# block 1

==> block_1/pinout.png <==
Pins as bars across the die edge, other pins in gray.
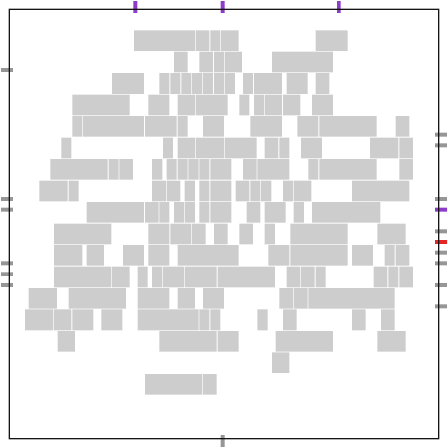

`config.mk`:
```
export PLATFORM = sky130hd
export DESIGN_NAME = dp_tap_ctrl
export DESIGN_NICKNAME = d
export VERILOG_FILES = /design/src/rtl/dp_tap_pkg.sv /design/src/rtl/dp_pin_sync.sv /design/src/rtl/dp_tap_ctrl.sv
export SDC_FILE = /design/constraint.sdc
export NUM_CORES = 1
export LEC_CHECK = 0
export ABC_AREA = 1
export ABC_CLOCK_PERIOD_IN_PS = 1110
export CAP_MARGIN = 40
export CORE_UTILIZATION = 30
export DETAILED_ROUTE_END_ITERATION = 8
export HOLD_SLACK_MARGIN = 0.06
export PLACE_DENSITY_LB_ADDON = 0.3
export SYNTH_ARGS = -nofsm -noshare
export SYNTH_HDL_FRONTEND = slang
export SYNTH_SLANG_ARGS = --single-unit
```
`constraint.sdc`:
```
create_clock -name iclk -period 1.11 [get_ports iclk]
set_clock_uncertainty 0.05 [all_clocks]
set_input_delay 0.1665 -clock iclk [delete_from_list [all_inputs] [get_ports iclk]]
set_output_delay 0.1665 -clock iclk [all_outputs]
set_load 0.01 [all_outputs]
```
`src/rtl/dp_tap_pkg.sv`:
```
// dp_tap_pkg
//   Shared definitions for the debug-port TAP controller.
//   tap_state_t : the 16 TAP states with their IEEE 1149.1 encodings.
//   tap_next()  : TAP transition function, next state from current state and tms.
package dp_tap_pkg;

   typedef enum logic [3:0] {
      EXIT2_DR = 4'h0,
      EXIT1_DR = 4'h1,
      SHIFT_DR = 4'h2,
      PAUSE_DR = 4'h3,
      SEL_IR   = 4'h4,
      UPD_DR   = 4'h5,
      CAP_DR   = 4'h6,
      SEL_DR   = 4'h7,
      EXIT2_IR = 4'h8,
      EXIT1_IR = 4'h9,
      SHIFT_IR = 4'hA,
      PAUSE_IR = 4'hB,
      RTI      = 4'hC,
      UPD_IR   = 4'hD,
      CAP_IR   = 4'hE,
      TLR      = 4'hF
   } tap_state_t;

   function automatic tap_state_t tap_next(input tap_state_t s, input logic t);
      tap_state_t n;
      n = TLR;
      case (s)
         TLR      : n = t ? TLR      : RTI;
         RTI      : n = t ? SEL_DR   : RTI;
         SEL_DR   : n = t ? SEL_IR   : CAP_DR;
         SEL_IR   : n = t ? TLR      : CAP_IR;
         CAP_DR   : n = t ? EXIT1_DR : SHIFT_DR;
         SHIFT_DR : n = t ? EXIT1_DR : SHIFT_DR;
         EXIT1_DR : n = t ? UPD_DR   : PAUSE_DR;
         PAUSE_DR : n = t ? EXIT2_DR : PAUSE_DR;
         EXIT2_DR : n = t ? UPD_DR   : SHIFT_DR;
         UPD_DR   : n = t ? SEL_DR   : RTI;
         CAP_IR   : n = t ? EXIT1_IR : SHIFT_IR;
         SHIFT_IR : n = t ? EXIT1_IR : SHIFT_IR;
         EXIT1_IR : n = t ? UPD_IR   : PAUSE_IR;
         PAUSE_IR : n = t ? EXIT2_IR : PAUSE_IR;
         EXIT2_IR : n = t ? UPD_IR   : SHIFT_IR;
         UPD_IR   : n = t ? SEL_DR   : RTI;
         default  : n = TLR;
      endcase
      return n;
   endfunction

endpackage

```
`src/rtl/dp_pin_sync.sv`:
```
// dp_pin_sync
//   Brings one asynchronous JTAG pin into the iclk domain and flags its edges.
//   Ports:
//     i_clk    internal clock
//     i_reset  synchronous active-high reset; every flop goes to RST_VAL
//     i_pin    asynchronous pin
//     o_sync   synchronized pin level (last synchronizer stage)
//     o_rise   one-cycle flag: o_sync went 0 -> 1
//     o_fall   one-cycle flag: o_sync went 1 -> 0
//   SYNC_STAGES must be at least 2.
module dp_pin_sync #(
   parameter int   SYNC_STAGES = 2,
   parameter logic RST_VAL     = 1'b0
) (
   input  logic i_clk,
   input  logic i_reset,
   input  logic i_pin,
   output logic o_sync,
   output logic o_rise,
   output logic o_fall
);

   logic [SYNC_STAGES-1:0] r_sync;
   logic                   r_prev;

   always_ff @(posedge i_clk) begin
      if (i_reset) begin
         r_sync <= {SYNC_STAGES{RST_VAL}};
         r_prev <= RST_VAL;
      end else begin
         r_sync <= {r_sync[SYNC_STAGES-2:0], i_pin};
         r_prev <= r_sync[SYNC_STAGES-1];
      end
   end

   assign o_sync = r_sync[SYNC_STAGES-1];
   assign o_rise =  r_sync[SYNC_STAGES-1] & ~r_prev;
   assign o_fall = ~r_sync[SYNC_STAGES-1] &  r_prev;

endmodule

```
`src/rtl/dp_tap_ctrl.sv`:
```
// dp_tap_ctrl
//   IEEE 1149.1 TAP controller oversampled in the iclk domain.
//   Ports:
//     iclk, ireset        internal clock, synchronous active-high reset
//     tck, tms, trstn     asynchronous JTAG pins (trstn active-low)
//     ir_sdo, dr_sdo      serial outputs of the IR chain and selected DR chain
//     tdo, tdo_en         JTAG data out and its output enable
//     shift_ir, shift_dr  levels, high while in SHIFT_IR / SHIFT_DR
//     clk_ir, clk_dr      one-iclk pulses: cells capture (CAP_x) or shift (SHIFT_x)
//     update_ir/_dr       one-iclk pulses on tck fall in UPD_IR / UPD_DR
//     tlr                 level, high while in TEST_LOGIC_RESET
//     tap_state           current state encoding for debug
module dp_tap_ctrl
   import dp_tap_pkg::*;
#(
   parameter int SYNC_STAGES = 2
) (
   input  logic       iclk,
   input  logic       ireset,
   input  logic       tck,
   input  logic       tms,
   input  logic       trstn,
   input  logic       ir_sdo,
   input  logic       dr_sdo,
   output logic       tdo,
   output logic       tdo_en,
   output logic       shift_ir,
   output logic       clk_ir,
   output logic       update_ir,
   output logic       shift_dr,
   output logic       clk_dr,
   output logic       update_dr,
   output logic       tlr,
   output logic [3:0] tap_state
);

   logic w_tck_s, w_tck_rise, w_tck_fall;
   logic w_tms_s, w_unused_tms_rise, w_unused_tms_fall;
   logic w_trstn_s, w_unused_trstn_rise, w_unused_trstn_fall;
   logic w_rst;

   tap_state_t r_state, w_state_nxt;
   logic r_clk_ir, r_clk_dr, r_update_ir, r_update_dr;
   logic r_shift_ir, r_shift_dr, r_tlr;
   logic r_tdo, r_tdo_en;

   // tms goes through the same number of stages as tck so that the tms
   // value seen with a tck rise is the one present at the pin edge.
   dp_pin_sync #(.SYNC_STAGES(SYNC_STAGES), .RST_VAL(1'b1)) u_sync_tck (
      .i_clk(iclk), .i_reset(ireset), .i_pin(tck),
      .o_sync(w_tck_s), .o_rise(w_tck_rise), .o_fall(w_tck_fall));

   dp_pin_sync #(.SYNC_STAGES(SYNC_STAGES), .RST_VAL(1'b0)) u_sync_tms (
      .i_clk(iclk), .i_reset(ireset), .i_pin(tms),
      .o_sync(w_tms_s), .o_rise(w_unused_tms_rise), .o_fall(w_unused_tms_fall));

   dp_pin_sync #(.SYNC_STAGES(SYNC_STAGES), .RST_VAL(1'b1)) u_sync_trstn (
      .i_clk(iclk), .i_reset(ireset), .i_pin(trstn),
      .o_sync(w_trstn_s), .o_rise(w_unused_trstn_rise), .o_fall(w_unused_trstn_fall));

   // Either reset source forces TLR; it has priority over any tck edge
   // detected in the same cycle.
   assign w_rst = ireset | ~w_trstn_s;

   // ---------------- TAP FSM ----------------
   always_ff @(posedge iclk) begin
      if (w_rst) r_state <= TLR;
      else       r_state <= w_state_nxt;
   end

   always_comb begin
      w_state_nxt = r_state;
      if (w_tck_rise) w_state_nxt = tap_next(r_state, w_tms_s);
   end

   // Strobes decode the pre-transition state together with the edge flag.
   always_ff @(posedge iclk) begin
      if (w_rst) begin
         r_clk_ir    <= 1'b0;
         r_clk_dr    <= 1'b0;
         r_update_ir <= 1'b0;
         r_update_dr <= 1'b0;
      end else begin
         r_clk_ir    <= w_tck_rise & ((r_state == CAP_IR) | (r_state == SHIFT_IR));
         r_clk_dr    <= w_tck_rise & ((r_state == CAP_DR) | (r_state == SHIFT_DR));
         r_update_ir <= w_tck_fall & (r_state == UPD_IR);
         r_update_dr <= w_tck_fall & (r_state == UPD_DR);
      end
   end

   // Level decodes trail the state by one iclk; under trstn they keep
   // following the state, so shift_x drops one cycle after TLR is entered.
   always_ff @(posedge iclk) begin
      if (ireset) begin
         r_shift_ir <= 1'b0;
         r_shift_dr <= 1'b0;
         r_tlr      <= 1'b1;
      end else begin
         r_shift_ir <= (r_state == SHIFT_IR);
         r_shift_dr <= (r_state == SHIFT_DR);
         r_tlr      <= (r_state == TLR);
      end
   end

   // TDO launches on the tck falling edge and holds between falls.
   always_ff @(posedge iclk) begin
      if (w_rst) begin
         r_tdo    <= 1'b0;
         r_tdo_en <= 1'b0;
      end else if (w_tck_fall) begin
         r_tdo_en <= r_shift_ir | r_shift_dr;
         if (r_shift_ir)      r_tdo <= ir_sdo;
         else if (r_shift_dr) r_tdo <= dr_sdo;
      end
   end

   assign tdo       = r_tdo;
   assign tdo_en    = r_tdo_en;
   assign shift_ir  = r_shift_ir;
   assign shift_dr  = r_shift_dr;
   assign clk_ir    = r_clk_ir;
   assign clk_dr    = r_clk_dr;
   assign update_ir = r_update_ir;
   assign update_dr = r_update_dr;
   assign tlr       = r_tlr;
   assign tap_state = r_state;

endmodule
```
# block 2

`src/rtl/seg_scan_decoder_if.sv`:
```
// seg_scan_decoder_if
//   Bundles the multiplexed display lines being monitored together with the
//   decoder's capture results.
//   master : display side / monitor consumer (drives anode_in, segment_in)
//   slave  : seg_scan_decoder (drives the capture and status outputs)
//   anode_in[3:0]     active-low one-hot digit enables
//   segment_in[6:0]   active-low segments, bit0=a .. bit6=g
//   raw_out[27:0]     captured patterns, slot n at [7n+6:7n]
//   bcd_out[15:0]     decoded digits, slot n at [4n+3:4n]
//   slot_valid_out    per-slot captured-this-frame flags
//   frame_done_out    one-cycle pulse when all four slots are captured
//   decode_err_out    sticky unrecognised-pattern flag
//   stall_out         scan watchdog flag
interface seg_scan_decoder_if;
    logic [3:0]  anode_in;
    logic [6:0]  segment_in;
    logic [27:0] raw_out;
    logic [15:0] bcd_out;
    logic [3:0]  slot_valid_out;
    logic        frame_done_out;
    logic        decode_err_out;
    logic        stall_out;

    modport master (
        output anode_in, segment_in,
        input  raw_out, bcd_out, slot_valid_out, frame_done_out,
               decode_err_out, stall_out
    );

    modport slave (
        input  anode_in, segment_in,
        output raw_out, bcd_out, slot_valid_out, frame_done_out,
               decode_err_out, stall_out
    );
endinterface

```
`src/rtl/seg_scan_decoder.sv`:
```
// seg_scan_decoder
//   Samples the time-multiplexed anode/segment lines of a 4-digit seven-segment
//   display, waits for each digit slot to hold steady for SETTLE_CYCLES, then
//   captures the raw pattern and decodes it back to BCD.
// Ports:
//   clk_in  rising-edge clock
//   rst_in  asynchronous active-high reset
//   bus     seg_scan_decoder_if.slave (anode/segment in, capture results out)
// Parameters:
//   SETTLE_CYCLES   cycles anode+segment must hold before capture (1..65535)
//   TIMEOUT_CYCLES  cycles without anode change before stall_out is raised
// Build option:
//   SCAN_TIMEOUT_EN  when defined, adds the anode watchdog driving stall_out;
//                    otherwise stall_out is tied low.
module seg_scan_decoder #(
    parameter int unsigned SETTLE_CYCLES  = 16,
    parameter int unsigned TIMEOUT_CYCLES = 1000000
) (
    input  logic                 clk_in,
    input  logic                 rst_in,
    seg_scan_decoder_if.slave    bus
);

    typedef enum logic [1:0] {IDLE, SETTLE, CAPTURE, HOLD} state_t;

    localparam logic [15:0] SETTLE_LAST = 16'(SETTLE_CYCLES - 1);

    state_t      state, state_nxt;
    logic [15:0] cnt, cnt_nxt;
    logic        cap_en;

    // an_q/seg_q: registered inputs; an_p/seg_p: the sample before that.
    logic [3:0]  an_q, an_p, cap_an;
    logic [6:0]  seg_q, seg_p;
    logic [27:0] raw_r;
    logic [15:0] bcd_r;
    logic [3:0]  valid_r;
    logic        fd_r, err_r;

    logic        an_ok, changed;
    logic [1:0]  slot;
    logic [4:0]  dec;   // {err, bcd}

    // Exactly one anode bit low.
    function automatic logic onehot_low(input logic [3:0] a);
        logic [3:0] n;
        n = ~a;
        return (n != 4'd0) && ((n & (n - 4'd1)) == 4'd0);
    endfunction

    function automatic logic [1:0] slot_of(input logic [3:0] a);
        case (a)
            4'b1101: return 2'd1;
            4'b1011: return 2'd2;
            4'b0111: return 2'd3;
            default: return 2'd0;
        endcase
    endfunction

    function automatic logic [4:0] decode7(input logic [6:0] s);
        case (s)
            7'b1000000: return {1'b0, 4'h0};
            7'b1111001: return {1'b0, 4'h1};
            7'b0100100: return {1'b0, 4'h2};
            7'b0110000: return {1'b0, 4'h3};
            7'b0011001: return {1'b0, 4'h4};
            7'b0010010: return {1'b0, 4'h5};
            7'b0000010: return {1'b0, 4'h6};
            7'b1111000: return {1'b0, 4'h7};
            7'b0000000: return {1'b0, 4'h8};
            7'b0010000: return {1'b0, 4'h9};
            7'b1111111: return {1'b0, 4'hF};
            default:    return {1'b1, 4'hE};
        endcase
    endfunction

    assign an_ok   = onehot_low(an_q);
    assign changed = (an_q != an_p) || (seg_q != seg_p);
    // In CAPTURE the previous sample is the last value that held through
    // SETTLE, so it is the one written even if the lines just moved.
    assign slot    = slot_of(an_p);
    assign dec     = decode7(seg_p);

    always_ff @(posedge clk_in or posedge rst_in) begin
        if (rst_in) begin
            an_q  <= 4'hF;
            an_p  <= 4'hF;
            seg_q <= 7'h7F;
            seg_p <= 7'h7F;
            state <= IDLE;
            cnt   <= 16'd0;
        end else begin
            an_q  <= bus.anode_in;
            seg_q <= bus.segment_in;
            an_p  <= an_q;
            seg_p <= seg_q;
            state <= state_nxt;
            cnt   <= cnt_nxt;
        end
    end

    always_comb begin
        state_nxt = state;
        cnt_nxt   = cnt;
        cap_en    = 1'b0;
        if (!an_ok) begin
            state_nxt = IDLE;
            cnt_nxt   = 16'd0;
        end else begin
            case (state)
                IDLE: begin
                    state_nxt = SETTLE;
                    cnt_nxt   = 16'd0;
                end
                SETTLE: begin
                    if (changed)                 cnt_nxt   = 16'd0;
                    else if (cnt == SETTLE_LAST) state_nxt = CAPTURE;
                    else                         cnt_nxt   = cnt + 16'd1;
                end
                CAPTURE: begin
                    cap_en    = 1'b1;
                    state_nxt = HOLD;
                    cnt_nxt   = 16'd0;
                end
                HOLD: begin
                    // Segment-only changes are ignored; only a new slot re-arms.
                    if (an_q != cap_an) begin
                        state_nxt = SETTLE;
                        cnt_nxt   = 16'd0;
                    end
                end
                default: begin
                    state_nxt = IDLE;
                    cnt_nxt   = 16'd0;
                end
            endcase
        end
    end

    always_ff @(posedge clk_in or posedge rst_in) begin
        if (rst_in) begin
            raw_r   <= '1;
            bcd_r   <= 16'hFFFF;
            valid_r <= 4'd0;
            fd_r    <= 1'b0;
            err_r   <= 1'b0;
            cap_an  <= 4'hF;
        end else begin
            // A full valid set is visible for one cycle, then retires as the
            // frame_done pulse; CAPTURE never directly follows CAPTURE.
            fd_r <= &valid_r;
            if (&valid_r)
                valid_r <= 4'd0;
            else if (cap_en)
                valid_r[slot] <= 1'b1;
            if (cap_en) begin
                raw_r[7*slot +: 7] <= seg_p;
                bcd_r[4*slot +: 4] <= dec[3:0];
                err_r              <= err_r | dec[4];
                cap_an             <= an_p;
            end
        end
    end

    assign bus.raw_out        = raw_r;
    assign bus.bcd_out        = bcd_r;
    assign bus.slot_valid_out = valid_r;
    assign bus.frame_done_out = fd_r;
    assign bus.decode_err_out = err_r;

`ifdef SCAN_TIMEOUT_EN
    localparam logic [31:0] TO_LIM = 32'(TIMEOUT_CYCLES);

    logic [31:0] wd;
    logic        stall_r;

    always_ff @(posedge clk_in or posedge rst_in) begin
        if (rst_in) begin
            wd      <= 32'd0;
            stall_r <= 1'b0;
        end else if (an_q != an_p) begin
            wd      <= 32'd0;
            stall_r <= 1'b0;
        end else if (wd != TO_LIM) begin
            wd <= wd + 32'd1;
            if (wd + 32'd1 == TO_LIM) stall_r <= 1'b1;
        end
    end

    assign bus.stall_out = stall_r;
`else
    assign bus.stall_out = 1'b0;
`endif

endmodule

```
`src/flat_wrapper.sv`:
```
// flat-port wrapper written by rule: the top's interface ports become plain ports
module seg_scan_decoder_flat 
#(
    parameter int unsigned SETTLE_CYCLES  = 16,
    parameter int unsigned TIMEOUT_CYCLES = 1000000
)
  (clk_in, rst_in, bus_anode_in, bus_segment_in, bus_raw_out, bus_bcd_out, bus_slot_valid_out, bus_frame_done_out, bus_decode_err_out, bus_stall_out);
  seg_scan_decoder_if bus_i ();
  input  logic clk_in;
  input  logic rst_in;
  input wire logic [$bits(bus_i.anode_in)-1:0] bus_anode_in;
  input wire logic [$bits(bus_i.segment_in)-1:0] bus_segment_in;
  output wire logic [$bits(bus_i.raw_out)-1:0] bus_raw_out;
  output wire logic [$bits(bus_i.bcd_out)-1:0] bus_bcd_out;
  output wire logic [$bits(bus_i.slot_valid_out)-1:0] bus_slot_valid_out;
  output wire logic [$bits(bus_i.frame_done_out)-1:0] bus_frame_done_out;
  output wire logic [$bits(bus_i.decode_err_out)-1:0] bus_decode_err_out;
  output wire logic [$bits(bus_i.stall_out)-1:0] bus_stall_out;
  assign bus_i.anode_in = bus_anode_in;
  assign bus_i.segment_in = bus_segment_in;
  assign bus_raw_out = bus_i.raw_out;
  assign bus_bcd_out = bus_i.bcd_out;
  assign bus_slot_valid_out = bus_i.slot_valid_out;
  assign bus_frame_done_out = bus_i.frame_done_out;
  assign bus_decode_err_out = bus_i.decode_err_out;
  assign bus_stall_out = bus_i.stall_out;
  seg_scan_decoder #(.SETTLE_CYCLES(SETTLE_CYCLES), .TIMEOUT_CYCLES(TIMEOUT_CYCLES)) u_core (.clk_in(clk_in), .rst_in(rst_in), .bus(bus_i));
endmodule
```
`config.mk`:
```
export PLATFORM = sky130hd
export DESIGN_NAME = seg_scan_decoder_flat
export DESIGN_NICKNAME = d
export VERILOG_FILES = /design/src/rtl/seg_scan_decoder_if.sv /design/src/rtl/seg_scan_decoder.sv /design/src/flat_wrapper.sv
export SDC_FILE = /design/constraint.sdc
export NUM_CORES = 1
export LEC_CHECK = 0
export CORE_MARGIN = 1.5
export CORE_UTILIZATION = 55
export CTS_CLUSTER_DIAMETER = 40
export DETAILED_ROUTE_END_ITERATION = 7
export GPL_ROUTABILITY_DRIVEN = 0
export MAX_ROUTING_LAYER = met4
export PLACE_DENSITY_LB_ADDON = 0.2
export RECOVER_POWER = 100
export SYNTH_ARGS = -nofsm -noshare
export SYNTH_HDL_FRONTEND = slang
export SYNTH_SLANG_ARGS = --single-unit
```
`constraint.sdc`:
```
create_clock -name clk_in -period 7.08 [get_ports clk_in]
set_input_delay 1.416 -clock clk_in [delete_from_list [all_inputs] [get_ports clk_in]]
set_output_delay 1.416 -clock clk_in [all_outputs]
set_load 0.005 [all_outputs]
```
# block 3

**config.mk**
```make
export PLATFORM = sky130hd
export DESIGN_NAME = rtsnoc_tx_arbiter
export DESIGN_NICKNAME = d
export VERILOG_FILES = /design/src/rtl/rtsnoc_tx_arbiter.sv
export SDC_FILE = /design/constraint.sdc
export NUM_CORES = 1
export LEC_CHECK = 0
export ABC_AREA = 1
export CELL_PAD_IN_SITES_DETAIL_PLACEMENT = 0
export CELL_PAD_IN_SITES_GLOBAL_PLACEMENT = 1
export CORE_MARGIN = 1.5
export CORE_UTILIZATION = 21
export DETAILED_ROUTE_END_ITERATION = 10
export PLACE_DENSITY_LB_ADDON = 0.1
export REMOVE_ABC_BUFFERS = 1
export SLEW_MARGIN = 20
export SYNTH_ARGS = -nofsm -noshare
export SYNTH_HDL_FRONTEND = slang
export SYNTH_SLANG_ARGS = --single-unit
```
**constraint.sdc**
```tcl
create_clock -name clk_i -period 2.5 [get_ports clk_i]
set_input_delay 0.5 -clock clk_i [delete_from_list [all_inputs] [get_ports clk_i]]
set_output_delay 0.5 -clock clk_i [all_outputs]
set_load 0.01 [all_outputs]
```
**src/rtl/rtsnoc_tx_arbiter.sv**
```systemverilog
// Round-robin TX arbiter for one RTSNoC router local port: grants one client,
// latches (and optionally origin-stamps) its flit, then issues a single wr_o pulse.

// Per-client flit formatter: keeps the bus-sized part of the flit, zeroes the
// unused upper bits and optionally overwrites the origin fields.
module rtsnoc_flit_fmt #(
  parameter int TX_ADDR        = 0,
  parameter int TX_ADDR_X      = 0,
  parameter int TX_ADDR_Y      = 0,
  parameter int SOC_SIZE_X     = 1,
  parameter int SOC_SIZE_Y     = 1,
  parameter int NOC_DATA_WIDTH = 16,
  parameter int STAMP_ORIG     = 1
) (
  input  logic [37:0] flit_i,
  output logic [37:0] flit_o
);
  localparam int NBS    = NOC_DATA_WIDTH + 2*SOC_SIZE_X + 2*SOC_SIZE_Y + 6;
  localparam int ORIG_W = SOC_SIZE_X + SOC_SIZE_Y + 3;
  localparam logic [ORIG_W-1:0] ORIG =
    {SOC_SIZE_X'(TX_ADDR_X), SOC_SIZE_Y'(TX_ADDR_Y), 3'(TX_ADDR)};

  always_comb begin
    flit_o          = '0;
    flit_o[NBS-1:0] = flit_i[NBS-1:0];
    if (STAMP_ORIG != 0) flit_o[NBS-1 -: ORIG_W] = ORIG;
  end
endmodule

module rtsnoc_tx_arbiter #(
  parameter int NUM_CLIENTS    = 4,
  parameter int CLIENT_IDX_W   = 2,
  parameter int TX_ADDR        = 0,
  parameter int TX_ADDR_X      = 0,
  parameter int TX_ADDR_Y      = 0,
  parameter int SOC_SIZE_X     = 1,
  parameter int SOC_SIZE_Y     = 1,
  parameter int NOC_DATA_WIDTH = 16,
  parameter int STAMP_ORIG     = 1
) (
  input  logic                      clk_i,
  input  logic                      rst_n_i,
  input  logic [NUM_CLIENTS-1:0]    tx_req_i,
  input  logic [38*NUM_CLIENTS-1:0] tx_flit_i,
  output logic [NUM_CLIENTS-1:0]    tx_ack_o,
  output logic [NUM_CLIENTS-1:0]    grant_o,
  output logic                      busy_o,
  output logic [37:0]               din_o,
  output logic                      wr_o,
  input  logic                      wait_i
);
  typedef enum logic [1:0] {IDLE = 2'd0, WAIT = 2'd1, WRITE = 2'd2} state_e;

  localparam logic [CLIENT_IDX_W:0]   NC   = (CLIENT_IDX_W+1)'(NUM_CLIENTS);
  localparam logic [CLIENT_IDX_W-1:0] LAST = CLIENT_IDX_W'(NUM_CLIENTS-1);

  state_e                        state_q, state_d;
  logic [CLIENT_IDX_W-1:0]       ptr_q, ptr_d;
  logic [37:0]                   din_q, din_d;
  logic [NUM_CLIENTS-1:0]        ack_q, ack_d, grant_q, grant_d;
  logic                          wr_q, wr_d;
  logic [NUM_CLIENTS-1:0][37:0]  flit_fmt;
  logic                          found;
  logic [CLIENT_IDX_W-1:0]       win;
  logic [CLIENT_IDX_W:0]         idx;

  for (genvar k = 0; k < NUM_CLIENTS; k++) begin : g_fmt
    rtsnoc_flit_fmt #(
      .TX_ADDR(TX_ADDR), .TX_ADDR_X(TX_ADDR_X), .TX_ADDR_Y(TX_ADDR_Y),
      .SOC_SIZE_X(SOC_SIZE_X), .SOC_SIZE_Y(SOC_SIZE_Y),
      .NOC_DATA_WIDTH(NOC_DATA_WIDTH), .STAMP_ORIG(STAMP_ORIG)
    ) u_fmt (
      .flit_i(tx_flit_i[38*k +: 38]),
      .flit_o(flit_fmt[k])
    );
  end

  // First requester at or above ptr, wrapping modulo NUM_CLIENTS.
  always_comb begin
    found = 1'b0;
    win   = '0;
    idx   = '0;
    for (int i = 0; i < NUM_CLIENTS; i++) begin
      idx = {1'b0, ptr_q} + (CLIENT_IDX_W+1)'(i);
      if (idx >= NC) idx = idx - NC;
      if (!found && tx_req_i[idx[CLIENT_IDX_W-1:0]]) begin
        found = 1'b1;
        win   = idx[CLIENT_IDX_W-1:0];
      end
    end
  end

  always_comb begin
    state_d = state_q;
    ptr_d   = ptr_q;
    din_d   = din_q;
    ack_d   = '0;
    grant_d = grant_q;
    wr_d    = 1'b0;
    case (state_q)
      IDLE: begin
        if (found) begin
          din_d        = flit_fmt[win];
          ack_d[win]   = 1'b1;
          grant_d      = '0;
          grant_d[win] = 1'b1;
          ptr_d        = (win == LAST) ? '0 : win + 1'b1;
          state_d      = WAIT;
        end
      end
      WAIT: begin
        if (!wait_i) begin
          wr_d    = 1'b1;
          state_d = WRITE;
        end
      end
      WRITE: begin
        grant_d = '0;
        state_d = IDLE;
      end
      default: begin
        din_d   = '0;
        grant_d = '0;
        state_d = IDLE;
      end
    endcase
  end

  always_ff @(posedge clk_i or negedge rst_n_i) begin
    if (!rst_n_i) begin
      state_q <= IDLE;
      ptr_q   <= '0;
      din_q   <= '0;
      ack_q   <= '0;
      grant_q <= '0;
      wr_q    <= 1'b0;
    end else begin
      state_q <= state_d;
      ptr_q   <= ptr_d;
      din_q   <= din_d;
      ack_q   <= ack_d;
      grant_q <= grant_d;
      wr_q    <= wr_d;
    end
  end

  assign tx_ack_o = ack_q;
  assign grant_o  = grant_q;
  assign din_o    = din_q;
  assign wr_o     = wr_q;
  assign busy_o   = (state_q == WAIT) || (state_q == WRITE);
endmodule

```
==> block_1/blocks.png <==
Other sequential cells in the stronger gray, the rest of the logic in the fainter gray.
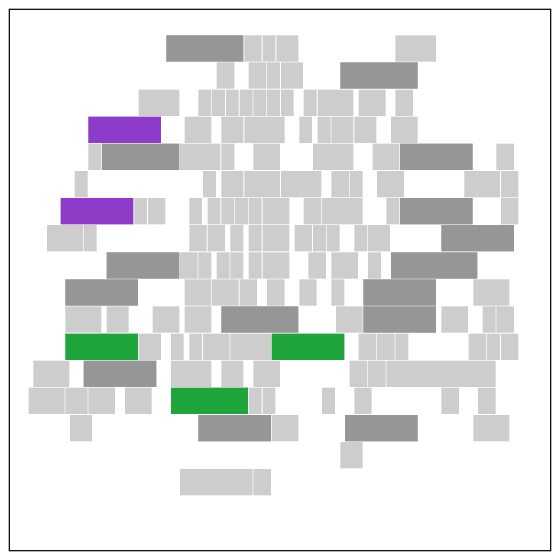
- green: u_sync_tck (flops 3)
- purple: u_sync_tms (flops 2)

Notes on block_1/pinout.png above:
- purple: tap_state (pins 4; direction output; edge 3 north, 1 east)
- red: shift_dr (pins 1; direction output; edge east)
chip height: 54.2 um
PortBufs: 19
Die Width: 54.2 um

==> results.cfg, block 1 <==
; synthesis and place-and-route metrics
[yosys]
numSynthFlops = 20
yosys.area_share.aoi_pct = 9.19
ys_seq_share_pct = 49.0
synth_top_area_share_pct = 49.0

[routing]
routed_wl_um = 1790

[grt]
grt_max_degree = 13
grt_pass1_wl_um = 2660
grt_remaining_overflow = 0

[power]
powerClk_uw = 581
p_seq_share_pct = 49.6

[worst_hold_path]
hold_start = tms

[clock_tree]
cts_made_buffers = 3
htreeDepth = 1

[final_timing]
fmax_ghz = 0.882
finalSetupViolCount = 3
fin_ws_ns = -0.0234

[placed_design]
pre_cts_ws_ns = -0.191

[final_layout]
post-route-util_pct = 49.1

[setup_path]
r2r_setup_slack_ns = -0.02
critPathCapture = tap_state[1]$_SDFFE_PP1P_
cp.arrival_ns = 1.28

[outcome]
violations = negative setup slack
outcome = complete, but fails checks
-- block 1: logic make-up after synthesis --
logic type	count (synthesis)
AND/OR/NAND/NOR	53
flip-flops	20
buffers and inverters	18
AND-OR/OR-AND	14
-- block 1: layout by cell type (no fill, tap or decap), types with 2 or more instances in the layout --
cell	n
buf_6	6
nand2_2	5
a21oi_1	7
nand3_1	2
nor2_1	5
nor2_2	2
dfxtp_2	5
buf_2	4
buf_4	17
nand3_2	2
nand2_1	24
inv_2	4
nor3_1	4
clkbuf_4	3
clkdlybuf4s50_1	6
inv_1	11
dfxtp_1	14
o21ai_0	4
clkbuf_2	7
or2_2	4
-- block 1: worst max-delay path, stage by stage (launching register included) --
cell and delay [ns]:
dfxtp_4 0.37, buf_6 0.12, nand4_1 0.17, nand3_2 0.10
nand2_2 0.07, nand2_1 0.05, nand2_1 0.05, nand2_1 0.04
-- block 1: final cells by class --
| cell class | instances | area, sq um |
|---|---|---|
| Clock inverter | 1 | 30.0 |
| Clock buffer | 3 | 22.5 |
| Fill cell | 253 | 1280 |
| Multi-Input combinational cell | 67 | 362 |
| Sequential cell | 20 | 410 |
| Tap cell | 30 | 37.5 |
| Timing Repair Buffer | 41 | 320 |
| Inverter | 15 | 56.3 |
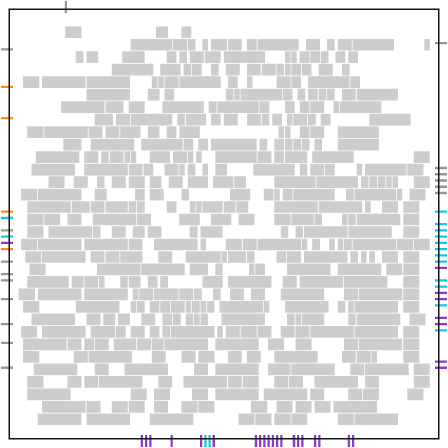
(block_2/pinout.png)
Pins as bars across the die edge, other pins in gray.
- orange: bus_anode_in (pins 4; direction input; edge west)
- purple: bus_raw_out (pins 28; direction output; edge 20 south, 7 east, 1 west)
- cyan: bus_bcd_out (pins 16; direction output; edge 12 east, 2 west, 2 south)

==> block_2/clock_wires.png <==
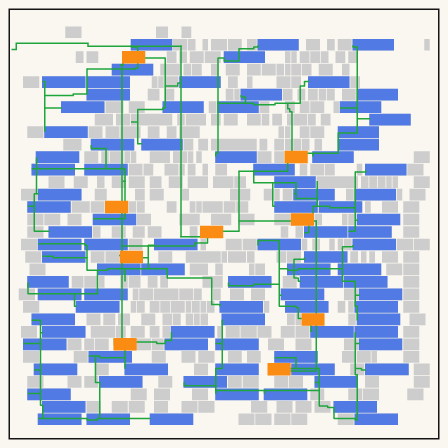
- blue: flip-flops (count 94)
- green: clock wires (length 1010 um)
- orange: clock-net drivers (count 9)
- flops lie: all over the die
- routed clock nets: 10
clock distribution power: 341 uW
clk_skew: 0.0142 ns
Late-Pin Clk Latency: 0.36 ns

==> results.cfg, block 2 <==
; synthesis and place-and-route metrics
[outcome]
outcome = finished clean

[grt]
use_met1_pct = 37.0
use_met2_pct = 35.3
grt_usage_pct = 25.0
antenna_found_initial = 0
grt_pass1_vias = 3252

[floorplanning]
pin_count = 64
die_x_um = 93.2

[run]
tool_warnings = 34

[final_timing]
finalMaxSlewViolations = 0

[routing]
drc = 0
routed.top_layer = met4

[final_layout]
sh_comb_area_pct = 35.1
lay_top_count = dlygate4sd3_1
seq_area_sq_um = 2440
final.fill_count = 618

[yosys]
synth.avg_cell_area_sq_um = 11.6
synth.most_common_cell = dfstp_2
ys_warn_count = 0
synth_top_area_share_pct = 41.1

[setup_path]
cp.required_ns = 7.37

[clock_tree]
ctsHoldBuffers = 0
clk_pin_slew_ns = 0.08

[power]
p_seq_share_pct = 56.5
## block 2: final timing paths
check	cells after the start	to	slack [ns]
max in group asynchronous	3	u_core.cnt[12]$_DFFE_PP0P_	4.50
max	5	u_core.bus.raw_out[15]$_DFFE_PP1P_	3.42
min	0	u_core.seg_p[5]$_DFF_PP1_	0.38
max reg2reg	5	u_core.bus.raw_out[15]$_DFFE_PP1P_	3.42
min in group asynchronous	3	u_core.cnt[5]$_DFFE_PP0P_	1.89
min reg2reg	0	u_core.seg_p[5]$_DFF_PP1_	0.38
## block 2: logic make-up after synthesis
kind of cell | after synthesis | synth area share [%]
other | 1 | 0.0837
muxes | 4 | 1.01
buffers and inverters | 34 | 3.35
xor gates and xnor gates | 20 | 3.91
DFF | 94 | 54.5
adders and majority gates | 11 | 3.07
and+or+nand+nor | 129 | 17.1
AOI/OAI and AO/OA | 94 | 17.0
## block 2: stage by stage
step	util (%)	cells	cell area (sq um)
after CTS	68.3	544	5340
after global placement	65.9	530	5140
final	67.9	544	5300
after floorplan	-	387	4480
after detailed placement	65.9	530	5140
after global routing	67.9	544	5300
==> block_3/clock_wires.png <==
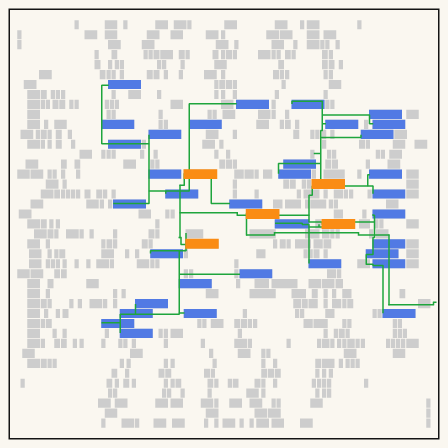
- blue: flip-flops (count 34)
- green: clock wires (length 527 um)
- orange: clock-net drivers (count 5)
- routed clock nets: 6
clock power share: 10.7%
clock distribution power: 610 uW

==> block_3/pinout.png <==
Pins as bars across the die edge, other pins in gray.
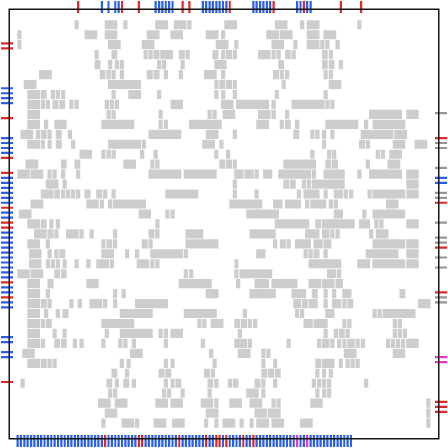
- blue: tx_flit_i (pins 152; direction input; edge 88 south, 34 west, 28 north, 2 east)
- red: din_o (pins 38; direction output; edge 11 west, 10 south, 10 north, 7 east)
- magenta: tx_req_i (pins 4; direction input; edge 2 east, 2 south)
chip height: 117 um
PortBufs: 121

==> results.cfg, block 3 <==
; synthesis and place-and-route metrics
[floorplanning]
num_tap_cells = 172
dieArea_sq_um = 13700
core_area_sq_um = 12600
die_x_um = 117
pin_count = 207

[final_timing]
timing.setup.tns_ns = 0
finalSetupViolCount = 0
skew_ns = 0.00509
holdWs_ns = 0.316

[routing]
antenna_violating_nets_post_route = 0
drc = 0
routed.top_layer = met4
drt_first_pass_iters = 4
wl_met3_um = 637
vias = 2988
wl_per_cell_um = 11.7
route.met2.wl_um = 4010

[yosys]
top_cells_by_area = dfrtp_1 (31%), nand2_1 (30%), nand3_1 (12%)
syn_inst = 448
ff_type = dfrtp_1
yosys.area.top_type = dfrtp_1

[final_layout]
sh_comb_area_pct = 34.3
lay_top_count = nand2_1
seq_share_pct = 19.9

[clock_tree]
cts_made_buffers = 5
cts_tree = yes
post-cts-setup-buffers = 0

[power]
pg_comb_mw = 4.22
power-top-group = combinational logic
vdd_drop_max_v = 0.000526

[outcome]
outcome = finished clean

[setup_path]
crit_buf_inv = 4
cp_max_fo = 18
cp.arrival_ns = 2.45
endpoint_kind = flip-flop

[grt]
grt_pass1_wl_um = 13400
busiest_layer = met2
grt_max_degree = 43
block 3: kinds of logic (layout without fill, tap and decap cells):
logic type               Yosys count  in the layout  synth area share [%]
other                              1             17                 0.138
adder cells (fa/ha/maj)            4              4                  1.84
buffers and inverters             97            205                  17.5
AND-OR/OR-AND                      8              8                  1.61
flip-flops                        34             34                  31.2
AND/OR/NAND/NOR                  304            304                  47.7
block 3: path summary, 6_finish.rpt:
kind,start,endpoint,slack [ns],cells past startpoint
max,tx_req_i[0],din_o[2]$_DFFE_PN0P_,0.26,17
min,rst_n_i,grant_o[1]$_DFFE_PN0P_,0.32,1
max reg2reg,ptr_q[0]$_DFFE_PN0P_,din_o[2]$_DFFE_PN0P_,0.37,15
min reg2reg,din_o[8]$_DFFE_PN0P_,din_o[8]$_DFFE_PN0P_,0.47,2
max in group asynchronous,rst_n_i,ptr_q[0]$_DFFE_PN0P_,1.63,1
min in group clk_i,din_o[8]$_DFFE_PN0P_,din_o[8]$_DFFE_PN0P_,0.47,2
block 3: flip-flops by register name, indices dropped and copies added, names as in the netlist:
| name | flops |
|---|---|
| din_o | 21 |
| grant_o | 4 |
| tx_ack_o | 4 |
| ptr_q | 2 |
| state_q | 2 |
| wr_o | 1 |

# block 4

==> block_4/clock_wires.png <==
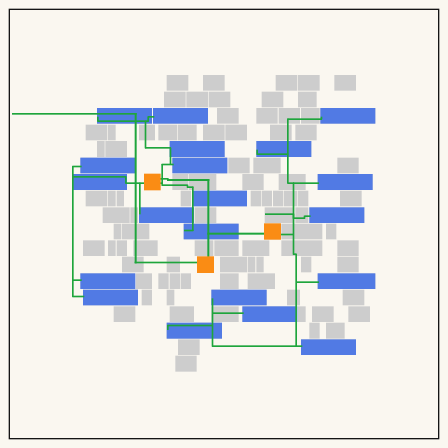

===== config.mk =====
export PLATFORM = sky130hd
export DESIGN_NAME = sr_bank_arbiter
export DESIGN_NICKNAME = d
export VERILOG_FILES = /design/src/rtl/sr_bank_arbiter.sv
export SDC_FILE = /design/constraint.sdc
export NUM_CORES = 1
export LEC_CHECK = 0
export CAP_MARGIN = 40
export CORE_MARGIN = 10
export CORE_UTILIZATION = 40
export CTS_CLUSTER_SIZE = 20
export DETAILED_ROUTE_END_ITERATION = 6
export PLACE_DENSITY = 0.65
export SYNTH_ARGS = -nofsm -noshare
export SYNTH_HDL_FRONTEND = slang
export SYNTH_SLANG_ARGS = --single-unit

===== constraint.sdc =====
create_clock -name clk_i -period 2.6 [get_ports clk_i]
set_input_delay 0.39 -clock clk_i [delete_from_list [all_inputs] [get_ports clk_i]]
set_output_delay 0.39 -clock clk_i [all_outputs]
set_load 0.05 [all_outputs]

===== src/rtl/sr_bank_arbiter.sv =====
// ---------------------------------------------------------------------------
// sr_bank_arbiter
//
// Purpose:
//   Arbitrates write access from two requesters to a bank of WIDTH SR
//   flip-flops. The winner's data is turned into per-bit set/reset drives
//   that are presented for one cycle before the bank enable rises. The
//   enable is held for PULSE_CYCLES cycles. The drives stay stable for one
//   cycle after the enable falls, so the bank never sees s/r move while it
//   is latching.
//
// Ports:
//   clk_i           rising-edge clock
//   rst_i           asynchronous active-high reset
//   req0_i, req1_i  write requests, held high until the matching grant
//   data0_i,data1_i write values, valid while the matching request is high
//   gnt0_o, gnt1_o  one-cycle grant pulses (high during SETUP)
//   s_o, r_o        per-bit set / reset drives to the bank (never both high)
//   en_o            bank latch enable, high only in PULSE
//   busy_o          high whenever a transaction is in progress
//   done_o          one-cycle completion pulse (HOLD)
// ---------------------------------------------------------------------------
module sr_bank_arbiter #(
    parameter int WIDTH        = 4,
    parameter int PULSE_CYCLES = 1
) (
    input  logic             clk_i,
    input  logic             rst_i,
    input  logic             req0_i,
    input  logic             req1_i,
    input  logic [WIDTH-1:0] data0_i,
    input  logic [WIDTH-1:0] data1_i,
    output logic             gnt0_o,
    output logic             gnt1_o,
    output logic [WIDTH-1:0] s_o,
    output logic [WIDTH-1:0] r_o,
    output logic             en_o,
    output logic             busy_o,
    output logic             done_o
);

    // The pulse counter counts the remaining PULSE cycles after the current
    // one, so it is loaded with PULSE_CYCLES-1 and PULSE exits on zero.
    localparam logic [3:0] CNT_LOAD = 4'(PULSE_CYCLES - 1);

    typedef enum logic [1:0] {
        IDLE  = 2'd0,
        SETUP = 2'd1,
        PULSE = 2'd2,
        HOLD  = 2'd3
    } state_e;

    state_e           state_q;
    logic             lastGnt_q;    // 0: requester 0 granted last, 1: requester 1
    logic [3:0]       cnt_q;
    logic [WIDTH-1:0] captured_q;   // word captured at grant, drives s directly
    logic [WIDTH-1:0] rDrive_q;
    logic             gnt0_q;
    logic             gnt1_q;
    logic             en_q;
    logic             busy_q;
    logic             done_q;

    logic             anyReq_d;
    logic             winner_d;     // 0: requester 0 wins, 1: requester 1 wins
    logic [WIDTH-1:0] winData_d;

    // Round-robin pick: on a tie the requester that was not granted last
    // wins; a lone request wins regardless of history.
    always_comb begin
        anyReq_d  = req0_i | req1_i;
        winner_d  = 1'b0;
        if (req0_i && req1_i) begin
            winner_d = ~lastGnt_q;
        end else if (req1_i) begin
            winner_d = 1'b1;
        end
        winData_d = winner_d ? data1_i : data0_i;
    end

    // Sequencer and all outputs live in one registered block so that every
    // output changes only on a clock edge (or on reset). s and r are loaded
    // together from the captured word and cleared together on return to
    // IDLE, which keeps s & r at zero in every cycle.
    always_ff @(posedge clk_i or posedge rst_i) begin
        if (rst_i) begin
            state_q    <= IDLE;
            lastGnt_q  <= 1'b1;
            cnt_q      <= 4'd0;
            captured_q <= '0;
            rDrive_q   <= '0;
            gnt0_q     <= 1'b0;
            gnt1_q     <= 1'b0;
            en_q       <= 1'b0;
            busy_q     <= 1'b0;
            done_q     <= 1'b0;
        end else begin
            case (state_q)
                IDLE: begin
                    gnt0_q <= 1'b0;
                    gnt1_q <= 1'b0;
                    en_q   <= 1'b0;
                    done_q <= 1'b0;
                    if (anyReq_d) begin
                        state_q    <= SETUP;
                        captured_q <= winData_d;
                        rDrive_q   <= ~winData_d;
                        gnt0_q     <= ~winner_d;
                        gnt1_q     <= winner_d;
                        lastGnt_q  <= winner_d;
                        busy_q     <= 1'b1;
                    end
                end

                SETUP: begin
                    gnt0_q  <= 1'b0;
                    gnt1_q  <= 1'b0;
                    en_q    <= 1'b1;
                    cnt_q   <= CNT_LOAD;
                    state_q <= PULSE;
                end

                PULSE: begin
                    if (cnt_q == 4'd0) begin
                        en_q    <= 1'b0;
                        done_q  <= 1'b1;
                        state_q <= HOLD;
                    end else begin
                        cnt_q <= cnt_q - 4'd1;
                    end
                end

                HOLD: begin
                    done_q     <= 1'b0;
                    busy_q     <= 1'b0;
                    captured_q <= '0;
                    rDrive_q   <= '0;
                    state_q    <= IDLE;
                end

                default: begin
                    state_q <= IDLE;
                end
            endcase
        end
    end

    assign gnt0_o = gnt0_q;
    assign gnt1_o = gnt1_q;
    assign s_o    = captured_q;
    assign r_o    = rDrive_q;
    assign en_o   = en_q;
    assign busy_o = busy_q;
    assign done_o = done_q;

endmodule


# block 5

`config.mk`:
```
export PLATFORM = sky130hd
export DESIGN_NAME = decode_stage
export DESIGN_NICKNAME = d
export VERILOG_FILES = /design/src/rtl/decode_stage.sv
export SDC_FILE = /design/constraint.sdc
export NUM_CORES = 1
export LEC_CHECK = 0
export ABC_AREA = 1
export CELL_PAD_IN_SITES_DETAIL_PLACEMENT = 0
export CELL_PAD_IN_SITES_GLOBAL_PLACEMENT = 2
export CORE_UTILIZATION = 24
export DETAILED_ROUTE_END_ITERATION = 10
export GPL_ROUTABILITY_DRIVEN = 0
export PLACE_DENSITY_LB_ADDON = 0.1
export SETUP_SLACK_MARGIN = 0.4
export SYNTH_ARGS = -nofsm -noshare
export SYNTH_HDL_FRONTEND = slang
export SYNTH_SLANG_ARGS = --single-unit
```
`constraint.sdc`:
```
create_clock -name clk -period 2.6 [get_ports clk]
set_input_delay 0.52 -clock clk [delete_from_list [all_inputs] [get_ports clk]]
set_output_delay 0.52 -clock clk [all_outputs]
set_load 0.03 [all_outputs]
```
`src/rtl/decode_stage.sv`:
```
// Registered MIPS decode stage (ID) with valid/ready handshake, load-use bubble and flush.
// Optional DECODE_PERF_EN adds saturating bubble_cnt / illegal_cnt performance counters.
module decode_stage #(
  parameter int DWIDTH = 32,
  parameter int RAW    = 5
`ifdef DECODE_PERF_EN
  , parameter int CNT_W = 16
`endif
) (
  input  logic              clk,
  input  logic              rst_n,
  input  logic              flush,
  input  logic              in_valid,
  output logic              in_ready,
  input  logic [DWIDTH-1:0] instr,
  output logic              out_valid,
  input  logic              out_ready,
  output logic [3:0]        op,
  output logic              ssel,
  output logic [DWIDTH-1:0] imm,
  output logic [RAW-1:0]    rs1_id,
  output logic [RAW-1:0]    rs2_id,
  output logic [RAW-1:0]    rdst_id,
  output logic [2:0]        jump_type,
  output logic [DWIDTH-1:0] jump_addr,
  output logic              we_dmem,
  output logic              we_regfile,
  output logic              is_load,
  output logic              illegal
`ifdef DECODE_PERF_EN
  ,
  output logic [CNT_W-1:0]  bubble_cnt,
  output logic [CNT_W-1:0]  illegal_cnt
`endif
);

  localparam logic [5:0] OPC_R    = 6'b000000;
  localparam logic [5:0] OPC_ADDI = 6'b001000;
  localparam logic [5:0] OPC_SLTI = 6'b001010;
  localparam logic [5:0] OPC_LW   = 6'b100011;
  localparam logic [5:0] OPC_SW   = 6'b101011;
  localparam logic [5:0] OPC_BEQ  = 6'b000100;
  localparam logic [5:0] OPC_J    = 6'b000010;
  localparam logic [5:0] OPC_JAL  = 6'b000011;

  localparam logic [5:0] F_ADD = 6'h20;
  localparam logic [5:0] F_SUB = 6'h22;
  localparam logic [5:0] F_AND = 6'h24;
  localparam logic [5:0] F_OR  = 6'h25;
  localparam logic [5:0] F_NOR = 6'h27;
  localparam logic [5:0] F_SLT = 6'h2a;
  localparam logic [5:0] F_JR  = 6'h08;

  localparam logic [3:0] ALU_AND   = 4'b0000;
  localparam logic [3:0] ALU_OR    = 4'b0001;
  localparam logic [3:0] ALU_ADD   = 4'b0010;
  localparam logic [3:0] ALU_SUB   = 4'b0110;
  localparam logic [3:0] ALU_SLT   = 4'b0111;
  localparam logic [3:0] ALU_NOR   = 4'b1100;
  localparam logic [3:0] ALU_JR    = 4'b1000;
  localparam logic [3:0] ALU_UNDEF = 4'b1111;

  localparam logic [2:0] JT_BEQ = 3'd1;
  localparam logic [2:0] JT_J   = 3'd2;
  localparam logic [2:0] JT_JAL = 3'd3;
  localparam logic [2:0] JT_JR  = 3'd4;

  localparam int BW = 4 + 1 + DWIDTH + 3*RAW + 3 + DWIDTH + 4;
  localparam logic [BW-1:0] IDLE = {ALU_UNDEF, {(BW-4){1'b0}}};

  logic [5:0]        opcode;
  logic [5:0]        funct;
  logic [3:0]        d_op;
  logic              d_ssel;
  logic [DWIDTH-1:0] d_imm;
  logic [RAW-1:0]    d_rs1;
  logic [RAW-1:0]    d_rs2;
  logic [RAW-1:0]    d_rdst;
  logic [2:0]        d_jt;
  logic [DWIDTH-1:0] d_ja;
  logic              d_wd;
  logic              d_wr;
  logic              d_ld;
  logic              d_ill;
  logic [BW-1:0]     d_bus;
  logic [BW-1:0]     q_bus;
  logic              load_en;
  logic              hazard;
  logic              take;
  logic              unused_shamt;

  assign opcode       = instr[31:26];
  assign funct        = instr[5:0];
  assign unused_shamt = ^instr[10:6];

  always_comb begin
    d_op   = ALU_UNDEF;
    d_ssel = 1'b0;
    d_imm  = '0;
    d_rs1  = '0;
    d_rs2  = '0;
    d_rdst = '0;
    d_jt   = '0;
    d_ja   = '0;
    d_wd   = 1'b0;
    d_wr   = 1'b0;
    d_ld   = 1'b0;
    d_ill  = 1'b0;
    case (opcode)
      OPC_R: begin
        case (funct)
          F_ADD:   d_op = ALU_ADD;
          F_SUB:   d_op = ALU_SUB;
          F_AND:   d_op = ALU_AND;
          F_OR:    d_op = ALU_OR;
          F_NOR:   d_op = ALU_NOR;
          F_SLT:   d_op = ALU_SLT;
          F_JR:    d_op = ALU_JR;
          default: d_op = ALU_UNDEF;
        endcase
        case (funct)
          F_ADD, F_SUB, F_AND, F_OR, F_NOR, F_SLT: begin
            d_ssel = 1'b1;
            d_rs1  = RAW'(instr[25:21]);
            d_rs2  = RAW'(instr[20:16]);
            d_rdst = RAW'(instr[15:11]);
            d_wr   = 1'b1;
          end
          F_JR: begin
            d_ssel = 1'b1;
            d_rs1  = RAW'(instr[25:21]);
            d_jt   = JT_JR;
          end
          default: d_ill = 1'b1;
        endcase
      end
      OPC_ADDI, OPC_SLTI, OPC_LW: begin
        d_op   = (opcode == OPC_SLTI) ? ALU_SLT : ALU_ADD;
        d_imm  = {{(DWIDTH-16){instr[15]}}, instr[15:0]};
        d_rs1  = RAW'(instr[25:21]);
        d_rdst = RAW'(instr[20:16]);
        d_wr   = 1'b1;
        d_ld   = (opcode == OPC_LW);
      end
      OPC_SW: begin
        d_op  = ALU_ADD;
        d_imm = {{(DWIDTH-16){instr[15]}}, instr[15:0]};
        d_rs1 = RAW'(instr[25:21]);
        d_rs2 = RAW'(instr[20:16]);
        d_wd  = 1'b1;
      end
      OPC_BEQ: begin
        d_op   = ALU_SUB;
        d_ssel = 1'b1;
        d_imm  = {{(DWIDTH-16){instr[15]}}, instr[15:0]};
        d_rs1  = RAW'(instr[25:21]);
        d_rs2  = RAW'(instr[20:16]);
        d_jt   = JT_BEQ;
      end
      OPC_J: begin
        d_jt = JT_J;
        d_ja = {{(DWIDTH-26){1'b0}}, instr[25:0]};
      end
      OPC_JAL: begin
        d_jt   = JT_JAL;
        d_ja   = {{(DWIDTH-26){1'b0}}, instr[25:0]};
        d_rdst = '1;
        d_wr   = 1'b1;
      end
      default: d_ill = 1'b1;
    endcase
  end

  assign d_bus = {d_op, d_ssel, d_imm, d_rs1, d_rs2, d_rdst, d_jt, d_ja, d_wd, d_wr, d_ld, d_ill};
  assign {op, ssel, imm, rs1_id, rs2_id, rdst_id, jump_type, jump_addr,
          we_dmem, we_regfile, is_load, illegal} = q_bus;

  // Unused source fields decode to 0 and a hazard needs rdst_id != 0,
  // so comparing against the decoded IDs counts rs2 only where it is used.
  assign load_en  = !out_valid || out_ready;
  assign hazard   = out_valid && is_load && (rdst_id != '0) && in_valid &&
                    ((rdst_id == d_rs1) || (rdst_id == d_rs2));
  assign in_ready = rst_n && load_en && !hazard && !flush;
  assign take     = in_valid && in_ready;

  always_ff @(posedge clk) begin
    if (!rst_n || flush) begin
      out_valid <= 1'b0;
      q_bus     <= IDLE;
    end else if (load_en) begin
      out_valid <= take;
      q_bus     <= take ? d_bus : IDLE;
    end
  end

`ifdef DECODE_PERF_EN
  always_ff @(posedge clk) begin
    if (!rst_n) begin
      bubble_cnt  <= '0;
      illegal_cnt <= '0;
    end else begin
      if (!flush && load_en && hazard && (bubble_cnt != '1))
        bubble_cnt <= bubble_cnt + {{(CNT_W-1){1'b0}}, 1'b1};
      if (take && d_ill && (illegal_cnt != '1))
        illegal_cnt <= illegal_cnt + {{(CNT_W-1){1'b0}}, 1'b1};
    end
  end
`endif

endmodule

```

==> gallery <==
Track usage over the die.
panel A
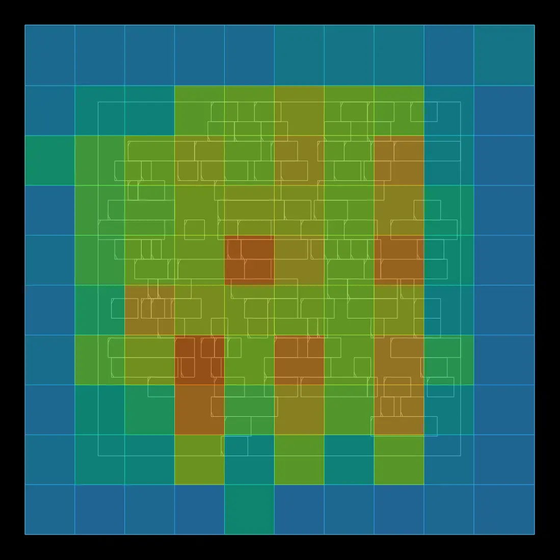
panel B
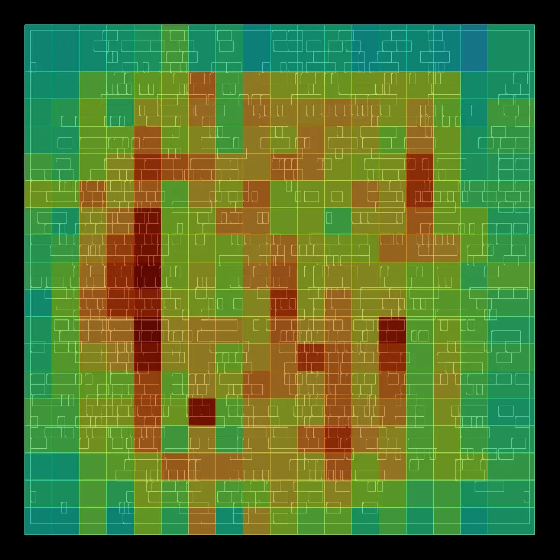
| from | picture |
|---|---|
| block 5 | panel B |
| block 4 | panel A |
The one with the highest utilization is panel A.
The one with the highest track usage is panel B.

==> block_4/pinout.png <==
Pins as bars across the die edge, other pins in gray.
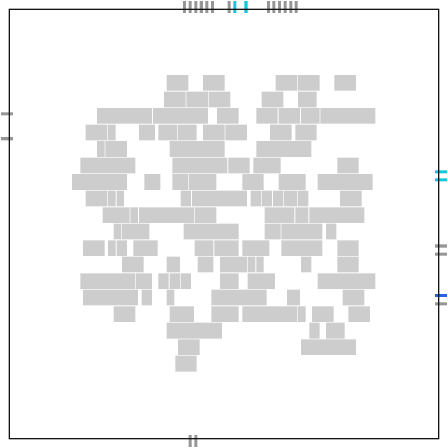
- cyan: s_o (pins 4; direction output; edge 2 north, 2 east)
- blue: gnt0_o (pins 1; direction output; edge east)

==> block_4/layers.png <==
Only two layers are drawn.
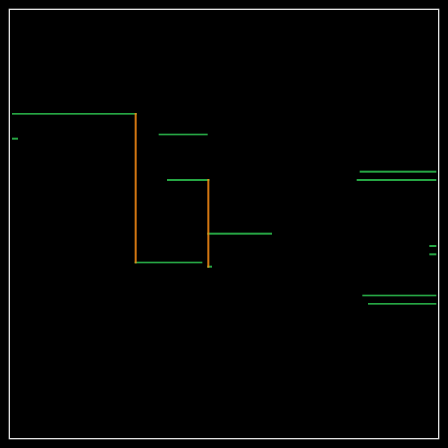
- orange: M4 (wire length 38.8 um)
- green: M3 (wire length 107 um)

Notes on block_4/clock_wires.png above:
- green: clock wires (length 286 um)
- blue: flip-flops (count 20)
- orange: clock-net drivers (count 3)
- routed clock nets: 4

==> results.cfg, block 4 <==
; synthesis and place-and-route metrics
[outcome]
outcome = finished clean

[yosys]
ff_type = dfrtp_1
synth.most_common_cell = dfrtp_1
ys_seq_share_pct = 49.2
syn_inst = 84
fp_nets = 102

[run]
tool_warnings = 30

[final_layout]
buffers = 24
comb_area_sq_um = 480
inverters = 5
layout_top_cells = clkdlybuf4s50_1 (24), dfrtp_1 (19), mux2i_1 (8)
drive_above_1_share_pct = 11.8
largestClassByArea = registers
area_delta_synth_final_pct = 29.0
lay_top_count = clkdlybuf4s50_1

[setup_path]
endpoint_kind = output port
crit_slowest_cell = clkdlybuf4s50_1
r2r_setup_slack_ns = 0.77
cp.arrival_ns = 1.51

[routing]
route.met2.wl_um = 1190
drt_first_pass_iters = 4
routed.top_layer = met4

[clock_tree]
cts_resized = 0
post-cts-setup-buffers = 0
clock_tree.buffer_depth = 2
clk_pin_slew_ns = 0.12

[power]
cellPowerDensity_nw_per_um2 = 1320

[final_timing]
timing.setup.tns_ns = 0
finalMaxSlewViolations = 0
hold_viol = 0
holdWs_ns = 0.493

[worst_hold_path]
hp-class = flip-flop to flip-flop
min_to = busy_o$_DFFE_PP0P_
whs_path_depth = 1

[floorplanning]
num_rows = 18

[grt]
grt_remaining_overflow = 0
antenna_found_initial = 0
use_met2_pct = 16.1
## block 4: power by group
| group | internal [mW] | total (mW) | switching, mW | leakage, nW |
|---|---|---|---|---|
| clock | 0.0855 | 0.182 | 0.0968 | 0.0210 |
| combinational | 0.394 | 1.04 | 0.648 | 0.318 |
| sequential | 0.438 | 0.515 | 0.0765 | 0.254 |
## block 4: cell families (layout without fill, tap and decap cells)
kind of cell / after synthesis / after routing / synth area share, %
AOI/OAI and AO/OA: 22 / 22 / 17.4
DFF: 20 / 20 / 49.2
and+or+nand+nor: 19 / 19 / 12.3
muxes: 10 / 10 / 10.1
buffers and inverters: 7 / 33 / 3.68
adders and majority gates: 6 / 6 / 7.36
## block 4: how the worst max path moves through the flow
stage / startpoint / end / depth (start not counted)
3_5_place_dp: req0_i / r_o[1]$_DFFE_PP0P_ / 4
4_1_cts: r_o[1]$_DFFE_PP0P_ / r_o[1] / 1
2_1_floorplan: cnt_q[0]$_DFFE_PP0P_ / en_o$_DFFE_PP0P_ / 5
5_1_grt: state_q[0]$_DFFE_PP0P_ / r_o[2]$_DFFE_PP0P_ / 5
3_3_place_gp: req0_i / r_o[1]$_DFFE_PP0P_ / 4
6_report: done_o$_DFFE_PP0P_ / done_o / 1
==> block_5/pinout.png <==
Pins as bars across the die edge, other pins in gray.
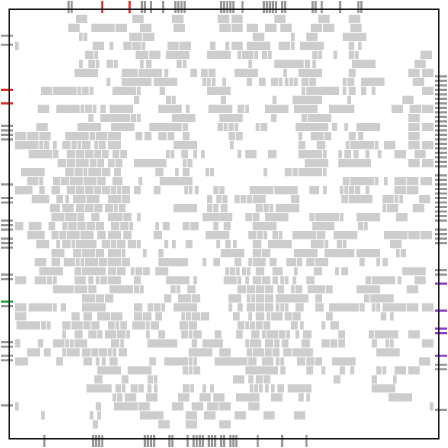
- red: op (pins 4; direction output; edge 2 west, 2 north)
- purple: rs2_id (pins 5; direction output; edge east)
- green: we_regfile (pins 1; direction output; edge west)

==> results.cfg, block 5 <==
; synthesis and place-and-route metrics
[yosys]
yosysChipArea_sq_um = 3880
numSynthFlops = 70
adder_share_pct = 0
async_flop_share_pct = 0
logic_family = simple AND/OR/NAND/NOR gates
yosys.area.top_type = dfxtp_1
ys_warn_count = 0
ys_sh_mux_pct = 0
synthTopCellsByCount = nand2_1 (114), a21oi_1 (71), nand4_1 (71)
syn_inst = 576
yosys.area_share.xor_xnor_pct = 0.226

[grt]
busiest_layer = met2
grt_max_degree = 70
grt_usage_pct = 20.0
grt_pass1_vias = 4542
grt_pass1_wl_um = 25300

[final_timing]
finalMaxSlewViolations = 0
relSlewSlack_pct = 48.6
min_period_ns = 2.69
fin_ws_ns = -0.0909
finalSetupViolCount = 8

[power]
power-top-group = clock
intPower_mw = 1.89
pg_comb_uw = 374
pwr-share-comb_pct = 14.6

[floorplanning]
num_rows = 46
initial_core_util_pct = 24.5
die_x_um = 129

[setup_path]
cpLargestDelayFamily = simple AND/OR/NAND/NOR gates
critPathLaunchType = primary input
crit_buf_inv = 3

[clock_tree]
cts_tree = yes
ctsHoldBuffers = 0
cts_resized = 158
clock_tree.buffer_depth = 2

[routing]
via_per_inst = 4.65

[placed_design]
dp_hpwl_um = 10300
pre_cts_ws_ns = -0.454

[final_layout]
area_delta_synth_final_pct = 83.4
insertedDiodeCount = 0
seq_area_sq_um = 1400

[outcome]
violations = negative setup slack
outcome = complete, but fails checks

[run]
maxCapViolCount = 0
## block 5: per-layer routing
| layer | part of all wire (%) | vias up |
|---|---|---|
| li1 | - | 2356 |
| met1 | 47 | 2230 |
| met2 | 47 | 141 |
| met3 | 4.3 | 29 |
| met4 | 2.1 | 0 |
| met5 | 0 | - |
## block 5: worst min-delay path, delay by kind of cell (launching register included)
| family | cells | cell delay, ns |
|---|---|---|
| AND/OR/NAND/NOR | 1 | 0.06 |
| AND-OR/OR-AND | 1 | 0.05 |
| flip-flops | 1 | 0.31 |
## block 5: registers in the layout, indices dropped and copies added (netlist names)
name and count:
out_valid 1, q_bus 69
## block 5: cell type report
type / count / share of cell area (%)
timing repair buffer: 273 / 38.0
multi-input combinational: 394 / 31.7
sequential: 70 / 19.7
tap: 216 / 3.80
clock buffer: 12 / 3.46
inverter: 56 / 3.24
clock inverter: 2 / 0.141
## block 5: per-stage QoR
stage | setup TNS [ns] | instance area, sq um | hold WS, ns
after global routing | -3.64 | 7120 | 0.482
after CTS | -0.0141 | 7030 | 0.467
after detailed placement | -23.30 | 5530 | 0.459
after floorplan | 0 | 3910 | 0.594
after global placement | -20.12 | 5530 | 0.457
final | -0.291 | 7120 | 0.463

# block 6

==> block_6/class_map.png <==
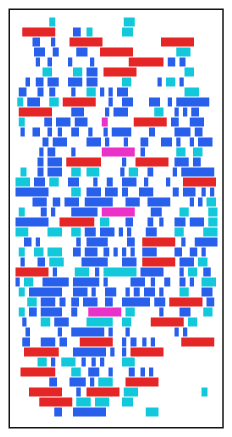

<file path="config.mk">
export PLATFORM = sky130hd
export DESIGN_NAME = alert_arbiter_flat
export DESIGN_NICKNAME = d
export VERILOG_FILES = /design/src/rtl/alert_pkg.sv /design/src/rtl/alert_arbiter_if.sv /design/src/rtl/alert_snooze_timer.sv /design/src/rtl/alert_arbiter.sv /design/src/flat_wrapper.sv
export SDC_FILE = /design/constraint.sdc
export NUM_CORES = 1
export LEC_CHECK = 0
export ABC_AREA = 1
export CELL_PAD_IN_SITES_DETAIL_PLACEMENT = 1
export CELL_PAD_IN_SITES_GLOBAL_PLACEMENT = 2
export CORE_ASPECT_RATIO = 2
export CORE_UTILIZATION = 29
export DETAILED_ROUTE_END_ITERATION = 7
export GPL_TIMING_DRIVEN = 0
export PLACE_DENSITY = 0.74
export SETUP_SLACK_MARGIN = 0.15
export SLEW_MARGIN = 15
export SYNTH_ARGS = -nofsm -noshare
export SYNTH_HDL_FRONTEND = slang
export SYNTH_SLANG_ARGS = --single-unit
</file>
<file path="constraint.sdc">
create_clock -name clk -period 1.5 [get_ports clk]
set_input_delay 0.3 -clock clk [delete_from_list [all_inputs] [get_ports clk]]
set_output_delay 0.3 -clock clk [all_outputs]
set_load 0.01 [all_outputs]
</file>
<file path="src/rtl/alert_pkg.sv">
// alert_pkg
// Shared definitions for the buzzer arbiter.
//   - ring_src encoding driven onto the speaker-source status output
//   - FSM state type used by alert_arbiter
package alert_pkg;

    localparam logic [1:0] SRC_NONE  = 2'd0;
    localparam logic [1:0] SRC_ALARM = 2'd1;
    localparam logic [1:0] SRC_TIMER = 2'd2;

    typedef enum logic [1:0] {
        ST_IDLE       = 2'd0,
        ST_RING_ALARM = 2'd1,
        ST_RING_TIMER = 2'd2
    } state_e;

endpackage

</file>
<file path="src/rtl/alert_arbiter_if.sv">
// alert_arbiter_if
// Event/button inputs and buzzer status outputs of the alert arbiter.
//   alarm_evt, timer_evt   one-cycle event pulses
//   alarm_enable           level, 0 disables alarm ringing and snooze
//   stop_btn, snooze_btn   one-cycle debounced button pulses
//   buzzer                 speaker drive
//   ring_src               0 none, 1 alarm, 2 timer
//   snooze_active          snooze countdown running
//   snooze_count           snoozes used on the current alarm
//   secs_left              remaining ring seconds, 0 when idle
// master: the event/button side; slave: the arbiter.
interface alert_arbiter_if;

    logic       alarm_evt;
    logic       timer_evt;
    logic       alarm_enable;
    logic       stop_btn;
    logic       snooze_btn;
    logic       buzzer;
    logic [1:0] ring_src;
    logic       snooze_active;
    logic [1:0] snooze_count;
    logic [8:0] secs_left;

    modport master (
        output alarm_evt, timer_evt, alarm_enable, stop_btn, snooze_btn,
        input  buzzer, ring_src, snooze_active, snooze_count, secs_left
    );

    modport slave (
        input  alarm_evt, timer_evt, alarm_enable, stop_btn, snooze_btn,
        output buzzer, ring_src, snooze_active, snooze_count, secs_left
    );

endinterface

</file>
<file path="src/rtl/alert_snooze_timer.sv">
// alert_snooze_timer
// Loadable down-counter that runs to zero and stops there.
//   clk, rst_n  clock, asynchronous active-low reset
//   load        load load_val this edge
//   load_val    reload value
//   clear       force the count to zero this edge (wins over load)
//   active      count is nonzero
//   expire      count is 1, i.e. the coming edge takes it 1 -> 0
module alert_snooze_timer #(
    parameter int WIDTH = 10
) (
    input  logic             clk,
    input  logic             rst_n,
    input  logic             load,
    input  logic [WIDTH-1:0] load_val,
    input  logic             clear,
    output logic             active,
    output logic             expire
);

    logic [WIDTH-1:0] cnt_q;
    logic [WIDTH-1:0] cnt_d;

    always_comb begin
        cnt_d = cnt_q;
        if (clear) begin
            cnt_d = '0;
        end else if (load) begin
            cnt_d = load_val;
        end else if (cnt_q != '0) begin
            cnt_d = cnt_q - WIDTH'(1);
        end
    end

    always_ff @(posedge clk or negedge rst_n) begin
        if (!rst_n) begin
            cnt_q <= '0;
        end else begin
            cnt_q <= cnt_d;
        end
    end

    assign active = (cnt_q != '0);
    // Raw transition flag; callers decide whether a 1 -> 0 step counts.
    assign expire = (cnt_q == WIDTH'(1));

endmodule

</file>
<file path="src/rtl/alert_arbiter.sv">
// alert_arbiter
// Shares the front-panel buzzer between the alarm and the countdown timer.
// clk is the 1 Hz tick, so every count below is in seconds.
//   clk    1 Hz system tick
//   reset  asynchronous active-low reset
//   bus    alert_arbiter_if.slave: event/button inputs, buzzer status outputs
//
// state          | meaning
// ST_IDLE        | buzzer off; serves a pending/incoming source, alarm first
// ST_RING_ALARM  | buzzer steady on; stop, snooze, timeout or disable end it
// ST_RING_TIMER  | buzzer beeps 1,0,1,0...; stop or timeout end it
module alert_arbiter
    import alert_pkg::*;
#(
    parameter int RING_SECS   = 30,
    parameter int SNOOZE_SECS = 300,
    parameter int MAX_SNOOZE  = 3
) (
    input  logic           clk,
    input  logic           reset,
    alert_arbiter_if.slave bus
);

    if (RING_SECS < 1 || RING_SECS > 511 || SNOOZE_SECS < 1 || SNOOZE_SECS > 1023 ||
        MAX_SNOOZE < 0 || MAX_SNOOZE > 3) begin : g_param_check
        $error("alert_arbiter: parameter out of range");
    end

    localparam logic [8:0] RING_FULL   = 9'(RING_SECS);
    localparam logic [8:0] RING_LAST   = 9'(RING_SECS - 1);
    localparam logic [9:0] SNOOZE_LOAD = 10'(SNOOZE_SECS);
    localparam logic [1:0] SNOOZE_MAX  = 2'(MAX_SNOOZE);

    state_e     state_q, state_d;
    logic [8:0] ring_cnt_q, ring_cnt_d;
    logic       buzzer_q, buzzer_d;
    logic       pending_alarm_q, pending_alarm_d;
    logic       pending_fresh_q, pending_fresh_d;
    logic       pending_timer_q, pending_timer_d;
    logic [1:0] snooze_count_q, snooze_count_d;

    logic snz_load;
    logic snz_clear;
    logic snz_active;
    logic snz_expire;

    alert_snooze_timer #(.WIDTH(10)) u_snooze (
        .clk      (clk),
        .rst_n    (reset),
        .load     (snz_load),
        .load_val (SNOOZE_LOAD),
        .clear    (snz_clear),
        .active   (snz_active),
        .expire   (snz_expire)
    );

    always_comb begin
        state_d         = state_q;
        ring_cnt_d      = ring_cnt_q;
        buzzer_d        = 1'b0;
        pending_alarm_d = pending_alarm_q;
        pending_fresh_d = pending_fresh_q;
        pending_timer_d = pending_timer_q;
        snooze_count_d  = snooze_count_q;
        snz_load        = 1'b0;
        snz_clear       = 1'b0;

        case (state_q)
            ST_IDLE: begin
                ring_cnt_d = '0;
                if (bus.alarm_enable && (pending_alarm_q || bus.alarm_evt || snz_expire)) begin
                    state_d         = ST_RING_ALARM;
                    buzzer_d        = 1'b1;
                    pending_alarm_d = 1'b0;
                    pending_fresh_d = 1'b0;
                    pending_timer_d = pending_timer_q | bus.timer_evt;
                    // A real alarm occurrence restarts the snooze budget;
                    // a snooze re-ring keeps it.
                    if (pending_fresh_q || bus.alarm_evt) begin
                        snooze_count_d = '0;
                    end
                end else if (pending_timer_q || bus.timer_evt) begin
                    state_d         = ST_RING_TIMER;
                    buzzer_d        = 1'b1;
                    pending_timer_d = 1'b0;
                end
            end

            ST_RING_ALARM: begin
                pending_timer_d = pending_timer_q | bus.timer_evt;
                if (!bus.alarm_enable || bus.stop_btn ||
                    (bus.snooze_btn && snooze_count_q >= SNOOZE_MAX) ||
                    (!bus.snooze_btn && ring_cnt_q == RING_LAST)) begin
                    state_d        = ST_IDLE;
                    ring_cnt_d     = '0;
                    snooze_count_d = '0;
                    snz_clear      = 1'b1;
                end else if (bus.snooze_btn) begin
                    state_d        = ST_IDLE;
                    ring_cnt_d     = '0;
                    snooze_count_d = snooze_count_q + 2'd1;
                    snz_load       = 1'b1;
                end else begin
                    ring_cnt_d = ring_cnt_q + 9'd1;
                    buzzer_d   = 1'b1;
                end
            end

            ST_RING_TIMER: begin
                // Alarm requests queue behind the timer instead of pre-empting.
                pending_alarm_d = pending_alarm_q | bus.alarm_evt | snz_expire;
                pending_fresh_d = pending_fresh_q | bus.alarm_evt;
                if (bus.stop_btn || ring_cnt_q == RING_LAST) begin
                    state_d    = ST_IDLE;
                    ring_cnt_d = '0;
                end else begin
                    ring_cnt_d = ring_cnt_q + 9'd1;
                    buzzer_d   = ~ring_cnt_d[0];
                end
            end

            default: begin
                state_d    = ST_IDLE;
                ring_cnt_d = '0;
            end
        endcase

        if (!bus.alarm_enable) begin
            snz_load        = 1'b0;
            snz_clear       = 1'b1;
            snooze_count_d  = '0;
            pending_alarm_d = 1'b0;
            pending_fresh_d = 1'b0;
        end
    end

    always_ff @(posedge clk or negedge reset) begin
        if (!reset) begin
            state_q         <= ST_IDLE;
            ring_cnt_q      <= '0;
            buzzer_q        <= 1'b0;
            pending_alarm_q <= 1'b0;
            pending_fresh_q <= 1'b0;
            pending_timer_q <= 1'b0;
            snooze_count_q  <= '0;
        end else begin
            state_q         <= state_d;
            ring_cnt_q      <= ring_cnt_d;
            buzzer_q        <= buzzer_d;
            pending_alarm_q <= pending_alarm_d;
            pending_fresh_q <= pending_fresh_d;
            pending_timer_q <= pending_timer_d;
            snooze_count_q  <= snooze_count_d;
        end
    end

    always_comb begin
        bus.ring_src = SRC_NONE;
        case (state_q)
            ST_RING_ALARM: bus.ring_src = SRC_ALARM;
            ST_RING_TIMER: bus.ring_src = SRC_TIMER;
            default:       bus.ring_src = SRC_NONE;
        endcase
    end

    assign bus.buzzer        = buzzer_q;
    assign bus.snooze_active = snz_active;
    assign bus.snooze_count  = snooze_count_q;
    assign bus.secs_left     = (state_q == ST_IDLE) ? 9'd0 : (RING_FULL - ring_cnt_q);

endmodule

</file>
<file path="src/flat_wrapper.sv">
// flat-port wrapper written by rule: the top's interface ports become plain ports
module alert_arbiter_flat import alert_pkg::*;
#(
    parameter int RING_SECS   = 30,
    parameter int SNOOZE_SECS = 300,
    parameter int MAX_SNOOZE  = 3
)
  (clk, reset, bus_alarm_evt, bus_timer_evt, bus_alarm_enable, bus_stop_btn, bus_snooze_btn, bus_buzzer, bus_ring_src, bus_snooze_active, bus_snooze_count, bus_secs_left);
  alert_arbiter_if bus_i ();
  input  logic clk;
  input  logic reset;
  input wire logic [$bits(bus_i.alarm_evt)-1:0] bus_alarm_evt;
  input wire logic [$bits(bus_i.timer_evt)-1:0] bus_timer_evt;
  input wire logic [$bits(bus_i.alarm_enable)-1:0] bus_alarm_enable;
  input wire logic [$bits(bus_i.stop_btn)-1:0] bus_stop_btn;
  input wire logic [$bits(bus_i.snooze_btn)-1:0] bus_snooze_btn;
  output wire logic [$bits(bus_i.buzzer)-1:0] bus_buzzer;
  output wire logic [$bits(bus_i.ring_src)-1:0] bus_ring_src;
  output wire logic [$bits(bus_i.snooze_active)-1:0] bus_snooze_active;
  output wire logic [$bits(bus_i.snooze_count)-1:0] bus_snooze_count;
  output wire logic [$bits(bus_i.secs_left)-1:0] bus_secs_left;
  assign bus_i.alarm_evt = bus_alarm_evt;
  assign bus_i.timer_evt = bus_timer_evt;
  assign bus_i.alarm_enable = bus_alarm_enable;
  assign bus_i.stop_btn = bus_stop_btn;
  assign bus_i.snooze_btn = bus_snooze_btn;
  assign bus_buzzer = bus_i.buzzer;
  assign bus_ring_src = bus_i.ring_src;
  assign bus_snooze_active = bus_i.snooze_active;
  assign bus_snooze_count = bus_i.snooze_count;
  assign bus_secs_left = bus_i.secs_left;
  alert_arbiter #(.RING_SECS(RING_SECS), .SNOOZE_SECS(SNOOZE_SECS), .MAX_SNOOZE(MAX_SNOOZE)) u_core (.clk(clk), .reset(reset), .bus(bus_i));
endmodule
</file>
# block 7

--- src/rtl/sync_down_counter_if.sv ---
// ----------------------------------------------------------------------------
// Module      : sync_down_counter_if
// Description : Control and status bundle of one sync_down_counter stage.
// Revision    : 1.0 - initial release
// ----------------------------------------------------------------------------
`default_nettype none

interface sync_down_counter_if #(
   parameter int WIDTH = 4
);
   logic             load;
   logic [WIDTH-1:0] D;
   logic             count_enable;
   logic             reload_mode;
   logic [WIDTH-1:0] Q;
   logic             borrow;
   logic             done;

   // master drives the controls, slave is the counter itself
   modport master (
      output load,
      output D,
      output count_enable,
      output reload_mode,
      input  Q,
      input  borrow,
      input  done
   );

   modport slave (
      input  load,
      input  D,
      input  count_enable,
      input  reload_mode,
      output Q,
      output borrow,
      output done
   );
endinterface

`default_nettype wire

--- src/rtl/sync_down_counter.sv ---
// ----------------------------------------------------------------------------
// Module      : sync_down_counter
// Description : Loadable down counter with one-shot or auto-reload terminal
//               action and a combinational borrow for cascading.
// Revision    : 1.0 - initial release
// ----------------------------------------------------------------------------
`default_nettype none

module sync_down_counter #(
   parameter int WIDTH = 4
) (
   input  wire logic           clock,
   input  wire logic           clear,
   sync_down_counter_if.slave  bus
);

   typedef enum logic [1:0] {
      IDLE    = 2'd0,
      RUN     = 2'd1,
      EXPIRED = 2'd2
   } state_t;

   state_t           r_state;
   state_t           w_state_nxt;
   logic [WIDTH-1:0] r_q;
   logic [WIDTH-1:0] w_q_nxt;
   logic [WIDTH-1:0] r_reload;
   logic [WIDTH-1:0] w_reload_nxt;
   logic             r_done;
   logic             w_done_nxt;
   logic             w_terminal;

   // terminal replaces the 0 -> all-ones wrap; load overrides it
   assign w_terminal = (r_state == RUN) && bus.count_enable && (r_q == '0);
   assign bus.borrow = w_terminal && !bus.load;
   assign bus.Q      = r_q;
   assign bus.done   = r_done;

   always_ff @(posedge clock or negedge clear) begin
      if (!clear) begin
         r_state  <= IDLE;
         r_q      <= '0;
         r_reload <= '0;
         r_done   <= 1'b0;
      end else begin
         r_state  <= w_state_nxt;
         r_q      <= w_q_nxt;
         r_reload <= w_reload_nxt;
         r_done   <= w_done_nxt;
      end
   end

   always_comb begin
      w_state_nxt  = r_state;
      w_q_nxt      = r_q;
      w_reload_nxt = r_reload;
      w_done_nxt   = r_done;

      if (bus.load) begin
         w_q_nxt      = bus.D;
         w_reload_nxt = bus.D;
         w_state_nxt  = RUN;
         w_done_nxt   = 1'b0;
      end else begin
         case (r_state)
            RUN: begin
               if (bus.count_enable) begin
                  if (r_q != '0) begin
                     w_q_nxt = r_q - 1'b1;
                  end else if (bus.reload_mode) begin
                     w_q_nxt = r_reload;
                  end else begin
                     w_state_nxt = EXPIRED;
                     w_done_nxt  = 1'b1;
                  end
               end
            end
            EXPIRED: begin
               w_q_nxt    = '0;
               w_done_nxt = 1'b1;
            end
            default: begin
               w_state_nxt = IDLE;
            end
         endcase
      end
   end

endmodule

`default_nettype wire
--- src/flat_wrapper.sv ---
// flat-port wrapper written by rule: the top's interface ports become plain ports
module sync_down_counter_flat 
#(
   parameter int WIDTH = 4
)
  (clock, clear, bus_load, bus_D, bus_count_enable, bus_reload_mode, bus_Q, bus_borrow, bus_done);
  sync_down_counter_if #(.WIDTH(WIDTH)) bus_i ();
  input  wire logic clock;
  input  wire logic clear;
  input wire logic [$bits(bus_i.load)-1:0] bus_load;
  input wire logic [$bits(bus_i.D)-1:0] bus_D;
  input wire logic [$bits(bus_i.count_enable)-1:0] bus_count_enable;
  input wire logic [$bits(bus_i.reload_mode)-1:0] bus_reload_mode;
  output wire logic [$bits(bus_i.Q)-1:0] bus_Q;
  output wire logic [$bits(bus_i.borrow)-1:0] bus_borrow;
  output wire logic [$bits(bus_i.done)-1:0] bus_done;
  assign bus_i.load = bus_load;
  assign bus_i.D = bus_D;
  assign bus_i.count_enable = bus_count_enable;
  assign bus_i.reload_mode = bus_reload_mode;
  assign bus_Q = bus_i.Q;
  assign bus_borrow = bus_i.borrow;
  assign bus_done = bus_i.done;
  sync_down_counter #(.WIDTH(WIDTH)) u_core (.clock(clock), .clear(clear), .bus(bus_i));
endmodule
--- config.mk ---
export PLATFORM = sky130hd
export DESIGN_NAME = sync_down_counter_flat
export DESIGN_NICKNAME = d
export VERILOG_FILES = /design/src/rtl/sync_down_counter_if.sv /design/src/rtl/sync_down_counter.sv /design/src/flat_wrapper.sv
export SDC_FILE = /design/constraint.sdc
export NUM_CORES = 1
export LEC_CHECK = 0
export ABC_AREA = 1
export ABC_CLOCK_PERIOD_IN_PS = 1600
export CORE_MARGIN = 2
export CORE_UTILIZATION = 50
export CTS_BUF_LIST = sky130_fd_sc_hd__clkbuf_8
export CTS_CLUSTER_DIAMETER = 60
export DETAILED_ROUTE_END_ITERATION = 12
export PLACE_DENSITY = 0.79
export SETUP_SLACK_MARGIN = 0.5
export SLEW_MARGIN = 30
export SYNTH_ARGS = -nofsm -noshare
export SYNTH_HDL_FRONTEND = slang
export SYNTH_SLANG_ARGS = --single-unit
--- constraint.sdc ---
create_clock -name clock -period 1.6 [get_ports clock]
set_clock_uncertainty 0.1 [all_clocks]
set_input_delay 0.32 -clock clock [delete_from_list [all_inputs] [get_ports clock]]
set_output_delay 0.32 -clock clock [all_outputs]
set_load 0.005 [all_outputs]
# block 8

**config.mk**
```make
export PLATFORM = sky130hd
export DESIGN_NAME = temp_conv_sched
export DESIGN_NICKNAME = d
export VERILOG_FILES = /design/src/rtl/temp_conv_sched.sv
export SDC_FILE = /design/constraint.sdc
export NUM_CORES = 1
export LEC_CHECK = 0
export ABC_CLOCK_PERIOD_IN_PS = 4550
export CAP_MARGIN = 20
export CORE_ASPECT_RATIO = 2
export CORE_UTILIZATION = 47
export DETAILED_ROUTE_END_ITERATION = 8
export PLACE_DENSITY = 0.8
export SLEW_MARGIN = 15
export SYNTH_ARGS = -nofsm -noshare
export SYNTH_HDL_FRONTEND = slang
export SYNTH_SLANG_ARGS = --single-unit
```
**constraint.sdc**
```tcl
create_clock -name clk -period 4.55 [get_ports clk]
set_input_delay 0.6825 -clock clk [delete_from_list [all_inputs] [get_ports clk]]
set_output_delay 0.6825 -clock clk [all_outputs]
set_load 0.01 [all_outputs]
```
**src/rtl/temp_conv_sched.sv**
```systemverilog
`default_nettype none
// ============================================================================
//  Module      : temp_conv_sched
//  Description : Round-robin scheduler that shares one temperature-to-ADC
//                converter between NCH heater channels. Each channel posts a
//                setpoint request; the block clamps it, drives the converter,
//                waits CONV_LAT cycles and stores the resulting ADC code.
//  Revision    : 1.0 - initial release
// ============================================================================
module temp_conv_sched #(
    parameter int NCH      = 3,
    parameter int CONV_LAT = 1
) (
    input  logic                 clk,
    input  logic                 rst_n,
    input  logic [NCH-1:0]       req,
    input  logic [NCH*12-1:0]    req_temp,
    output logic [11:0]          conv_temp,
    input  logic [11:0]          conv_adc,
    output logic [NCH*12-1:0]    adc_target,
    output logic [NCH-1:0]       target_valid,
    output logic [NCH-1:0]       done,
    output logic [NCH-1:0]       clamp_err,
    output logic                 busy
);

    localparam int                GW          = (NCH > 1) ? $clog2(NCH) : 1;
    localparam logic [GW:0]       C_NCH       = (GW+1)'(NCH);
    localparam logic [GW-1:0]     C_LAST_RST  = GW'(NCH - 1);
    localparam logic [NCH-1:0]    C_ONE       = NCH'(1);
    localparam logic [3:0]        C_WAIT_INIT = 4'(CONV_LAT - 1);
    localparam logic signed [11:0] C_TMIN     = -12'sd55;
    localparam logic signed [11:0] C_TMAX     = 12'sd300;

    typedef enum logic [1:0] {
        S_IDLE  = 2'd0,
        S_ISSUE = 2'd1,
        S_WAIT  = 2'd2,
        S_STORE = 2'd3
    } state_t;

    state_t                 r_state;
    state_t                 w_next;
    logic [NCH-1:0]         r_pending;
    logic [GW-1:0]          r_last_grant;
    logic [3:0]             r_cnt;
    logic [11:0]            r_conv_temp;
    logic [11:0]            r_adc [NCH];
    logic [NCH-1:0]         r_valid;
    logic [NCH-1:0]         r_done;
    logic [NCH-1:0]         r_clamp;

    logic signed [11:0]     w_temp [NCH];
    logic [GW-1:0]          w_pick;
    logic                   w_found;
    logic [GW:0]            w_sum;
    logic signed [11:0]     w_sel_temp;
    logic signed [11:0]     w_clamped;
    logic                   w_clip;
    logic [NCH-1:0]         w_clr;

    // Unpack the per-channel setpoints and pack the stored codes.
    for (genvar i = 0; i < NCH; i++) begin : g_chan
        assign w_temp[i]              = req_temp[12*i +: 12];
        assign adc_target[12*i +: 12] = r_adc[i];
    end

    assign conv_temp    = r_conv_temp;
    assign target_valid = r_valid;
    assign done         = r_done;
    assign clamp_err    = r_clamp;
    assign busy         = (r_state != S_IDLE);

    // Round-robin pick: first pending channel after the last grant, wrapping.
    always_comb begin
        w_pick  = r_last_grant;
        w_found = 1'b0;
        w_sum   = '0;
        for (int k = 1; k <= NCH; k++) begin
            w_sum = {1'b0, r_last_grant} + (GW+1)'(k);
            if (w_sum >= C_NCH) begin
                w_sum = w_sum - C_NCH;
            end
            if (!w_found && r_pending[w_sum[GW-1:0]]) begin
                w_found = 1'b1;
                w_pick  = w_sum[GW-1:0];
            end
        end
    end

    // Signed clamp of the picked setpoint into the converter's legal range.
    always_comb begin
        w_sel_temp = w_temp[w_pick];
        w_clamped  = w_sel_temp;
        w_clip     = 1'b0;
        if (w_sel_temp < C_TMIN) begin
            w_clamped = C_TMIN;
            w_clip    = 1'b1;
        end else if (w_sel_temp > C_TMAX) begin
            w_clamped = C_TMAX;
            w_clip    = 1'b1;
        end
    end

    // Next-state logic and the pending-clear mask for the granted channel.
    always_comb begin
        w_next = r_state;
        w_clr  = '0;
        unique case (r_state)
            S_IDLE:  if (|r_pending) w_next = S_ISSUE;
            S_ISSUE: begin
                w_next = S_WAIT;
                w_clr  = C_ONE << w_pick;
            end
            S_WAIT:  if (r_cnt == 4'd0) w_next = S_STORE;
            S_STORE: w_next = (|r_pending) ? S_ISSUE : S_IDLE;
            default: w_next = S_IDLE;
        endcase
    end

    // State register.
    always_ff @(posedge clk or negedge rst_n) begin
        if (!rst_n) begin
            r_state <= S_IDLE;
        end else begin
            r_state <= w_next;
        end
    end

    // Datapath: pending bits (set beats clear), grant, wait counter, results.
    always_ff @(posedge clk or negedge rst_n) begin
        if (!rst_n) begin
            r_pending    <= '0;
            r_last_grant <= C_LAST_RST;
            r_cnt        <= 4'd0;
            r_conv_temp  <= 12'd0;
            r_valid      <= '0;
            r_done       <= '0;
            r_clamp      <= '0;
            for (int i = 0; i < NCH; i++) begin
                r_adc[i] <= 12'd0;
            end
        end else begin
            r_pending <= (r_pending & ~w_clr) | req;
            r_done    <= '0;
            if (r_state == S_ISSUE) begin
                r_last_grant    <= w_pick;
                r_conv_temp     <= w_clamped;
                r_clamp[w_pick] <= w_clip;
                r_cnt           <= C_WAIT_INIT;
            end
            if ((r_state == S_WAIT) && (r_cnt != 4'd0)) begin
                r_cnt <= r_cnt - 4'd1;
            end
            if (r_state == S_STORE) begin
                r_adc[r_last_grant]   <= conv_adc;
                r_valid[r_last_grant] <= 1'b1;
                r_done[r_last_grant]  <= 1'b1;
            end
        end
    end

endmodule
`default_nettype wire

```
==> block_8/class_map.png <==
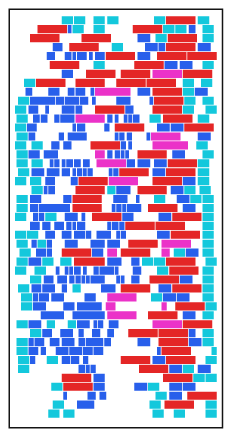
- blue: remaining logic cells (cells 227)
- red: registers (cells 68)
- magenta: clock drivers and dummy loads (cells 16)
- cyan: remaining buffers and delay cells (cells 115)
CORE AREA: 7540 sq um
final core utilization: 68.0%

==> block_8/congestion_map.png <==
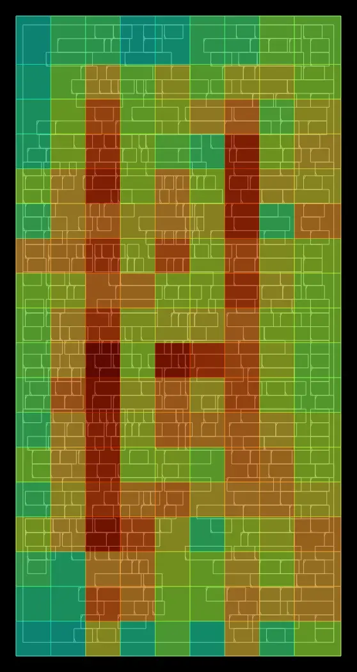
met3 usage: 4.77%
GRT Total Usage: 24.4%
met2 usage: 45.2%

==> results.cfg, block 8 <==
; synthesis and place-and-route metrics
[outcome]
outcome = finished clean

[setup_path]
crit_path_cell_trace = inv_1 -> ha_1 -> and2_1 -> o21a_4 -> nor4_4 -> o21ai_2 -> mux2_1 -> a22oi_1 -> nand3_1 -> o21a_1 -> a32o_1
cp_max_fo = 15
worstSetupPathType = flip-flop to flip-flop
cpLargestDelayFamily = AND-OR/OR-AND gates
r2r-start = r_last_grant[0]$_DFFE_PN0P_
reg2reg_depth = 11
worstReg2RegEnd = conv_temp[1]$_DFFE_PN0P_

[clock_tree]
cts_sinks = 68
htreeDepth = 3
clk_latency_ns = 0.33
clk_pin_slew_ns = 0.06

[grt]
grt_pass1_vias = 3119
grt_max_degree = 39
busiest_layer = met2

[final_layout]
layout_top_cells = clkdlybuf4s50_1 (109), dfrtp_1 (67), mux2_2 (38)
buf_share_pct = 22.1
logic_gates = 212
seq_area_sq_um = 1700
sh_comb_area_pct = 35.0
inverters = 15

[final_timing]
holdWs_ns = 0.454
fmax_ghz = 0.247
finalSetupViolCount = 0

[run]
maxCapViolCount = 0

[yosys]
synth.avg_cell_area_sq_um = 11.7
async_flop_share_pct = 100
yosys.area.top_type = dfrtp_1
ys_seq_share_pct = 46.5

[routing]
routed.top_layer = met4
drt_first_pass_iters = 4
routed_wl_um = 9250

[floorplanning]
dieArea_sq_um = 8180
pin_count = 111

[placed_design]
pre_cts_ws_ns = 0.564

[power]
p_total_mw = 5.04
[block 8: flip-flops by register name (all words and copies together), names as in the netlist]
register,cells
r_last_grant,2
conv_temp,12
r_pending,3
done,3
r_state,2
adc_target,36
clamp_err,3
r_cnt,4
target_valid,3
[block 8: worst min path at each step]
stage / end / slack, ns / cells past startpoint
2_1_floorplan: adc_target[0]$_DFFE_PN0P_ / 0.39 / 0
3_3_place_gp: target_valid[0]$_DFFE_PN0P_ / 0.45 / 1
3_5_place_dp: target_valid[2]$_DFFE_PN0P_ / 0.45 / 1
4_1_cts: target_valid[2]$_DFFE_PN0P_ / 0.47 / 1
5_1_grt: target_valid[0]$_DFFE_PN0P_ / 0.49 / 1
6_report: adc_target[35]$_DFFE_PN0P_ / 0.45 / 1
[block 8: where the power goes]
group          internal (mW)  total, mW  switching, mW
combinational           1.46       3.26           1.80
sequential             0.885       1.05          0.168
clock                  0.482      0.737          0.255
[block 8: cells by family after synthesis]
group	Yosys count	share of synthesized area (%)
AND/OR/NAND/NOR	68	10.6
adder cells (fa/ha/maj)	10	3.41
flip-flops	68	46.5
AND-OR/OR-AND	91	21.8
multiplexers	43	13.1
buffers and inverters	33	4.61
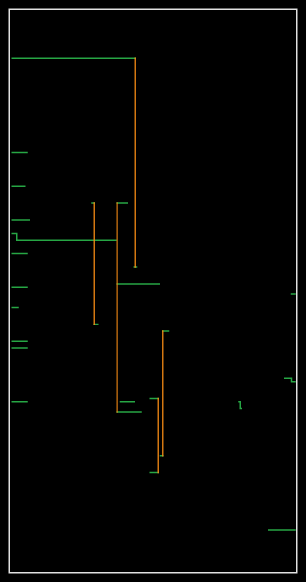
(block_6/layers.png)
Only two layers are drawn.
- orange: M4 (wire length 149 um)
- green: M3 (wire length 107 um)
final WL: 6030 um
GRT Total Usage: 18.1%
DR vias: 1832
WL per Instance: 16.2 um

Notes on block_6/class_map.png above:
- cyan: remaining buffers and delay cells (cells 67)
- magenta: clock drivers and dummy loads (cells 4)
- red: registers (cells 27)
- blue: remaining logic cells (cells 211)

==> results.cfg, block 6 <==
; synthesis and place-and-route metrics
[power]
p_sw_share_pct = 45.1
p_sw_mw = 2.71
cellPowerDensity_nw_per_um2 = 1990
pg_comb_mw = 4.28

[setup_path]
crit_path_cell_trace = ha_4 -> nand4_1 -> nand3_2 -> nor2_4 -> o21ai_2 -> a21oi_2 -> buf_2
worstSetupPathType = flip-flop to output port
cp_max_fo = 3
endpoint_kind = output port

[final_timing]
finalSetupViolCount = 35
fin_ws_ns = -0.410
relSlewSlack_pct = 54.0

[final_layout]
post-route-util_pct = 50.3
lay_top_count = buf_4
largestClassByArea = multi-input combinational cells
comb_area_sq_um = 1480
buf_share_pct = 19.0
ff_count = 27

[run]
tool_warnings = 36

[yosys]
synthDistinctLibCells = 26
yosys.area_share.aoi_pct = 6.88
fp_nets = 257

[clock_tree]
cts_made_buffers = 3
clock_tree.buffer_depth = 2
clk_latency_ns = 0.27
root_buffer = clkbuf_16

[outcome]
outcome = complete, but fails checks
violations = design-rule violations, negative setup slack

[routing]
drc = 1

[grt]
use_met2_pct = 39.1
busiest_layer = met2

[floorplanning]
core_area_sq_um = 6010
[block 6: registers in the layout (all words and copies together), names as in the netlist]
| register | cells |
|---|---|
| u_core.bus.buzzer | 1 |
| u_core.bus.snooze_count | 2 |
| u_core.pending_alarm_q | 1 |
| u_core.pending_fresh_q | 1 |
| u_core.pending_timer_q | 1 |
| u_core.ring_cnt_q | 9 |
| u_core.state_q | 2 |
| u_core.u_snooze.cnt_q | 10 |
[block 6: metrics by stage]
stage / hold WS (ns) / instance area (sq um) / std cells / setup TNS [ns] / setup slack [ns]
after CTS: 0.0890 / 2640 / 355 / -4.03 / -0.398
after global placement: 0.468 / 2110 / 322 / -19.71 / -0.674
final: 0.0628 / 3020 / 372 / -5.74 / -0.410
after floorplan: 0.00441 / 1830 / 239 / 0 / 0.000188
after global routing: 0.121 / 3020 / 372 / -8.32 / -0.490
after detailed placement: 0.386 / 2100 / 322 / -8.02 / -0.670
[block 6: routing by layer]
metal	vias up	share of wire, %
met5	-	0
met4	0	2.5
met3	11	1.8
met2	27	63
met1	908	32
li1	886	-
==> block_7/layers.png <==
Only two layers are drawn.
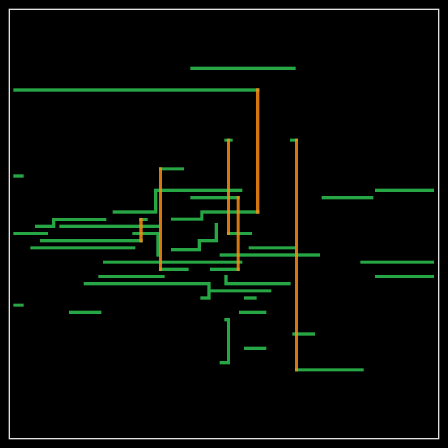
- orange: M4 (wire length 60.5 um)
- green: M3 (wire length 221 um)
GRT Total Usage: 29.8%
WL per Instance: 16.7 um
DR vias: 849
final WL: 2550 um

==> results.cfg, block 7 <==
; synthesis and place-and-route metrics
[placed_design]
dp_hpwl_um = 1250
place_area_sq_um = 966
placed_cells = 137
pre_cts_ws_ns = -0.499

[final_layout]
largestClassByArea = multi-input combinational cells
layout_top_cells = nand2_1 (32), buf_4 (19), buf_6 (13)
drive_above_1_share_pct = 47.8
lay_top_count = nand2_1
inverters = 17
buffers = 43
post-route-util_pct = 93.1

[routing]
via_per_inst = 5.55
m1WireLength_um = 1030

[run]
maxCapViolCount = 0

[outcome]
violations = negative setup slack
outcome = complete, but fails checks

[clock_tree]
post-cts-setup-buffers = 8
root_buffer = clkbuf_8

[setup_path]
cpLargestDelayFamily = flip-flops
crit_path_cell_trace = inv_2 -> ha_4 -> inv_4 -> nor2_4 -> nand2_2 -> nor4_2 -> buf_2
r2r_setup_slack_ns = -0.14

[final_timing]
hold_viol = 0
finalSetupViolCount = 6
period_used_pct = 111
relSlewSlack_pct = 76.6
fin_ws_ns = -0.176

[power]
power.leakage_nw = 0.634
cellPowerDensity_nw_per_um2 = 1380

[worst_hold_path]
hp-class = primary input to async pin

[yosys]
synth.avg_cell_area_sq_um = 7.26
[block 7: worst max path at each step]
stage                            end  slack (ns)                   startpoint  cells after the start
after floorplan           bus_borrow        0.18  u_core.bus.Q[0]$_DFFE_PN0P_                      6
after global placement    bus_borrow       -0.44             bus_count_enable                      4
after detailed placement  bus_borrow       -0.50             bus_count_enable                      4
after CTS                 bus_borrow       -0.16  u_core.bus.Q[0]$_DFFE_PN0P_                      7
after global routing      bus_borrow       -0.24  u_core.bus.Q[0]$_DFFE_PN0P_                      7
final                     bus_borrow       -0.18  u_core.bus.Q[0]$_DFFE_PN0P_                      7
[block 7: layer usage]
metal	vias to the layer above	global-route usage, %
met5	-	0
met3	12	7.22
met2	59	51.2
met4	0	19.2
li1	372	-
met1	406	32.1
[block 7: cell families (layout without fill, tap and decap cells)]
logic type	Yosys count	count (layout)	synth area share, %
flops	11	11	41.2
simple gates	52	52	36.1
buf+inv	18	64	11.1
compound gates	10	10	9.74
fa+ha+maj	1	1	1.87
[block 7: power by group]
group | switching (mW) | internal [mW]
clock | 0.115 | 0.169
combinational | 0.470 | 0.506
sequential | 0.0393 | 0.333

## Gallery

Clock distribution.
(a)
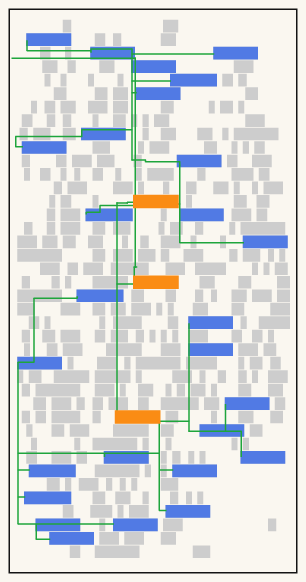
(b)
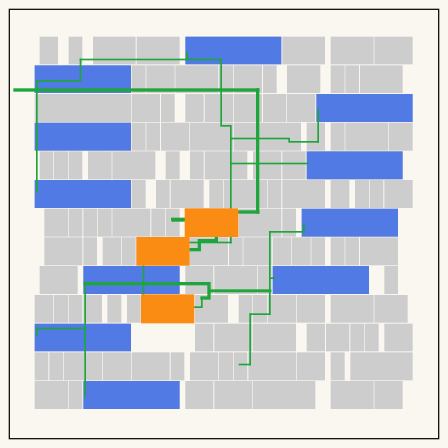
(c)
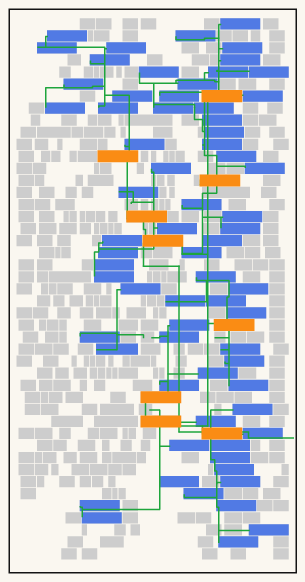
For block 8, see (c).
For block 6, see (a).
For block 7, see (b).


# block 9

==> block_9/congestion_map.png <==
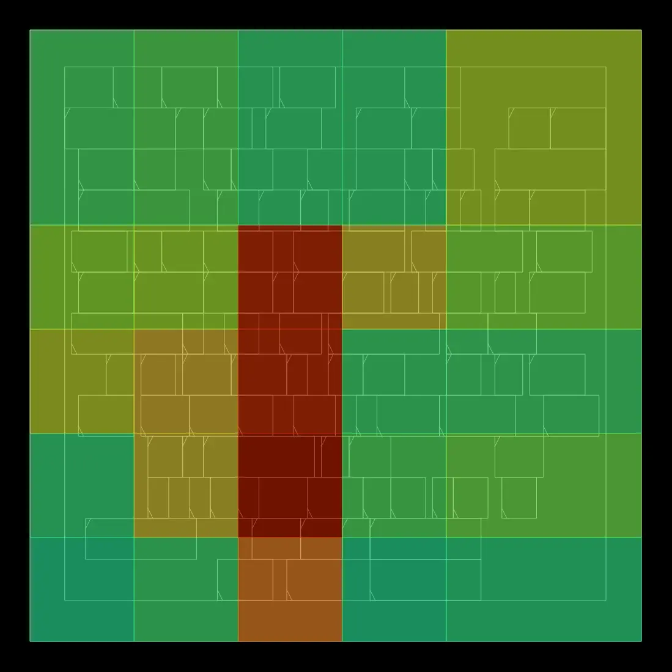

<file path="src/rtl/alu_pkg.sv">
`default_nettype none
// ============================================================================
//  Module      : alu_pkg
//  Description : Shared widths and state encoding for the ALU iterative
//                shift sequencer.
//  Revision    : 1.0 - initial release
// ============================================================================
package alu_pkg;

    localparam int ALU_W     = 5;
    localparam int ALU_AMT_W = 3;

    typedef enum logic [1:0] {
        IDLE  = 2'd0,
        SHIFT = 2'd1,
        DONE  = 2'd2
    } shift_seq_state_t;

endpackage : alu_pkg
`default_nettype wire

</file>
<file path="src/rtl/alu_shl1_step.sv">
`default_nettype none
// ============================================================================
//  Module      : alu_shl1_step
//  Description : Combinational one-bit shift-left / rotate-left step.
//                out_bit is the MSB leaving the word; the LSB is zero
//                filled for a shift or takes the old MSB for a rotate.
//  Revision    : 1.0 - initial release
// ============================================================================
module alu_shl1_step #(
    parameter int WIDTH = 5
) (
    input  logic [WIDTH-1:0] r,
    input  logic             rot,
    output logic [WIDTH-1:0] r_next,
    output logic             out_bit
);

    assign out_bit = r[WIDTH-1];
    assign r_next  = {r[WIDTH-2:0], rot & r[WIDTH-1]};

endmodule : alu_shl1_step
`default_nettype wire

</file>
<file path="src/rtl/alu_shift_seq.sv">
`default_nettype none
// ============================================================================
//  Module      : alu_shift_seq
//  Description : Iterative shift-left controller, one bit per cycle, with a
//                valid/ready request and response handshake. Result and
//                carry match the combinational SHL (R = A<<n truncated,
//                CF = last bit shifted out, 0 when n = 0).
//                Optional macro ALU_SHIFT_SEQ_ROTATE_EN adds a req_rot input
//                selecting rotate-left instead of shift-left.
//  Revision    : 1.0 - initial release
// ============================================================================
module alu_shift_seq
    import alu_pkg::*;
#(
    parameter int WIDTH = ALU_W,
    parameter int AMT_W = ALU_AMT_W
) (
    input  logic             clk,
    input  logic             rst_n,
    input  logic             req_valid,
    output logic             req_ready,
    input  logic [WIDTH-1:0] req_a,
    input  logic [WIDTH-1:0] req_b,
`ifdef ALU_SHIFT_SEQ_ROTATE_EN
    input  logic             req_rot,
`endif
    output logic             rsp_valid,
    input  logic             rsp_ready,
    output logic [WIDTH-1:0] rsp_r,
    output logic             rsp_cf,
    output logic             busy
);

    shift_seq_state_t state_q, state_d;
    logic [WIDTH-1:0] r_q, r_d;
    logic             cf_q, cf_d;
    logic [AMT_W-1:0] cnt_q, cnt_d;

    logic             w_accept;
    logic [AMT_W-1:0] w_amt;
    logic [WIDTH-1:0] w_step_r;
    logic             w_step_bit;
    logic             w_step_rot;

    // Only the low AMT_W bits of operand B carry the shift amount.
    logic unused_b_hi;
    assign unused_b_hi = ^req_b[WIDTH-1:AMT_W];
    assign w_amt       = req_b[AMT_W-1:0];
    assign w_accept    = req_valid & req_ready;

`ifdef ALU_SHIFT_SEQ_ROTATE_EN
    logic rot_q, rot_d;
    assign w_step_rot = rot_q;
`else
    assign w_step_rot = 1'b0;
`endif

    alu_shl1_step #(
        .WIDTH (WIDTH)
    ) u_step (
        .r       (r_q),
        .rot     (w_step_rot),
        .r_next  (w_step_r),
        .out_bit (w_step_bit)
    );

    assign rsp_r  = r_q;
    assign rsp_cf = cf_q;

    // State and datapath registers; reset drops any operation in flight.
    always_ff @(posedge clk) begin
        if (!rst_n) begin
            state_q <= IDLE;
            r_q     <= '0;
            cf_q    <= 1'b0;
            cnt_q   <= '0;
`ifdef ALU_SHIFT_SEQ_ROTATE_EN
            rot_q   <= 1'b0;
`endif
        end else begin
            state_q <= state_d;
            r_q     <= r_d;
            cf_q    <= cf_d;
            cnt_q   <= cnt_d;
`ifdef ALU_SHIFT_SEQ_ROTATE_EN
            rot_q   <= rot_d;
`endif
        end
    end

    // Next-state, datapath update and handshake outputs.
    always_comb begin
        state_d   = state_q;
        r_d       = r_q;
        cf_d      = cf_q;
        cnt_d     = cnt_q;
`ifdef ALU_SHIFT_SEQ_ROTATE_EN
        rot_d     = rot_q;
`endif
        req_ready = 1'b0;
        rsp_valid = 1'b0;
        busy      = 1'b0;

        case (state_q)
            IDLE: begin
                req_ready = 1'b1;
            end
            SHIFT: begin
                busy = 1'b1;
                r_d  = w_step_r;
                cf_d = w_step_bit;
                if (cnt_q != '0) begin
                    cnt_d = cnt_q - 1'b1;
                end
                if (cnt_q <= AMT_W'(1)) begin
                    state_d = DONE;
                end
            end
            DONE: begin
                rsp_valid = 1'b1;
                // A consumed response frees the slot for a new request in
                // the same cycle, giving zero-bubble back-to-back ops.
                req_ready = rsp_ready;
                if (rsp_ready && !req_valid) begin
                    state_d = IDLE;
                end
            end
            default: begin
                state_d = IDLE;
            end
        endcase

        // Accept only happens in IDLE or DONE, so it never races a SHIFT step.
        if (w_accept) begin
            r_d     = req_a;
            cf_d    = 1'b0;
            cnt_d   = w_amt;
`ifdef ALU_SHIFT_SEQ_ROTATE_EN
            rot_d   = req_rot;
`endif
            state_d = (w_amt != '0) ? SHIFT : DONE;
        end
    end

endmodule : alu_shift_seq
`default_nettype wire

</file>
<file path="config.mk">
export PLATFORM = sky130hd
export DESIGN_NAME = alu_shift_seq
export DESIGN_NICKNAME = d
export VERILOG_FILES = /design/src/rtl/alu_pkg.sv /design/src/rtl/alu_shl1_step.sv /design/src/rtl/alu_shift_seq.sv
export SDC_FILE = /design/constraint.sdc
export NUM_CORES = 1
export LEC_CHECK = 0
export CAP_MARGIN = 20
export CORE_MARGIN = 2
export CORE_UTILIZATION = 48
export CTS_BUF_LIST = sky130_fd_sc_hd__clkbuf_4
export DETAILED_ROUTE_END_ITERATION = 6
export GPL_TIMING_DRIVEN = 0
export MAX_ROUTING_LAYER = met4
export PLACE_DENSITY = 0.83
export SKIP_LAST_GASP = 1
export SLEW_MARGIN = 40
export SYNTH_ARGS = -nofsm -noshare
export SYNTH_HDL_FRONTEND = slang
export SYNTH_SLANG_ARGS = --single-unit
</file>
<file path="constraint.sdc">
create_clock -name clk -period 3.9 [get_ports clk]
set_input_delay 0.585 -clock clk [delete_from_list [all_inputs] [get_ports clk]]
set_output_delay 0.585 -clock clk [all_outputs]
set_load 0.02 [all_outputs]
</file>
# block 10

[src/rtl/bundle_acc.sv]
// bundle_acc
// ----------
// Accumulates signed per-lane votes (+1 / 0 / -1) from the selector stage
// across the beats of a bundle, with one signed counter per lane. On the last
// beat it thresholds every counter into one bit, producing the majority
// hypervector. It then holds that result under a valid/ready handshake until
// the consumer takes it.
//
// Parameters:
//   LANES  - number of hypervector lanes (one 2-bit vote and one counter each)
//   ACC_W  - lane counter width, signed two's complement, >= 2
//
// Ports:
//   clk        in   rising-edge clock
//   rst_n      in   asynchronous active-low reset
//   in_valid   in   vote beat present
//   in_ready   out  beat accepted this cycle (high in ACCUM)
//   in_last    in   beat is the final one of the bundle
//   sel_bits   in   packed votes, lane i = sel_bits[2i+1:2i]
//                   (01 = +1, 11 = -1, 00 = 0, 10 = illegal, counted as 0)
//   out_valid  out  out_hv / out_count valid (high in HOLD)
//   out_ready  in   consumer takes the result
//   out_hv     out  majority hypervector, bit i = 1 iff counter i < 0
//   out_count  out  beats accepted in the bundle, saturating at 16'hFFFF
//   err        out  sticky flag, set when an illegal vote is accepted
//
// Build option:
//   BUNDLE_ACC_SAT_EN - when defined, lane counters saturate at their signed
//                       limits; otherwise they wrap modulo 2^ACC_W.

module bundle_acc #(
    parameter int LANES = 32,
    parameter int ACC_W = 8
) (
    input  logic                 clk,
    input  logic                 rst_n,
    input  logic                 in_valid,
    output logic                 in_ready,
    input  logic                 in_last,
    input  logic [2*LANES-1:0]   sel_bits,
    output logic                 out_valid,
    input  logic                 out_ready,
    output logic [LANES-1:0]     out_hv,
    output logic [15:0]          out_count,
    output logic                 err
);

    typedef enum logic {
        ACCUM = 1'b0,
        HOLD  = 1'b1
    } state_t;

    state_t             state_q, state_d;
    logic [15:0]        beat_q, beat_d;
    logic [LANES-1:0]   hv_q, hv_d;
    logic [15:0]        count_q, count_d;
    logic               err_q, err_d;

    logic               accept;
    logic               release_hold;
    logic [LANES-1:0]   illegal;
    logic [LANES-1:0]   sum_sign;

    // Handshake controls come from the state register only, so there is no
    // combinational path from out_ready to in_ready.
    assign accept       = in_valid  && (state_q == ACCUM);
    assign release_hold = out_ready && (state_q == HOLD);

    // ------------------------------------------------------------------
    // Per-lane counters
    // ------------------------------------------------------------------
    generate
        for (genvar gi = 0; gi < LANES; gi++) begin : g_lane
            logic signed [1:0]  vote;
            logic [ACC_W-1:0]   vote_ext;
            logic [ACC_W-1:0]   sum;
            logic [ACC_W-1:0]   acc_q, acc_d;

            assign vote       = sel_bits[2*gi +: 2];
            assign illegal[gi] = (vote == 2'b10);
            // Signed size cast sign-extends the vote; illegal code counts as 0.
            assign vote_ext   = illegal[gi] ? '0 : ACC_W'(vote);

`ifdef BUNDLE_ACC_SAT_EN
            logic [ACC_W:0] wide;
            assign wide = {acc_q[ACC_W-1], acc_q} + {vote_ext[ACC_W-1], vote_ext};
            // Overflow when the extra top bit disagrees with the result sign;
            // the extra bit then tells which limit was crossed.
            always_comb begin
                sum = wide[ACC_W-1:0];
                if (wide[ACC_W] != wide[ACC_W-1]) begin
                    sum = wide[ACC_W] ? {1'b1, {(ACC_W-1){1'b0}}}
                                      : {1'b0, {(ACC_W-1){1'b1}}};
                end
            end
`else
            assign sum = acc_q + vote_ext;
`endif

            assign sum_sign[gi] = sum[ACC_W-1];

            always_comb begin
                acc_d = acc_q;
                if (accept) begin
                    acc_d = sum;
                end else if (release_hold) begin
                    acc_d = '0;
                end
            end

            always_ff @(posedge clk or negedge rst_n) begin
                if (!rst_n) begin
                    acc_q <= '0;
                end else begin
                    acc_q <= acc_d;
                end
            end
        end
    endgenerate

    // ------------------------------------------------------------------
    // Control FSM, beat counter, result registers
    // ------------------------------------------------------------------
    always_comb begin
        state_d = state_q;
        beat_d  = beat_q;
        hv_d    = hv_q;
        count_d = count_q;
        err_d   = err_q | (accept && (|illegal));
        case (state_q)
            ACCUM: begin
                if (accept) begin
                    beat_d = (beat_q == 16'hFFFF) ? beat_q : beat_q + 16'd1;
                    if (in_last) begin
                        // Threshold on the counters including this beat.
                        hv_d    = sum_sign;
                        count_d = beat_d;
                        state_d = HOLD;
                    end
                end
            end
            HOLD: begin
                if (out_ready) begin
                    beat_d  = '0;
                    state_d = ACCUM;
                end
            end
            default: state_d = ACCUM;
        endcase
    end

    always_ff @(posedge clk or negedge rst_n) begin
        if (!rst_n) begin
            state_q <= ACCUM;
            beat_q  <= '0;
            hv_q    <= '0;
            count_q <= '0;
            err_q   <= 1'b0;
        end else begin
            state_q <= state_d;
            beat_q  <= beat_d;
            hv_q    <= hv_d;
            count_q <= count_d;
            err_q   <= err_d;
        end
    end

    assign in_ready  = (state_q == ACCUM);
    assign out_valid = (state_q == HOLD);
    assign out_hv    = hv_q;
    assign out_count = count_q;
    assign err       = err_q;

endmodule

[config.mk]
export PLATFORM = sky130hd
export DESIGN_NAME = bundle_acc
export DESIGN_NICKNAME = d
export VERILOG_FILES = /design/src/rtl/bundle_acc.sv
export SDC_FILE = /design/constraint.sdc
export NUM_CORES = 1
export LEC_CHECK = 0
export ABC_AREA = 0
export CAP_MARGIN = 15
export CORE_MARGIN = 4
export CORE_UTILIZATION = 35
export CTS_CLUSTER_SIZE = 28
export DETAILED_ROUTE_END_ITERATION = 10
export PLACE_DENSITY = 0.61
export SETUP_SLACK_MARGIN = 0.15
export SKIP_CTS_REPAIR_TIMING = 1
export SLEW_MARGIN = 20
export SYNTH_ARGS = -nofsm -noshare
export SYNTH_HDL_FRONTEND = slang
export SYNTH_SLANG_ARGS = --single-unit
[constraint.sdc]
create_clock -name clk -period 3.87 [get_ports clk]
set_input_delay 0.387 -clock clk [delete_from_list [all_inputs] [get_ports clk]]
set_output_delay 0.387 -clock clk [all_outputs]
set_load 0.1 [all_outputs]
# block 11

File: src/rtl/snail_pkg.sv
// Shared widths and constants for the operand-fetch slice of the pipeline.
package snail_pkg;

    localparam int DW  = 8;   // data width, matches the register file
    localparam int RW  = 3;   // register address width (8 registers)
    localparam int OPW = 4;   // opaque opcode width

    // Register 0 always reads as zero and is never written; a destination of
    // zero therefore also means "no write".
    localparam logic [RW-1:0] REG_ZERO = 3'o0;

endpackage

File: src/rtl/operand_fetch_if.sv
// Bus bundle around operand_fetch: decoded instruction in, register file read
// ports, forwarding buses from the later stages, and the bundle to execute.
interface operand_fetch_if
    import snail_pkg::*;
#(
    parameter int DW  = snail_pkg::DW,
    parameter int RW  = snail_pkg::RW,
    parameter int OPW = snail_pkg::OPW
);
    // decoded instruction from decode
    logic           in_valid;
    logic           in_ready;
    logic [RW-1:0]  in_srcA;
    logic [RW-1:0]  in_srcB;
    logic [RW-1:0]  in_dstE;
    logic [RW-1:0]  in_dstM;
    logic [OPW-1:0] in_op;

    // register file read ports
    logic [RW-1:0]  rf_srcA;
    logic [RW-1:0]  rf_srcB;
    logic [DW-1:0]  rf_A;
    logic [DW-1:0]  rf_B;

    // in-flight results from execute, memory and writeback
    logic [RW-1:0]  ex_dstE;
    logic [DW-1:0]  ex_valE;
    logic [RW-1:0]  ex_dstM;
    logic [RW-1:0]  mem_dstE;
    logic [DW-1:0]  mem_valE;
    logic [RW-1:0]  mem_dstM;
    logic [DW-1:0]  mem_valM;
    logic [RW-1:0]  wb_dstE;
    logic [DW-1:0]  wb_valE;
    logic [RW-1:0]  wb_dstM;
    logic [DW-1:0]  wb_valM;

    logic           flush;

    // registered operand bundle to execute
    logic           out_valid;
    logic           out_ready;
    logic [DW-1:0]  out_A;
    logic [DW-1:0]  out_B;
    logic [RW-1:0]  out_dstE;
    logic [RW-1:0]  out_dstM;
    logic [OPW-1:0] out_op;

    // operand_fetch side
    modport slave (
        input  in_valid, in_srcA, in_srcB, in_dstE, in_dstM, in_op,
        output in_ready,
        output rf_srcA, rf_srcB,
        input  rf_A, rf_B,
        input  ex_dstE, ex_valE, ex_dstM,
        input  mem_dstE, mem_valE, mem_dstM, mem_valM,
        input  wb_dstE, wb_valE, wb_dstM, wb_valM,
        input  flush,
        output out_valid, out_A, out_B, out_dstE, out_dstM, out_op,
        input  out_ready
    );

    // surrounding pipeline side (decode, register file, later stages)
    modport master (
        output in_valid, in_srcA, in_srcB, in_dstE, in_dstM, in_op,
        input  in_ready,
        input  rf_srcA, rf_srcB,
        output rf_A, rf_B,
        output ex_dstE, ex_valE, ex_dstM,
        output mem_dstE, mem_valE, mem_dstM, mem_valM,
        output wb_dstE, wb_valE, wb_dstM, wb_valM,
        output flush,
        input  out_valid, out_A, out_B, out_dstE, out_dstM, out_op,
        output out_ready
    );

endinterface

File: src/rtl/fwd_mux.sv
// Priority selector for one source operand: the youngest in-flight producer
// wins, and within a stage the M (load) write beats the E (ALU) write, the
// same way the register file resolves a dual write to one register.
module fwd_mux
    import snail_pkg::*;
#(
    parameter int DW = snail_pkg::DW,
    parameter int RW = snail_pkg::RW
) (
    input  logic [RW-1:0] src,
    input  logic [DW-1:0] rf_val,
    input  logic [RW-1:0] ex_dstE,
    input  logic [DW-1:0] ex_valE,
    input  logic [RW-1:0] mem_dstM,
    input  logic [DW-1:0] mem_valM,
    input  logic [RW-1:0] mem_dstE,
    input  logic [DW-1:0] mem_valE,
    input  logic [RW-1:0] wb_dstM,
    input  logic [DW-1:0] wb_valM,
    input  logic [RW-1:0] wb_dstE,
    input  logic [DW-1:0] wb_valE,
    output logic [DW-1:0] val
);

    // First match wins; a zero source short-circuits so idle buses (dst=0)
    // can never leak into an unused operand.
    always_comb begin
        val = rf_val;
        if (src == RW'(REG_ZERO))
            val = '0;
        else if (ex_dstE == src)
            val = ex_valE;
        else if (mem_dstM == src)
            val = mem_valM;
        else if (mem_dstE == src)
            val = mem_valE;
        else if (wb_dstM == src)
            val = wb_valM;
        else if (wb_dstE == src)
            val = wb_valE;
    end

endmodule

File: src/rtl/operand_fetch.sv
// Decode-side operand fetch: reads the register file, patches operands with
// in-flight results, stalls on load-use, and registers a valid/ready bundle
// for execute.
module operand_fetch
    import snail_pkg::*;
#(
    parameter int DW  = snail_pkg::DW,
    parameter int RW  = snail_pkg::RW,
    parameter int OPW = snail_pkg::OPW
) (
    input  logic          clk,
    input  logic          rst_n,
    operand_fetch_if.slave bus
);

    logic [DW-1:0]  fwd_a;
    logic [DW-1:0]  fwd_b;
    logic           hazard;
    logic           accept;

    logic           vld_p0;
    logic [DW-1:0]  a_p0;
    logic [DW-1:0]  b_p0;
    logic [RW-1:0]  dste_p0;
    logic [RW-1:0]  dstm_p0;
    logic [OPW-1:0] op_p0;

    // The file only commits at posedge, so writeback must still be forwarded.
    assign bus.rf_srcA = bus.in_srcA;
    assign bus.rf_srcB = bus.in_srcB;

    fwd_mux #(.DW(DW), .RW(RW)) u_fwd_a (
        .src      (bus.in_srcA),
        .rf_val   (bus.rf_A),
        .ex_dstE  (bus.ex_dstE),
        .ex_valE  (bus.ex_valE),
        .mem_dstM (bus.mem_dstM),
        .mem_valM (bus.mem_valM),
        .mem_dstE (bus.mem_dstE),
        .mem_valE (bus.mem_valE),
        .wb_dstM  (bus.wb_dstM),
        .wb_valM  (bus.wb_valM),
        .wb_dstE  (bus.wb_dstE),
        .wb_valE  (bus.wb_valE),
        .val      (fwd_a)
    );

    fwd_mux #(.DW(DW), .RW(RW)) u_fwd_b (
        .src      (bus.in_srcB),
        .rf_val   (bus.rf_B),
        .ex_dstE  (bus.ex_dstE),
        .ex_valE  (bus.ex_valE),
        .mem_dstM (bus.mem_dstM),
        .mem_valM (bus.mem_valM),
        .mem_dstE (bus.mem_dstE),
        .mem_valE (bus.mem_valE),
        .wb_dstM  (bus.wb_dstM),
        .wb_valM  (bus.wb_valM),
        .wb_dstE  (bus.wb_dstE),
        .wb_valE  (bus.wb_valE),
        .val      (fwd_b)
    );

    // A load in execute has no data yet; a nonzero ex_dstM that matches
    // either source holds the instruction one cycle until it reaches mem.
    always_comb begin
        hazard = 1'b0;
        if (bus.ex_dstM != RW'(REG_ZERO))
            hazard = (bus.in_srcA == bus.ex_dstM) || (bus.in_srcB == bus.ex_dstM);
    end

    assign bus.in_ready = !hazard && !bus.flush && (!vld_p0 || bus.out_ready);
    assign accept       = bus.in_valid && bus.in_ready;

    // ---- stage p0: operand bundle register toward execute ----
    // Operands are captured only at acceptance; a stalled bundle keeps them.
    always_ff @(posedge clk or negedge rst_n) begin
        if (!rst_n) begin
            vld_p0  <= 1'b0;
            a_p0    <= '0;
            b_p0    <= '0;
            dste_p0 <= '0;
            dstm_p0 <= '0;
            op_p0   <= '0;
        end else if (bus.flush) begin
            vld_p0  <= 1'b0;
            dste_p0 <= '0;
            dstm_p0 <= '0;
        end else if (accept) begin
            vld_p0  <= 1'b1;
            a_p0    <= fwd_a;
            b_p0    <= fwd_b;
            dste_p0 <= bus.in_dstE;
            dstm_p0 <= bus.in_dstM;
            op_p0   <= bus.in_op;
        end else if (vld_p0 && bus.out_ready) begin
            // bubble: zero destinations keep downstream hazard/forward inert
            vld_p0  <= 1'b0;
            dste_p0 <= '0;
            dstm_p0 <= '0;
        end
    end

    assign bus.out_valid = vld_p0;
    assign bus.out_A     = a_p0;
    assign bus.out_B     = b_p0;
    assign bus.out_dstE  = dste_p0;
    assign bus.out_dstM  = dstm_p0;
    assign bus.out_op    = op_p0;

endmodule

File: src/flat_wrapper.sv
// flat-port wrapper written by rule: the top's interface ports become plain ports
module operand_fetch_flat import snail_pkg::*;
#(
    parameter int DW  = snail_pkg::DW,
    parameter int RW  = snail_pkg::RW,
    parameter int OPW = snail_pkg::OPW
)
  (clk, rst_n, bus_in_valid, bus_in_srcA, bus_in_srcB, bus_in_dstE, bus_in_dstM, bus_in_op, bus_in_ready, bus_rf_srcA, bus_rf_srcB, bus_rf_A, bus_rf_B, bus_ex_dstE, bus_ex_valE, bus_ex_dstM, bus_mem_dstE, bus_mem_valE, bus_mem_dstM, bus_mem_valM, bus_wb_dstE, bus_wb_valE, bus_wb_dstM, bus_wb_valM, bus_flush, bus_out_valid, bus_out_A, bus_out_B, bus_out_dstE, bus_out_dstM, bus_out_op, bus_out_ready);
  operand_fetch_if #(.DW(DW), .RW(RW), .OPW(OPW)) bus_i ();
  input  logic clk;
  input  logic rst_n;
  input wire logic [$bits(bus_i.in_valid)-1:0] bus_in_valid;
  input wire logic [$bits(bus_i.in_srcA)-1:0] bus_in_srcA;
  input wire logic [$bits(bus_i.in_srcB)-1:0] bus_in_srcB;
  input wire logic [$bits(bus_i.in_dstE)-1:0] bus_in_dstE;
  input wire logic [$bits(bus_i.in_dstM)-1:0] bus_in_dstM;
  input wire logic [$bits(bus_i.in_op)-1:0] bus_in_op;
  output wire logic [$bits(bus_i.in_ready)-1:0] bus_in_ready;
  output wire logic [$bits(bus_i.rf_srcA)-1:0] bus_rf_srcA;
  output wire logic [$bits(bus_i.rf_srcB)-1:0] bus_rf_srcB;
  input wire logic [$bits(bus_i.rf_A)-1:0] bus_rf_A;
  input wire logic [$bits(bus_i.rf_B)-1:0] bus_rf_B;
  input wire logic [$bits(bus_i.ex_dstE)-1:0] bus_ex_dstE;
  input wire logic [$bits(bus_i.ex_valE)-1:0] bus_ex_valE;
  input wire logic [$bits(bus_i.ex_dstM)-1:0] bus_ex_dstM;
  input wire logic [$bits(bus_i.mem_dstE)-1:0] bus_mem_dstE;
  input wire logic [$bits(bus_i.mem_valE)-1:0] bus_mem_valE;
  input wire logic [$bits(bus_i.mem_dstM)-1:0] bus_mem_dstM;
  input wire logic [$bits(bus_i.mem_valM)-1:0] bus_mem_valM;
  input wire logic [$bits(bus_i.wb_dstE)-1:0] bus_wb_dstE;
  input wire logic [$bits(bus_i.wb_valE)-1:0] bus_wb_valE;
  input wire logic [$bits(bus_i.wb_dstM)-1:0] bus_wb_dstM;
  input wire logic [$bits(bus_i.wb_valM)-1:0] bus_wb_valM;
  input wire logic [$bits(bus_i.flush)-1:0] bus_flush;
  output wire logic [$bits(bus_i.out_valid)-1:0] bus_out_valid;
  output wire logic [$bits(bus_i.out_A)-1:0] bus_out_A;
  output wire logic [$bits(bus_i.out_B)-1:0] bus_out_B;
  output wire logic [$bits(bus_i.out_dstE)-1:0] bus_out_dstE;
  output wire logic [$bits(bus_i.out_dstM)-1:0] bus_out_dstM;
  output wire logic [$bits(bus_i.out_op)-1:0] bus_out_op;
  input wire logic [$bits(bus_i.out_ready)-1:0] bus_out_ready;
  assign bus_i.in_valid = bus_in_valid;
  assign bus_i.in_srcA = bus_in_srcA;
  assign bus_i.in_srcB = bus_in_srcB;
  assign bus_i.in_dstE = bus_in_dstE;
  assign bus_i.in_dstM = bus_in_dstM;
  assign bus_i.in_op = bus_in_op;
  assign bus_in_ready = bus_i.in_ready;
  assign bus_rf_srcA = bus_i.rf_srcA;
  assign bus_rf_srcB = bus_i.rf_srcB;
  assign bus_i.rf_A = bus_rf_A;
  assign bus_i.rf_B = bus_rf_B;
  assign bus_i.ex_dstE = bus_ex_dstE;
  assign bus_i.ex_valE = bus_ex_valE;
  assign bus_i.ex_dstM = bus_ex_dstM;
  assign bus_i.mem_dstE = bus_mem_dstE;
  assign bus_i.mem_valE = bus_mem_valE;
  assign bus_i.mem_dstM = bus_mem_dstM;
  assign bus_i.mem_valM = bus_mem_valM;
  assign bus_i.wb_dstE = bus_wb_dstE;
  assign bus_i.wb_valE = bus_wb_valE;
  assign bus_i.wb_dstM = bus_wb_dstM;
  assign bus_i.wb_valM = bus_wb_valM;
  assign bus_i.flush = bus_flush;
  assign bus_out_valid = bus_i.out_valid;
  assign bus_out_A = bus_i.out_A;
  assign bus_out_B = bus_i.out_B;
  assign bus_out_dstE = bus_i.out_dstE;
  assign bus_out_dstM = bus_i.out_dstM;
  assign bus_out_op = bus_i.out_op;
  assign bus_i.out_ready = bus_out_ready;
  operand_fetch #(.DW(DW), .RW(RW), .OPW(OPW)) u_core (.clk(clk), .rst_n(rst_n), .bus(bus_i));
endmodule
File: config.mk
export PLATFORM = sky130hd
export DESIGN_NAME = operand_fetch_flat
export DESIGN_NICKNAME = d
export VERILOG_FILES = /design/src/rtl/snail_pkg.sv /design/src/rtl/operand_fetch_if.sv /design/src/rtl/fwd_mux.sv /design/src/rtl/operand_fetch.sv /design/src/flat_wrapper.sv
export SDC_FILE = /design/constraint.sdc
export NUM_CORES = 1
export LEC_CHECK = 0
export CAP_MARGIN = 30
export CORE_AREA = 2 2 108 78
export CTS_CLUSTER_DIAMETER = 150
export DETAILED_ROUTE_END_ITERATION = 8
export DIE_AREA = 0 0 110 80
export GPL_TIMING_DRIVEN = 0
export PLACE_DENSITY = 0.83
export SLEW_MARGIN = 10
export SYNTH_ARGS = -nofsm -noshare
export SYNTH_HDL_FRONTEND = slang
export SYNTH_SLANG_ARGS = --single-unit
File: constraint.sdc
create_clock -name clk -period 1.85 [get_ports clk]
set_clock_uncertainty 0.2 [all_clocks]
set_input_delay 0.185 -clock clk [delete_from_list [all_inputs] [get_ports clk]]
set_output_delay 0.185 -clock clk [all_outputs]
set_load 0.02 [all_outputs]
# block 12

$ cat src/rtl/id_ex_reg.sv
// Decode-to-execute pipeline register: stall hold, flush bubble, valid bit.
// Optional perf counters (BubbleCntE/StallCntE) enabled by ID_EX_PERF_CNT_EN.
module id_ex_reg #(
  parameter int XLEN      = 32,
  parameter int ALUCTRL_W = 3,
  parameter int REG_AW    = 5
) (
  input  logic                 clk,
  input  logic                 rst_n,
  input  logic                 StallE,
  input  logic                 FlushE,
  input  logic                 ValidD,
  input  logic                 RegWriteD,
  input  logic [1:0]           ResultSrcD,
  input  logic                 MemWriteD,
  input  logic                 JumpD,
  input  logic                 BranchD,
  input  logic                 ALUSrcAD,
  input  logic [1:0]           ALUSrcBD,
  input  logic                 PCJalSrcD,
  input  logic [ALUCTRL_W-1:0] ALUControlD,
  input  logic [2:0]           funct3D,
  input  logic [XLEN-1:0]      RD1D,
  input  logic [XLEN-1:0]      RD2D,
  input  logic [XLEN-1:0]      PCD,
  input  logic [XLEN-1:0]      PCPlus4D,
  input  logic [XLEN-1:0]      ImmExtD,
  input  logic [REG_AW-1:0]    Rs1D,
  input  logic [REG_AW-1:0]    Rs2D,
  input  logic [REG_AW-1:0]    RdD,
  output logic                 ValidE,
  output logic                 RegWriteE,
  output logic [1:0]           ResultSrcE,
  output logic                 MemWriteE,
  output logic                 JumpE,
  output logic                 BranchE,
  output logic                 ALUSrcAE,
  output logic [1:0]           ALUSrcBE,
  output logic                 PCJalSrcE,
  output logic [ALUCTRL_W-1:0] ALUControlE,
  output logic [2:0]           funct3E,
  output logic [XLEN-1:0]      RD1E,
  output logic [XLEN-1:0]      RD2E,
  output logic [XLEN-1:0]      PCE,
  output logic [XLEN-1:0]      PCPlus4E,
  output logic [XLEN-1:0]      ImmExtE,
  output logic [REG_AW-1:0]    Rs1E,
  output logic [REG_AW-1:0]    Rs2E,
  output logic [REG_AW-1:0]    RdE
`ifdef ID_EX_PERF_CNT_EN
  ,
  output logic [31:0]          BubbleCntE,
  output logic [31:0]          StallCntE
`endif
);

  typedef struct packed {
    logic                 valid;
    logic                 reg_write;
    logic [1:0]           result_src;
    logic                 mem_write;
    logic                 jump;
    logic                 branch;
    logic                 alu_src_a;
    logic [1:0]           alu_src_b;
    logic                 pc_jal_src;
    logic [ALUCTRL_W-1:0] alu_control;
    logic [2:0]           funct3;
    logic [XLEN-1:0]      rd1;
    logic [XLEN-1:0]      rd2;
    logic [XLEN-1:0]      pc;
    logic [XLEN-1:0]      pc_plus4;
    logic [XLEN-1:0]      imm_ext;
    logic [REG_AW-1:0]    rs1;
    logic [REG_AW-1:0]    rs2;
    logic [REG_AW-1:0]    rd;
  } id_ex_t;

  id_ex_t ex_d, ex_q;

  always_comb begin
    ex_d = ex_q;
    if (FlushE) begin
      ex_d = '0;
    end else if (!StallE) begin
      ex_d.valid       = ValidD;
      // gate with ValidD so an X from an illegal opcode never becomes
      // a side-effecting control bit on a bubble
      ex_d.reg_write   = ValidD ? RegWriteD : 1'b0;
      ex_d.mem_write   = ValidD ? MemWriteD : 1'b0;
      ex_d.jump        = ValidD ? JumpD     : 1'b0;
      ex_d.branch      = ValidD ? BranchD   : 1'b0;
      ex_d.result_src  = ResultSrcD;
      ex_d.alu_src_a   = ALUSrcAD;
      ex_d.alu_src_b   = ALUSrcBD;
      ex_d.pc_jal_src  = PCJalSrcD;
      ex_d.alu_control = ALUControlD;
      ex_d.funct3      = funct3D;
      ex_d.rd1         = RD1D;
      ex_d.rd2         = RD2D;
      ex_d.pc          = PCD;
      ex_d.pc_plus4    = PCPlus4D;
      ex_d.imm_ext     = ImmExtD;
      ex_d.rs1         = Rs1D;
      ex_d.rs2         = Rs2D;
      ex_d.rd          = RdD;
    end
  end

  always_ff @(posedge clk or negedge rst_n) begin
    if (!rst_n) ex_q <= '0;
    else        ex_q <= ex_d;
  end

  assign ValidE      = ex_q.valid;
  assign RegWriteE   = ex_q.reg_write;
  assign ResultSrcE  = ex_q.result_src;
  assign MemWriteE   = ex_q.mem_write;
  assign JumpE       = ex_q.jump;
  assign BranchE     = ex_q.branch;
  assign ALUSrcAE    = ex_q.alu_src_a;
  assign ALUSrcBE    = ex_q.alu_src_b;
  assign PCJalSrcE   = ex_q.pc_jal_src;
  assign ALUControlE = ex_q.alu_control;
  assign funct3E     = ex_q.funct3;
  assign RD1E        = ex_q.rd1;
  assign RD2E        = ex_q.rd2;
  assign PCE         = ex_q.pc;
  assign PCPlus4E    = ex_q.pc_plus4;
  assign ImmExtE     = ex_q.imm_ext;
  assign Rs1E        = ex_q.rs1;
  assign Rs2E        = ex_q.rs2;
  assign RdE         = ex_q.rd;

`ifdef ID_EX_PERF_CNT_EN
  logic [31:0] bub_cnt_d, bub_cnt_q;
  logic [31:0] stl_cnt_d, stl_cnt_q;
  logic        bub_ev, stl_ev;

  // a bubble enters E on a flush or on a load of an invalid slot
  assign bub_ev    = FlushE | (!StallE & !ValidD);
  assign stl_ev    = StallE & !FlushE;
  assign bub_cnt_d = bub_cnt_q + {31'd0, bub_ev};
  assign stl_cnt_d = stl_cnt_q + {31'd0, stl_ev};

  always_ff @(posedge clk or negedge rst_n) begin
    if (!rst_n) begin
      bub_cnt_q <= '0;
      stl_cnt_q <= '0;
    end else begin
      bub_cnt_q <= bub_cnt_d;
      stl_cnt_q <= stl_cnt_d;
    end
  end

  assign BubbleCntE = bub_cnt_q;
  assign StallCntE  = stl_cnt_q;
`else
  // counters absent in this build
`endif

endmodule
$ cat config.mk
export PLATFORM = sky130hd
export DESIGN_NAME = id_ex_reg
export DESIGN_NICKNAME = d
export VERILOG_FILES = /design/src/rtl/id_ex_reg.sv
export SDC_FILE = /design/constraint.sdc
export NUM_CORES = 1
export LEC_CHECK = 0
export CAP_MARGIN = 20
export CORE_MARGIN = 8
export CORE_UTILIZATION = 40
export CTS_BUF_LIST = sky130_fd_sc_hd__clkbuf_8 sky130_fd_sc_hd__clkbuf_16
export DETAILED_ROUTE_END_ITERATION = 6
export PLACE_DENSITY = 0.85
export RECOVER_POWER = 25
export SKIP_LAST_GASP = 1
export SLEW_MARGIN = 20
export SYNTH_ARGS = -nofsm -noshare
export SYNTH_HDL_FRONTEND = slang
export SYNTH_SLANG_ARGS = --single-unit
export TNS_END_PERCENT = 30
$ cat constraint.sdc
create_clock -name clk -period 0.85 [get_ports clk]
set_input_delay 0.17 -clock clk [delete_from_list [all_inputs] [get_ports clk]]
set_output_delay 0.17 -clock clk [all_outputs]
set_load 0.01 [all_outputs]
==> block_9/class_map.png <==
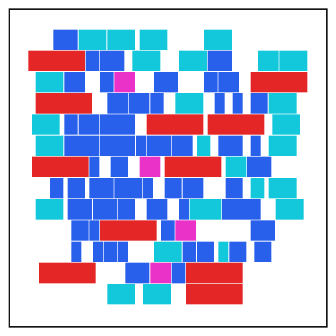
- blue: remaining logic cells (cells 56)
- red: registers (cells 11)
- magenta: clock drivers and dummy loads (cells 4)
- cyan: remaining buffers and delay cells (cells 26)
CORE AREA: 1270 sq um
Post-Layout Inst Area: 890 sq um
final core utilization: 70.1%
Site Rows: 13
flop share of the area: 24.8%

About block_9/congestion_map.png:
met2 usage: 35.7%
GR peak layer: met2
met3 usage: 5.00%

==> results.cfg, block 9 <==
; synthesis and place-and-route metrics
[worst_hold_path]
whs_path_depth = 2
hold_start = rsp_cf$_SDFFE_PP0P_

[power]
seq_cell_power_uw = 133
power.share.clock_pct = 27.2
intPower_uw = 223

[final_layout]
lay_top_count = clkdlybuf4s50_1
area_delta_synth_final_pct = 38.9
final_nets = 115

[outcome]
outcome = finished clean

[yosys]
ff_type = dfxtp_1
syn_inst = 73
synth.avg_cell_area_sq_um = 8.78
ys_seq_share_pct = 34.4
synthesis.area_sq_um = 641
async_flop_share_pct = 0
fp_nets = 90
ys_warn_count = 0
yosys.area_share.aoi_pct = 27.5

[final_timing]
fin_ws_ns = 1.28
fmax_ghz = 0.381
timing.setup.tns_ns = 0
tightest_slew_ns = 0.445
min_period_ns = 2.62
relSlewSlack_pct = 70.3

[floorplanning]
dieArea_sq_um = 1640

[clock_tree]
clk_latency_ns = 0.27
cts_made_buffers = 3
cts_resized = 0
htreeDepth = 1
cts_tree = yes
ctsHoldBuffers = 0

[routing]
vias = 653
routed_wl_um = 1600

[grt]
grt_remaining_overflow = 0
grt_max_degree = 11
antenna_found_initial = 0
grt_usage_pct = 23.2

[setup_path]
critPathLaunchType = primary input
timing.critical_path.mode_cell = clkdlybuf4s50_1
cp.required_ns = 3.31

[placed_design]
dp_hpwl_um = 1140
place_area_sq_um = 860

[run]
maxCapViolCount = 0
[block 9: layout make-up]
type                    count  area (sq um)
flip-flops and latches     11           220
inverters                   4          15.0
well taps                  15          18.8
clock buffers               4          30.0
repair buffers             20           200
plain buffers               6          40.0
multi-input cells          52           365
fillers                   109           379
[block 9: worst max-delay path, delay by kind of cell]
| family | cells | cell delay [ns] |
|---|---|---|
| buf+inv | 3 | 1.28 |
| simple gates | 2 | 0.18 |
[block 9: worst max-delay path by stage]
stage	depth (start not counted)	start	endpoint	slack, ns
2_1_floorplan	3	rsp_ready	req_ready	2.24
3_3_place_gp	5	rsp_ready	req_ready	1.27
3_5_place_dp	5	rsp_ready	req_ready	1.27
4_1_cts	5	rsp_ready	req_ready	1.26
5_1_grt	5	rsp_ready	req_ready	1.24
6_report	5	rsp_ready	req_ready	1.28
[block 9: state kept, by name (all words and copies together), names as in the netlist]
name     cells
cnt_q        3
rsp_r        5
rsp_cf       1
state_q      2
[block 9: metal layers]
layer  wire length (um)  vias to the layer above
met5                  0                        -
met4                 32                        0
met3                 81                        5
met2                746                       18
met1                737                      306
li1                   -                      324
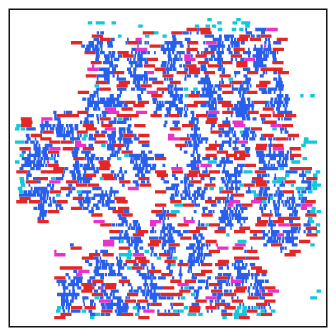
(block_10/class_map.png)
- cyan: remaining buffers and delay cells (cells 140)
- magenta: clock drivers and dummy loads (cells 70)
- blue: remaining logic cells (cells 2133)
- red: registers (cells 322)

==> results.cfg, block 10 <==
; synthesis and place-and-route metrics
[grt]
busiest_layer = met2
grt_pass1_wl_um = 94200
antenna_found_initial = 8
grt_usage_pct = 16.6

[placed_design]
pre_cts_ws_ns = 0.536
dp_hpwl_um = 37000
placed_cells = 3431
place_area_sq_um = 23900

[final_layout]
seq_area_sq_um = 8060
comb_area_sq_um = 13000
layout_top_cells = o21ai_0 (353), nand2_1 (333), dfrtp_1 (322)
post-route-util_pct = 40.6
layoutNonFillerInstCount = 3508

[setup_path]
reg2reg_depth = 7
cp.required_ns = 4.25
endpoint_kind = flip-flop
critPathLaunchType = primary input
worstReg2RegEnd = out_count[7]$_DFFE_PN0P_
max_stage_delay_ns = 0.50
r2r_setup_slack_ns = 1.26
crit_slowest_cell = clkdlybuf4s50_1
r2r-start = beat_q[0]$_DFFE_PN0P_

[yosys]
ys_warn_count = 0
async_flop_share_pct = 100
yosysChipArea_sq_um = 22100
yosys_cells = 2646
yosys.area_share.aoi_pct = 25.0
simple_gate_share_pct = 17.1
ys_seq_share_pct = 36.4
logic_family = AND-OR/OR-AND gates
ff_type = dfrtp_1

[final_timing]
hold_viol = 0
min_period_ns = 2.82
fmax_ghz = 0.354
period_used_pct = 72.9

[outcome]
outcome = finished clean

[routing]
drt_first_pass_iters = 5
wl_met3_um = 2740
drc = 0

[floorplanning]
pin_count = 120

[clock_tree]
cts_tree = yes

[power]
cellPowerDensity_nw_per_um2 = 688
[block 10: cell type report]
| cell class | count | share of cell area (%) |
|---|---|---|
| Timing Repair Buffer | 140 | 5.87 |
| Clock buffer | 68 | 5.20 |
| Inverter | 86 | 1.28 |
| Multi-Input combinational cell | 2047 | 51.5 |
| Sequential cell | 322 | 31.9 |
| Clock inverter | 2 | 0.0397 |
| Antenna cell | 6 | 0.0595 |
| Tap cell | 837 | 4.15 |
[block 10: synthesized netlist by cell type (18+ instances only)]
cell type,number
o22ai_1,19
nand2_1,336
clkbuf_1,117
a22o_1,116
xnor2_1,148
xor2_1,75
nor3_1,46
and3_1,20
nor4_1,54
a41oi_1,18
inv_1,80
or4_1,20
nand4_1,50
a21o_1,18
a32oi_1,26
dfrtp_1,322
o21ai_0,353
buf_2,66
nand3_1,96
a21oi_1,231
nor2_1,105
ha_1,130
o2bb2ai_1,29
[block 10: report_power, final]
part	switching [mW]	internal, mW
Clock	1.51	2.29
Combinational	4.31	2.98
Sequential	1.66	4.63
Total	7.47	9.90
==> block_12/layers.png <==
Only two layers are drawn.
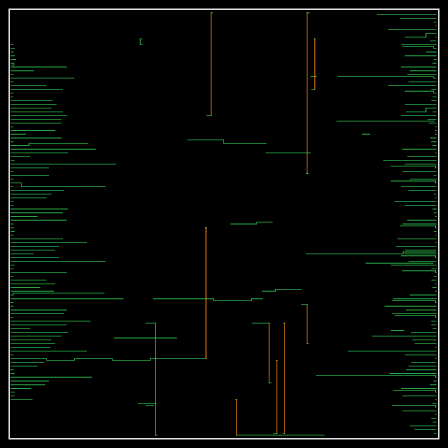
- green: M3 (wire length 2510 um)
- orange: M4 (wire length 318 um)

==> block_12/class_map.png <==
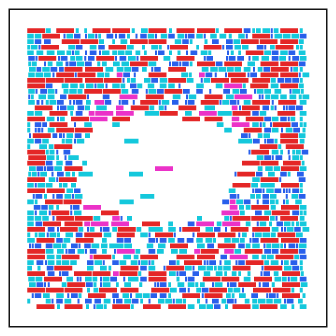
- cyan: remaining buffers and delay cells (cells 501)
- magenta: clock drivers and dummy loads (cells 32)
- red: registers (cells 192)
- blue: remaining logic cells (cells 388)
CORE AREA: 19300 sq um
Post-Layout Inst Area: 12800 sq um
final core utilization: 66.2%
Site Rows: 51
flop share of the area: 37.6%

==> results.cfg, block 12 <==
; synthesis and place-and-route metrics
[yosys]
ys_sh_mux_pct = 24.1
synth.most_common_cell = dfrtp_1

[outcome]
violations = negative setup slack
outcome = complete, but fails checks

[final_timing]
finalSetupViolCount = 217
fin_ws_ns = -0.300

[placed_design]
numPortBuffers = 387

[grt]
use_met1_pct = 23.5

[worst_hold_path]
hp-class = primary input to flip-flop

[routing]
drc = 0

[floorplanning]
dieArea_sq_um = 24200

[final_layout]
layoutNonFillerInstCount = 1378
ff_count = 192
drive_above_1_share_pct = 30.5

[power]
power.leakage_nw = 6.77
## block 12: worst paths after layout
path                                        start                  endpoint  cells after the start
hold / removal                             FlushE       Rs2E[4]$_DFFE_PN0P_                      2
max in group asynchronous                   rst_n  PCPlus4E[10]$_DFFE_PN0P_                      3
setup reg to reg              PCE[10]$_DFFE_PN0P_       PCE[10]$_DFFE_PN0P_                      4
setup / recovery              PCE[10]$_DFFE_PN0P_                   PCE[10]                      1
hold reg to reg            ImmExtE[6]$_DFFE_PN0P_    ImmExtE[6]$_DFFE_PN0P_                      2
min in group asynchronous                   rst_n    ImmExtE[6]$_DFFE_PN0P_                      2
## block 12: power breakdown
group / leakage, nW / internal (mW) / total (mW) / switching (mW)
combinational: 3.94 / 2.31 / 4.02 / 1.72
sequential: 2.55 / 9.64 / 9.94 / 0.302
clock: 0.286 / 4.03 / 7.83 / 3.80
total: 6.77 / 16.0 / 21.8 / 5.82
## block 12: state kept, by name (all words and copies together) (netlist names), 2 cells and up
signal and count:
ImmExtE 32, ALUControlE 3, RdE 5, ALUSrcBE 2, funct3E 3, RD1E 32, PCPlus4E 32, ResultSrcE 2
Rs2E 5, RD2E 32, PCE 32, Rs1E 5
==> block_11/class_map.png <==
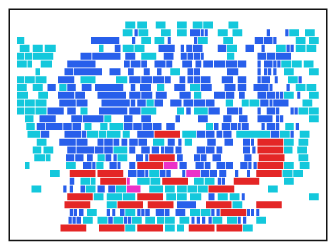
- magenta: clock drivers and dummy loads (cells 4)
- cyan: remaining buffers and delay cells (cells 170)
- blue: remaining logic cells (cells 277)
- red: registers (cells 27)

==> results.cfg, block 11 <==
; synthesis and place-and-route metrics
[grt]
busiest_layer = met2
antenna_found_initial = 0

[yosys]
synth.avg_cell_area_sq_um = 8.75

[clock_tree]
cts_made_buffers = 3
clock_tree.buffer_depth = 2
htreeDepth = 1

[routing]
via_per_inst = 5.68
drc = 0
dr.first_iter.drc_count = 271

[final_layout]
seq_share_pct = 14.2
clock_area_share_pct = 0.946
insertedDiodeCount = 0

[outcome]
violations = negative setup slack
outcome = complete, but fails checks

[setup_path]
cp.depth = 6
r2r_setup_slack_ns = 0.08
crit_slowest_cell = clkdlybuf4s50_1

[final_timing]
fin_ws_ns = -0.0549
finalSetupViolCount = 2
-- block 11: Yosys cell counts (all sizes together) --
master and instances:
nand2 59, dfrtp 27, inv 24, buf 23, xnor2 18, xor2 18
a21oi 17, a311o 16, nor4 16, o221a 16, o221ai 16, o311ai 16
o31ai 16, nand2b 15, nand3 11, clkbuf 10, and3 5, nor3 5
or2b 2, or3 2, or4 2, bufbuf 1, clkdlybuf4s25 1, nor2b 1
nor3b 1, o21ai 1
-- block 11: cells by family after synthesis --
| logic type | count (synthesis) | synth area share, % |
|---|---|---|
| AND/OR/NAND/NOR | 119 | 20.4 |
| AND-OR/OR-AND | 98 | 28.8 |
| XOR/XNOR | 36 | 12.9 |
| buffers and inverters | 59 | 15.2 |
| flip-flops | 27 | 22.8 |
-- block 11: report_power, final --
part | switching (mW) | internal, mW | leakage [nW] | total, mW
logic | 0.885 | 0.878 | 1.56 | 1.76
clock network | 0.184 | 0.154 | 0.0228 | 0.338
registers | 0.0764 | 0.729 | 0.344 | 0.805
total | 1.15 | 1.76 | 1.93 | 2.91

# block 13

===== config.mk =====
export PLATFORM = sky130hd
export DESIGN_NAME = word_register
export DESIGN_NICKNAME = d
export VERILOG_FILES = /design/src/rtl/word_register.sv
export SDC_FILE = /design/constraint.sdc
export NUM_CORES = 1
export LEC_CHECK = 0
export ABC_CLOCK_PERIOD_IN_PS = 800
export CORE_ASPECT_RATIO = 0.8
export CORE_UTILIZATION = 30
export CTS_CLUSTER_SIZE = 8
export DETAILED_ROUTE_END_ITERATION = 7
export GPL_TIMING_DRIVEN = 0
export PLACE_DENSITY = 0.7
export SETUP_SLACK_MARGIN = 0.1
export SYNTH_ARGS = -nofsm -noshare
export SYNTH_HDL_FRONTEND = slang
export SYNTH_SLANG_ARGS = --single-unit

===== constraint.sdc =====
create_clock -name clk -period 0.8 [get_ports clk]
set_input_delay 0.2 -clock clk [delete_from_list [all_inputs] [get_ports clk]]
set_output_delay 0.2 -clock clk [all_outputs]
set_load 0.05 [all_outputs]

===== src/rtl/word_register.sv =====
// word_register: WIDTH-bit D register with synchronous active-high clear
//   clk   : rising-edge clock
//   reset : synchronous active-high; loads RESET_VALUE and overrides D and en
//   D     : data captured on each non-reset rising edge
//   Q     : registered data, one-cycle latency, no combinational path from D
//   en    : write enable, present only when REG_WRITE_ENABLE_EN is defined
module word_register #(
  parameter int WIDTH = 64,
  parameter logic [WIDTH-1:0] RESET_VALUE = '0
) (
  input  logic             clk,
  input  logic             reset,
`ifdef REG_WRITE_ENABLE_EN
  input  logic             en,
`endif
  input  logic [WIDTH-1:0] D,
  output logic [WIDTH-1:0] Q
);
  always_ff @(posedge clk)
    if (reset) Q <= RESET_VALUE;
`ifdef REG_WRITE_ENABLE_EN
    else if (en) Q <= D;
`else
    else Q <= D;
`endif
endmodule


# block 14

===== src/rtl/pipeline_pkg.sv =====
`default_nettype none
// ============================================================================
// Package  : pipeline_pkg
// Brief    : Shared MEM-stage types: access FSM states, access-size encodings,
//            byte-lane geometry and a sign-extension helper.
// Revision : 1.0 - initial release
// ============================================================================
package pipeline_pkg;

  typedef enum logic [1:0] {
    ST_IDLE = 2'd0,
    ST_WAIT = 2'd1,
    ST_DONE = 2'd2
  } mem_state_e;

  localparam logic MEM_WORD = 1'b0;
  localparam logic MEM_BYTE = 1'b1;

  localparam int LANE_W    = 8;
  localparam int NUM_LANES = 4;

  function automatic logic [31:0] sext_byte(input logic [LANE_W-1:0] b);
    return {{(32-LANE_W){b[LANE_W-1]}}, b};
  endfunction

endpackage
`default_nettype wire


===== src/rtl/mem_align.sv =====
`default_nettype none
// ============================================================================
// Module   : mem_align
// Brief    : Combinational lane steering for data-memory byte/word accesses.
// Revision : 1.0 - initial release
// ============================================================================
module mem_align
  import pipeline_pkg::*;
(
  input  logic        mem_type,
  input  logic [1:0]  lane,
  input  logic [31:0] store_data,
  input  logic [31:0] rdata,
  output logic [3:0]  be,
  output logic [31:0] wdata,
  output logic [31:0] load_data
);

  logic [LANE_W-1:0] w_lane_byte;

  always_comb begin
    w_lane_byte = rdata[7:0];
    case (lane)
      2'd0:    w_lane_byte = rdata[7:0];
      2'd1:    w_lane_byte = rdata[15:8];
      2'd2:    w_lane_byte = rdata[23:16];
      default: w_lane_byte = rdata[31:24];
    endcase
  end

  // Byte stores replicate the byte on every lane; the enable picks the lane.
  always_comb begin
    if (mem_type == MEM_BYTE) begin
      be        = 4'b0001 << lane;
      wdata     = {NUM_LANES{store_data[LANE_W-1:0]}};
      load_data = sext_byte(w_lane_byte);
    end else begin
      be        = 4'b1111;
      wdata     = store_data;
      load_data = rdata;
    end
  end

endmodule
`default_nettype wire


===== src/rtl/mem_stage.sv =====
`default_nettype none
// ============================================================================
// Module   : mem_stage
// Brief    : MIPS MEM stage: redirect, req/ack data access, forwarding probe,
//            MEM/WB register. MEM_ALIGN_CHECK_EN suppresses misaligned words.
// Revision : 1.0 - initial release
// ============================================================================
module mem_stage
  import pipeline_pkg::*;
(
  input  logic        clk,
  input  logic        reset,
  input  logic        we,
  input  logic        is_branch,
  input  logic        is_jump,
  input  logic        alu_zero,
  input  logic [31:0] pc_branch,
  input  logic [31:0] pc_jump,
  input  logic        mem_read,
  input  logic        mem_write,
  input  logic        mem_to_reg,
  input  logic        reg_write,
  input  logic        mem_type,
  input  logic [31:0] alu_out,
  input  logic [31:0] data_t,
  input  logic [4:0]  reg_addr,
  output logic        pc_src,
  output logic [31:0] pc_target,
  output logic        mem_busy,
  output logic        dmem_req,
  output logic        dmem_we,
  output logic [31:0] dmem_addr,
  output logic [31:0] dmem_wdata,
  output logic [3:0]  dmem_be,
  input  logic [31:0] dmem_rdata,
  input  logic        dmem_ack,
  output logic [4:0]  reg_probe,
  output logic [31:0] data_probe,
  output logic        write_probe,
  output logic [31:0] wb_mem_data,
  output logic [31:0] wb_alu_out,
  output logic [4:0]  wb_reg_addr,
  output logic        wb_reg_write,
  output logic        wb_mem_to_reg,
  output logic        wb_misalign
);

  mem_state_e  r_state;
  mem_state_e  w_state_next;
  logic        w_access;
  logic        w_misalign;
  logic        w_eff_access;
  logic        w_capture;
  logic [31:0] r_hold;
  logic [31:0] w_rdata_sel;
  logic [31:0] w_load_data;
  logic [31:0] w_wdata;
  logic [3:0]  w_be;

  assign w_access = mem_read | mem_write;

`ifdef MEM_ALIGN_CHECK_EN
  assign w_misalign = w_access & (mem_type == MEM_WORD) & (alu_out[1:0] != 2'b00);
`else
  assign w_misalign = 1'b0;
`endif

  assign w_eff_access = w_access & ~w_misalign;

  assign pc_src    = (is_branch & alu_zero) | is_jump;
  assign pc_target = is_jump ? pc_jump : pc_branch;

  always_ff @(posedge clk) begin
    if (reset) r_state <= ST_IDLE;
    else       r_state <= w_state_next;
  end

  always_comb begin
    w_state_next = r_state;
    case (r_state)
      ST_IDLE: begin
        if (w_eff_access) begin
          if (dmem_ack) w_state_next = we ? ST_IDLE : ST_DONE;
          else          w_state_next = ST_WAIT;
        end
      end
      ST_WAIT: begin
        if (dmem_ack) w_state_next = we ? ST_IDLE : ST_DONE;
      end
      ST_DONE: begin
        if (we) w_state_next = ST_IDLE;
      end
      default: w_state_next = ST_IDLE;
    endcase
  end

  // DONE parks a completed access until the pipeline advances; no bus activity.
  always_comb begin
    dmem_req  = 1'b0;
    w_capture = 1'b0;
    mem_busy  = 1'b0;
    case (r_state)
      ST_IDLE: begin
        dmem_req  = w_eff_access;
        w_capture = w_eff_access & dmem_ack;
        mem_busy  = w_eff_access & ~dmem_ack;
      end
      ST_WAIT: begin
        dmem_req  = 1'b1;
        w_capture = dmem_ack;
        mem_busy  = w_eff_access & ~dmem_ack;
      end
      default: ;
    endcase
  end

  always_ff @(posedge clk) begin
    if (reset)          r_hold <= 32'd0;
    else if (w_capture) r_hold <= dmem_rdata;
  end

  assign w_rdata_sel = (r_state == ST_DONE) ? r_hold : dmem_rdata;

  mem_align u_align (
    .mem_type   (mem_type),
    .lane       (alu_out[1:0]),
    .store_data (data_t),
    .rdata      (w_rdata_sel),
    .be         (w_be),
    .wdata      (w_wdata),
    .load_data  (w_load_data)
  );

  assign dmem_we    = mem_write;
  assign dmem_addr  = (mem_type == MEM_BYTE) ? alu_out : {alu_out[31:2], 2'b00};
  assign dmem_be    = w_be;
  assign dmem_wdata = mem_write ? w_wdata : 32'd0;

  assign reg_probe   = reg_addr;
  assign data_probe  = mem_to_reg ? w_load_data : alu_out;
  assign write_probe = reg_write & ~mem_busy;

  always_ff @(posedge clk) begin
    if (reset) begin
      wb_mem_data   <= 32'd0;
      wb_alu_out    <= 32'd0;
      wb_reg_addr   <= 5'd0;
      wb_reg_write  <= 1'b0;
      wb_mem_to_reg <= 1'b0;
    end else if (we) begin
      wb_mem_data   <= w_load_data;
      wb_alu_out    <= alu_out;
      wb_reg_addr   <= reg_addr;
      wb_reg_write  <= reg_write & ~w_misalign;
      wb_mem_to_reg <= mem_to_reg;
    end
  end

`ifdef MEM_ALIGN_CHECK_EN
  always_ff @(posedge clk) begin
    if (reset)   wb_misalign <= 1'b0;
    else if (we) wb_misalign <= w_misalign;
  end
`else
  assign wb_misalign = 1'b0;
`endif

endmodule
`default_nettype wire


===== config.mk =====
export PLATFORM = sky130hd
export DESIGN_NAME = mem_stage
export DESIGN_NICKNAME = d
export VERILOG_FILES = /design/src/rtl/pipeline_pkg.sv /design/src/rtl/mem_align.sv /design/src/rtl/mem_stage.sv
export SDC_FILE = /design/constraint.sdc
export NUM_CORES = 1
export LEC_CHECK = 0
export CAP_MARGIN = 40
export CELL_PAD_IN_SITES_DETAIL_PLACEMENT = 1
export CELL_PAD_IN_SITES_GLOBAL_PLACEMENT = 2
export CORE_AREA = 2 2 178 180
export CTS_CLUSTER_SIZE = 10
export DETAILED_ROUTE_END_ITERATION = 12
export DIE_AREA = 0 0 180 182
export PLACE_DENSITY = 0.79
export SYNTH_ARGS = -nofsm -noshare
export SYNTH_HDL_FRONTEND = slang
export SYNTH_SLANG_ARGS = --single-unit

===== constraint.sdc =====
create_clock -name clk -period 2.1 [get_ports clk]
set_input_delay 0.21 -clock clk [delete_from_list [all_inputs] [get_ports clk]]
set_output_delay 0.21 -clock clk [all_outputs]
set_load 0.03 [all_outputs]

# block 15

===== config.mk =====
export PLATFORM = sky130hd
export DESIGN_NAME = uart_tx_arbiter
export DESIGN_NICKNAME = d
export VERILOG_FILES = /design/src/rtl/uart_pkg.sv /design/src/rtl/rr_arbiter2.sv /design/src/rtl/uart_tx_arbiter.sv
export SDC_FILE = /design/constraint.sdc
export NUM_CORES = 1
export LEC_CHECK = 0
export CORE_MARGIN = 8
export CORE_UTILIZATION = 46
export CTS_CLUSTER_SIZE = 10
export DETAILED_ROUTE_END_ITERATION = 8
export GPL_ROUTABILITY_DRIVEN = 0
export MAX_ROUTING_LAYER = met4
export PLACE_DENSITY = 0.83
export SYNTH_ARGS = -nofsm -noshare
export SYNTH_HDL_FRONTEND = slang
export SYNTH_SLANG_ARGS = --single-unit

===== constraint.sdc =====
create_clock -name clk -period 3.3 [get_ports clk]
set_input_delay 0.33 -clock clk [delete_from_list [all_inputs] [get_ports clk]]
set_output_delay 0.33 -clock clk [all_outputs]
set_load 0.02 [all_outputs]

===== src/rtl/uart_pkg.sv =====
// Shared UART definitions used by the TX serializer and the TX arbiter.
//   UART_FRAME_CYCLES : uart_clk cycles one TX frame occupies (start + 8 data + stop)
//   BYTE_W            : width of a UART payload byte
//   uart_arb_state_t  : TX arbiter FSM states
//   uart_byte_t       : one payload byte
//   rr_pick           : two-way round-robin pick used by the arbiter
package uart_pkg;

    localparam int unsigned UART_FRAME_CYCLES = 10;
    localparam int unsigned BYTE_W            = 8;

    typedef enum logic [1:0] {
        IDLE = 2'd0,
        SEND = 2'd1,
        WAIT = 2'd2
    } uart_arb_state_t;

    typedef logic [BYTE_W-1:0] uart_byte_t;

    // On a tie the requester that was not served last wins; otherwise the sole valid one.
    function automatic logic rr_pick(input logic [1:0] valid, input logic last_grant);
        logic pick;
        if (valid == 2'b11) begin
            pick = ~last_grant;
        end else begin
            pick = valid[1];
        end
        return pick;
    endfunction

endpackage : uart_pkg


===== src/rtl/rr_arbiter2.sv =====
// Two-requester round-robin arbiter, purely combinational.
// Ports:
//   valid[1:0]   in  request lines
//   last_grant   in  index of the requester served most recently
//   grant        out index chosen this cycle (meaningful only with grant_valid)
//   grant_valid  out at least one requester is valid
module rr_arbiter2
    import uart_pkg::*;
(
    input  logic [1:0] valid,
    input  logic       last_grant,
    output logic       grant,
    output logic       grant_valid
);

    assign grant       = rr_pick(valid, last_grant);
    assign grant_valid = |valid;

endmodule : rr_arbiter2


===== src/rtl/uart_tx_arbiter.sv =====
// Shares one UART TX serializer between two byte producers. Picks a requester
// round-robin, emits a one-cycle send strobe with the byte, then blocks further
// accepts until the frame plus one guard cycle has passed.
// Ports:
//   clk, rst                  uart_clk and asynchronous active-low reset
//   reqN_valid/data/ready     byte handshake per requester (ready is combinational)
//   send                      one-cycle strobe to the serializer
//   data                      byte for the serializer, held until the next accept
//   busy                      high while a frame is being sent or waited out
//   last_grant                index of the requester most recently served
module uart_tx_arbiter
    import uart_pkg::*;
#(
    parameter int unsigned FRAME_CYCLES = UART_FRAME_CYCLES
) (
    input  logic              clk,
    input  logic              rst,
    input  logic              req0_valid,
    input  logic [BYTE_W-1:0] req0_data,
    output logic              req0_ready,
    input  logic              req1_valid,
    input  logic [BYTE_W-1:0] req1_data,
    output logic              req1_ready,
    output logic              send,
    output logic [BYTE_W-1:0] data,
    output logic              busy,
    output logic              last_grant
);

    localparam int unsigned      CNT_W    = $clog2(FRAME_CYCLES);
    // SEND occupies one frame cycle and the counter counts down to zero inclusive.
    localparam logic [CNT_W-1:0] CNT_LOAD = CNT_W'(FRAME_CYCLES - 2);

    uart_arb_state_t  state;
    uart_arb_state_t  state_nxt;
    logic [CNT_W-1:0] cnt;
    logic [CNT_W-1:0] cnt_nxt;
    logic             send_nxt;
    uart_byte_t       data_nxt;
    logic             busy_nxt;
    logic             last_grant_nxt;

    logic             grant;
    logic             grant_valid;

    // Priority rule kept in its own block so it can be tested alone.
    rr_arbiter2 u_rr (
        .valid       ({req1_valid, req0_valid}),
        .last_grant  (last_grant),
        .grant       (grant),
        .grant_valid (grant_valid)
    );

    // State, counter and output registers.
    always_ff @(posedge clk or negedge rst) begin
        if (!rst) begin
            state      <= IDLE;
            cnt        <= '0;
            send       <= 1'b0;
            data       <= '0;
            busy       <= 1'b0;
            last_grant <= 1'b1;
        end else begin
            state      <= state_nxt;
            cnt        <= cnt_nxt;
            send       <= send_nxt;
            data       <= data_nxt;
            busy       <= busy_nxt;
            last_grant <= last_grant_nxt;
        end
    end

    // Next-state, next-output and ready decode.
    always_comb begin
        state_nxt      = state;
        cnt_nxt        = cnt;
        send_nxt       = 1'b0;
        data_nxt       = data;
        busy_nxt       = busy;
        last_grant_nxt = last_grant;
        req0_ready     = 1'b0;
        req1_ready     = 1'b0;

        case (state)
            IDLE: begin
                // Ready follows the granted valid, so a grant is always a transfer.
                if (grant_valid) begin
                    req0_ready     = ~grant;
                    req1_ready     = grant;
                    data_nxt       = grant ? req1_data : req0_data;
                    last_grant_nxt = grant;
                    send_nxt       = 1'b1;
                    busy_nxt       = 1'b1;
                    state_nxt      = SEND;
                end
            end
            SEND: begin
                cnt_nxt   = CNT_LOAD;
                state_nxt = WAIT;
            end
            WAIT: begin
                if (cnt == '0) begin
                    busy_nxt  = 1'b0;
                    state_nxt = IDLE;
                end else begin
                    cnt_nxt = cnt - CNT_W'(1);
                end
            end
            default: begin
                busy_nxt  = 1'b0;
                state_nxt = IDLE;
            end
        endcase
    end

endmodule : uart_tx_arbiter

# block 16

--- src/rtl/johnson_4_decoder.sv ---
// Johnson-code receive decoder and sequence monitor with HUNT/ACQ/LOCK tracking.
// Optional macro JOHNSON_DEC_ERRCNT_EN implements the saturating err_cnt register; otherwise err_cnt is 0.
module johnson_4_decoder #(
  parameter int N        = 4,
  parameter int LOCK_LEN = 2,
  parameter int ERR_W    = 8
) (
  input  logic                        clk,
  input  logic                        rst,
  input  logic                        en,
  input  logic [N-1:0]                q,
  output logic [$clog2(2*N)-1:0]      idx,
  output logic                        valid,
  output logic                        illegal,
  output logic                        seq_err,
  output logic                        locked,
  output logic [ERR_W-1:0]            err_cnt
);

  // state | meaning
  // HUNT  | no reference index; waiting for any legal code
  // ACQ   | reference captured; counting correct successors toward lock
  // LOCK  | sequence tracked; any break is reported as seq_err
  typedef enum logic [1:0] {HUNT, ACQ, LOCK} state_t;

  localparam int IW = $clog2(2*N);
  localparam int RW = $clog2(LOCK_LEN + 1);

  state_t          state;
  logic [RW-1:0]   run;
  logic [N-2:0]    diff;
  logic            legal;
  logic [IW-1:0]   pc;
  logic [IW-1:0]   dec_idx;
  logic [IW-1:0]   succ;
  logic            succ_ok;

  always_comb begin
    diff  = q[N-1:1] ^ q[N-2:0];
    legal = ((diff & (diff - 1'b1)) == '0);
    pc    = '0;
    for (int i = 0; i < N; i++) pc = pc + IW'(q[i]);
    // Upper half of the cycle counts down from 2N as ones shift out.
    dec_idx = q[N-1] ? IW'(2*N - int'(pc)) : pc;
    succ    = (idx == IW'(2*N - 1)) ? '0 : idx + 1'b1;
    succ_ok = legal && (dec_idx == succ);
  end

  always_ff @(posedge clk) begin
    if (rst) begin
      state   <= HUNT;
      run     <= '0;
      idx     <= '0;
      valid   <= 1'b0;
      illegal <= 1'b0;
      seq_err <= 1'b0;
      locked  <= 1'b0;
    end else begin
      valid   <= 1'b0;
      illegal <= 1'b0;
      seq_err <= 1'b0;
      if (en) begin
        if (legal) begin
          valid <= 1'b1;
          idx   <= dec_idx;
        end
        case (state)
          HUNT: begin
            if (legal) begin
              state <= ACQ;
              run   <= '0;
            end else begin
              illegal <= 1'b1;
            end
          end
          ACQ: begin
            if (!legal) begin
              illegal <= 1'b1;
              state   <= HUNT;
            end else if (succ_ok) begin
              if (run == RW'(LOCK_LEN - 1)) begin
                state  <= LOCK;
                locked <= 1'b1;
              end else begin
                run <= run + 1'b1;
              end
            end else begin
              run <= '0;
            end
          end
          LOCK: begin
            if (!legal) begin
              illegal <= 1'b1;
              seq_err <= 1'b1;
              locked  <= 1'b0;
              state   <= HUNT;
            end else if (!succ_ok) begin
              seq_err <= 1'b1;
              locked  <= 1'b0;
              run     <= '0;
              state   <= ACQ;
            end
          end
          default: begin
            state  <= HUNT;
            locked <= 1'b0;
          end
        endcase
      end
    end
  end

`ifdef JOHNSON_DEC_ERRCNT_EN
  logic err_evt;
  assign err_evt = en && (state == LOCK) && !succ_ok;

  always_ff @(posedge clk) begin
    if (rst) begin
      err_cnt <= '0;
    end else if (err_evt && (err_cnt != {ERR_W{1'b1}})) begin
      err_cnt <= err_cnt + 1'b1;
    end
  end
`else
  assign err_cnt = '0;
`endif

endmodule

--- config.mk ---
export PLATFORM = sky130hd
export DESIGN_NAME = johnson_4_decoder
export DESIGN_NICKNAME = d
export VERILOG_FILES = /design/src/rtl/johnson_4_decoder.sv
export SDC_FILE = /design/constraint.sdc
export NUM_CORES = 1
export LEC_CHECK = 0
export CORE_MARGIN = 3
export CORE_UTILIZATION = 47
export DETAILED_ROUTE_END_ITERATION = 12
export PLACE_DENSITY = 0.87
export SYNTH_ARGS = -nofsm -noshare
export SYNTH_HDL_FRONTEND = slang
export SYNTH_SLANG_ARGS = --single-unit
--- constraint.sdc ---
create_clock -name clk -period 3.2 [get_ports clk]
set_input_delay 0.32 -clock clk [delete_from_list [all_inputs] [get_ports clk]]
set_output_delay 0.32 -clock clk [all_outputs]
set_load 0.01 [all_outputs]
# block 17

File: src/rtl/freq_div_pkg.sv
// Shared constants and helpers for the freq_div clock divider.
package freq_div_pkg;

  // Default integer division ratio.
  localparam int unsigned FREQ_DIV_DEFAULT = 10;

  // Ceiling log2. Returns at least 1 so a counter is never zero bits wide.
  function automatic int unsigned clog2(input int unsigned value);
    int unsigned result;
    int unsigned v;
    result = 0;
    v = (value > 0) ? value - 1 : 0;
    while (v > 0) begin
      result++;
      v = v >> 1;
    end
    return (result == 0) ? 1 : result;
  endfunction

endpackage : freq_div_pkg

File: src/rtl/freq_div_cnt.sv
// Modulo-DIV counter: counts 0..DIV-1 and flags the terminal count.
module freq_div_cnt
  import freq_div_pkg::*;
#(
  parameter int unsigned DIV   = FREQ_DIV_DEFAULT,
  parameter int unsigned CNT_W = clog2(DIV)
) (
  input  logic             clk_i,
  input  logic             rst_i,
  output logic [CNT_W-1:0] cnt_o,
  output logic             wrap_o
);

  localparam logic [CNT_W-1:0] LAST = CNT_W'(DIV - 1);

  logic [CNT_W-1:0] cnt_q;
  logic [CNT_W-1:0] cnt_d;

  // Terminal count decode; the next edge wraps the counter to zero.
  assign wrap_o = (cnt_q == LAST);
  assign cnt_o  = cnt_q;

  // Next count: increment, or wrap to zero at DIV-1.
  always_comb begin
    cnt_d = cnt_q + CNT_W'(1);
    if (wrap_o) begin
      cnt_d = '0;
    end
  end

  // Counter register, held at zero while reset is asserted.
  always_ff @(posedge clk_i or negedge rst_i) begin
    if (!rst_i) begin
      cnt_q <= '0;
    end else begin
      cnt_q <= cnt_d;
    end
  end

endmodule : freq_div_cnt

File: src/rtl/freq_div.sv
// Integer clock divider producing clk_o = clk_i / DIV plus a once-per-period
// tick_o pulse aligned with the clk_o falling edge.
// Optional macro FREQ_DIV_ODD_DUTY50_EN: for odd DIV, a negedge flop stretches
// the clk_o low phase by half a clk_i cycle to give exact 50% duty.
module freq_div
  import freq_div_pkg::*;
#(
  parameter int unsigned DIV = FREQ_DIV_DEFAULT
) (
  input  logic clk_i,
  input  logic rst_i,
  output logic clk_o,
  output logic tick_o
);

  localparam int unsigned      CNT_W  = clog2(DIV);
  localparam logic [CNT_W-1:0] SET_AT = CNT_W'(DIV / 2 - 1);

  // Ratios below 2 have no meaningful divided clock.
  if (DIV < 2) begin : g_div_check
    $error("freq_div: DIV must be at least 2");
  end

  logic [CNT_W-1:0] cnt;
  logic             wrap;
  logic             q_pos_q;
  logic             q_pos_d;
  logic             tick_q;
  logic             tick_d;

  freq_div_cnt #(
    .DIV   (DIV),
    .CNT_W (CNT_W)
  ) u_cnt (
    .clk_i  (clk_i),
    .rst_i  (rst_i),
    .cnt_o  (cnt),
    .wrap_o (wrap)
  );

  // Rise at the half-period count, fall at the terminal count; tick follows wrap.
  always_comb begin
    q_pos_d = q_pos_q;
    tick_d  = wrap;
    if (wrap) begin
      q_pos_d = 1'b0;
    end else if (cnt == SET_AT) begin
      q_pos_d = 1'b1;
    end
  end

  // Divided-clock and tick registers.
  always_ff @(posedge clk_i or negedge rst_i) begin
    if (!rst_i) begin
      q_pos_q <= 1'b0;
      tick_q  <= 1'b0;
    end else begin
      q_pos_q <= q_pos_d;
      tick_q  <= tick_d;
    end
  end

  assign tick_o = tick_q;

`ifdef FREQ_DIV_ODD_DUTY50_EN
  if (DIV % 2 == 1) begin : g_odd_duty
    logic q_neg_q;

    // Half-cycle delayed copy of q_pos; ANDing trims the rising edge by half a cycle.
    always_ff @(negedge clk_i or negedge rst_i) begin
      if (!rst_i) begin
        q_neg_q <= 1'b0;
      end else begin
        q_neg_q <= q_pos_q;
      end
    end

    assign clk_o = q_pos_q & q_neg_q;
  end else begin : g_even_duty
    assign clk_o = q_pos_q;
  end
`else
  assign clk_o = q_pos_q;
`endif

endmodule : freq_div

File: config.mk
export PLATFORM = sky130hd
export DESIGN_NAME = freq_div
export DESIGN_NICKNAME = d
export VERILOG_FILES = /design/src/rtl/freq_div_pkg.sv /design/src/rtl/freq_div_cnt.sv /design/src/rtl/freq_div.sv
export SDC_FILE = /design/constraint.sdc
export NUM_CORES = 1
export LEC_CHECK = 0
export CAP_MARGIN = 25
export CORE_AREA = 8 8 45 47
export CTS_BUF_LIST = sky130_fd_sc_hd__clkbuf_4 sky130_fd_sc_hd__clkbuf_8
export DETAILED_ROUTE_END_ITERATION = 10
export DIE_AREA = 0 0 53 55
export HOLD_SLACK_MARGIN = 0.06
export PLACE_DENSITY = 0.42
export REMOVE_ABC_BUFFERS = 1
export SYNTH_ARGS = -nofsm -noshare
export SYNTH_HDL_FRONTEND = slang
export SYNTH_HIERARCHICAL = 1
export SYNTH_SLANG_ARGS = --single-unit
File: constraint.sdc
create_clock -name clk_i -period 1.6 [get_ports clk_i]
set_input_delay 0.32 -clock clk_i [delete_from_list [all_inputs] [get_ports clk_i]]
set_output_delay 0.32 -clock clk_i [all_outputs]
set_load 0.01 [all_outputs]

==> layout pictures side by side <==
Cells colored by class.
image #1
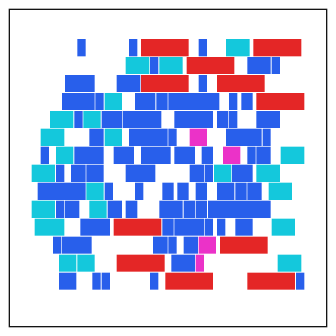
image #2
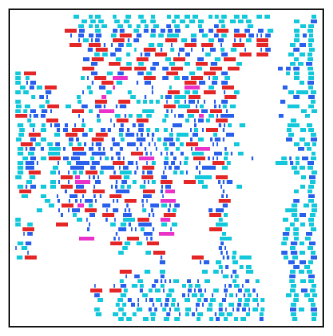
image #3
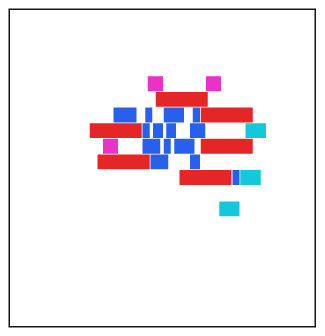
image #4
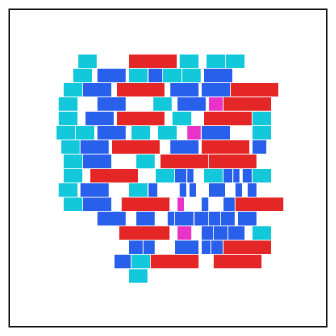
image #5
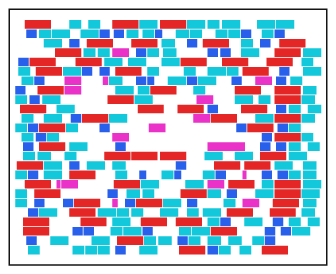
| picture | from |
|---|---|
| image #4 | block 15 |
| image #1 | block 16 |
| image #2 | block 14 |
| image #5 | block 13 |
| image #3 | block 17 |
Of these, fewest sequential cells: image #3
Of these, most sequential cells: image #2

Key to image #3:
- blue: remaining logic cells (cells 14)
- cyan: remaining buffers and delay cells (cells 3)
- red: registers (cells 6)
- magenta: clock-net drivers (cells 3)

==> block_13/layers.png <==
Only two layers are drawn.
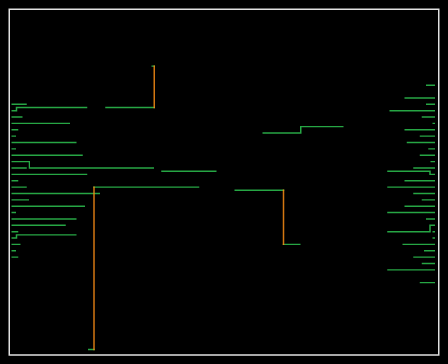
- orange: M4 (wire length 55.1 um)
- green: M3 (wire length 416 um)
final WL: 4240 um
GRT Total Usage: 13.6%
DR vias: 1367
WL per Instance: 11.8 um

==> results.cfg, block 13 <==
; synthesis and place-and-route metrics
[outcome]
outcome = complete, but fails checks
violations = negative setup slack

[final_timing]
fin_ws_ns = -0.219
tightest_slew_ns = 0.125
relSlewSlack_pct = 91.7
finalSetupViolCount = 64

[setup_path]
cp.arrival_ns = 0.82
crit_path_cell_trace = buf_8

[clock_tree]
clk_pin_slew_ns = 0.07
cts_resized = 491
cts_sinks = 64

[final_layout]
area_delta_synth_final_pct = 101
post-route-util_pct = 63.7
insertedDiodeCount = 0
largest_reg_flops = 64
layoutNonFillerInstCount = 360

[power]
p_sw_share_pct = 26.0
p_total_mw = 7.89

[yosys]
yosysChipArea_sq_um = 1920
numSynthFlops = 64
synthDistinctLibCells = 5

[floorplanning]
chipHeight_um = 73.5

[run]
maxCapViolCount = 0

[routing]
route.met2.wl_um = 2150
drc = 0

[worst_hold_path]
hold_start = reset

[grt]
grt_pass1_wl_um = 6710
-- block 13: cells in the final DEF, fill, tap and decap left out --
cell,netlist,routed
clkdlybuf4s50_1,0,64
clkinv_2,0,2
clkbuf_8,0,11
nor2b_1,4,4
clkbuf_1,0,2
dfxtp_2,0,64
buf_8,2,52
bufinv_16,0,1
buf_6,5,19
nor2b_2,60,60
-- block 13: logic make-up after synthesis --
family / count (synthesis) / synth area share [%]
flops: 64 / 66.8
simple gates: 64 / 28.7
buf+inv: 7 / 4.50
-- block 13: power groups by stage --
stage                     sequential, mW  clock, mW  combinational, mW
after floorplan                     4.12          0              0.249
final                               3.49       2.74               1.66
after global routing                3.51       3.03               1.73
after global placement              3.50          0               1.52
after detailed placement            3.50          0               1.52
after CTS                           3.49       2.86               1.67
-- block 13: cell type report --
class / instances / area (sq um)
sequential: 64 / 1360
clock buffer: 13 / 159
timing repair buffer: 128 / 1550
buffer: 7 / 86.3
tap: 81 / 101
fill: 487 / 2190
multi-input combinational: 64 / 551
clock inverter: 3 / 40.0
-- block 13: worst paths after layout --
check                              end  slack (ns)  cells past startpoint
worst max-delay path             Q[51]       -0.22                      1
worst min-delay path  Q[61]$_SDFF_PP0_        0.11                      2
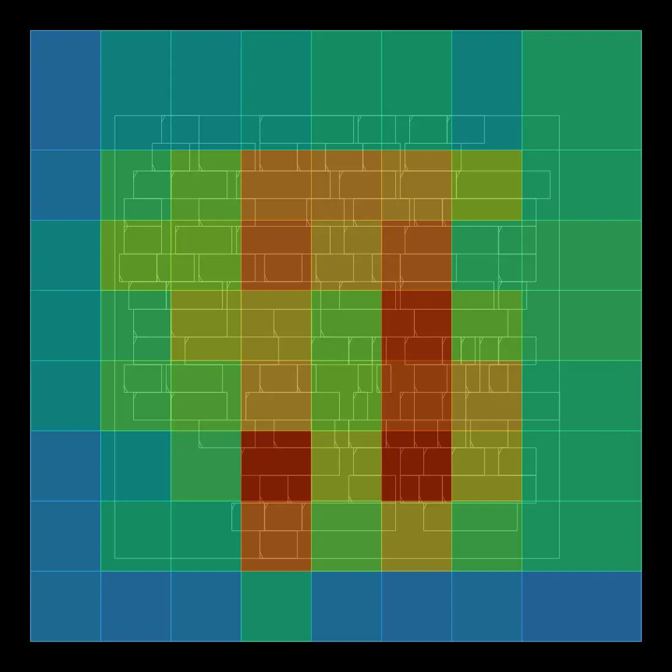
(block_15/congestion_map.png)
WL per Instance: 15.1 um
GRT Total Usage: 11.8%
met3 usage: 2.15%
final core utilization: 65.7%
GR peak layer: met2

==> block_15/pinout.png <==
Pins as bars across the die edge, other pins in gray.
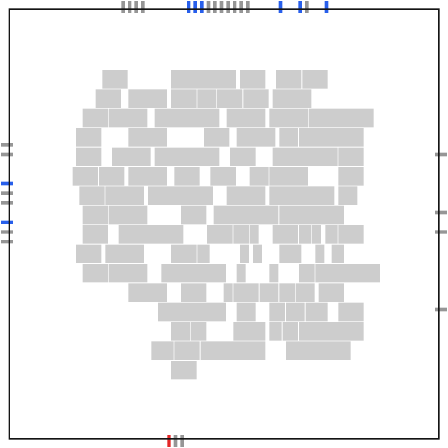
- red: req1_valid (pins 1; direction input; edge south)
- blue: data (pins 8; direction output; edge 6 north, 2 west)
- all pins by edge: 18 north, 8 west, 4 east, 3 south

==> results.cfg, block 15 <==
; synthesis and place-and-route metrics
[final_layout]
buf_share_pct = 25.6
nClkBuffers = 4

[setup_path]
crit_buf_inv = 1
worstReg2RegEnd = data[4]$_DFFE_PN0P_

[clock_tree]
root_buffer = clkbuf_4
clock_tree.buffer_depth = 2
cts_resized = 0

[floorplanning]
dieArea_sq_um = 3600
num_tap_cells = 27
pin_count = 33

[power]
power-top-group = combinational logic
intPower_uw = 727
power.leakage_nw = 0.559

[final_timing]
skew_ns = 0.0112
tightest_slew_ns = 0.729
holdWs_ns = 0.460
rsz0062_at_grt = no

[outcome]
outcome = finished clean
[block 15: worst max path at each step]
stage | cells after the start | to | from | slack (ns)
finish | 4 | req0_ready | state[0]$_DFFE_PN0P_ | 0.76
detailed placement | 4 | req0_ready | req1_valid | 0.82
floorplan | 4 | data[2]$_DFFE_PN0P_ | last_grant$_DFFE_PN1P_ | 1.77
global placement | 4 | req0_ready | req1_valid | 0.84
CTS | 4 | req0_ready | state[0]$_DFFE_PN0P_ | 0.73
global route | 4 | req0_ready | state[0]$_DFFE_PN0P_ | 0.63
[block 15: cells in the final DEF, fill, tap and decap left out, drive strengths merged, types with 2 or more instances in the layout]
cell type	n
nand2b	3
nand2	3
dfrtp	16
mux2	16
clkdlybuf4s50	32
inv	3
clkbuf	4
o21ai	2
o21a	2
a21oi	2
[block 15: per-layer routing]
layer  GRT usage (%)  wire length (um)
met5               -                 0
met4            7.14                51
met3            2.15                56
met2            19.8              1060
met1            12.5               743
[block 15: sequential cells by signal (all words and copies together), names as in the netlist]
| signal | count |
|---|---|
| data | 8 |
| cnt | 4 |
| state | 2 |
| busy | 1 |
| last_grant | 1 |
| send | 1 |
==> block_17/congestion_map.png <==
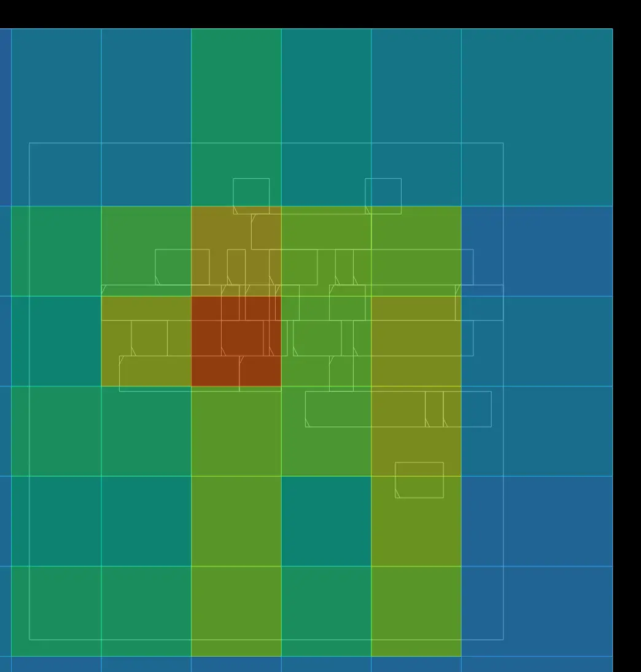
met2 usage: 3.71%
met3 usage: 3.48%
met1 usage: 4.00%
GRT Total Usage: 3.51%

==> block_17/clock_wires.png <==
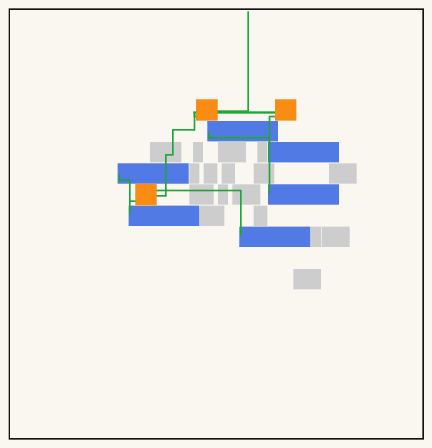
- green: clock wires (length 95.1 um)
- orange: clock-net drivers (count 3)
- blue: flip-flops (count 6)
- routed clock nets: 4
Late-Pin Clk Latency: 0.24 ns
clock distribution power: 138 uW

==> results.cfg, block 17 <==
; synthesis and place-and-route metrics
[placed_design]
numPortBuffers = 3
gp_congestion = 0.607

[outcome]
outcome = finished clean

[grt]
grt_pass1_vias = 161

[routing]
via_per_inst = 3.83
drc = 0

[setup_path]
max_stage_delay_ns = 0.53
critPathCapture = clk_o
startpoint = clk_o$_DFFE_PN0P_

[clock_tree]
cts_tree = yes
cts_made_buffers = 3

[floorplanning]
chipHeight_um = 55

[final_layout]
buffers = 3
area_delta_synth_final_pct = 30.2
final_nets = 30
sh_comb_area_pct = 25.2
ff_count = 6

[final_timing]
hold_viol = 0

[power]
power.share.clock_pct = 46.7
## block 17: routing by layer
layer / GRT usage [%] / share of wire (%)
met4: 2.59 / 0
met2: 3.71 / 38
met5: 0 / 0
met1: 4.00 / 49
met3: 3.48 / 12
## block 17: worst min-delay path by stage
| stage | to |
|---|---|
| global placement | clk_o$_DFFE_PN0P_ |
| finish | clk_o$_DFFE_PN0P_ |
| CTS | clk_o$_DFFE_PN0P_ |
| floorplan | clk_o$_DFFE_PN0P_ |
| global route | clk_o$_DFFE_PN0P_ |
| detailed placement | clk_o$_DFFE_PN0P_ |
## block 17: state kept, by name (all words and copies together), names as in the netlist
| register | count |
|---|---|
| tick_o | 1 |
| u_cnt/cnt_o | 4 |
| clk_o | 1 |
## block 17: synth_stat cells
cell | number | area share [%]
dfrtp_1 | 6 | 62
inv_1 | 3 | 4.7
a21oi_1 | 1 | 2.1
a221o_1 | 1 | 4.2
mux2_2 | 1 | 4.7
nand2_1 | 1 | 1.6
nor2_1 | 1 | 1.6
nor2b_2 | 1 | 3.6
nor3_1 | 1 | 2.1
nor3b_1 | 1 | 3.1
o21ai_1 | 1 | 2.1
or4b_1 | 1 | 4.2
xnor2_1 | 1 | 3.6
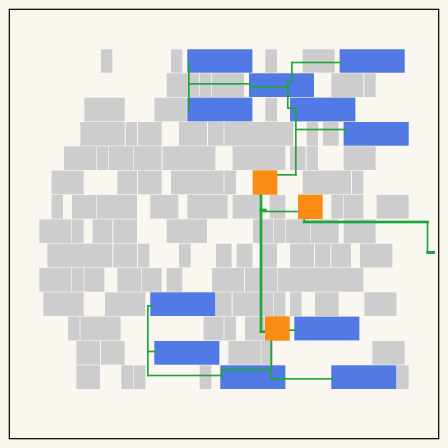
(block_16/clock_wires.png)
- green: clock wires (length 130 um)
- blue: flip-flops (count 11)
- orange: clock-net drivers (count 3)
- routed clock nets: 4

==> results.cfg, block 16 <==
; synthesis and place-and-route metrics
[final_layout]
insertedDiodeCount = 0
final.fill_count = 140
area_delta_synth_final_pct = 26.4
seq_share_pct = 21.2

[yosys]
top_cells_by_area = dfxtp_1 (27%), ha_1 (11%), buf_4 (8.2%)
ff_type = dfxtp_1
ys_seq_share_pct = 26.7
ys_sh_mux_pct = 5.32

[power]
vdd_drop_max_v = 0.000199

[grt]
grt_remaining_overflow = 0
grt_pass1_vias = 577

[setup_path]
cp_max_fo = 4
r2r_setup_slack_ns = 1.24
endpoint_kind = flip-flop

[floorplanning]
chipHeight_um = 47.9
num_tap_cells = 16

[clock_tree]
cts_sinks = 11
cts_tree = yes

[final_timing]
period_used_pct = 95.2
finalSetupViolCount = 0

[routing]
wl_per_cell_um = 12.2
drt_first_pass_iters = 4

[placed_design]
placed_cells = 126

[outcome]
outcome = finished clean

[worst_hold_path]
hold_start = run[1]$_SDFFE_PP0P_
-- block 16: worst max path at each step --
stage | startpoint | endpoint | slack [ns] | cells past startpoint
after floorplan | q[0] | state[0]$_SDFFE_PP0P_ | 0.45 | 12
after global placement | q[0] | state[0]$_SDFFE_PP0P_ | -0.16 | 13
after detailed placement | q[0] | state[0]$_SDFFE_PP0P_ | -0.20 | 13
after CTS | q[0] | run[1]$_SDFFE_PP0P_ | 0.09 | 13
after global routing | q[1] | run[1]$_SDFFE_PP0P_ | 0.01 | 13
final | q[1] | run[1]$_SDFFE_PP0P_ | 0.15 | 13
-- block 16: per-layer routing --
metal / vias to the layer above / part of all wire, % / track usage, %
li1: 345 / - / -
met5: - / 0 / 0
met2: 17 / 55 / 24.5
met3: 3 / 3.4 / 1.50
met1: 320 / 41 / 15.8
met4: 0 / 1.0 / 4.84
-- block 16: where the power goes --
group / total (mW) / internal, mW / switching [mW]
clock: 0.0915 / 0.0482 / 0.0433
combinational: 0.175 / 0.0829 / 0.0919
sequential: 0.152 / 0.144 / 0.00852
total: 0.419 / 0.275 / 0.144
-- block 16: sequential cells by signal, indices dropped and copies added (netlist names) --
name     flops
illegal      1
state        2
locked       1
idx          3
run          2
valid        1
seq_err      1
==> block_14/layers.png <==
Only two layers are drawn.
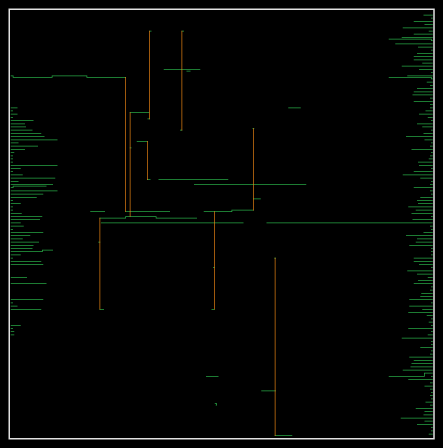
- green: M3 (wire length 1510 um)
- orange: M4 (wire length 388 um)

==> results.cfg, block 14 <==
; synthesis and place-and-route metrics
[final_layout]
seq_area_sq_um = 2100
ff_count = 105
inverters = 3
seq_share_pct = 19.5
drive_above_1_share_pct = 26.0
nClkBuffers = 9
comb_area_sq_um = 3340
logic_gates = 461

[yosys]
synthDistinctLibCells = 38
yosys_cells = 661
syn_inst = 661
numSynthFlops = 105
ys_seq_share_pct = 36.2
top_cells_by_area = dfxtp_1 (36%), mux2i_1 (12%), mux2_2 (7.6%)

[floorplanning]
num_tap_cells = 402
initial_core_util_pct = 18.8
pin_count = 391

[grt]
grt_remaining_overflow = 0
antenna_found_initial = 1
use_met2_pct = 31.5

[placed_design]
dp_hpwl_um = 23000
place_area_sq_um = 10200
numPortBuffers = 389
gp_congestion = 0.794

[worst_hold_path]
hp-class = primary input to flip-flop

[outcome]
outcome = complete, but fails checks
violations = negative setup slack

[routing]
route.met2.wl_um = 14900
wl_met3_um = 1510
via_per_inst = 4.44

[clock_tree]
cts_tree = yes
root_buffer = clkbuf_16

[final_timing]
fin_ws_ns = -0.467
fmax_ghz = 0.390
finalSetupViolCount = 32

[setup_path]
reg2reg_depth = 8
endpoint_kind = output port

[power]
power.leakage_nw = 4.56
p_sw_share_pct = 35.8
pwr-share-comb_pct = 39.1
p_total_mw = 6.47

[run]
tool_warnings = 28
-- block 14: how the worst max path moves through the flow --
| stage | cells past startpoint | end | slack [ns] |
|---|---|---|---|
| floorplan | 5 | dmem_wdata[10] | 0.01 |
| global placement | 6 | data_probe[4] | -0.23 |
| detailed placement | 8 | data_probe[25] | -0.27 |
| CTS | 8 | data_probe[4] | -0.50 |
| global route | 8 | data_probe[6] | -0.50 |
| finish | 8 | data_probe[6] | -0.47 |
-- block 14: stage by stage --
step	std cells	setup TNS [ns]	util, %	setup slack, ns
after floorplan	661	0	-	0.00978
after global placement	1432	-7.75	33.0	-0.232
after detailed placement	1432	-10.77	33.0	-0.273
after CTS	1455	-14.11	34.7	-0.497
after global routing	1457	-14.10	34.8	-0.505
final	1457	-12.15	34.8	-0.467
-- block 14: cell families after synthesis --
family / after synthesis / synth area share (%)
flip-flops: 105 / 36.2
buffers and inverters: 95 / 9.36
AND/OR/NAND/NOR: 212 / 15.0
other: 1 / 0.0645
AND-OR/OR-AND: 137 / 18.9
multiplexers: 111 / 20.6

# block 18

==> block_18/pinout.png <==
Pins as bars across the die edge, other pins in gray.
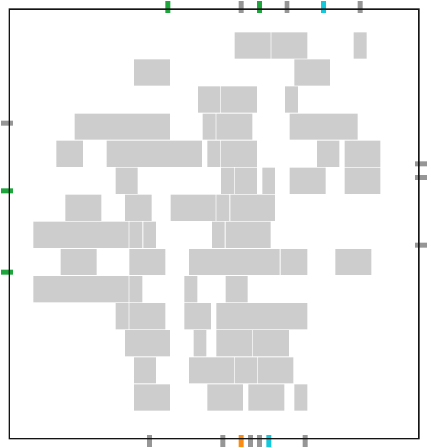

File: config.mk
export PLATFORM = sky130hd
export DESIGN_NAME = inventory_bank
export DESIGN_NICKNAME = d
export VERILOG_FILES = /design/src/rtl/inventory_bank.sv
export SDC_FILE = /design/constraint.sdc
export NUM_CORES = 1
export LEC_CHECK = 0
export ABC_CLOCK_PERIOD_IN_PS = 4100
export CAP_MARGIN = 20
export CORE_AREA = 2 2 39 41
export DETAILED_ROUTE_END_ITERATION = 8
export DIE_AREA = 0 0 41 43
export SLEW_MARGIN = 20
export SYNTH_ARGS = -nofsm -noshare
export SYNTH_HDL_FRONTEND = slang
export SYNTH_SLANG_ARGS = --single-unit
File: constraint.sdc
create_clock -name clk1 -period 4.1 [get_ports clk1]
set_clock_uncertainty 0.2 [all_clocks]
set_input_delay 0.615 -clock clk1 [delete_from_list [all_inputs] [get_ports clk1]]
set_output_delay 0.615 -clock clk1 [all_outputs]
set_load 0.01 [all_outputs]
File: src/rtl/inventory_bank.sv
// Per-channel unit counters with take-edge detection, restock refill and grant/deny pulses.
// Optional low-stock flags are compiled in with INVENTORY_LOW_WARN_EN.
module inventory_bank #(
    parameter int CHANNELS   = 2,
    parameter int CAPACITY   = 3,
    parameter int CNT_W      = 2,
    parameter int LOW_THRESH = 1
) (
    input  logic                      clk1,
    input  logic                      reset1,
    input  logic [CHANNELS-1:0]       take,
    input  logic [CHANNELS-1:0]       restock,
    output logic [CHANNELS-1:0]       avail,
    output logic [CHANNELS-1:0]       grant,
    output logic [CHANNELS-1:0]       deny,
    output logic [CHANNELS*CNT_W-1:0] count,
    output logic                      all_empty,
    output logic [CHANNELS-1:0]       low
);

    localparam logic [CNT_W-1:0] CAP_VAL = CNT_W'(CAPACITY);

    // Elaboration-time guard against parameter sets the counters cannot represent.
    if ((CHANNELS < 1) || (CHANNELS > 8) || (CAPACITY < 1) || (CAPACITY > 255) ||
        ((1 << CNT_W) <= CAPACITY) || (LOW_THRESH < 0) || (LOW_THRESH > 255)) begin : g_bad_params
        $error("inventory_bank: unsupported parameter combination");
    end

    logic [CHANNELS-1:0] take_q;

    always_ff @(posedge clk1 or posedge reset1) begin
        if (reset1) begin
            take_q <= '0;
        end else begin
            take_q <= take;
        end
    end

    genvar gi;
    generate
        for (gi = 0; gi < CHANNELS; gi++) begin : g_chan
            logic [CNT_W-1:0] cnt_q;
            logic [CNT_W-1:0] cnt_d;
            logic             take_edge;
            logic             nonzero;

            assign take_edge = take[gi] & ~take_q[gi];
            assign nonzero   = (cnt_q != '0);

            // Restock wins over a coincident take edge; reset suppresses both pulses.
            assign grant[gi] = ~reset1 & ~restock[gi] & take_edge & nonzero;
            assign deny[gi]  = ~reset1 & ~restock[gi] & take_edge & ~nonzero;

            always_comb begin
                cnt_d = cnt_q;
                if (restock[gi]) begin
                    cnt_d = CAP_VAL;
                end else if (take_edge && nonzero) begin
                    cnt_d = cnt_q - CNT_W'(1);
                end
            end

            always_ff @(posedge clk1 or posedge reset1) begin
                if (reset1) begin
                    cnt_q <= CAP_VAL;
                end else begin
                    cnt_q <= cnt_d;
                end
            end

            assign avail[gi]                  = nonzero;
            assign count[gi*CNT_W +: CNT_W]   = cnt_q;

`ifdef INVENTORY_LOW_WARN_EN
            localparam logic [31:0] LOW_VAL = LOW_THRESH;
            assign low[gi] = nonzero && (32'(cnt_q) <= LOW_VAL);
`else
            assign low[gi] = 1'b0;
`endif
        end
    endgenerate

    assign all_empty = ~|avail;

endmodule

# block 19

`src/rtl/uart_rx_pkg.sv`:
```
// Shared UART-RX definitions: parity mode codes, checker FSM states and
// the parity verdict used by the checker.
package uart_rx_pkg;

   localparam logic [1:0] PAR_EVEN  = 2'b00;
   localparam logic [1:0] PAR_ODD   = 2'b01;
   localparam logic [1:0] PAR_MARK  = 2'b10;
   localparam logic [1:0] PAR_SPACE = 2'b11;

   typedef enum logic [1:0] {
      IDLE   = 2'd0,
      DATA   = 2'd1,
      PARITY = 2'd2
   } state_e;

   // acc is the XOR of all data bits; pbit is the received parity bit.
   function automatic logic parity_bad(input logic [1:0] mode,
                                       input logic       acc,
                                       input logic       pbit);
      case (mode)
         PAR_EVEN: return acc != pbit;
         PAR_ODD:  return acc == pbit;
         PAR_MARK: return !pbit;
         default:  return pbit;
      endcase
   endfunction

endpackage

```
`src/rtl/parity_err_counter.sv`:
```
// Saturating errored-frame counter with sticky flag; a clear coinciding
// with an error counts that error after clearing.
module parity_err_counter #(
   parameter int CNT_WIDTH = 8
) (
   input  logic                 asy_reset,
   input  logic                 clk_based_on_prescale,
   input  logic                 i_clear,
   input  logic                 i_inc,
   output logic [CNT_WIDTH-1:0] o_err_count,
   output logic                 o_err_sticky
);

   logic [CNT_WIDTH-1:0] r_count;
   logic                 r_sticky;

   always_ff @(posedge clk_based_on_prescale or negedge asy_reset) begin
      if (!asy_reset) begin
         r_count  <= '0;
         r_sticky <= 1'b0;
      end else if (i_clear) begin
         r_count  <= i_inc ? CNT_WIDTH'(1) : '0;
         r_sticky <= i_inc;
      end else if (i_inc) begin
         if (r_count != '1)
            r_count <= r_count + 1'b1;
         r_sticky <= 1'b1;
      end
   end

   assign o_err_count  = r_count;
   assign o_err_sticky = r_sticky;

endmodule

```
`src/rtl/parity_check_gen.sv`:
```
// Serial parity checker for the UART RX path: accumulates a frame LSB first,
// checks the trailing parity bit and feeds the error statistics.
module parity_check_gen
   import uart_rx_pkg::*;
#(
   parameter int MAX_DATA_WIDTH = 8,
   parameter int LEN_WIDTH      = 4,
   parameter int CNT_WIDTH      = 8
) (
   input  logic                 asy_reset,
   input  logic                 clk_based_on_prescale,
   input  logic                 parity_check_enable,
   input  logic                 sampled_data,
   input  logic                 sampled_data_valid,
   input  logic [1:0]           parity_mode,
   input  logic [LEN_WIDTH-1:0] data_len,
   input  logic                 err_clear,
   output logic                 parity_error,
   output logic                 parity_done,
   output logic                 err_sticky,
   output logic [CNT_WIDTH-1:0] err_count
);

   localparam logic [LEN_WIDTH-1:0] MAX_LEN = LEN_WIDTH'(MAX_DATA_WIDTH);

   state_e               r_state, w_state_nxt;
   logic [LEN_WIDTH-1:0] r_cnt, w_cnt_nxt;
   logic [LEN_WIDTH-1:0] r_len, w_len_nxt;
   logic [1:0]           r_mode, w_mode_nxt;
   logic                 r_acc, w_acc_nxt;
   logic                 r_parity_error, w_parity_error_nxt;
   logic                 r_parity_done, w_parity_done_nxt;
   logic                 w_err_evt;
   logic                 w_bad;
   logic [LEN_WIDTH-1:0] w_len_eff;
   logic [LEN_WIDTH-1:0] w_cnt_inc;

   // Zero and out-of-range lengths both mean a full-width frame.
   assign w_len_eff = (data_len == '0 || data_len > MAX_LEN) ? MAX_LEN : data_len;
   assign w_cnt_inc = r_cnt + 1'b1;
   assign w_bad     = parity_bad(r_mode, r_acc, sampled_data);

   always_ff @(posedge clk_based_on_prescale or negedge asy_reset) begin
      if (!asy_reset) begin
         r_state        <= IDLE;
         r_cnt          <= '0;
         r_len          <= '0;
         r_mode         <= PAR_EVEN;
         r_acc          <= 1'b0;
         r_parity_error <= 1'b0;
         r_parity_done  <= 1'b0;
      end else begin
         r_state        <= w_state_nxt;
         r_cnt          <= w_cnt_nxt;
         r_len          <= w_len_nxt;
         r_mode         <= w_mode_nxt;
         r_acc          <= w_acc_nxt;
         r_parity_error <= w_parity_error_nxt;
         r_parity_done  <= w_parity_done_nxt;
      end
   end

   always_comb begin
      w_state_nxt        = r_state;
      w_cnt_nxt          = r_cnt;
      w_len_nxt          = r_len;
      w_mode_nxt         = r_mode;
      w_acc_nxt          = r_acc;
      w_parity_error_nxt = r_parity_error;
      w_parity_done_nxt  = 1'b0;
      w_err_evt          = 1'b0;
      if (!parity_check_enable) begin
         w_state_nxt        = IDLE;
         w_cnt_nxt          = '0;
         w_acc_nxt          = 1'b0;
         w_parity_error_nxt = 1'b0;
      end else if (sampled_data_valid) begin
         case (r_state)
            IDLE: begin
               w_mode_nxt  = parity_mode;
               w_len_nxt   = w_len_eff;
               w_acc_nxt   = sampled_data;
               w_cnt_nxt   = LEN_WIDTH'(1);
               w_state_nxt = (w_len_eff == LEN_WIDTH'(1)) ? PARITY : DATA;
            end
            DATA: begin
               w_acc_nxt = r_acc ^ sampled_data;
               w_cnt_nxt = w_cnt_inc;
               if (w_cnt_inc == r_len)
                  w_state_nxt = PARITY;
            end
            PARITY: begin
               w_parity_error_nxt = w_bad;
               w_parity_done_nxt  = 1'b1;
               w_err_evt          = w_bad;
               w_state_nxt        = IDLE;
               w_cnt_nxt          = '0;
               w_acc_nxt          = 1'b0;
            end
            default: begin
               w_state_nxt = IDLE;
               w_cnt_nxt   = '0;
               w_acc_nxt   = 1'b0;
            end
         endcase
      end
   end

   parity_err_counter #(
      .CNT_WIDTH (CNT_WIDTH)
   ) u_err_cnt (
      .asy_reset             (asy_reset),
      .clk_based_on_prescale (clk_based_on_prescale),
      .i_clear               (err_clear),
      .i_inc                 (w_err_evt),
      .o_err_count           (err_count),
      .o_err_sticky          (err_sticky)
   );

   assign parity_error = r_parity_error;
   assign parity_done  = r_parity_done;

endmodule
```
`config.mk`:
```
export PLATFORM = sky130hd
export DESIGN_NAME = parity_check_gen
export DESIGN_NICKNAME = d
export VERILOG_FILES = /design/src/rtl/uart_rx_pkg.sv /design/src/rtl/parity_err_counter.sv /design/src/rtl/parity_check_gen.sv
export SDC_FILE = /design/constraint.sdc
export NUM_CORES = 1
export LEC_CHECK = 0
export CORE_MARGIN = 2
export CORE_UTILIZATION = 55
export DETAILED_ROUTE_END_ITERATION = 10
export HOLD_SLACK_MARGIN = 0.06
export PLACE_DENSITY = 0.82
export SKIP_LAST_GASP = 1
export SLEW_MARGIN = 10
export SYNTH_ARGS = -nofsm -noshare
export SYNTH_HDL_FRONTEND = slang
export SYNTH_SLANG_ARGS = --single-unit
```
`constraint.sdc`:
```
create_clock -name clk_based_on_prescale -period 5.41 [get_ports clk_based_on_prescale]
set_clock_uncertainty 0.05 [all_clocks]
set_input_delay 1.3525 -clock clk_based_on_prescale [delete_from_list [all_inputs] [get_ports clk_based_on_prescale]]
set_output_delay 1.3525 -clock clk_based_on_prescale [all_outputs]
set_load 0.01 [all_outputs]
```
# block 20

$ cat config.mk
export PLATFORM = sky130hd
export DESIGN_NAME = uart_tx_arbiter
export DESIGN_NICKNAME = d
export VERILOG_FILES = /design/src/rtl/uart_tx_arbiter.sv
export SDC_FILE = /design/constraint.sdc
export NUM_CORES = 1
export LEC_CHECK = 0
export CAP_MARGIN = 25
export CORE_MARGIN = 4
export CORE_UTILIZATION = 41
export CTS_BUF_LIST = sky130_fd_sc_hd__clkbuf_2
export DETAILED_ROUTE_END_ITERATION = 12
export HOLD_SLACK_MARGIN = 0.05
export PLACE_DENSITY = 0.92
export SLEW_MARGIN = 20
export SYNTH_ARGS = -nofsm -noshare
export SYNTH_HDL_FRONTEND = slang
export SYNTH_SLANG_ARGS = --single-unit
$ cat constraint.sdc
create_clock -name clk -period 7.7 [get_ports clk]
set_clock_uncertainty 0.1 [all_clocks]
set_input_delay 1.54 -clock clk [delete_from_list [all_inputs] [get_ports clk]]
set_output_delay 1.54 -clock clk [all_outputs]
set_load 0.02 [all_outputs]
$ cat src/rtl/uart_tx_arbiter.sv
// uart_tx_arbiter: round-robin scheduler sharing one memory-mapped UART
// transmitter between NUM_REQ byte sources. Polls the status byte until the
// transmitter is idle, then issues one masked write carrying the byte and the
// start bit.
// Optional build macro: UART_ARB_TIMEOUT_EN -- drops a byte (drop_err pulse)
// after TIMEOUT_POLLS consecutive busy polls; without it polling never gives up.
//
// state      | meaning
// S_IDLE     | no transfer; round-robin pick among valid requesters
// S_POLL_RD  | status read issued at UART_BASE
// S_POLL_CHK | registered status returned; bit 0 picks write or gap
// S_GAP      | bus released for POLL_GAP cycles before the next poll
// S_WRITE    | masked write {control=8'h01, writeData=byte}
// S_SETTLE   | bus released 2 cycles so status reads busy on the next poll

module uart_tx_arbiter #(
  parameter int          NUM_REQ       = 4,
  parameter logic [31:0] UART_BASE     = 32'hFFFF_FFF4,
  parameter int          POLL_GAP      = 4,
  parameter int          TIMEOUT_POLLS = 65535
) (
  input  logic                       clk,
  input  logic                       reset_n,
  input  logic [NUM_REQ-1:0]         req_valid,
  input  logic [8*NUM_REQ-1:0]       req_data,
  output logic [NUM_REQ-1:0]         req_ready,
  output logic                       mem_req,
  output logic [31:0]                memAddress,
  output logic [31:0]                memWriteData,
  output logic                       memWrite,
  output logic [3:0]                 byteMask,
  input  logic [31:0]                memReadData,
  output logic                       busy,
  output logic [$clog2(NUM_REQ)-1:0] grant_id,
  output logic                       drop_err
);

  localparam int ID_W  = $clog2(NUM_REQ);
  localparam int GAP_W = $clog2(POLL_GAP + 1);
  localparam logic [ID_W:0]      NUM_REQ_W = (ID_W+1)'(NUM_REQ);
  localparam logic [GAP_W-1:0]   GAP_LOAD  = GAP_W'(POLL_GAP - 1);

  typedef enum logic [2:0] {
    S_IDLE     = 3'd0,
    S_POLL_RD  = 3'd1,
    S_POLL_CHK = 3'd2,
    S_GAP      = 3'd3,
    S_WRITE    = 3'd4,
    S_SETTLE   = 3'd5
  } state_t;

  state_t               state_q, state_d;
  logic [ID_W-1:0]      rr_ptr_q, rr_ptr_d;
  logic [ID_W-1:0]      grant_q, grant_d;
  logic [7:0]           byte_q, byte_d;
  logic [GAP_W-1:0]     gap_cnt_q, gap_cnt_d;
  logic                 settle_q, settle_d;
  logic [NUM_REQ-1:0]   req_ready_q, req_ready_d;
  logic                 mem_req_q, mem_req_d;
  logic [31:0]          addr_q, addr_d;
  logic [31:0]          wdata_q, wdata_d;
  logic                 mem_write_q, mem_write_d;
  logic [3:0]           mask_q, mask_d;
  logic                 busy_q, busy_d;
  logic                 drop_q, drop_d;

  logic [NUM_REQ-1:0]   vld_rot;
  logic                 found;
  logic [ID_W:0]        off_w;
  logic [ID_W:0]        pick_w;
  logic [ID_W:0]        nxt_w;
  logic [7:0]           byte_sel;

`ifdef UART_ARB_TIMEOUT_EN
  localparam logic [15:0] TO_CNT = 16'(TIMEOUT_POLLS);
  logic [15:0]          poll_cnt_q, poll_cnt_d;
`else
  logic                 unused_timeout;
  assign unused_timeout = (TIMEOUT_POLLS == 0);
`endif

  // only the idle/busy bit of the status byte matters here
  logic                 unused_rd;
  assign unused_rd = ^memReadData[31:1];

  // next-state, arbitration and registered-output decode
  always_comb begin
    state_d     = state_q;
    rr_ptr_d    = rr_ptr_q;
    grant_d     = grant_q;
    byte_d      = byte_q;
    gap_cnt_d   = gap_cnt_q;
    settle_d    = settle_q;
    req_ready_d = '0;
    drop_d      = 1'b0;
`ifdef UART_ARB_TIMEOUT_EN
    poll_cnt_d  = poll_cnt_q;
`endif

    // rotate so bit 0 is the requester at rr_ptr; first set bit wins
    vld_rot = NUM_REQ'({req_valid, req_valid} >> rr_ptr_q);
    found   = 1'b0;
    off_w   = '0;
    for (int k = 0; k < NUM_REQ; k++) begin
      if (!found && vld_rot[k]) begin
        found = 1'b1;
        off_w = (ID_W+1)'(k);
      end
    end
    pick_w = {1'b0, rr_ptr_q} + off_w;
    if (pick_w >= NUM_REQ_W) pick_w = pick_w - NUM_REQ_W;
    nxt_w = pick_w + 1'b1;
    byte_sel = '0;
    for (int k = 0; k < NUM_REQ; k++) begin
      if (pick_w == (ID_W+1)'(k)) byte_sel = req_data[8*k +: 8];
    end

    unique case (state_q)
      S_IDLE: begin
        if (found) begin
          state_d     = S_POLL_RD;
          grant_d     = pick_w[ID_W-1:0];
          byte_d      = byte_sel;
          rr_ptr_d    = (nxt_w == NUM_REQ_W) ? '0 : nxt_w[ID_W-1:0];
          req_ready_d = NUM_REQ'(1) << pick_w[ID_W-1:0];
`ifdef UART_ARB_TIMEOUT_EN
          poll_cnt_d  = '0;
`endif
        end
      end
      S_POLL_RD: state_d = S_POLL_CHK;
      S_POLL_CHK: begin
        if (!memReadData[0]) begin
          state_d = S_WRITE;
        end else begin
`ifdef UART_ARB_TIMEOUT_EN
          poll_cnt_d = poll_cnt_q + 16'd1;
          if (poll_cnt_q + 16'd1 == TO_CNT) begin
            state_d = S_IDLE;
            drop_d  = 1'b1;
          end else begin
            state_d   = S_GAP;
            gap_cnt_d = GAP_LOAD;
          end
`else
          state_d   = S_GAP;
          gap_cnt_d = GAP_LOAD;
`endif
        end
      end
      S_GAP: begin
        if (gap_cnt_q == '0) state_d = S_POLL_RD;
        else gap_cnt_d = gap_cnt_q - GAP_W'(1);
      end
      S_WRITE: begin
        state_d  = S_SETTLE;
        settle_d = 1'b1;
      end
      S_SETTLE: begin
        if (settle_q) settle_d = 1'b0;
        else state_d = S_IDLE;
      end
      default: state_d = S_IDLE;
    endcase

    // bus outputs follow the state being entered, so they are registered
    mem_req_d   = (state_d == S_POLL_RD) || (state_d == S_POLL_CHK) || (state_d == S_WRITE);
    addr_d      = mem_req_d ? UART_BASE : 32'h0;
    mem_write_d = (state_d == S_WRITE);
    mask_d      = (state_d == S_WRITE) ? 4'b1100 : 4'b0000;
    wdata_d     = (state_d == S_WRITE) ? {8'h01, byte_d, 16'h0000} : 32'h0;
    busy_d      = (state_d != S_IDLE);
  end

  // state and output registers; reset aborts any transfer immediately
  always_ff @(posedge clk or negedge reset_n) begin
    if (!reset_n) begin
      state_q     <= S_IDLE;
      rr_ptr_q    <= '0;
      grant_q     <= '0;
      byte_q      <= '0;
      gap_cnt_q   <= '0;
      settle_q    <= 1'b0;
      req_ready_q <= '0;
      mem_req_q   <= 1'b0;
      addr_q      <= '0;
      wdata_q     <= '0;
      mem_write_q <= 1'b0;
      mask_q      <= '0;
      busy_q      <= 1'b0;
      drop_q      <= 1'b0;
`ifdef UART_ARB_TIMEOUT_EN
      poll_cnt_q  <= '0;
`endif
    end else begin
      state_q     <= state_d;
      rr_ptr_q    <= rr_ptr_d;
      grant_q     <= grant_d;
      byte_q      <= byte_d;
      gap_cnt_q   <= gap_cnt_d;
      settle_q    <= settle_d;
      req_ready_q <= req_ready_d;
      mem_req_q   <= mem_req_d;
      addr_q      <= addr_d;
      wdata_q     <= wdata_d;
      mem_write_q <= mem_write_d;
      mask_q      <= mask_d;
      busy_q      <= busy_d;
      drop_q      <= drop_d;
`ifdef UART_ARB_TIMEOUT_EN
      poll_cnt_q  <= poll_cnt_d;
`endif
    end
  end

  assign req_ready    = req_ready_q;
  assign mem_req      = mem_req_q;
  assign memAddress   = addr_q;
  assign memWriteData = wdata_q;
  assign memWrite     = mem_write_q;
  assign byteMask     = mask_q;
  assign busy         = busy_q;
  assign grant_id     = grant_q;
  assign drop_err     = drop_q;

endmodule
# block 21

File: config.mk
export PLATFORM = sky130hd
export DESIGN_NAME = approx_prod_accumulator_flat
export DESIGN_NICKNAME = d
export VERILOG_FILES = /design/src/rtl/approx_prod_accumulator_if.sv /design/src/rtl/approx_prod_accumulator.sv /design/src/flat_wrapper.sv
export SDC_FILE = /design/constraint.sdc
export NUM_CORES = 1
export LEC_CHECK = 0
export ABC_AREA = 1
export CAP_MARGIN = 0
export CORE_ASPECT_RATIO = 0.6
export CORE_MARGIN = 5
export CORE_UTILIZATION = 25
export CTS_CLUSTER_DIAMETER = 30
export DETAILED_ROUTE_END_ITERATION = 6
export GPL_TIMING_DRIVEN = 0
export PLACE_DENSITY = 0.49
export SKIP_CTS_REPAIR_TIMING = 1
export SYNTH_ARGS = -nofsm -noshare
export SYNTH_HDL_FRONTEND = slang
export SYNTH_SLANG_ARGS = --single-unit
File: constraint.sdc
create_clock -name clk -period 6.1 [get_ports clk]
set_input_delay 1.525 -clock clk [delete_from_list [all_inputs] [get_ports clk]]
set_output_delay 1.525 -clock clk [all_outputs]
set_load 0.01 [all_outputs]
File: src/rtl/approx_prod_accumulator_if.sv
// Product-stream in / packet-result out handshake bundle for the accumulator.
// The slave side is the accumulator; the master side is the producer/consumer.
interface approx_prod_accumulator_if #(
    parameter int PW = 64,
    parameter int AW = 72
);
    logic          in_valid;
    logic          in_ready;
    logic [PW-1:0] in_prod;
    logic          in_last;
    logic          out_valid;
    logic          out_ready;
    logic [AW-1:0] out_sum;
    logic [15:0]   out_count;
    logic          out_ovf;

    modport slave (
        input  in_valid, in_prod, in_last, out_ready,
        output in_ready, out_valid, out_sum, out_count, out_ovf
    );

    modport master (
        output in_valid, in_prod, in_last, out_ready,
        input  in_ready, out_valid, out_sum, out_count, out_ovf
    );
endinterface

File: src/rtl/approx_prod_accumulator.sv
// Per-packet product accumulator: sums, counts and flags overflow, result valid one cycle after the last beat.
// in_ready drops for at least one cycle per packet (HOLD) until the result is taken with out_ready.
module approx_prod_accumulator #(
    parameter int PW  = 64,
    parameter int AW  = 72,
    parameter int SAT = 1
) (
    input  logic                        clk,
    input  logic                        rst_n,
    approx_prod_accumulator_if.slave    bus
);
    typedef enum logic {ACC = 1'b0, HOLD = 1'b1} state_t;

    state_t        state_q, state_d;
    logic [AW-1:0] acc_q, acc_d;
    logic [15:0]   count_q, count_d;
    logic          ovf_q, ovf_d;
    logic          out_valid_q, out_valid_d;
    logic [AW-1:0] out_sum_q, out_sum_d;
    logic [15:0]   out_count_q, out_count_d;
    logic          out_ovf_q, out_ovf_d;

    logic          beat;
    logic [AW:0]   sum_ext;
    logic [AW-1:0] acc_upd;
    logic [15:0]   count_upd;
    logic          ovf_upd;

    always_comb begin
        state_d     = state_q;
        acc_d       = acc_q;
        count_d     = count_q;
        ovf_d       = ovf_q;
        out_valid_d = out_valid_q;
        out_sum_d   = out_sum_q;
        out_count_d = out_count_q;
        out_ovf_d   = out_ovf_q;

        beat    = bus.in_valid && (state_q == ACC);
        sum_ext = {1'b0, acc_q} + (AW+1)'(bus.in_prod);
        ovf_upd = ovf_q | sum_ext[AW];
        // Sticky ovf keeps a saturated accumulator pinned for the rest of the packet
        if ((SAT != 0) && ovf_upd) begin
            acc_upd = {AW{1'b1}};
        end else begin
            acc_upd = sum_ext[AW-1:0];
        end
        count_upd = (count_q == 16'hFFFF) ? count_q : count_q + 16'd1;

        if (state_q == ACC) begin
            if (beat) begin
                if (bus.in_last) begin
                    out_sum_d   = acc_upd;
                    out_count_d = count_upd;
                    out_ovf_d   = ovf_upd;
                    out_valid_d = 1'b1;
                    acc_d       = '0;
                    count_d     = '0;
                    ovf_d       = 1'b0;
                    state_d     = HOLD;
                end else begin
                    acc_d   = acc_upd;
                    count_d = count_upd;
                    ovf_d   = ovf_upd;
                end
            end
        end else begin
            if (out_valid_q && bus.out_ready) begin
                out_valid_d = 1'b0;
                state_d     = ACC;
            end
        end
    end

    always_ff @(posedge clk or negedge rst_n) begin
        if (!rst_n) begin
            state_q     <= ACC;
            acc_q       <= '0;
            count_q     <= '0;
            ovf_q       <= 1'b0;
            out_valid_q <= 1'b0;
            out_sum_q   <= '0;
            out_count_q <= '0;
            out_ovf_q   <= 1'b0;
        end else begin
            state_q     <= state_d;
            acc_q       <= acc_d;
            count_q     <= count_d;
            ovf_q       <= ovf_d;
            out_valid_q <= out_valid_d;
            out_sum_q   <= out_sum_d;
            out_count_q <= out_count_d;
            out_ovf_q   <= out_ovf_d;
        end
    end

    assign bus.in_ready  = (state_q == ACC);
    assign bus.out_valid = out_valid_q;
    assign bus.out_sum   = out_sum_q;
    assign bus.out_count = out_count_q;
    assign bus.out_ovf   = out_ovf_q;
endmodule

File: src/flat_wrapper.sv
// flat-port wrapper written by rule: the top's interface ports become plain ports
module approx_prod_accumulator_flat 
#(
    parameter int PW  = 64,
    parameter int AW  = 72,
    parameter int SAT = 1
)
  (clk, rst_n, bus_in_valid, bus_in_prod, bus_in_last, bus_out_ready, bus_in_ready, bus_out_valid, bus_out_sum, bus_out_count, bus_out_ovf);
  approx_prod_accumulator_if #(.PW(PW), .AW(AW)) bus_i ();
  input  logic clk;
  input  logic rst_n;
  input wire logic [$bits(bus_i.in_valid)-1:0] bus_in_valid;
  input wire logic [$bits(bus_i.in_prod)-1:0] bus_in_prod;
  input wire logic [$bits(bus_i.in_last)-1:0] bus_in_last;
  input wire logic [$bits(bus_i.out_ready)-1:0] bus_out_ready;
  output wire logic [$bits(bus_i.in_ready)-1:0] bus_in_ready;
  output wire logic [$bits(bus_i.out_valid)-1:0] bus_out_valid;
  output wire logic [$bits(bus_i.out_sum)-1:0] bus_out_sum;
  output wire logic [$bits(bus_i.out_count)-1:0] bus_out_count;
  output wire logic [$bits(bus_i.out_ovf)-1:0] bus_out_ovf;
  assign bus_i.in_valid = bus_in_valid;
  assign bus_i.in_prod = bus_in_prod;
  assign bus_i.in_last = bus_in_last;
  assign bus_i.out_ready = bus_out_ready;
  assign bus_in_ready = bus_i.in_ready;
  assign bus_out_valid = bus_i.out_valid;
  assign bus_out_sum = bus_i.out_sum;
  assign bus_out_count = bus_i.out_count;
  assign bus_out_ovf = bus_i.out_ovf;
  approx_prod_accumulator #(.PW(PW), .AW(AW), .SAT(SAT)) u_core (.clk(clk), .rst_n(rst_n), .bus(bus_i));
endmodule
==> block_19/class_map.png <==
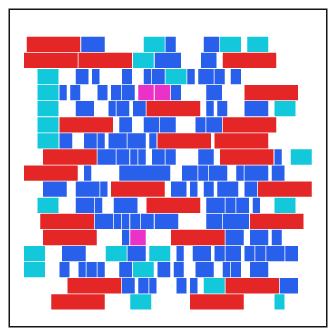
- red: registers (cells 24)
- cyan: remaining buffers and delay cells (cells 22)
- magenta: clock-net drivers (cells 3)
- blue: remaining logic cells (cells 109)

==> results.cfg, block 19 <==
; synthesis and place-and-route metrics
[clock_tree]
clk_pin_slew_ns = 0.12
htreeDepth = 1
cts_made_buffers = 3

[routing]
dr.first_iter.drc_count = 28
vias = 1096
m1WireLength_um = 1300
routed.top_layer = met4
wl_met3_um = 118

[setup_path]
endpoint_kind = flip-flop
cp.required_ns = 5.57
worstSetupPathType = primary input to flip-flop

[run]
maxCapViolCount = 0

[yosys]
fp_nets = 152
yosys.area.top_type = dfrtp_1
synth_top_area_share_pct = 44.7
top_cells_by_area = dfrtp_1 (45%), mux2_2 (5.9%), xnor2_1 (3.9%)
yosys.area_share.aoi_pct = 14.3
ys_seq_share_pct = 44.7

[final_layout]
postLayoutCellArea_sq_um = 1590
largest_reg_flops = 8
lay_top_count = dfrtp_1
final_nets = 174
layoutNonFillerInstCount = 186

[grt]
use_met1_pct = 32.0
use_met3_pct = 2.82

[floorplanning]
dieArea_sq_um = 2850

[final_timing]
rsz0062_at_grt = no
relSlewSlack_pct = 36.4

[outcome]
outcome = finished clean

[worst_hold_path]
hp-class = flip-flop to flip-flop
min_to = r_mode[1]$_DFFE_PN0P_
block 19: how the worst max path moves through the flow:
stage | startpoint | endpoint | slack (ns) | cells past startpoint
global route | sampled_data | u_err_cnt.o_err_count[7]$_DFFE_PN0P_ | 2.15 | 5
CTS | sampled_data | u_err_cnt.o_err_count[7]$_DFFE_PN0P_ | 2.31 | 5
floorplan | sampled_data | u_err_cnt.o_err_count[7]$_DFFE_PN0P_ | 2.80 | 5
finish | sampled_data | u_err_cnt.o_err_count[7]$_DFFE_PN0P_ | 2.30 | 5
global placement | sampled_data_valid | u_err_cnt.o_err_count[3]$_DFFE_PN0P_ | 2.06 | 5
detailed placement | sampled_data | u_err_cnt.o_err_count[7]$_DFFE_PN0P_ | 1.96 | 5
block 19: final cells by class:
class | instances | area (sq um)
timing repair buffer | 22 | 215
sequential | 24 | 601
multi-input combinational | 102 | 688
tap | 28 | 35.0
clock buffer | 3 | 22.5
fill | 193 | 667
inverter | 7 | 26.3
block 19: power by group:
part	total, mW	internal (mW)	switching [mW]
clock	0.0769	0.0260	0.0508
combinational	0.177	0.0825	0.0941
sequential	0.253	0.214	0.0394
total	0.507	0.322	0.184
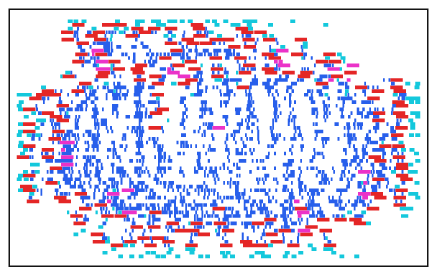
(block_21/class_map.png)
- cyan: remaining buffers and delay cells (cells 204)
- blue: remaining logic cells (cells 1969)
- red: registers (cells 180)
- magenta: clock drivers and dummy loads (cells 32)
CORE AREA: 52800 sq um
flop share of the area: 27.3%
final core utilization: 31.3%
Site Rows: 65
Post-Layout Inst Area: 16500 sq um

==> block_21/clock_wires.png <==
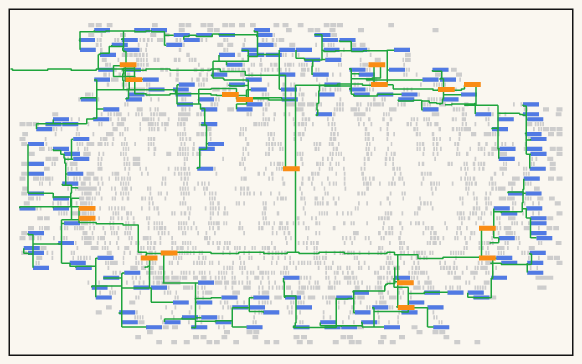
- blue: flip-flops (count 180)
- orange: clock-net drivers (count 17)
- green: clock wires (length 3050 um)
- flops lie: all over the die

==> results.cfg, block 21 <==
; synthesis and place-and-route metrics
[outcome]
outcome = finished clean

[worst_hold_path]
hold_start = u_core.bus.out_sum[35]$_DFFE_PN0P_
min_to = u_core.bus.out_sum[35]$_DFFE_PN0P_
whs_path_depth = 2

[clock_tree]
cts_made_buffers = 17
cts_sinks = 180
clk_pin_slew_ns = 0.07

[setup_path]
worstSetupPathType = primary input to flip-flop

[power]
p_sw_mw = 3.57
power-top-group = combinational logic
pwr-share-comb_pct = 58.0

[floorplanning]
pin_count = 160
initial_core_util_pct = 25.3

[yosys]
yosys_cells = 2192
ys_seq_share_pct = 33.7
numSynthFlops = 180
adder_share_pct = 6.23
yosys.area.top_type = dfrtp_1
synthTopCellsByCount = nand2_1 (1066), inv_1 (334), dfrtp_1 (180)
syn_inst = 2192
yosysChipArea_sq_um = 13400
ff_type = dfrtp_1
logic_family = simple AND/OR/NAND/NOR gates

[routing]
wl_met3_um = 3100
drt_first_pass_iters = 5
routed.top_layer = met4

[final_timing]
timing.setup.tns_ns = 0
period_used_pct = 81.3

[placed_design]
placed_cells = 3056
gp_congestion = 0.954

[final_layout]
drive_above_1_share_pct = 2.18
largestClassByArea = multi-input combinational cells
layoutNonFillerInstCount = 3089

[grt]
use_met3_pct = 3.07
block 21: stage by stage:
step | hold slack [ns] | util (%) | power (mW)
finish | 0.477 | 31.3 | 7.33
global route | 0.495 | 31.3 | 7.98
CTS | 0.485 | 31.3 | 7.37
detailed placement | 0.465 | 30.1 | 6.10
global placement | 0.461 | 30.0 | 6.08
floorplan | 0.453 | - | 4.39
block 21: worst max-delay path: stages:
cell and delay [ns]:
clkdlybuf4s50_1 0.44, ha_1 0.27, fa_1 0.45, nand3_1 0.13, nand3_2 0.14, nand2_1 0.09
nand2_1 0.15, nand2_1 0.12, nand3_2 0.21, nand2_1 0.14, nand3_2 0.20, a21boi_4 0.57
buf_4 0.33, nand3_1 0.27, nand2_1 0.21, nand2_1 0.08
block 21: state kept, by name, indices dropped and copies added, names as in the netlist:
name                  cells
u_core.bus.out_ovf        1
u_core.bus.out_count     16
u_core.count_q           16
u_core.bus.out_sum       72
u_core.ovf_q              1
u_core.acc_q             72
u_core.bus.out_valid      1
u_core.state_q            1
==> block_20/class_map.png <==
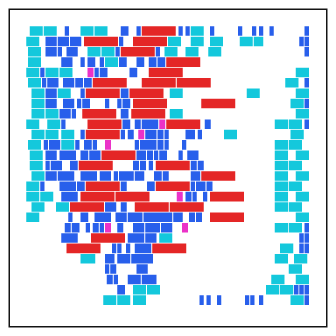
- red: registers (cells 34)
- cyan: remaining buffers and delay cells (cells 89)
- magenta: clock drivers and dummy loads (cells 7)
- blue: remaining logic cells (cells 172)
Post-Layout Inst Area: 2930 sq um
CORE AREA: 5470 sq um
final core utilization: 53.5%
Site Rows: 27
flop share of the area: 29.1%

==> results.cfg, block 20 <==
; synthesis and place-and-route metrics
[power]
vdd_drop_max_v = 0.000387
power-top-group = combinational logic

[setup_path]
cp.depth = 13
crit_path_cell_trace = clkdlybuf4s50_1 -> inv_1 -> o21ai_0 -> a21oi_1 -> o31a_1 -> ha_1 -> xnor2_1 -> xnor2_1 -> ha_1 -> nor2b_1 -> a221oi_1 -> a211o_1 -> a31oi_1
critPathCapture = byte_q[5]$_DFF_PN0_
max_stage_delay_ns = 0.55
r2r-start = rr_ptr_q[1]$_DFFE_PN0P_
worstReg2RegEnd = byte_q[5]$_DFF_PN0_

[yosys]
yosysChipArea_sq_um = 2310
yosys_cells = 251
ys_warn_count = 0
syn_inst = 251
logic_family = buffers and inverters
edf_count = 0

[worst_hold_path]
whs_path_depth = 1

[routing]
dr.first_iter.drc_count = 101
routed_wl_um = 4740
routed.top_layer = met4

[final_timing]
hold_viol = 0
rsz0062_at_grt = no

[grt]
grt_max_degree = 35
busiest_layer = met2

[outcome]
outcome = finished clean
==> block 20: cell type report <==
| cell class | instances | area, sq um |
|---|---|---|
| well taps | 72 | 90.1 |
| fillers | 472 | 2550 |
| inverters | 15 | 56.3 |
| clock buffers | 7 | 35.0 |
| repair buffers | 89 | 890 |
| multi-input cells | 157 | 1000 |
| flip-flops and latches | 34 | 851 |
==> block 20: cells in the mapped netlist (4+ instances only) <==
cell      number  area (sq um)
nor2_1        16          60.1
ha_1           9           113
a31oi_1        8          50.1
inv_1         15          56.3
o21ai_0        5          25.0
buf_4         62           465
dfrtp_1       34           851
nand2_1       13          48.8
a211o_1        8          70.1
a21oi_1        8          40.0
o21ai_1        5          25.0
and2_1         5          31.3
buf_2          4          20.0
and3_1         8          50.1
clkbuf_1       7          26.3
a221oi_1       8          70.1
==> block 20: metrics by stage <==
step	area [sq um]	setup slack [ns]	util (%)	instances	power, mW
floorplan	2410	3.60	-	279	1.03
CTS	2920	2.91	53.3	373	1.32
detailed placement	2880	2.56	52.6	366	1.24
global placement	2880	2.70	52.6	366	1.21
global route	2930	2.75	53.5	374	1.42
finish	2930	2.90	53.5	374	1.32
==> block_18/class_map.png <==
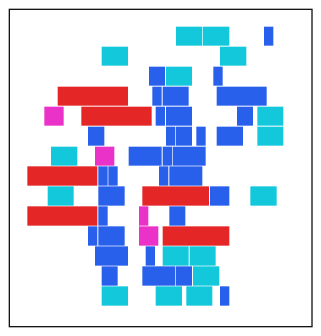
- cyan: remaining buffers and delay cells (cells 16)
- blue: remaining logic cells (cells 33)
- red: registers (cells 6)
- magenta: clock drivers and dummy loads (cells 4)

==> block_18/congestion_map.png <==
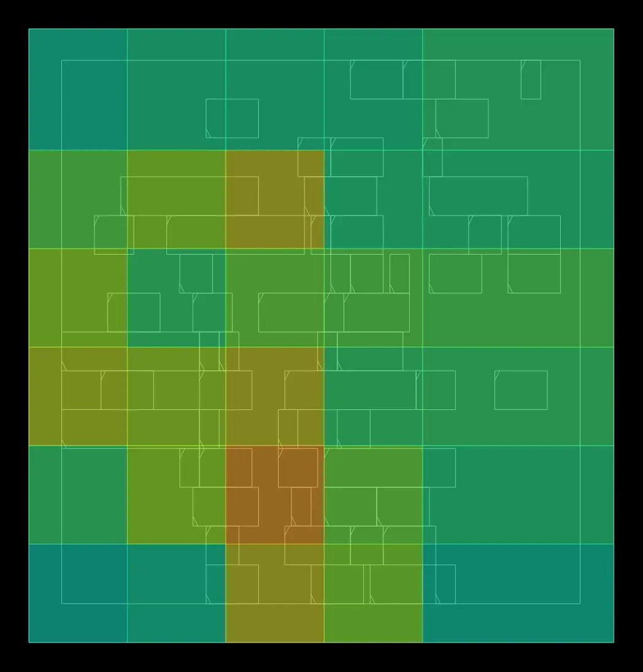
final core utilization: 43.1%
met2 usage: 16.9%
WL per Instance: 9.97 um
GRT Total Usage: 12.0%

Notes on block_18/pinout.png above:
- green: count (pins 4; direction output; edge 2 north, 2 west)
- orange: reset1 (pins 1; direction input; edge south)
- cyan: avail (pins 2; direction output; edge 1 north, 1 south)
- all pins by edge: 7 south, 6 north, 3 east, 3 west

==> results.cfg, block 18 <==
; synthesis and place-and-route metrics
[setup_path]
crit_path_cell_trace = clkdlybuf4s50_1 -> nor3b_4 -> and2_1 -> clkdlybuf4s50_1
crit_slowest_cell = clkdlybuf4s50_1

[final_layout]
comb_area_sq_um = 209
insertedDiodeCount = 0
layoutNonFillerInstCount = 75
sh_comb_area_pct = 35.0

[routing]
antenna_violating_nets_post_route = 0
vias = 319
dr.first_iter.drc_count = 2
drt_first_pass_iters = 4

[outcome]
outcome = finished clean

[floorplanning]
die_x_um = 41

[yosys]
simple_gate_share_pct = 29.7
synth.most_common_cell = inv_1

[power]
p_sw_share_pct = 24.2

[grt]
grt_pass1_vias = 331

[final_timing]
rsz0062_at_grt = no
[block 18: path summary, 6_finish.rpt]
| path | cells after the start | slack (ns) | from | to |
|---|---|---|---|---|
| setup / recovery | 4 | 1.23 | take[0] | grant[0] |
| hold / removal | 2 | 0.32 | g_chan[1].cnt_q[1]$_DFFE_PP1P_ | g_chan[1].cnt_q[1]$_DFFE_PP1P_ |
| setup reg to reg | 4 | 2.48 | g_chan[1].cnt_q[0]$_DFFE_PP1P_ | g_chan[1].cnt_q[0]$_DFFE_PP1P_ |
| hold reg to reg | 2 | 0.32 | g_chan[1].cnt_q[1]$_DFFE_PP1P_ | g_chan[1].cnt_q[1]$_DFFE_PP1P_ |
| max in group asynchronous | 2 | 2.93 | reset1 | g_chan[0].cnt_q[1]$_DFFE_PP1P_ |
| min in group asynchronous | 2 | 0.51 | reset1 | take_q[1]$_DFF_PP0_ |
[block 18: metal layers]
layer	up-vias	global-route usage, %	share of wire (%)	wire length, um
met3	0	4.71	3.7	28
met5	-	0	0	0
li1	163	-	-	-
met2	8	16.9	54	401
met1	148	14.5	43	318
met4	0	8.00	0	0
[block 18: flip-flops by register name (all words and copies together) (netlist names)]
register	cells
g_chan.cnt_q	4
take_q	2

# block 22

==> block_22/congestion_map.png <==
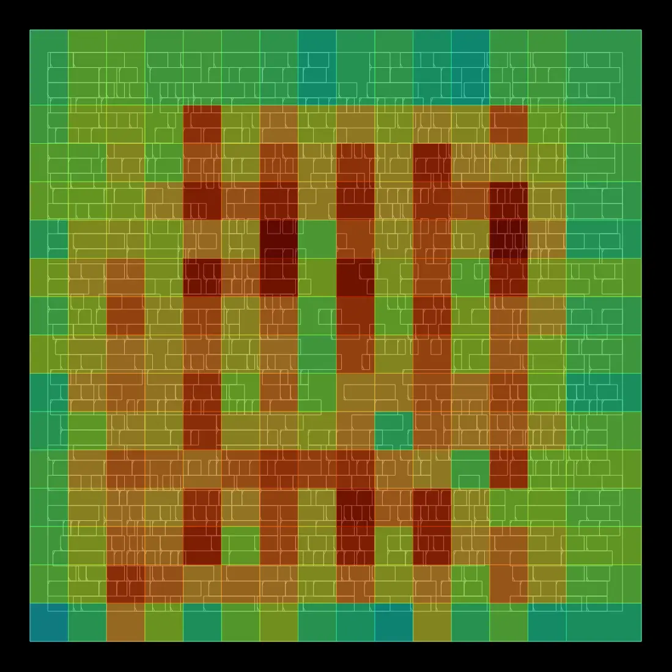

$ cat config.mk
export PLATFORM = sky130hd
export DESIGN_NAME = multi_dataflow_job_sequencer_flat
export DESIGN_NICKNAME = d
export VERILOG_FILES = /design/src/rtl/multi_dataflow_job_sequencer_pkg.sv /design/src/rtl/multi_dataflow_job_sequencer_if.sv /design/src/rtl/multi_dataflow_watchdog.sv /design/src/rtl/multi_dataflow_job_sequencer.sv /design/src/flat_wrapper.sv
export SDC_FILE = /design/constraint.sdc
export NUM_CORES = 1
export LEC_CHECK = 0
export ABC_AREA = 0
export CAP_MARGIN = 25
export CORE_MARGIN = 3
export CORE_UTILIZATION = 59
export CTS_CLUSTER_DIAMETER = 150
export DETAILED_ROUTE_END_ITERATION = 8
export PLACE_DENSITY = 0.83
export SLEW_MARGIN = 20
export SYNTH_ARGS = -nofsm -noshare
export SYNTH_HDL_FRONTEND = slang
export SYNTH_SLANG_ARGS = --single-unit
$ cat constraint.sdc
create_clock -name clk_i -period 5.79 [get_ports clk_i]
set_input_delay 0.579 -clock clk_i [delete_from_list [all_inputs] [get_ports clk_i]]
set_output_delay 0.579 -clock clk_i [all_outputs]
set_load 0.03 [all_outputs]
$ cat src/rtl/multi_dataflow_job_sequencer_pkg.sv
// multi_dataflow_package: shared types and widths for the job sequencer
package multi_dataflow_package;

    localparam int SEQ_LEN_W = 32;
    localparam int SEQ_TO_W  = 16;

    typedef enum logic [2:0] {
        IDLE, CLEAR, WAIT_RDY, START, RUN, FLUSH, DONE, ERR
    } seq_state_e;

    typedef struct packed {
        logic       busy;
        logic       err_to;
        logic       err_ovr;
        logic [2:0] state;
    } seq_status_t;

endpackage

$ cat src/rtl/multi_dataflow_job_sequencer_if.sv
// multi_dataflow_job_sequencer_if: control, engine and stream-observe signals of the job sequencer
interface multi_dataflow_job_sequencer_if
    import multi_dataflow_package::*;
#(
    parameter int LEN_W = SEQ_LEN_W,
    parameter int TO_W  = SEQ_TO_W
);
    logic             clear_i;
    logic             job_start_i;
    logic [LEN_W-1:0] job_len_i;
    logic [TO_W-1:0]  timeout_i;
    logic             eng_ready_i;
    logic             out_valid_i;
    logic             out_ready_i;
    logic             sink_done_i;
    logic             eng_clear_o;
    logic             eng_start_o;
    logic             strm_start_o;
    logic             busy_o;
    logic             evt_done_o;
    logic             evt_err_o;
    logic             err_to_o;
    logic             err_ovr_o;
    logic [LEN_W-1:0] beat_cnt_o;
    logic [2:0]       state_o;

    modport slave (
        input  clear_i, job_start_i, job_len_i, timeout_i, eng_ready_i,
               out_valid_i, out_ready_i, sink_done_i,
        output eng_clear_o, eng_start_o, strm_start_o, busy_o, evt_done_o,
               evt_err_o, err_to_o, err_ovr_o, beat_cnt_o, state_o
    );

    modport master (
        output clear_i, job_start_i, job_len_i, timeout_i, eng_ready_i,
               out_valid_i, out_ready_i, sink_done_i,
        input  eng_clear_o, eng_start_o, strm_start_o, busy_o, evt_done_o,
               evt_err_o, err_to_o, err_ovr_o, beat_cnt_o, state_o
    );
endinterface

$ cat src/rtl/multi_dataflow_watchdog.sv
// multi_dataflow_watchdog: saturating no-progress counter; expired flags the cycle that reaches limit
module multi_dataflow_watchdog #(
    parameter int TO_W = 16
) (
    input  logic            clk_i,
    input  logic            rst_i,
    input  logic            clr,
    input  logic            en,
    input  logic [TO_W-1:0] limit,
    output logic            expired
);
    logic [TO_W-1:0] cnt;

    always_ff @(posedge clk_i or posedge rst_i) begin
        if (rst_i) cnt <= '0;
        else if (clr || !en) cnt <= '0;
        else if (cnt != '1) cnt <= cnt + TO_W'(1);
    end

    assign expired = en && !clr && (limit != '0) && (cnt == limit - TO_W'(1));
endmodule

$ cat src/rtl/multi_dataflow_job_sequencer.sv
// multi_dataflow_job_sequencer: job FSM that clears/starts the engine, counts output beats and reports done/error
module multi_dataflow_job_sequencer
    import multi_dataflow_package::*;
#(
    parameter int LEN_W = SEQ_LEN_W,
    parameter int TO_W  = SEQ_TO_W
) (
    input logic                           clk_i,
    input logic                           rst_i,
    multi_dataflow_job_sequencer_if.slave bus
);
    localparam logic [2:0] ST_IDLE     = IDLE;
    localparam logic [2:0] ST_CLEAR    = CLEAR;
    localparam logic [2:0] ST_WAIT_RDY = WAIT_RDY;
    localparam logic [2:0] ST_START    = START;
    localparam logic [2:0] ST_RUN      = RUN;
    localparam logic [2:0] ST_FLUSH    = FLUSH;
    localparam logic [2:0] ST_DONE     = DONE;
    localparam logic [2:0] ST_ERR      = ERR;

    logic [2:0]       state, state_nxt;
    logic [LEN_W-1:0] len_q, cnt_q;
    logic [TO_W-1:0]  to_q;
    logic             err_to_q, err_ovr_q;
    logic             beat, last, accept, busy, wd_en, wd_exp;
    seq_status_t      status;

    assign beat   = bus.out_valid_i & bus.out_ready_i;
    assign last   = beat && (cnt_q + LEN_W'(1) == len_q);
    assign busy   = state != ST_IDLE;
    assign accept = !busy && bus.job_start_i;
    assign wd_en  = state == ST_WAIT_RDY || state == ST_RUN || state == ST_FLUSH;

    multi_dataflow_watchdog #(.TO_W(TO_W)) u_wd (
        .clk_i   (clk_i),
        .rst_i   (rst_i),
        .clr     (beat | bus.clear_i),
        .en      (wd_en),
        .limit   (to_q),
        .expired (wd_exp)
    );

    // progress conditions take priority over a watchdog expiry in the same cycle
    always_comb begin
        state_nxt = state;
        case (state)
            ST_IDLE:     if (bus.job_start_i) state_nxt = (bus.job_len_i != '0) ? ST_CLEAR : ST_DONE;
            ST_CLEAR:    state_nxt = ST_WAIT_RDY;
            ST_WAIT_RDY: state_nxt = bus.eng_ready_i ? ST_START : wd_exp ? ST_ERR : state;
            ST_START:    state_nxt = ST_RUN;
            ST_RUN:      state_nxt = last ? ST_FLUSH : wd_exp ? ST_ERR : state;
            ST_FLUSH:    state_nxt = bus.sink_done_i ? ST_DONE : wd_exp ? ST_ERR : state;
            default:     state_nxt = ST_IDLE;
        endcase
        if (bus.clear_i) state_nxt = ST_IDLE;
    end

    always_ff @(posedge clk_i or posedge rst_i) begin
        if (rst_i) begin
            state     <= ST_IDLE;
            len_q     <= '0;
            to_q      <= '0;
            cnt_q     <= '0;
            err_to_q  <= 1'b0;
            err_ovr_q <= 1'b0;
        end else begin
            state <= state_nxt;
            if (bus.clear_i) begin
                cnt_q     <= '0;
                err_to_q  <= 1'b0;
                err_ovr_q <= 1'b0;
            end else if (accept) begin
                len_q     <= bus.job_len_i;
                to_q      <= bus.timeout_i;
                cnt_q     <= '0;
                err_to_q  <= 1'b0;
                err_ovr_q <= 1'b0;
            end else begin
                if (state == ST_RUN && beat) cnt_q <= cnt_q + LEN_W'(1);
                if (busy && state != ST_RUN && beat) err_ovr_q <= 1'b1;
                if (state_nxt == ST_ERR) err_to_q <= 1'b1;
            end
        end
    end

    assign status = '{busy: busy, err_to: err_to_q, err_ovr: err_ovr_q, state: state};

    assign bus.eng_clear_o  = state == ST_CLEAR || state == ST_ERR || bus.clear_i;
    assign bus.eng_start_o  = state == ST_START;
    assign bus.strm_start_o = state == ST_START;
    assign bus.evt_done_o   = state == ST_DONE;
    assign bus.evt_err_o    = state == ST_ERR;
    assign bus.busy_o       = status.busy;
    assign bus.err_to_o     = status.err_to;
    assign bus.err_ovr_o    = status.err_ovr;
    assign bus.state_o      = status.state;
    assign bus.beat_cnt_o   = cnt_q;
endmodule

$ cat src/flat_wrapper.sv
// flat-port wrapper written by rule: the top's interface ports become plain ports
module multi_dataflow_job_sequencer_flat import multi_dataflow_package::*;
#(
    parameter int LEN_W = SEQ_LEN_W,
    parameter int TO_W  = SEQ_TO_W
)
  (clk_i, rst_i, bus_clear_i, bus_job_start_i, bus_job_len_i, bus_timeout_i, bus_eng_ready_i, bus_out_valid_i, bus_out_ready_i, bus_sink_done_i, bus_eng_clear_o, bus_eng_start_o, bus_strm_start_o, bus_busy_o, bus_evt_done_o, bus_evt_err_o, bus_err_to_o, bus_err_ovr_o, bus_beat_cnt_o, bus_state_o);
  multi_dataflow_job_sequencer_if #(.LEN_W(LEN_W), .TO_W(TO_W)) bus_i ();
  input logic clk_i;
  input logic rst_i;
  input wire logic [$bits(bus_i.clear_i)-1:0] bus_clear_i;
  input wire logic [$bits(bus_i.job_start_i)-1:0] bus_job_start_i;
  input wire logic [$bits(bus_i.job_len_i)-1:0] bus_job_len_i;
  input wire logic [$bits(bus_i.timeout_i)-1:0] bus_timeout_i;
  input wire logic [$bits(bus_i.eng_ready_i)-1:0] bus_eng_ready_i;
  input wire logic [$bits(bus_i.out_valid_i)-1:0] bus_out_valid_i;
  input wire logic [$bits(bus_i.out_ready_i)-1:0] bus_out_ready_i;
  input wire logic [$bits(bus_i.sink_done_i)-1:0] bus_sink_done_i;
  output wire logic [$bits(bus_i.eng_clear_o)-1:0] bus_eng_clear_o;
  output wire logic [$bits(bus_i.eng_start_o)-1:0] bus_eng_start_o;
  output wire logic [$bits(bus_i.strm_start_o)-1:0] bus_strm_start_o;
  output wire logic [$bits(bus_i.busy_o)-1:0] bus_busy_o;
  output wire logic [$bits(bus_i.evt_done_o)-1:0] bus_evt_done_o;
  output wire logic [$bits(bus_i.evt_err_o)-1:0] bus_evt_err_o;
  output wire logic [$bits(bus_i.err_to_o)-1:0] bus_err_to_o;
  output wire logic [$bits(bus_i.err_ovr_o)-1:0] bus_err_ovr_o;
  output wire logic [$bits(bus_i.beat_cnt_o)-1:0] bus_beat_cnt_o;
  output wire logic [$bits(bus_i.state_o)-1:0] bus_state_o;
  assign bus_i.clear_i = bus_clear_i;
  assign bus_i.job_start_i = bus_job_start_i;
  assign bus_i.job_len_i = bus_job_len_i;
  assign bus_i.timeout_i = bus_timeout_i;
  assign bus_i.eng_ready_i = bus_eng_ready_i;
  assign bus_i.out_valid_i = bus_out_valid_i;
  assign bus_i.out_ready_i = bus_out_ready_i;
  assign bus_i.sink_done_i = bus_sink_done_i;
  assign bus_eng_clear_o = bus_i.eng_clear_o;
  assign bus_eng_start_o = bus_i.eng_start_o;
  assign bus_strm_start_o = bus_i.strm_start_o;
  assign bus_busy_o = bus_i.busy_o;
  assign bus_evt_done_o = bus_i.evt_done_o;
  assign bus_evt_err_o = bus_i.evt_err_o;
  assign bus_err_to_o = bus_i.err_to_o;
  assign bus_err_ovr_o = bus_i.err_ovr_o;
  assign bus_beat_cnt_o = bus_i.beat_cnt_o;
  assign bus_state_o = bus_i.state_o;
  multi_dataflow_job_sequencer #(.LEN_W(LEN_W), .TO_W(TO_W)) u_core (.clk_i(clk_i), .rst_i(rst_i), .bus(bus_i));
endmodule
# block 23

### src/rtl/multicycle_controller.sv
// Moore FSM sequencing a multicycle RV32I datapath (lw, sw, R/I ALU, beq, jal).
// Memory states wait on mem_ready under a watchdog; illegal encodings and timeouts trap until reset.
module multicycle_controller #(
    parameter int unsigned WAIT_LIMIT = 16,
    parameter int unsigned WCNT_W     = 5
) (
    input  logic       clk,
    input  logic       rst,
    input  logic [6:0] op,
    input  logic [2:0] funct3,
    input  logic       funct7b5,
    input  logic       zero,
    input  logic       mem_ready,
    output logic       mem_read,
    output logic       mem_write,
    output logic       adr_src,
    output logic       ir_write,
    output logic       pc_write,
    output logic       reg_write,
    output logic [1:0] result_src,
    output logic [1:0] alu_src_a,
    output logic [1:0] alu_src_b,
    output logic [1:0] imm_src,
    output logic [2:0] alu_control,
    output logic       retire,
    output logic       illegal,
    output logic       timeout,
    output logic [3:0] state_dbg
);

    localparam logic [6:0] OP_LW  = 7'b0000011;
    localparam logic [6:0] OP_SW  = 7'b0100011;
    localparam logic [6:0] OP_R   = 7'b0110011;
    localparam logic [6:0] OP_I   = 7'b0010011;
    localparam logic [6:0] OP_BEQ = 7'b1100011;
    localparam logic [6:0] OP_JAL = 7'b1101111;
    localparam logic [WCNT_W-1:0] WCNT_LAST = WCNT_W'(WAIT_LIMIT - 1);

    typedef enum logic [3:0] {
        S_FETCH    = 4'd0,
        S_DECODE   = 4'd1,
        S_MEMADR   = 4'd2,
        S_MEMREAD  = 4'd3,
        S_MEMWB    = 4'd4,
        S_MEMWRITE = 4'd5,
        S_EXECR    = 4'd6,
        S_ALUWB    = 4'd7,
        S_EXECI    = 4'd8,
        S_JAL      = 4'd9,
        S_BEQ      = 4'd10,
        S_TRAP     = 4'd11
    } state_t;

    typedef enum logic [1:0] {
        ALUOP_ADD   = 2'b00,
        ALUOP_SUB   = 2'b01,
        ALUOP_FUNCT = 2'b10
    } alu_op_t;

    state_t              state_q, state_d;
    logic [WCNT_W-1:0]   wcnt_q, wcnt_d;
    logic                illegal_q, illegal_d;
    logic                timeout_q, timeout_d;

    logic                f3_alu_ok;
    logic                instr_legal;
    logic                mem_wait;
    logic                wd_expired;
    alu_op_t             alu_op;

    always_comb begin
        f3_alu_ok = funct3 inside {3'b000, 3'b010, 3'b110, 3'b111};
        case (op)
            OP_LW, OP_SW: instr_legal = (funct3 == 3'b010);
            OP_R:         instr_legal = f3_alu_ok && (!funct7b5 || funct3 == 3'b000);
            OP_I:         instr_legal = f3_alu_ok;
            OP_BEQ:       instr_legal = (funct3 == 3'b000);
            OP_JAL:       instr_legal = 1'b1;
            default:      instr_legal = 1'b0;
        endcase
    end

    // Only states stalled on memory count; mem_ready on the last allowed cycle still wins.
    assign mem_wait   = (state_q == S_FETCH) || (state_q == S_MEMREAD) || (state_q == S_MEMWRITE);
    assign wd_expired = mem_wait && !mem_ready && (wcnt_q == WCNT_LAST);

    always_comb begin
        state_d   = state_q;
        illegal_d = illegal_q;
        timeout_d = timeout_q;
        case (state_q)
            S_FETCH:    if (mem_ready) state_d = S_DECODE;
            S_DECODE: begin
                if (!instr_legal) begin
                    state_d   = S_TRAP;
                    illegal_d = 1'b1;
                end else begin
                    case (op)
                        OP_LW, OP_SW: state_d = S_MEMADR;
                        OP_R:         state_d = S_EXECR;
                        OP_I:         state_d = S_EXECI;
                        OP_JAL:       state_d = S_JAL;
                        default:      state_d = S_BEQ;
                    endcase
                end
            end
            S_MEMADR:   state_d = (op == OP_LW) ? S_MEMREAD : S_MEMWRITE;
            S_MEMREAD:  if (mem_ready) state_d = S_MEMWB;
            S_MEMWB:    state_d = S_FETCH;
            S_MEMWRITE: if (mem_ready) state_d = S_FETCH;
            S_EXECR:    state_d = S_ALUWB;
            S_EXECI:    state_d = S_ALUWB;
            S_ALUWB:    state_d = S_FETCH;
            S_JAL:      state_d = S_ALUWB;
            S_BEQ:      state_d = S_FETCH;
            S_TRAP:     state_d = S_TRAP;
            default:    state_d = S_TRAP;
        endcase
        if (wd_expired) begin
            state_d   = S_TRAP;
            timeout_d = 1'b1;
        end

        wcnt_d = wcnt_q;
        if (state_d != state_q) begin
            wcnt_d = '0;
        end else if (mem_wait && !mem_ready) begin
            wcnt_d = wcnt_q + WCNT_W'(1);
        end
    end

    always_ff @(posedge clk) begin
        if (rst) begin
            state_q   <= S_FETCH;
            wcnt_q    <= '0;
            illegal_q <= 1'b0;
            timeout_q <= 1'b0;
        end else begin
            state_q   <= state_d;
            wcnt_q    <= wcnt_d;
            illegal_q <= illegal_d;
            timeout_q <= timeout_d;
        end
    end

    always_comb begin
        mem_read   = 1'b0;
        mem_write  = 1'b0;
        adr_src    = 1'b0;
        ir_write   = 1'b0;
        pc_write   = 1'b0;
        reg_write  = 1'b0;
        retire     = 1'b0;
        result_src = 2'b00;
        alu_src_a  = 2'b00;
        alu_src_b  = 2'b00;
        alu_op     = ALUOP_ADD;
        case (state_q)
            S_FETCH: begin
                mem_read   = 1'b1;
                alu_src_b  = 2'b10;
                result_src = 2'b10;
                ir_write   = mem_ready;
                pc_write   = mem_ready;
            end
            S_DECODE: begin
                alu_src_a = 2'b01;
                alu_src_b = 2'b01;
            end
            S_MEMADR: begin
                alu_src_a = 2'b10;
                alu_src_b = 2'b01;
            end
            S_MEMREAD: begin
                adr_src  = 1'b1;
                mem_read = 1'b1;
            end
            S_MEMWB: begin
                result_src = 2'b01;
                reg_write  = 1'b1;
                retire     = 1'b1;
            end
            S_MEMWRITE: begin
                adr_src   = 1'b1;
                mem_write = 1'b1;
                retire    = mem_ready;
            end
            S_EXECR: begin
                alu_src_a = 2'b10;
                alu_op    = ALUOP_FUNCT;
            end
            S_EXECI: begin
                alu_src_a = 2'b10;
                alu_src_b = 2'b01;
                alu_op    = ALUOP_FUNCT;
            end
            S_ALUWB: begin
                reg_write = 1'b1;
                retire    = 1'b1;
            end
            S_JAL: begin
                alu_src_a = 2'b01;
                alu_src_b = 2'b10;
                pc_write  = 1'b1;
            end
            S_BEQ: begin
                alu_src_a = 2'b10;
                alu_op    = ALUOP_SUB;
                pc_write  = zero;
                retire    = 1'b1;
            end
            default: ;
        endcase
    end

    always_comb begin
        case (alu_op)
            ALUOP_SUB: alu_control = 3'b001;
            ALUOP_FUNCT: begin
                case (funct3)
                    3'b000:  alu_control = (op[5] && funct7b5) ? 3'b001 : 3'b000;
                    3'b010:  alu_control = 3'b101;
                    3'b110:  alu_control = 3'b011;
                    3'b111:  alu_control = 3'b010;
                    default: alu_control = 3'b000;
                endcase
            end
            default:   alu_control = 3'b000;
        endcase
    end

    always_comb begin
        case (op)
            OP_SW:   imm_src = 2'b01;
            OP_BEQ:  imm_src = 2'b10;
            OP_JAL:  imm_src = 2'b11;
            default: imm_src = 2'b00;
        endcase
    end

    assign illegal   = illegal_q;
    assign timeout   = timeout_q;
    assign state_dbg = state_q;

endmodule

### config.mk
export PLATFORM = sky130hd
export DESIGN_NAME = multicycle_controller
export DESIGN_NICKNAME = d
export VERILOG_FILES = /design/src/rtl/multicycle_controller.sv
export SDC_FILE = /design/constraint.sdc
export NUM_CORES = 1
export LEC_CHECK = 0
export CAP_MARGIN = 25
export CORE_ASPECT_RATIO = 0.8
export CORE_UTILIZATION = 50
export DETAILED_ROUTE_END_ITERATION = 8
export GPL_TIMING_DRIVEN = 0
export PLACE_DENSITY = 0.86
export SETUP_SLACK_MARGIN = 0.4
export SLEW_MARGIN = 15
export SYNTH_ARGS = -nofsm -noshare
export SYNTH_HDL_FRONTEND = slang
export SYNTH_SLANG_ARGS = --single-unit
### constraint.sdc
create_clock -name clk -period 5.45 [get_ports clk]
set_input_delay 0.545 -clock clk [delete_from_list [all_inputs] [get_ports clk]]
set_output_delay 0.545 -clock clk [all_outputs]
set_load 0.05 [all_outputs]
==> block_23/pinout.png <==
Pins as bars across the die edge, other pins in gray.
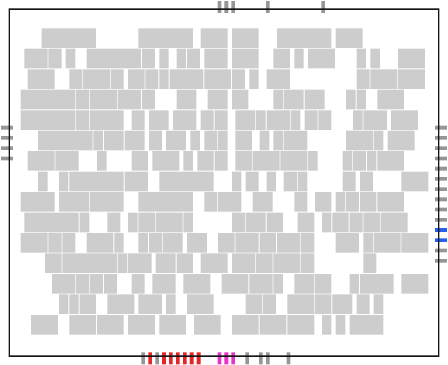
- red: op (pins 7; direction input; edge south)
- magenta: funct3 (pins 3; direction input; edge south)
- blue: alu_src_b (pins 2; direction output; edge east)

==> block_23/layers.png <==
Only two layers are drawn.
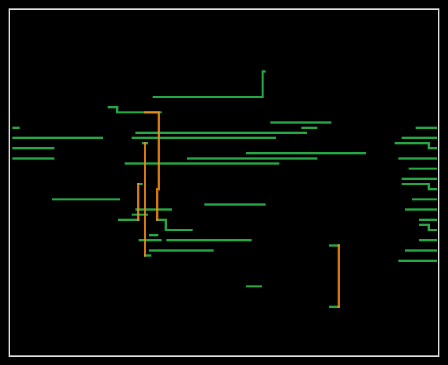
- orange: M4 (wire length 44.2 um)
- green: M3 (wire length 266 um)

==> results.cfg, block 23 <==
; synthesis and place-and-route metrics
[setup_path]
crit_path_cell_trace = clkbuf_1 -> buf_1 -> nand3_1 -> a21oi_1 -> ha_1 -> nor4_1 -> clkdlybuf4s50_1
critPathLaunchType = flip-flop
cp.depth = 7
critPathCapture = alu_control[2]
r2r-start = wcnt_q[0]$_SDFFE_PP0P_
endpoint_kind = output port

[final_layout]
layout_top_cells = clkdlybuf4s50_1 (38), nor2_1 (24), nor3_1 (14)

[routing]
drc = 6
drt_first_pass_iters = 7
vias = 1412
antenna_violating_nets_post_route = 0

[yosys]
top_cells_by_area = dfxtp_1 (18%), nor2_1 (7.5%), nor3_1 (5.8%)
synthTopCellsByCount = nor2_1 (24), nor3_1 (14), dfxtp_1 (11)
ys_sh_mux_pct = 3.32
synthDistinctLibCells = 47
yosys.area_share.xor_xnor_pct = 5.82
edf_count = 0
synth_top_area_share_pct = 18.3
syn_inst = 171
adder_share_pct = 4.15
synth.avg_cell_area_sq_um = 7.05

[floorplanning]
num_rows = 15
dieArea_sq_um = 2610
core_area_sq_um = 2210

[worst_hold_path]
hold_start = timeout$_SDFFE_PP0P_

[final_timing]
holdWs_ns = 0.476
finalSetupViolCount = 0
skew_ns = 0.00399
fmax_ghz = 0.266
period_used_pct = 69.0

[outcome]
violations = design-rule violations
outcome = complete, but fails checks

[grt]
antenna_found_initial = 0
grt_remaining_overflow = 0

[placed_design]
place_area_sq_um = 1620

[clock_tree]
clock_tree.buffer_depth = 2
block 23: cell type report:
class	count	area, sq um	area share [%]
Clock buffer	3	22.5	1.37
Multi-Input combinational cell	142	906	55.1
Inverter	8	30.0	1.83
Tap cell	25	31.3	1.90
Buffer	10	48.8	2.97
Sequential cell	11	220	13.4
Clock inverter	1	5.00	0.304
Timing Repair Buffer	38	380	23.1
block 23: power by group:
| group | internal [mW] | total, mW | switching, mW | leakage [nW] |
|---|---|---|---|---|
| Clock | 0.0273 | 0.0609 | 0.0336 | 0.0177 |
| Sequential | 0.0978 | 0.119 | 0.0208 | 0.0897 |
| Combinational | 0.304 | 0.892 | 0.588 | 0.482 |
block 23: per-layer routing:
metal / up-vias / track usage (%) / share of wire, %
met2: 64 / 47.3 / 43
li1: 706 / - / -
met4: 0 / 8.29 / 1.2
met1: 634 / 39.9 / 48
met5: - / 0 / 0
met3: 8 / 4.83 / 7.5
block 23: per-stage QoR:
stage	setup slack [ns]	total power [mW]
after global placement	2.08	0.981
after floorplan	1.54	0.756
after detailed placement	2.02	1.00
after global routing	1.45	1.14
final	1.69	1.07
after CTS	1.69	1.06
==> block_22/class_map.png <==
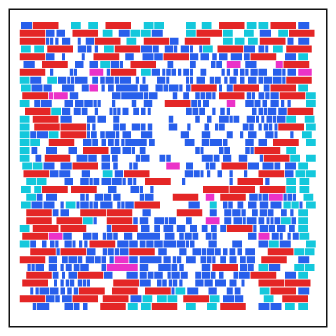
- magenta: clock drivers and dummy loads (cells 16)
- blue: remaining logic cells (cells 540)
- red: registers (cells 101)
- cyan: remaining buffers and delay cells (cells 102)
flop share of the area: 33.1%
final core utilization: 73.2%

## Picture notes: block_22/congestion_map.png
GRT Total Usage: 29.6%
GR peak layer: met2

==> results.cfg, block 22 <==
; synthesis and place-and-route metrics
[outcome]
outcome = finished clean

[routing]
routed_wl_um = 17200
routed.top_layer = met4

[yosys]
synth.avg_cell_area_sq_um = 9.39
ff_type = dfrtp_1
ys_warn_count = 0
top_cells_by_area = dfrtp_1 (40%), xnor2_1 (8.8%), mux2_2 (8.1%)

[setup_path]
cp.depth = 9
startpoint = u_core.bus.beat_cnt_o[0]$_DFFE_PP0P_
r2r-start = u_core.bus.beat_cnt_o[0]$_DFFE_PP0P_
cpLargestDelayFamily = simple AND/OR/NAND/NOR gates

[clock_tree]
cts_tree = yes
post-cts-setup-buffers = 0
cts_resized = 0

[power]
pg_comb_uw = 509
powerClk_uw = 474
seq_cell_power_uw = 909
intPower_mw = 1.27
cellPowerDensity_nw_per_um2 = 248
vdd_drop_max_v = 0.000252

[placed_design]
dp_hpwl_um = 12900
gp_congestion = 0.920

[final_timing]
finalSetupViolCount = 0
period_used_pct = 59.3
fmax_ghz = 0.291
fin_ws_ns = 2.35
hold_viol = 0

[final_layout]
logic_gates = 528
drive_above_1_share_pct = 11.5
layoutNonFillerInstCount = 895
postLayoutCellArea_sq_um = 7630
final.fill_count = 791
buf_share_pct = 13.3
nClkBuffers = 9

[floorplanning]
pin_count = 99

[worst_hold_path]
min_to = u_core.len_q[9]$_DFFE_PP0P_

[run]
tool_warnings = 27
## block 22: layout by cell type, fill, tap and decap left out, types with 4 or more instances in the layout
master and count:
buf_4 4, nand4_1 21, nor2_1 73, clkbuf_8 9, a31oi_1 6, xor2_1 30
clkdlybuf4s50_1 98, o2111ai_1 4, nor3_1 17, nand2b_1 9, nand3_1 26, nand2_1 46
or3_1 12, o21ai_0 19, dfrtp_1 101, nor4_4 4, mux2i_1 4, xnor2_1 64
and4_1 5, and3_1 11, nor4_1 22, or4_1 4, mux2_2 46, ha_1 4
a21oi_1 27, nor2b_1 4, inv_1 11, a211oi_1 8
## block 22: cells by family (layout without fill, tap and decap cells)
| family | count (synthesis) | in the layout | share of synthesized area (%) |
|---|---|---|---|
| and+or+nand+nor | 278 | 278 | 23.6 |
| buffers and inverters | 52 | 130 | 3.48 |
| xor gates and xnor gates | 95 | 95 | 13.2 |
| adders and majority gates | 4 | 4 | 0.782 |
| DFF | 101 | 101 | 39.5 |
| AOI/OAI and AO/OA | 101 | 101 | 10.6 |
| muxes | 50 | 50 | 8.72 |

==> notes/layouts.md <==
Pictures saved along the way, in no particular order.

Clock distribution.
shot_01.png
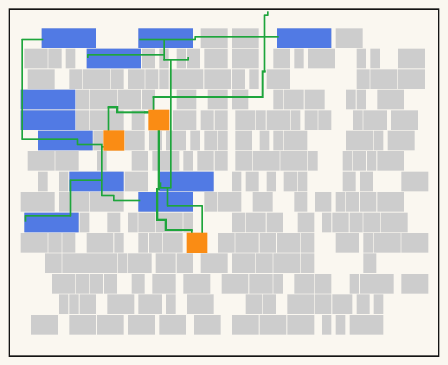
shot_02.png
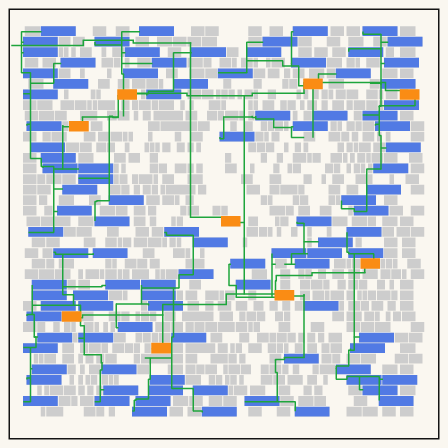
| from | picture |
|---|---|
| block 23 | shot_01.png |
| block 22 | shot_02.png |
- most sequential cells: shot_02.png



==> gallery <==
Pin map.
Pins as bars across the die edge, other pins in gray.
Plate I
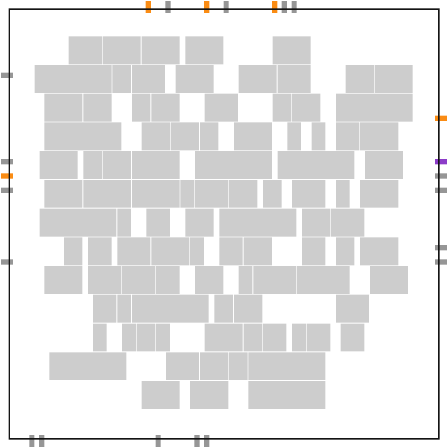
Plate II
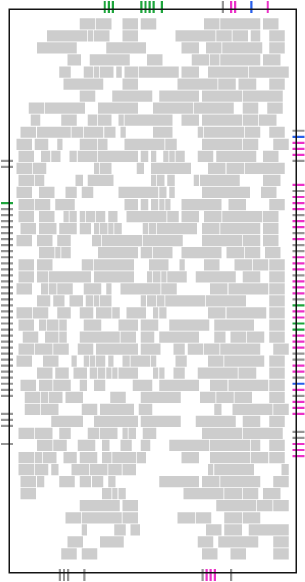
Plate III
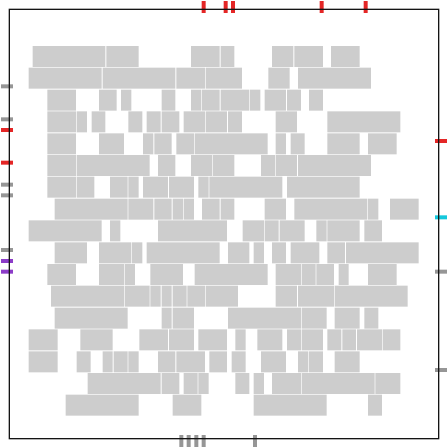
Plate IV
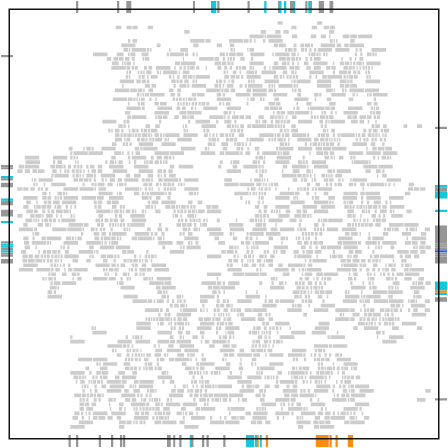
Plate V
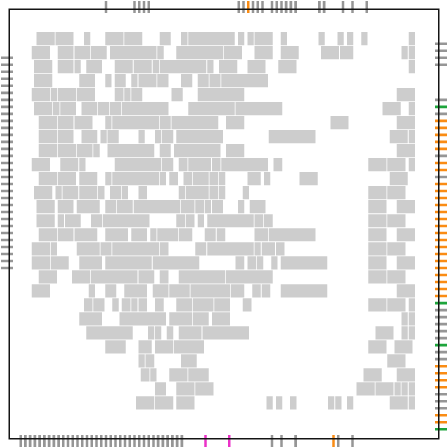
Plate VI
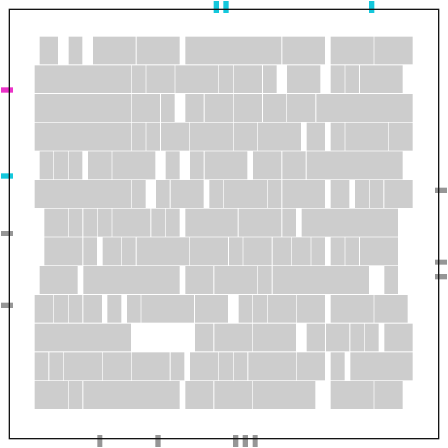
Plate III is block 19.
Plate I is block 9.
Plate IV is block 10.
Plate VI is block 7.
Plate V is block 20.
Plate II is block 8.
- fewest pins: Plate VI
- most pins: Plate V

Key to Plate I:
- purple: rsp_cf (pins 1; direction output; edge east)
- orange: rsp_r (pins 5; direction output; edge 3 north, 1 west, 1 east)


## Gallery

Clock distribution.
picture 1
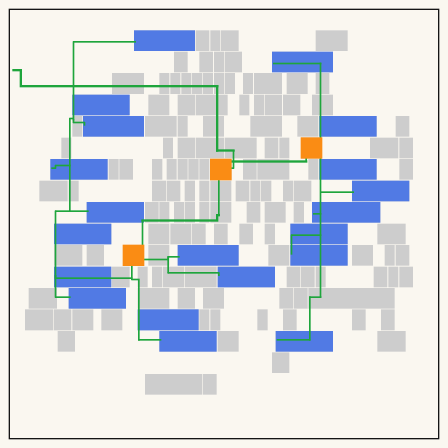
picture 2
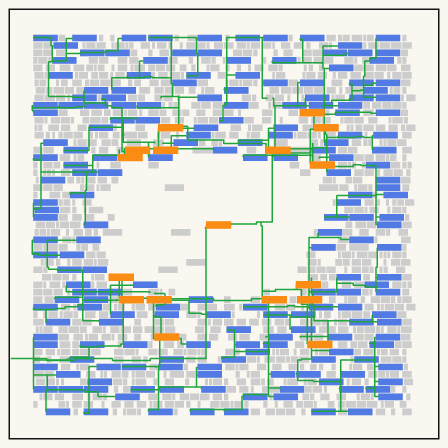
picture 3
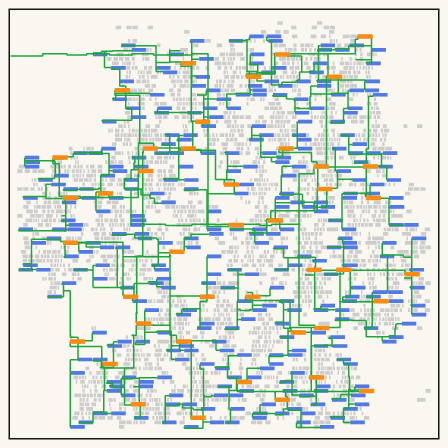
picture 4
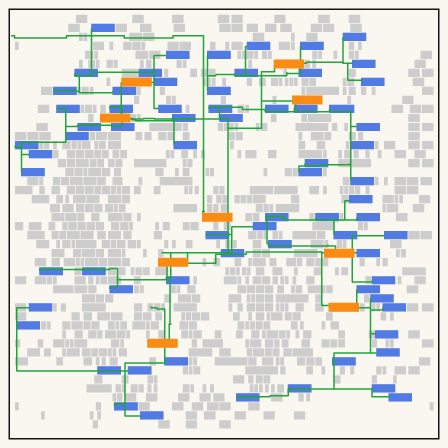
picture 5
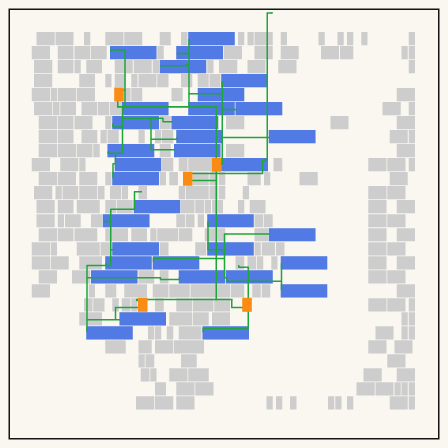
picture 6
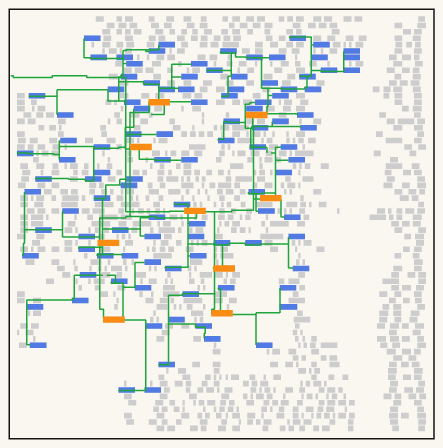
Block 5 is picture 4.
Block 14 is picture 6.
Block 20 is picture 5.
Block 10 is picture 3.
Block 12 is picture 2.
Block 1 is picture 1.

Power is estimated from default activity; no workload was simulated.
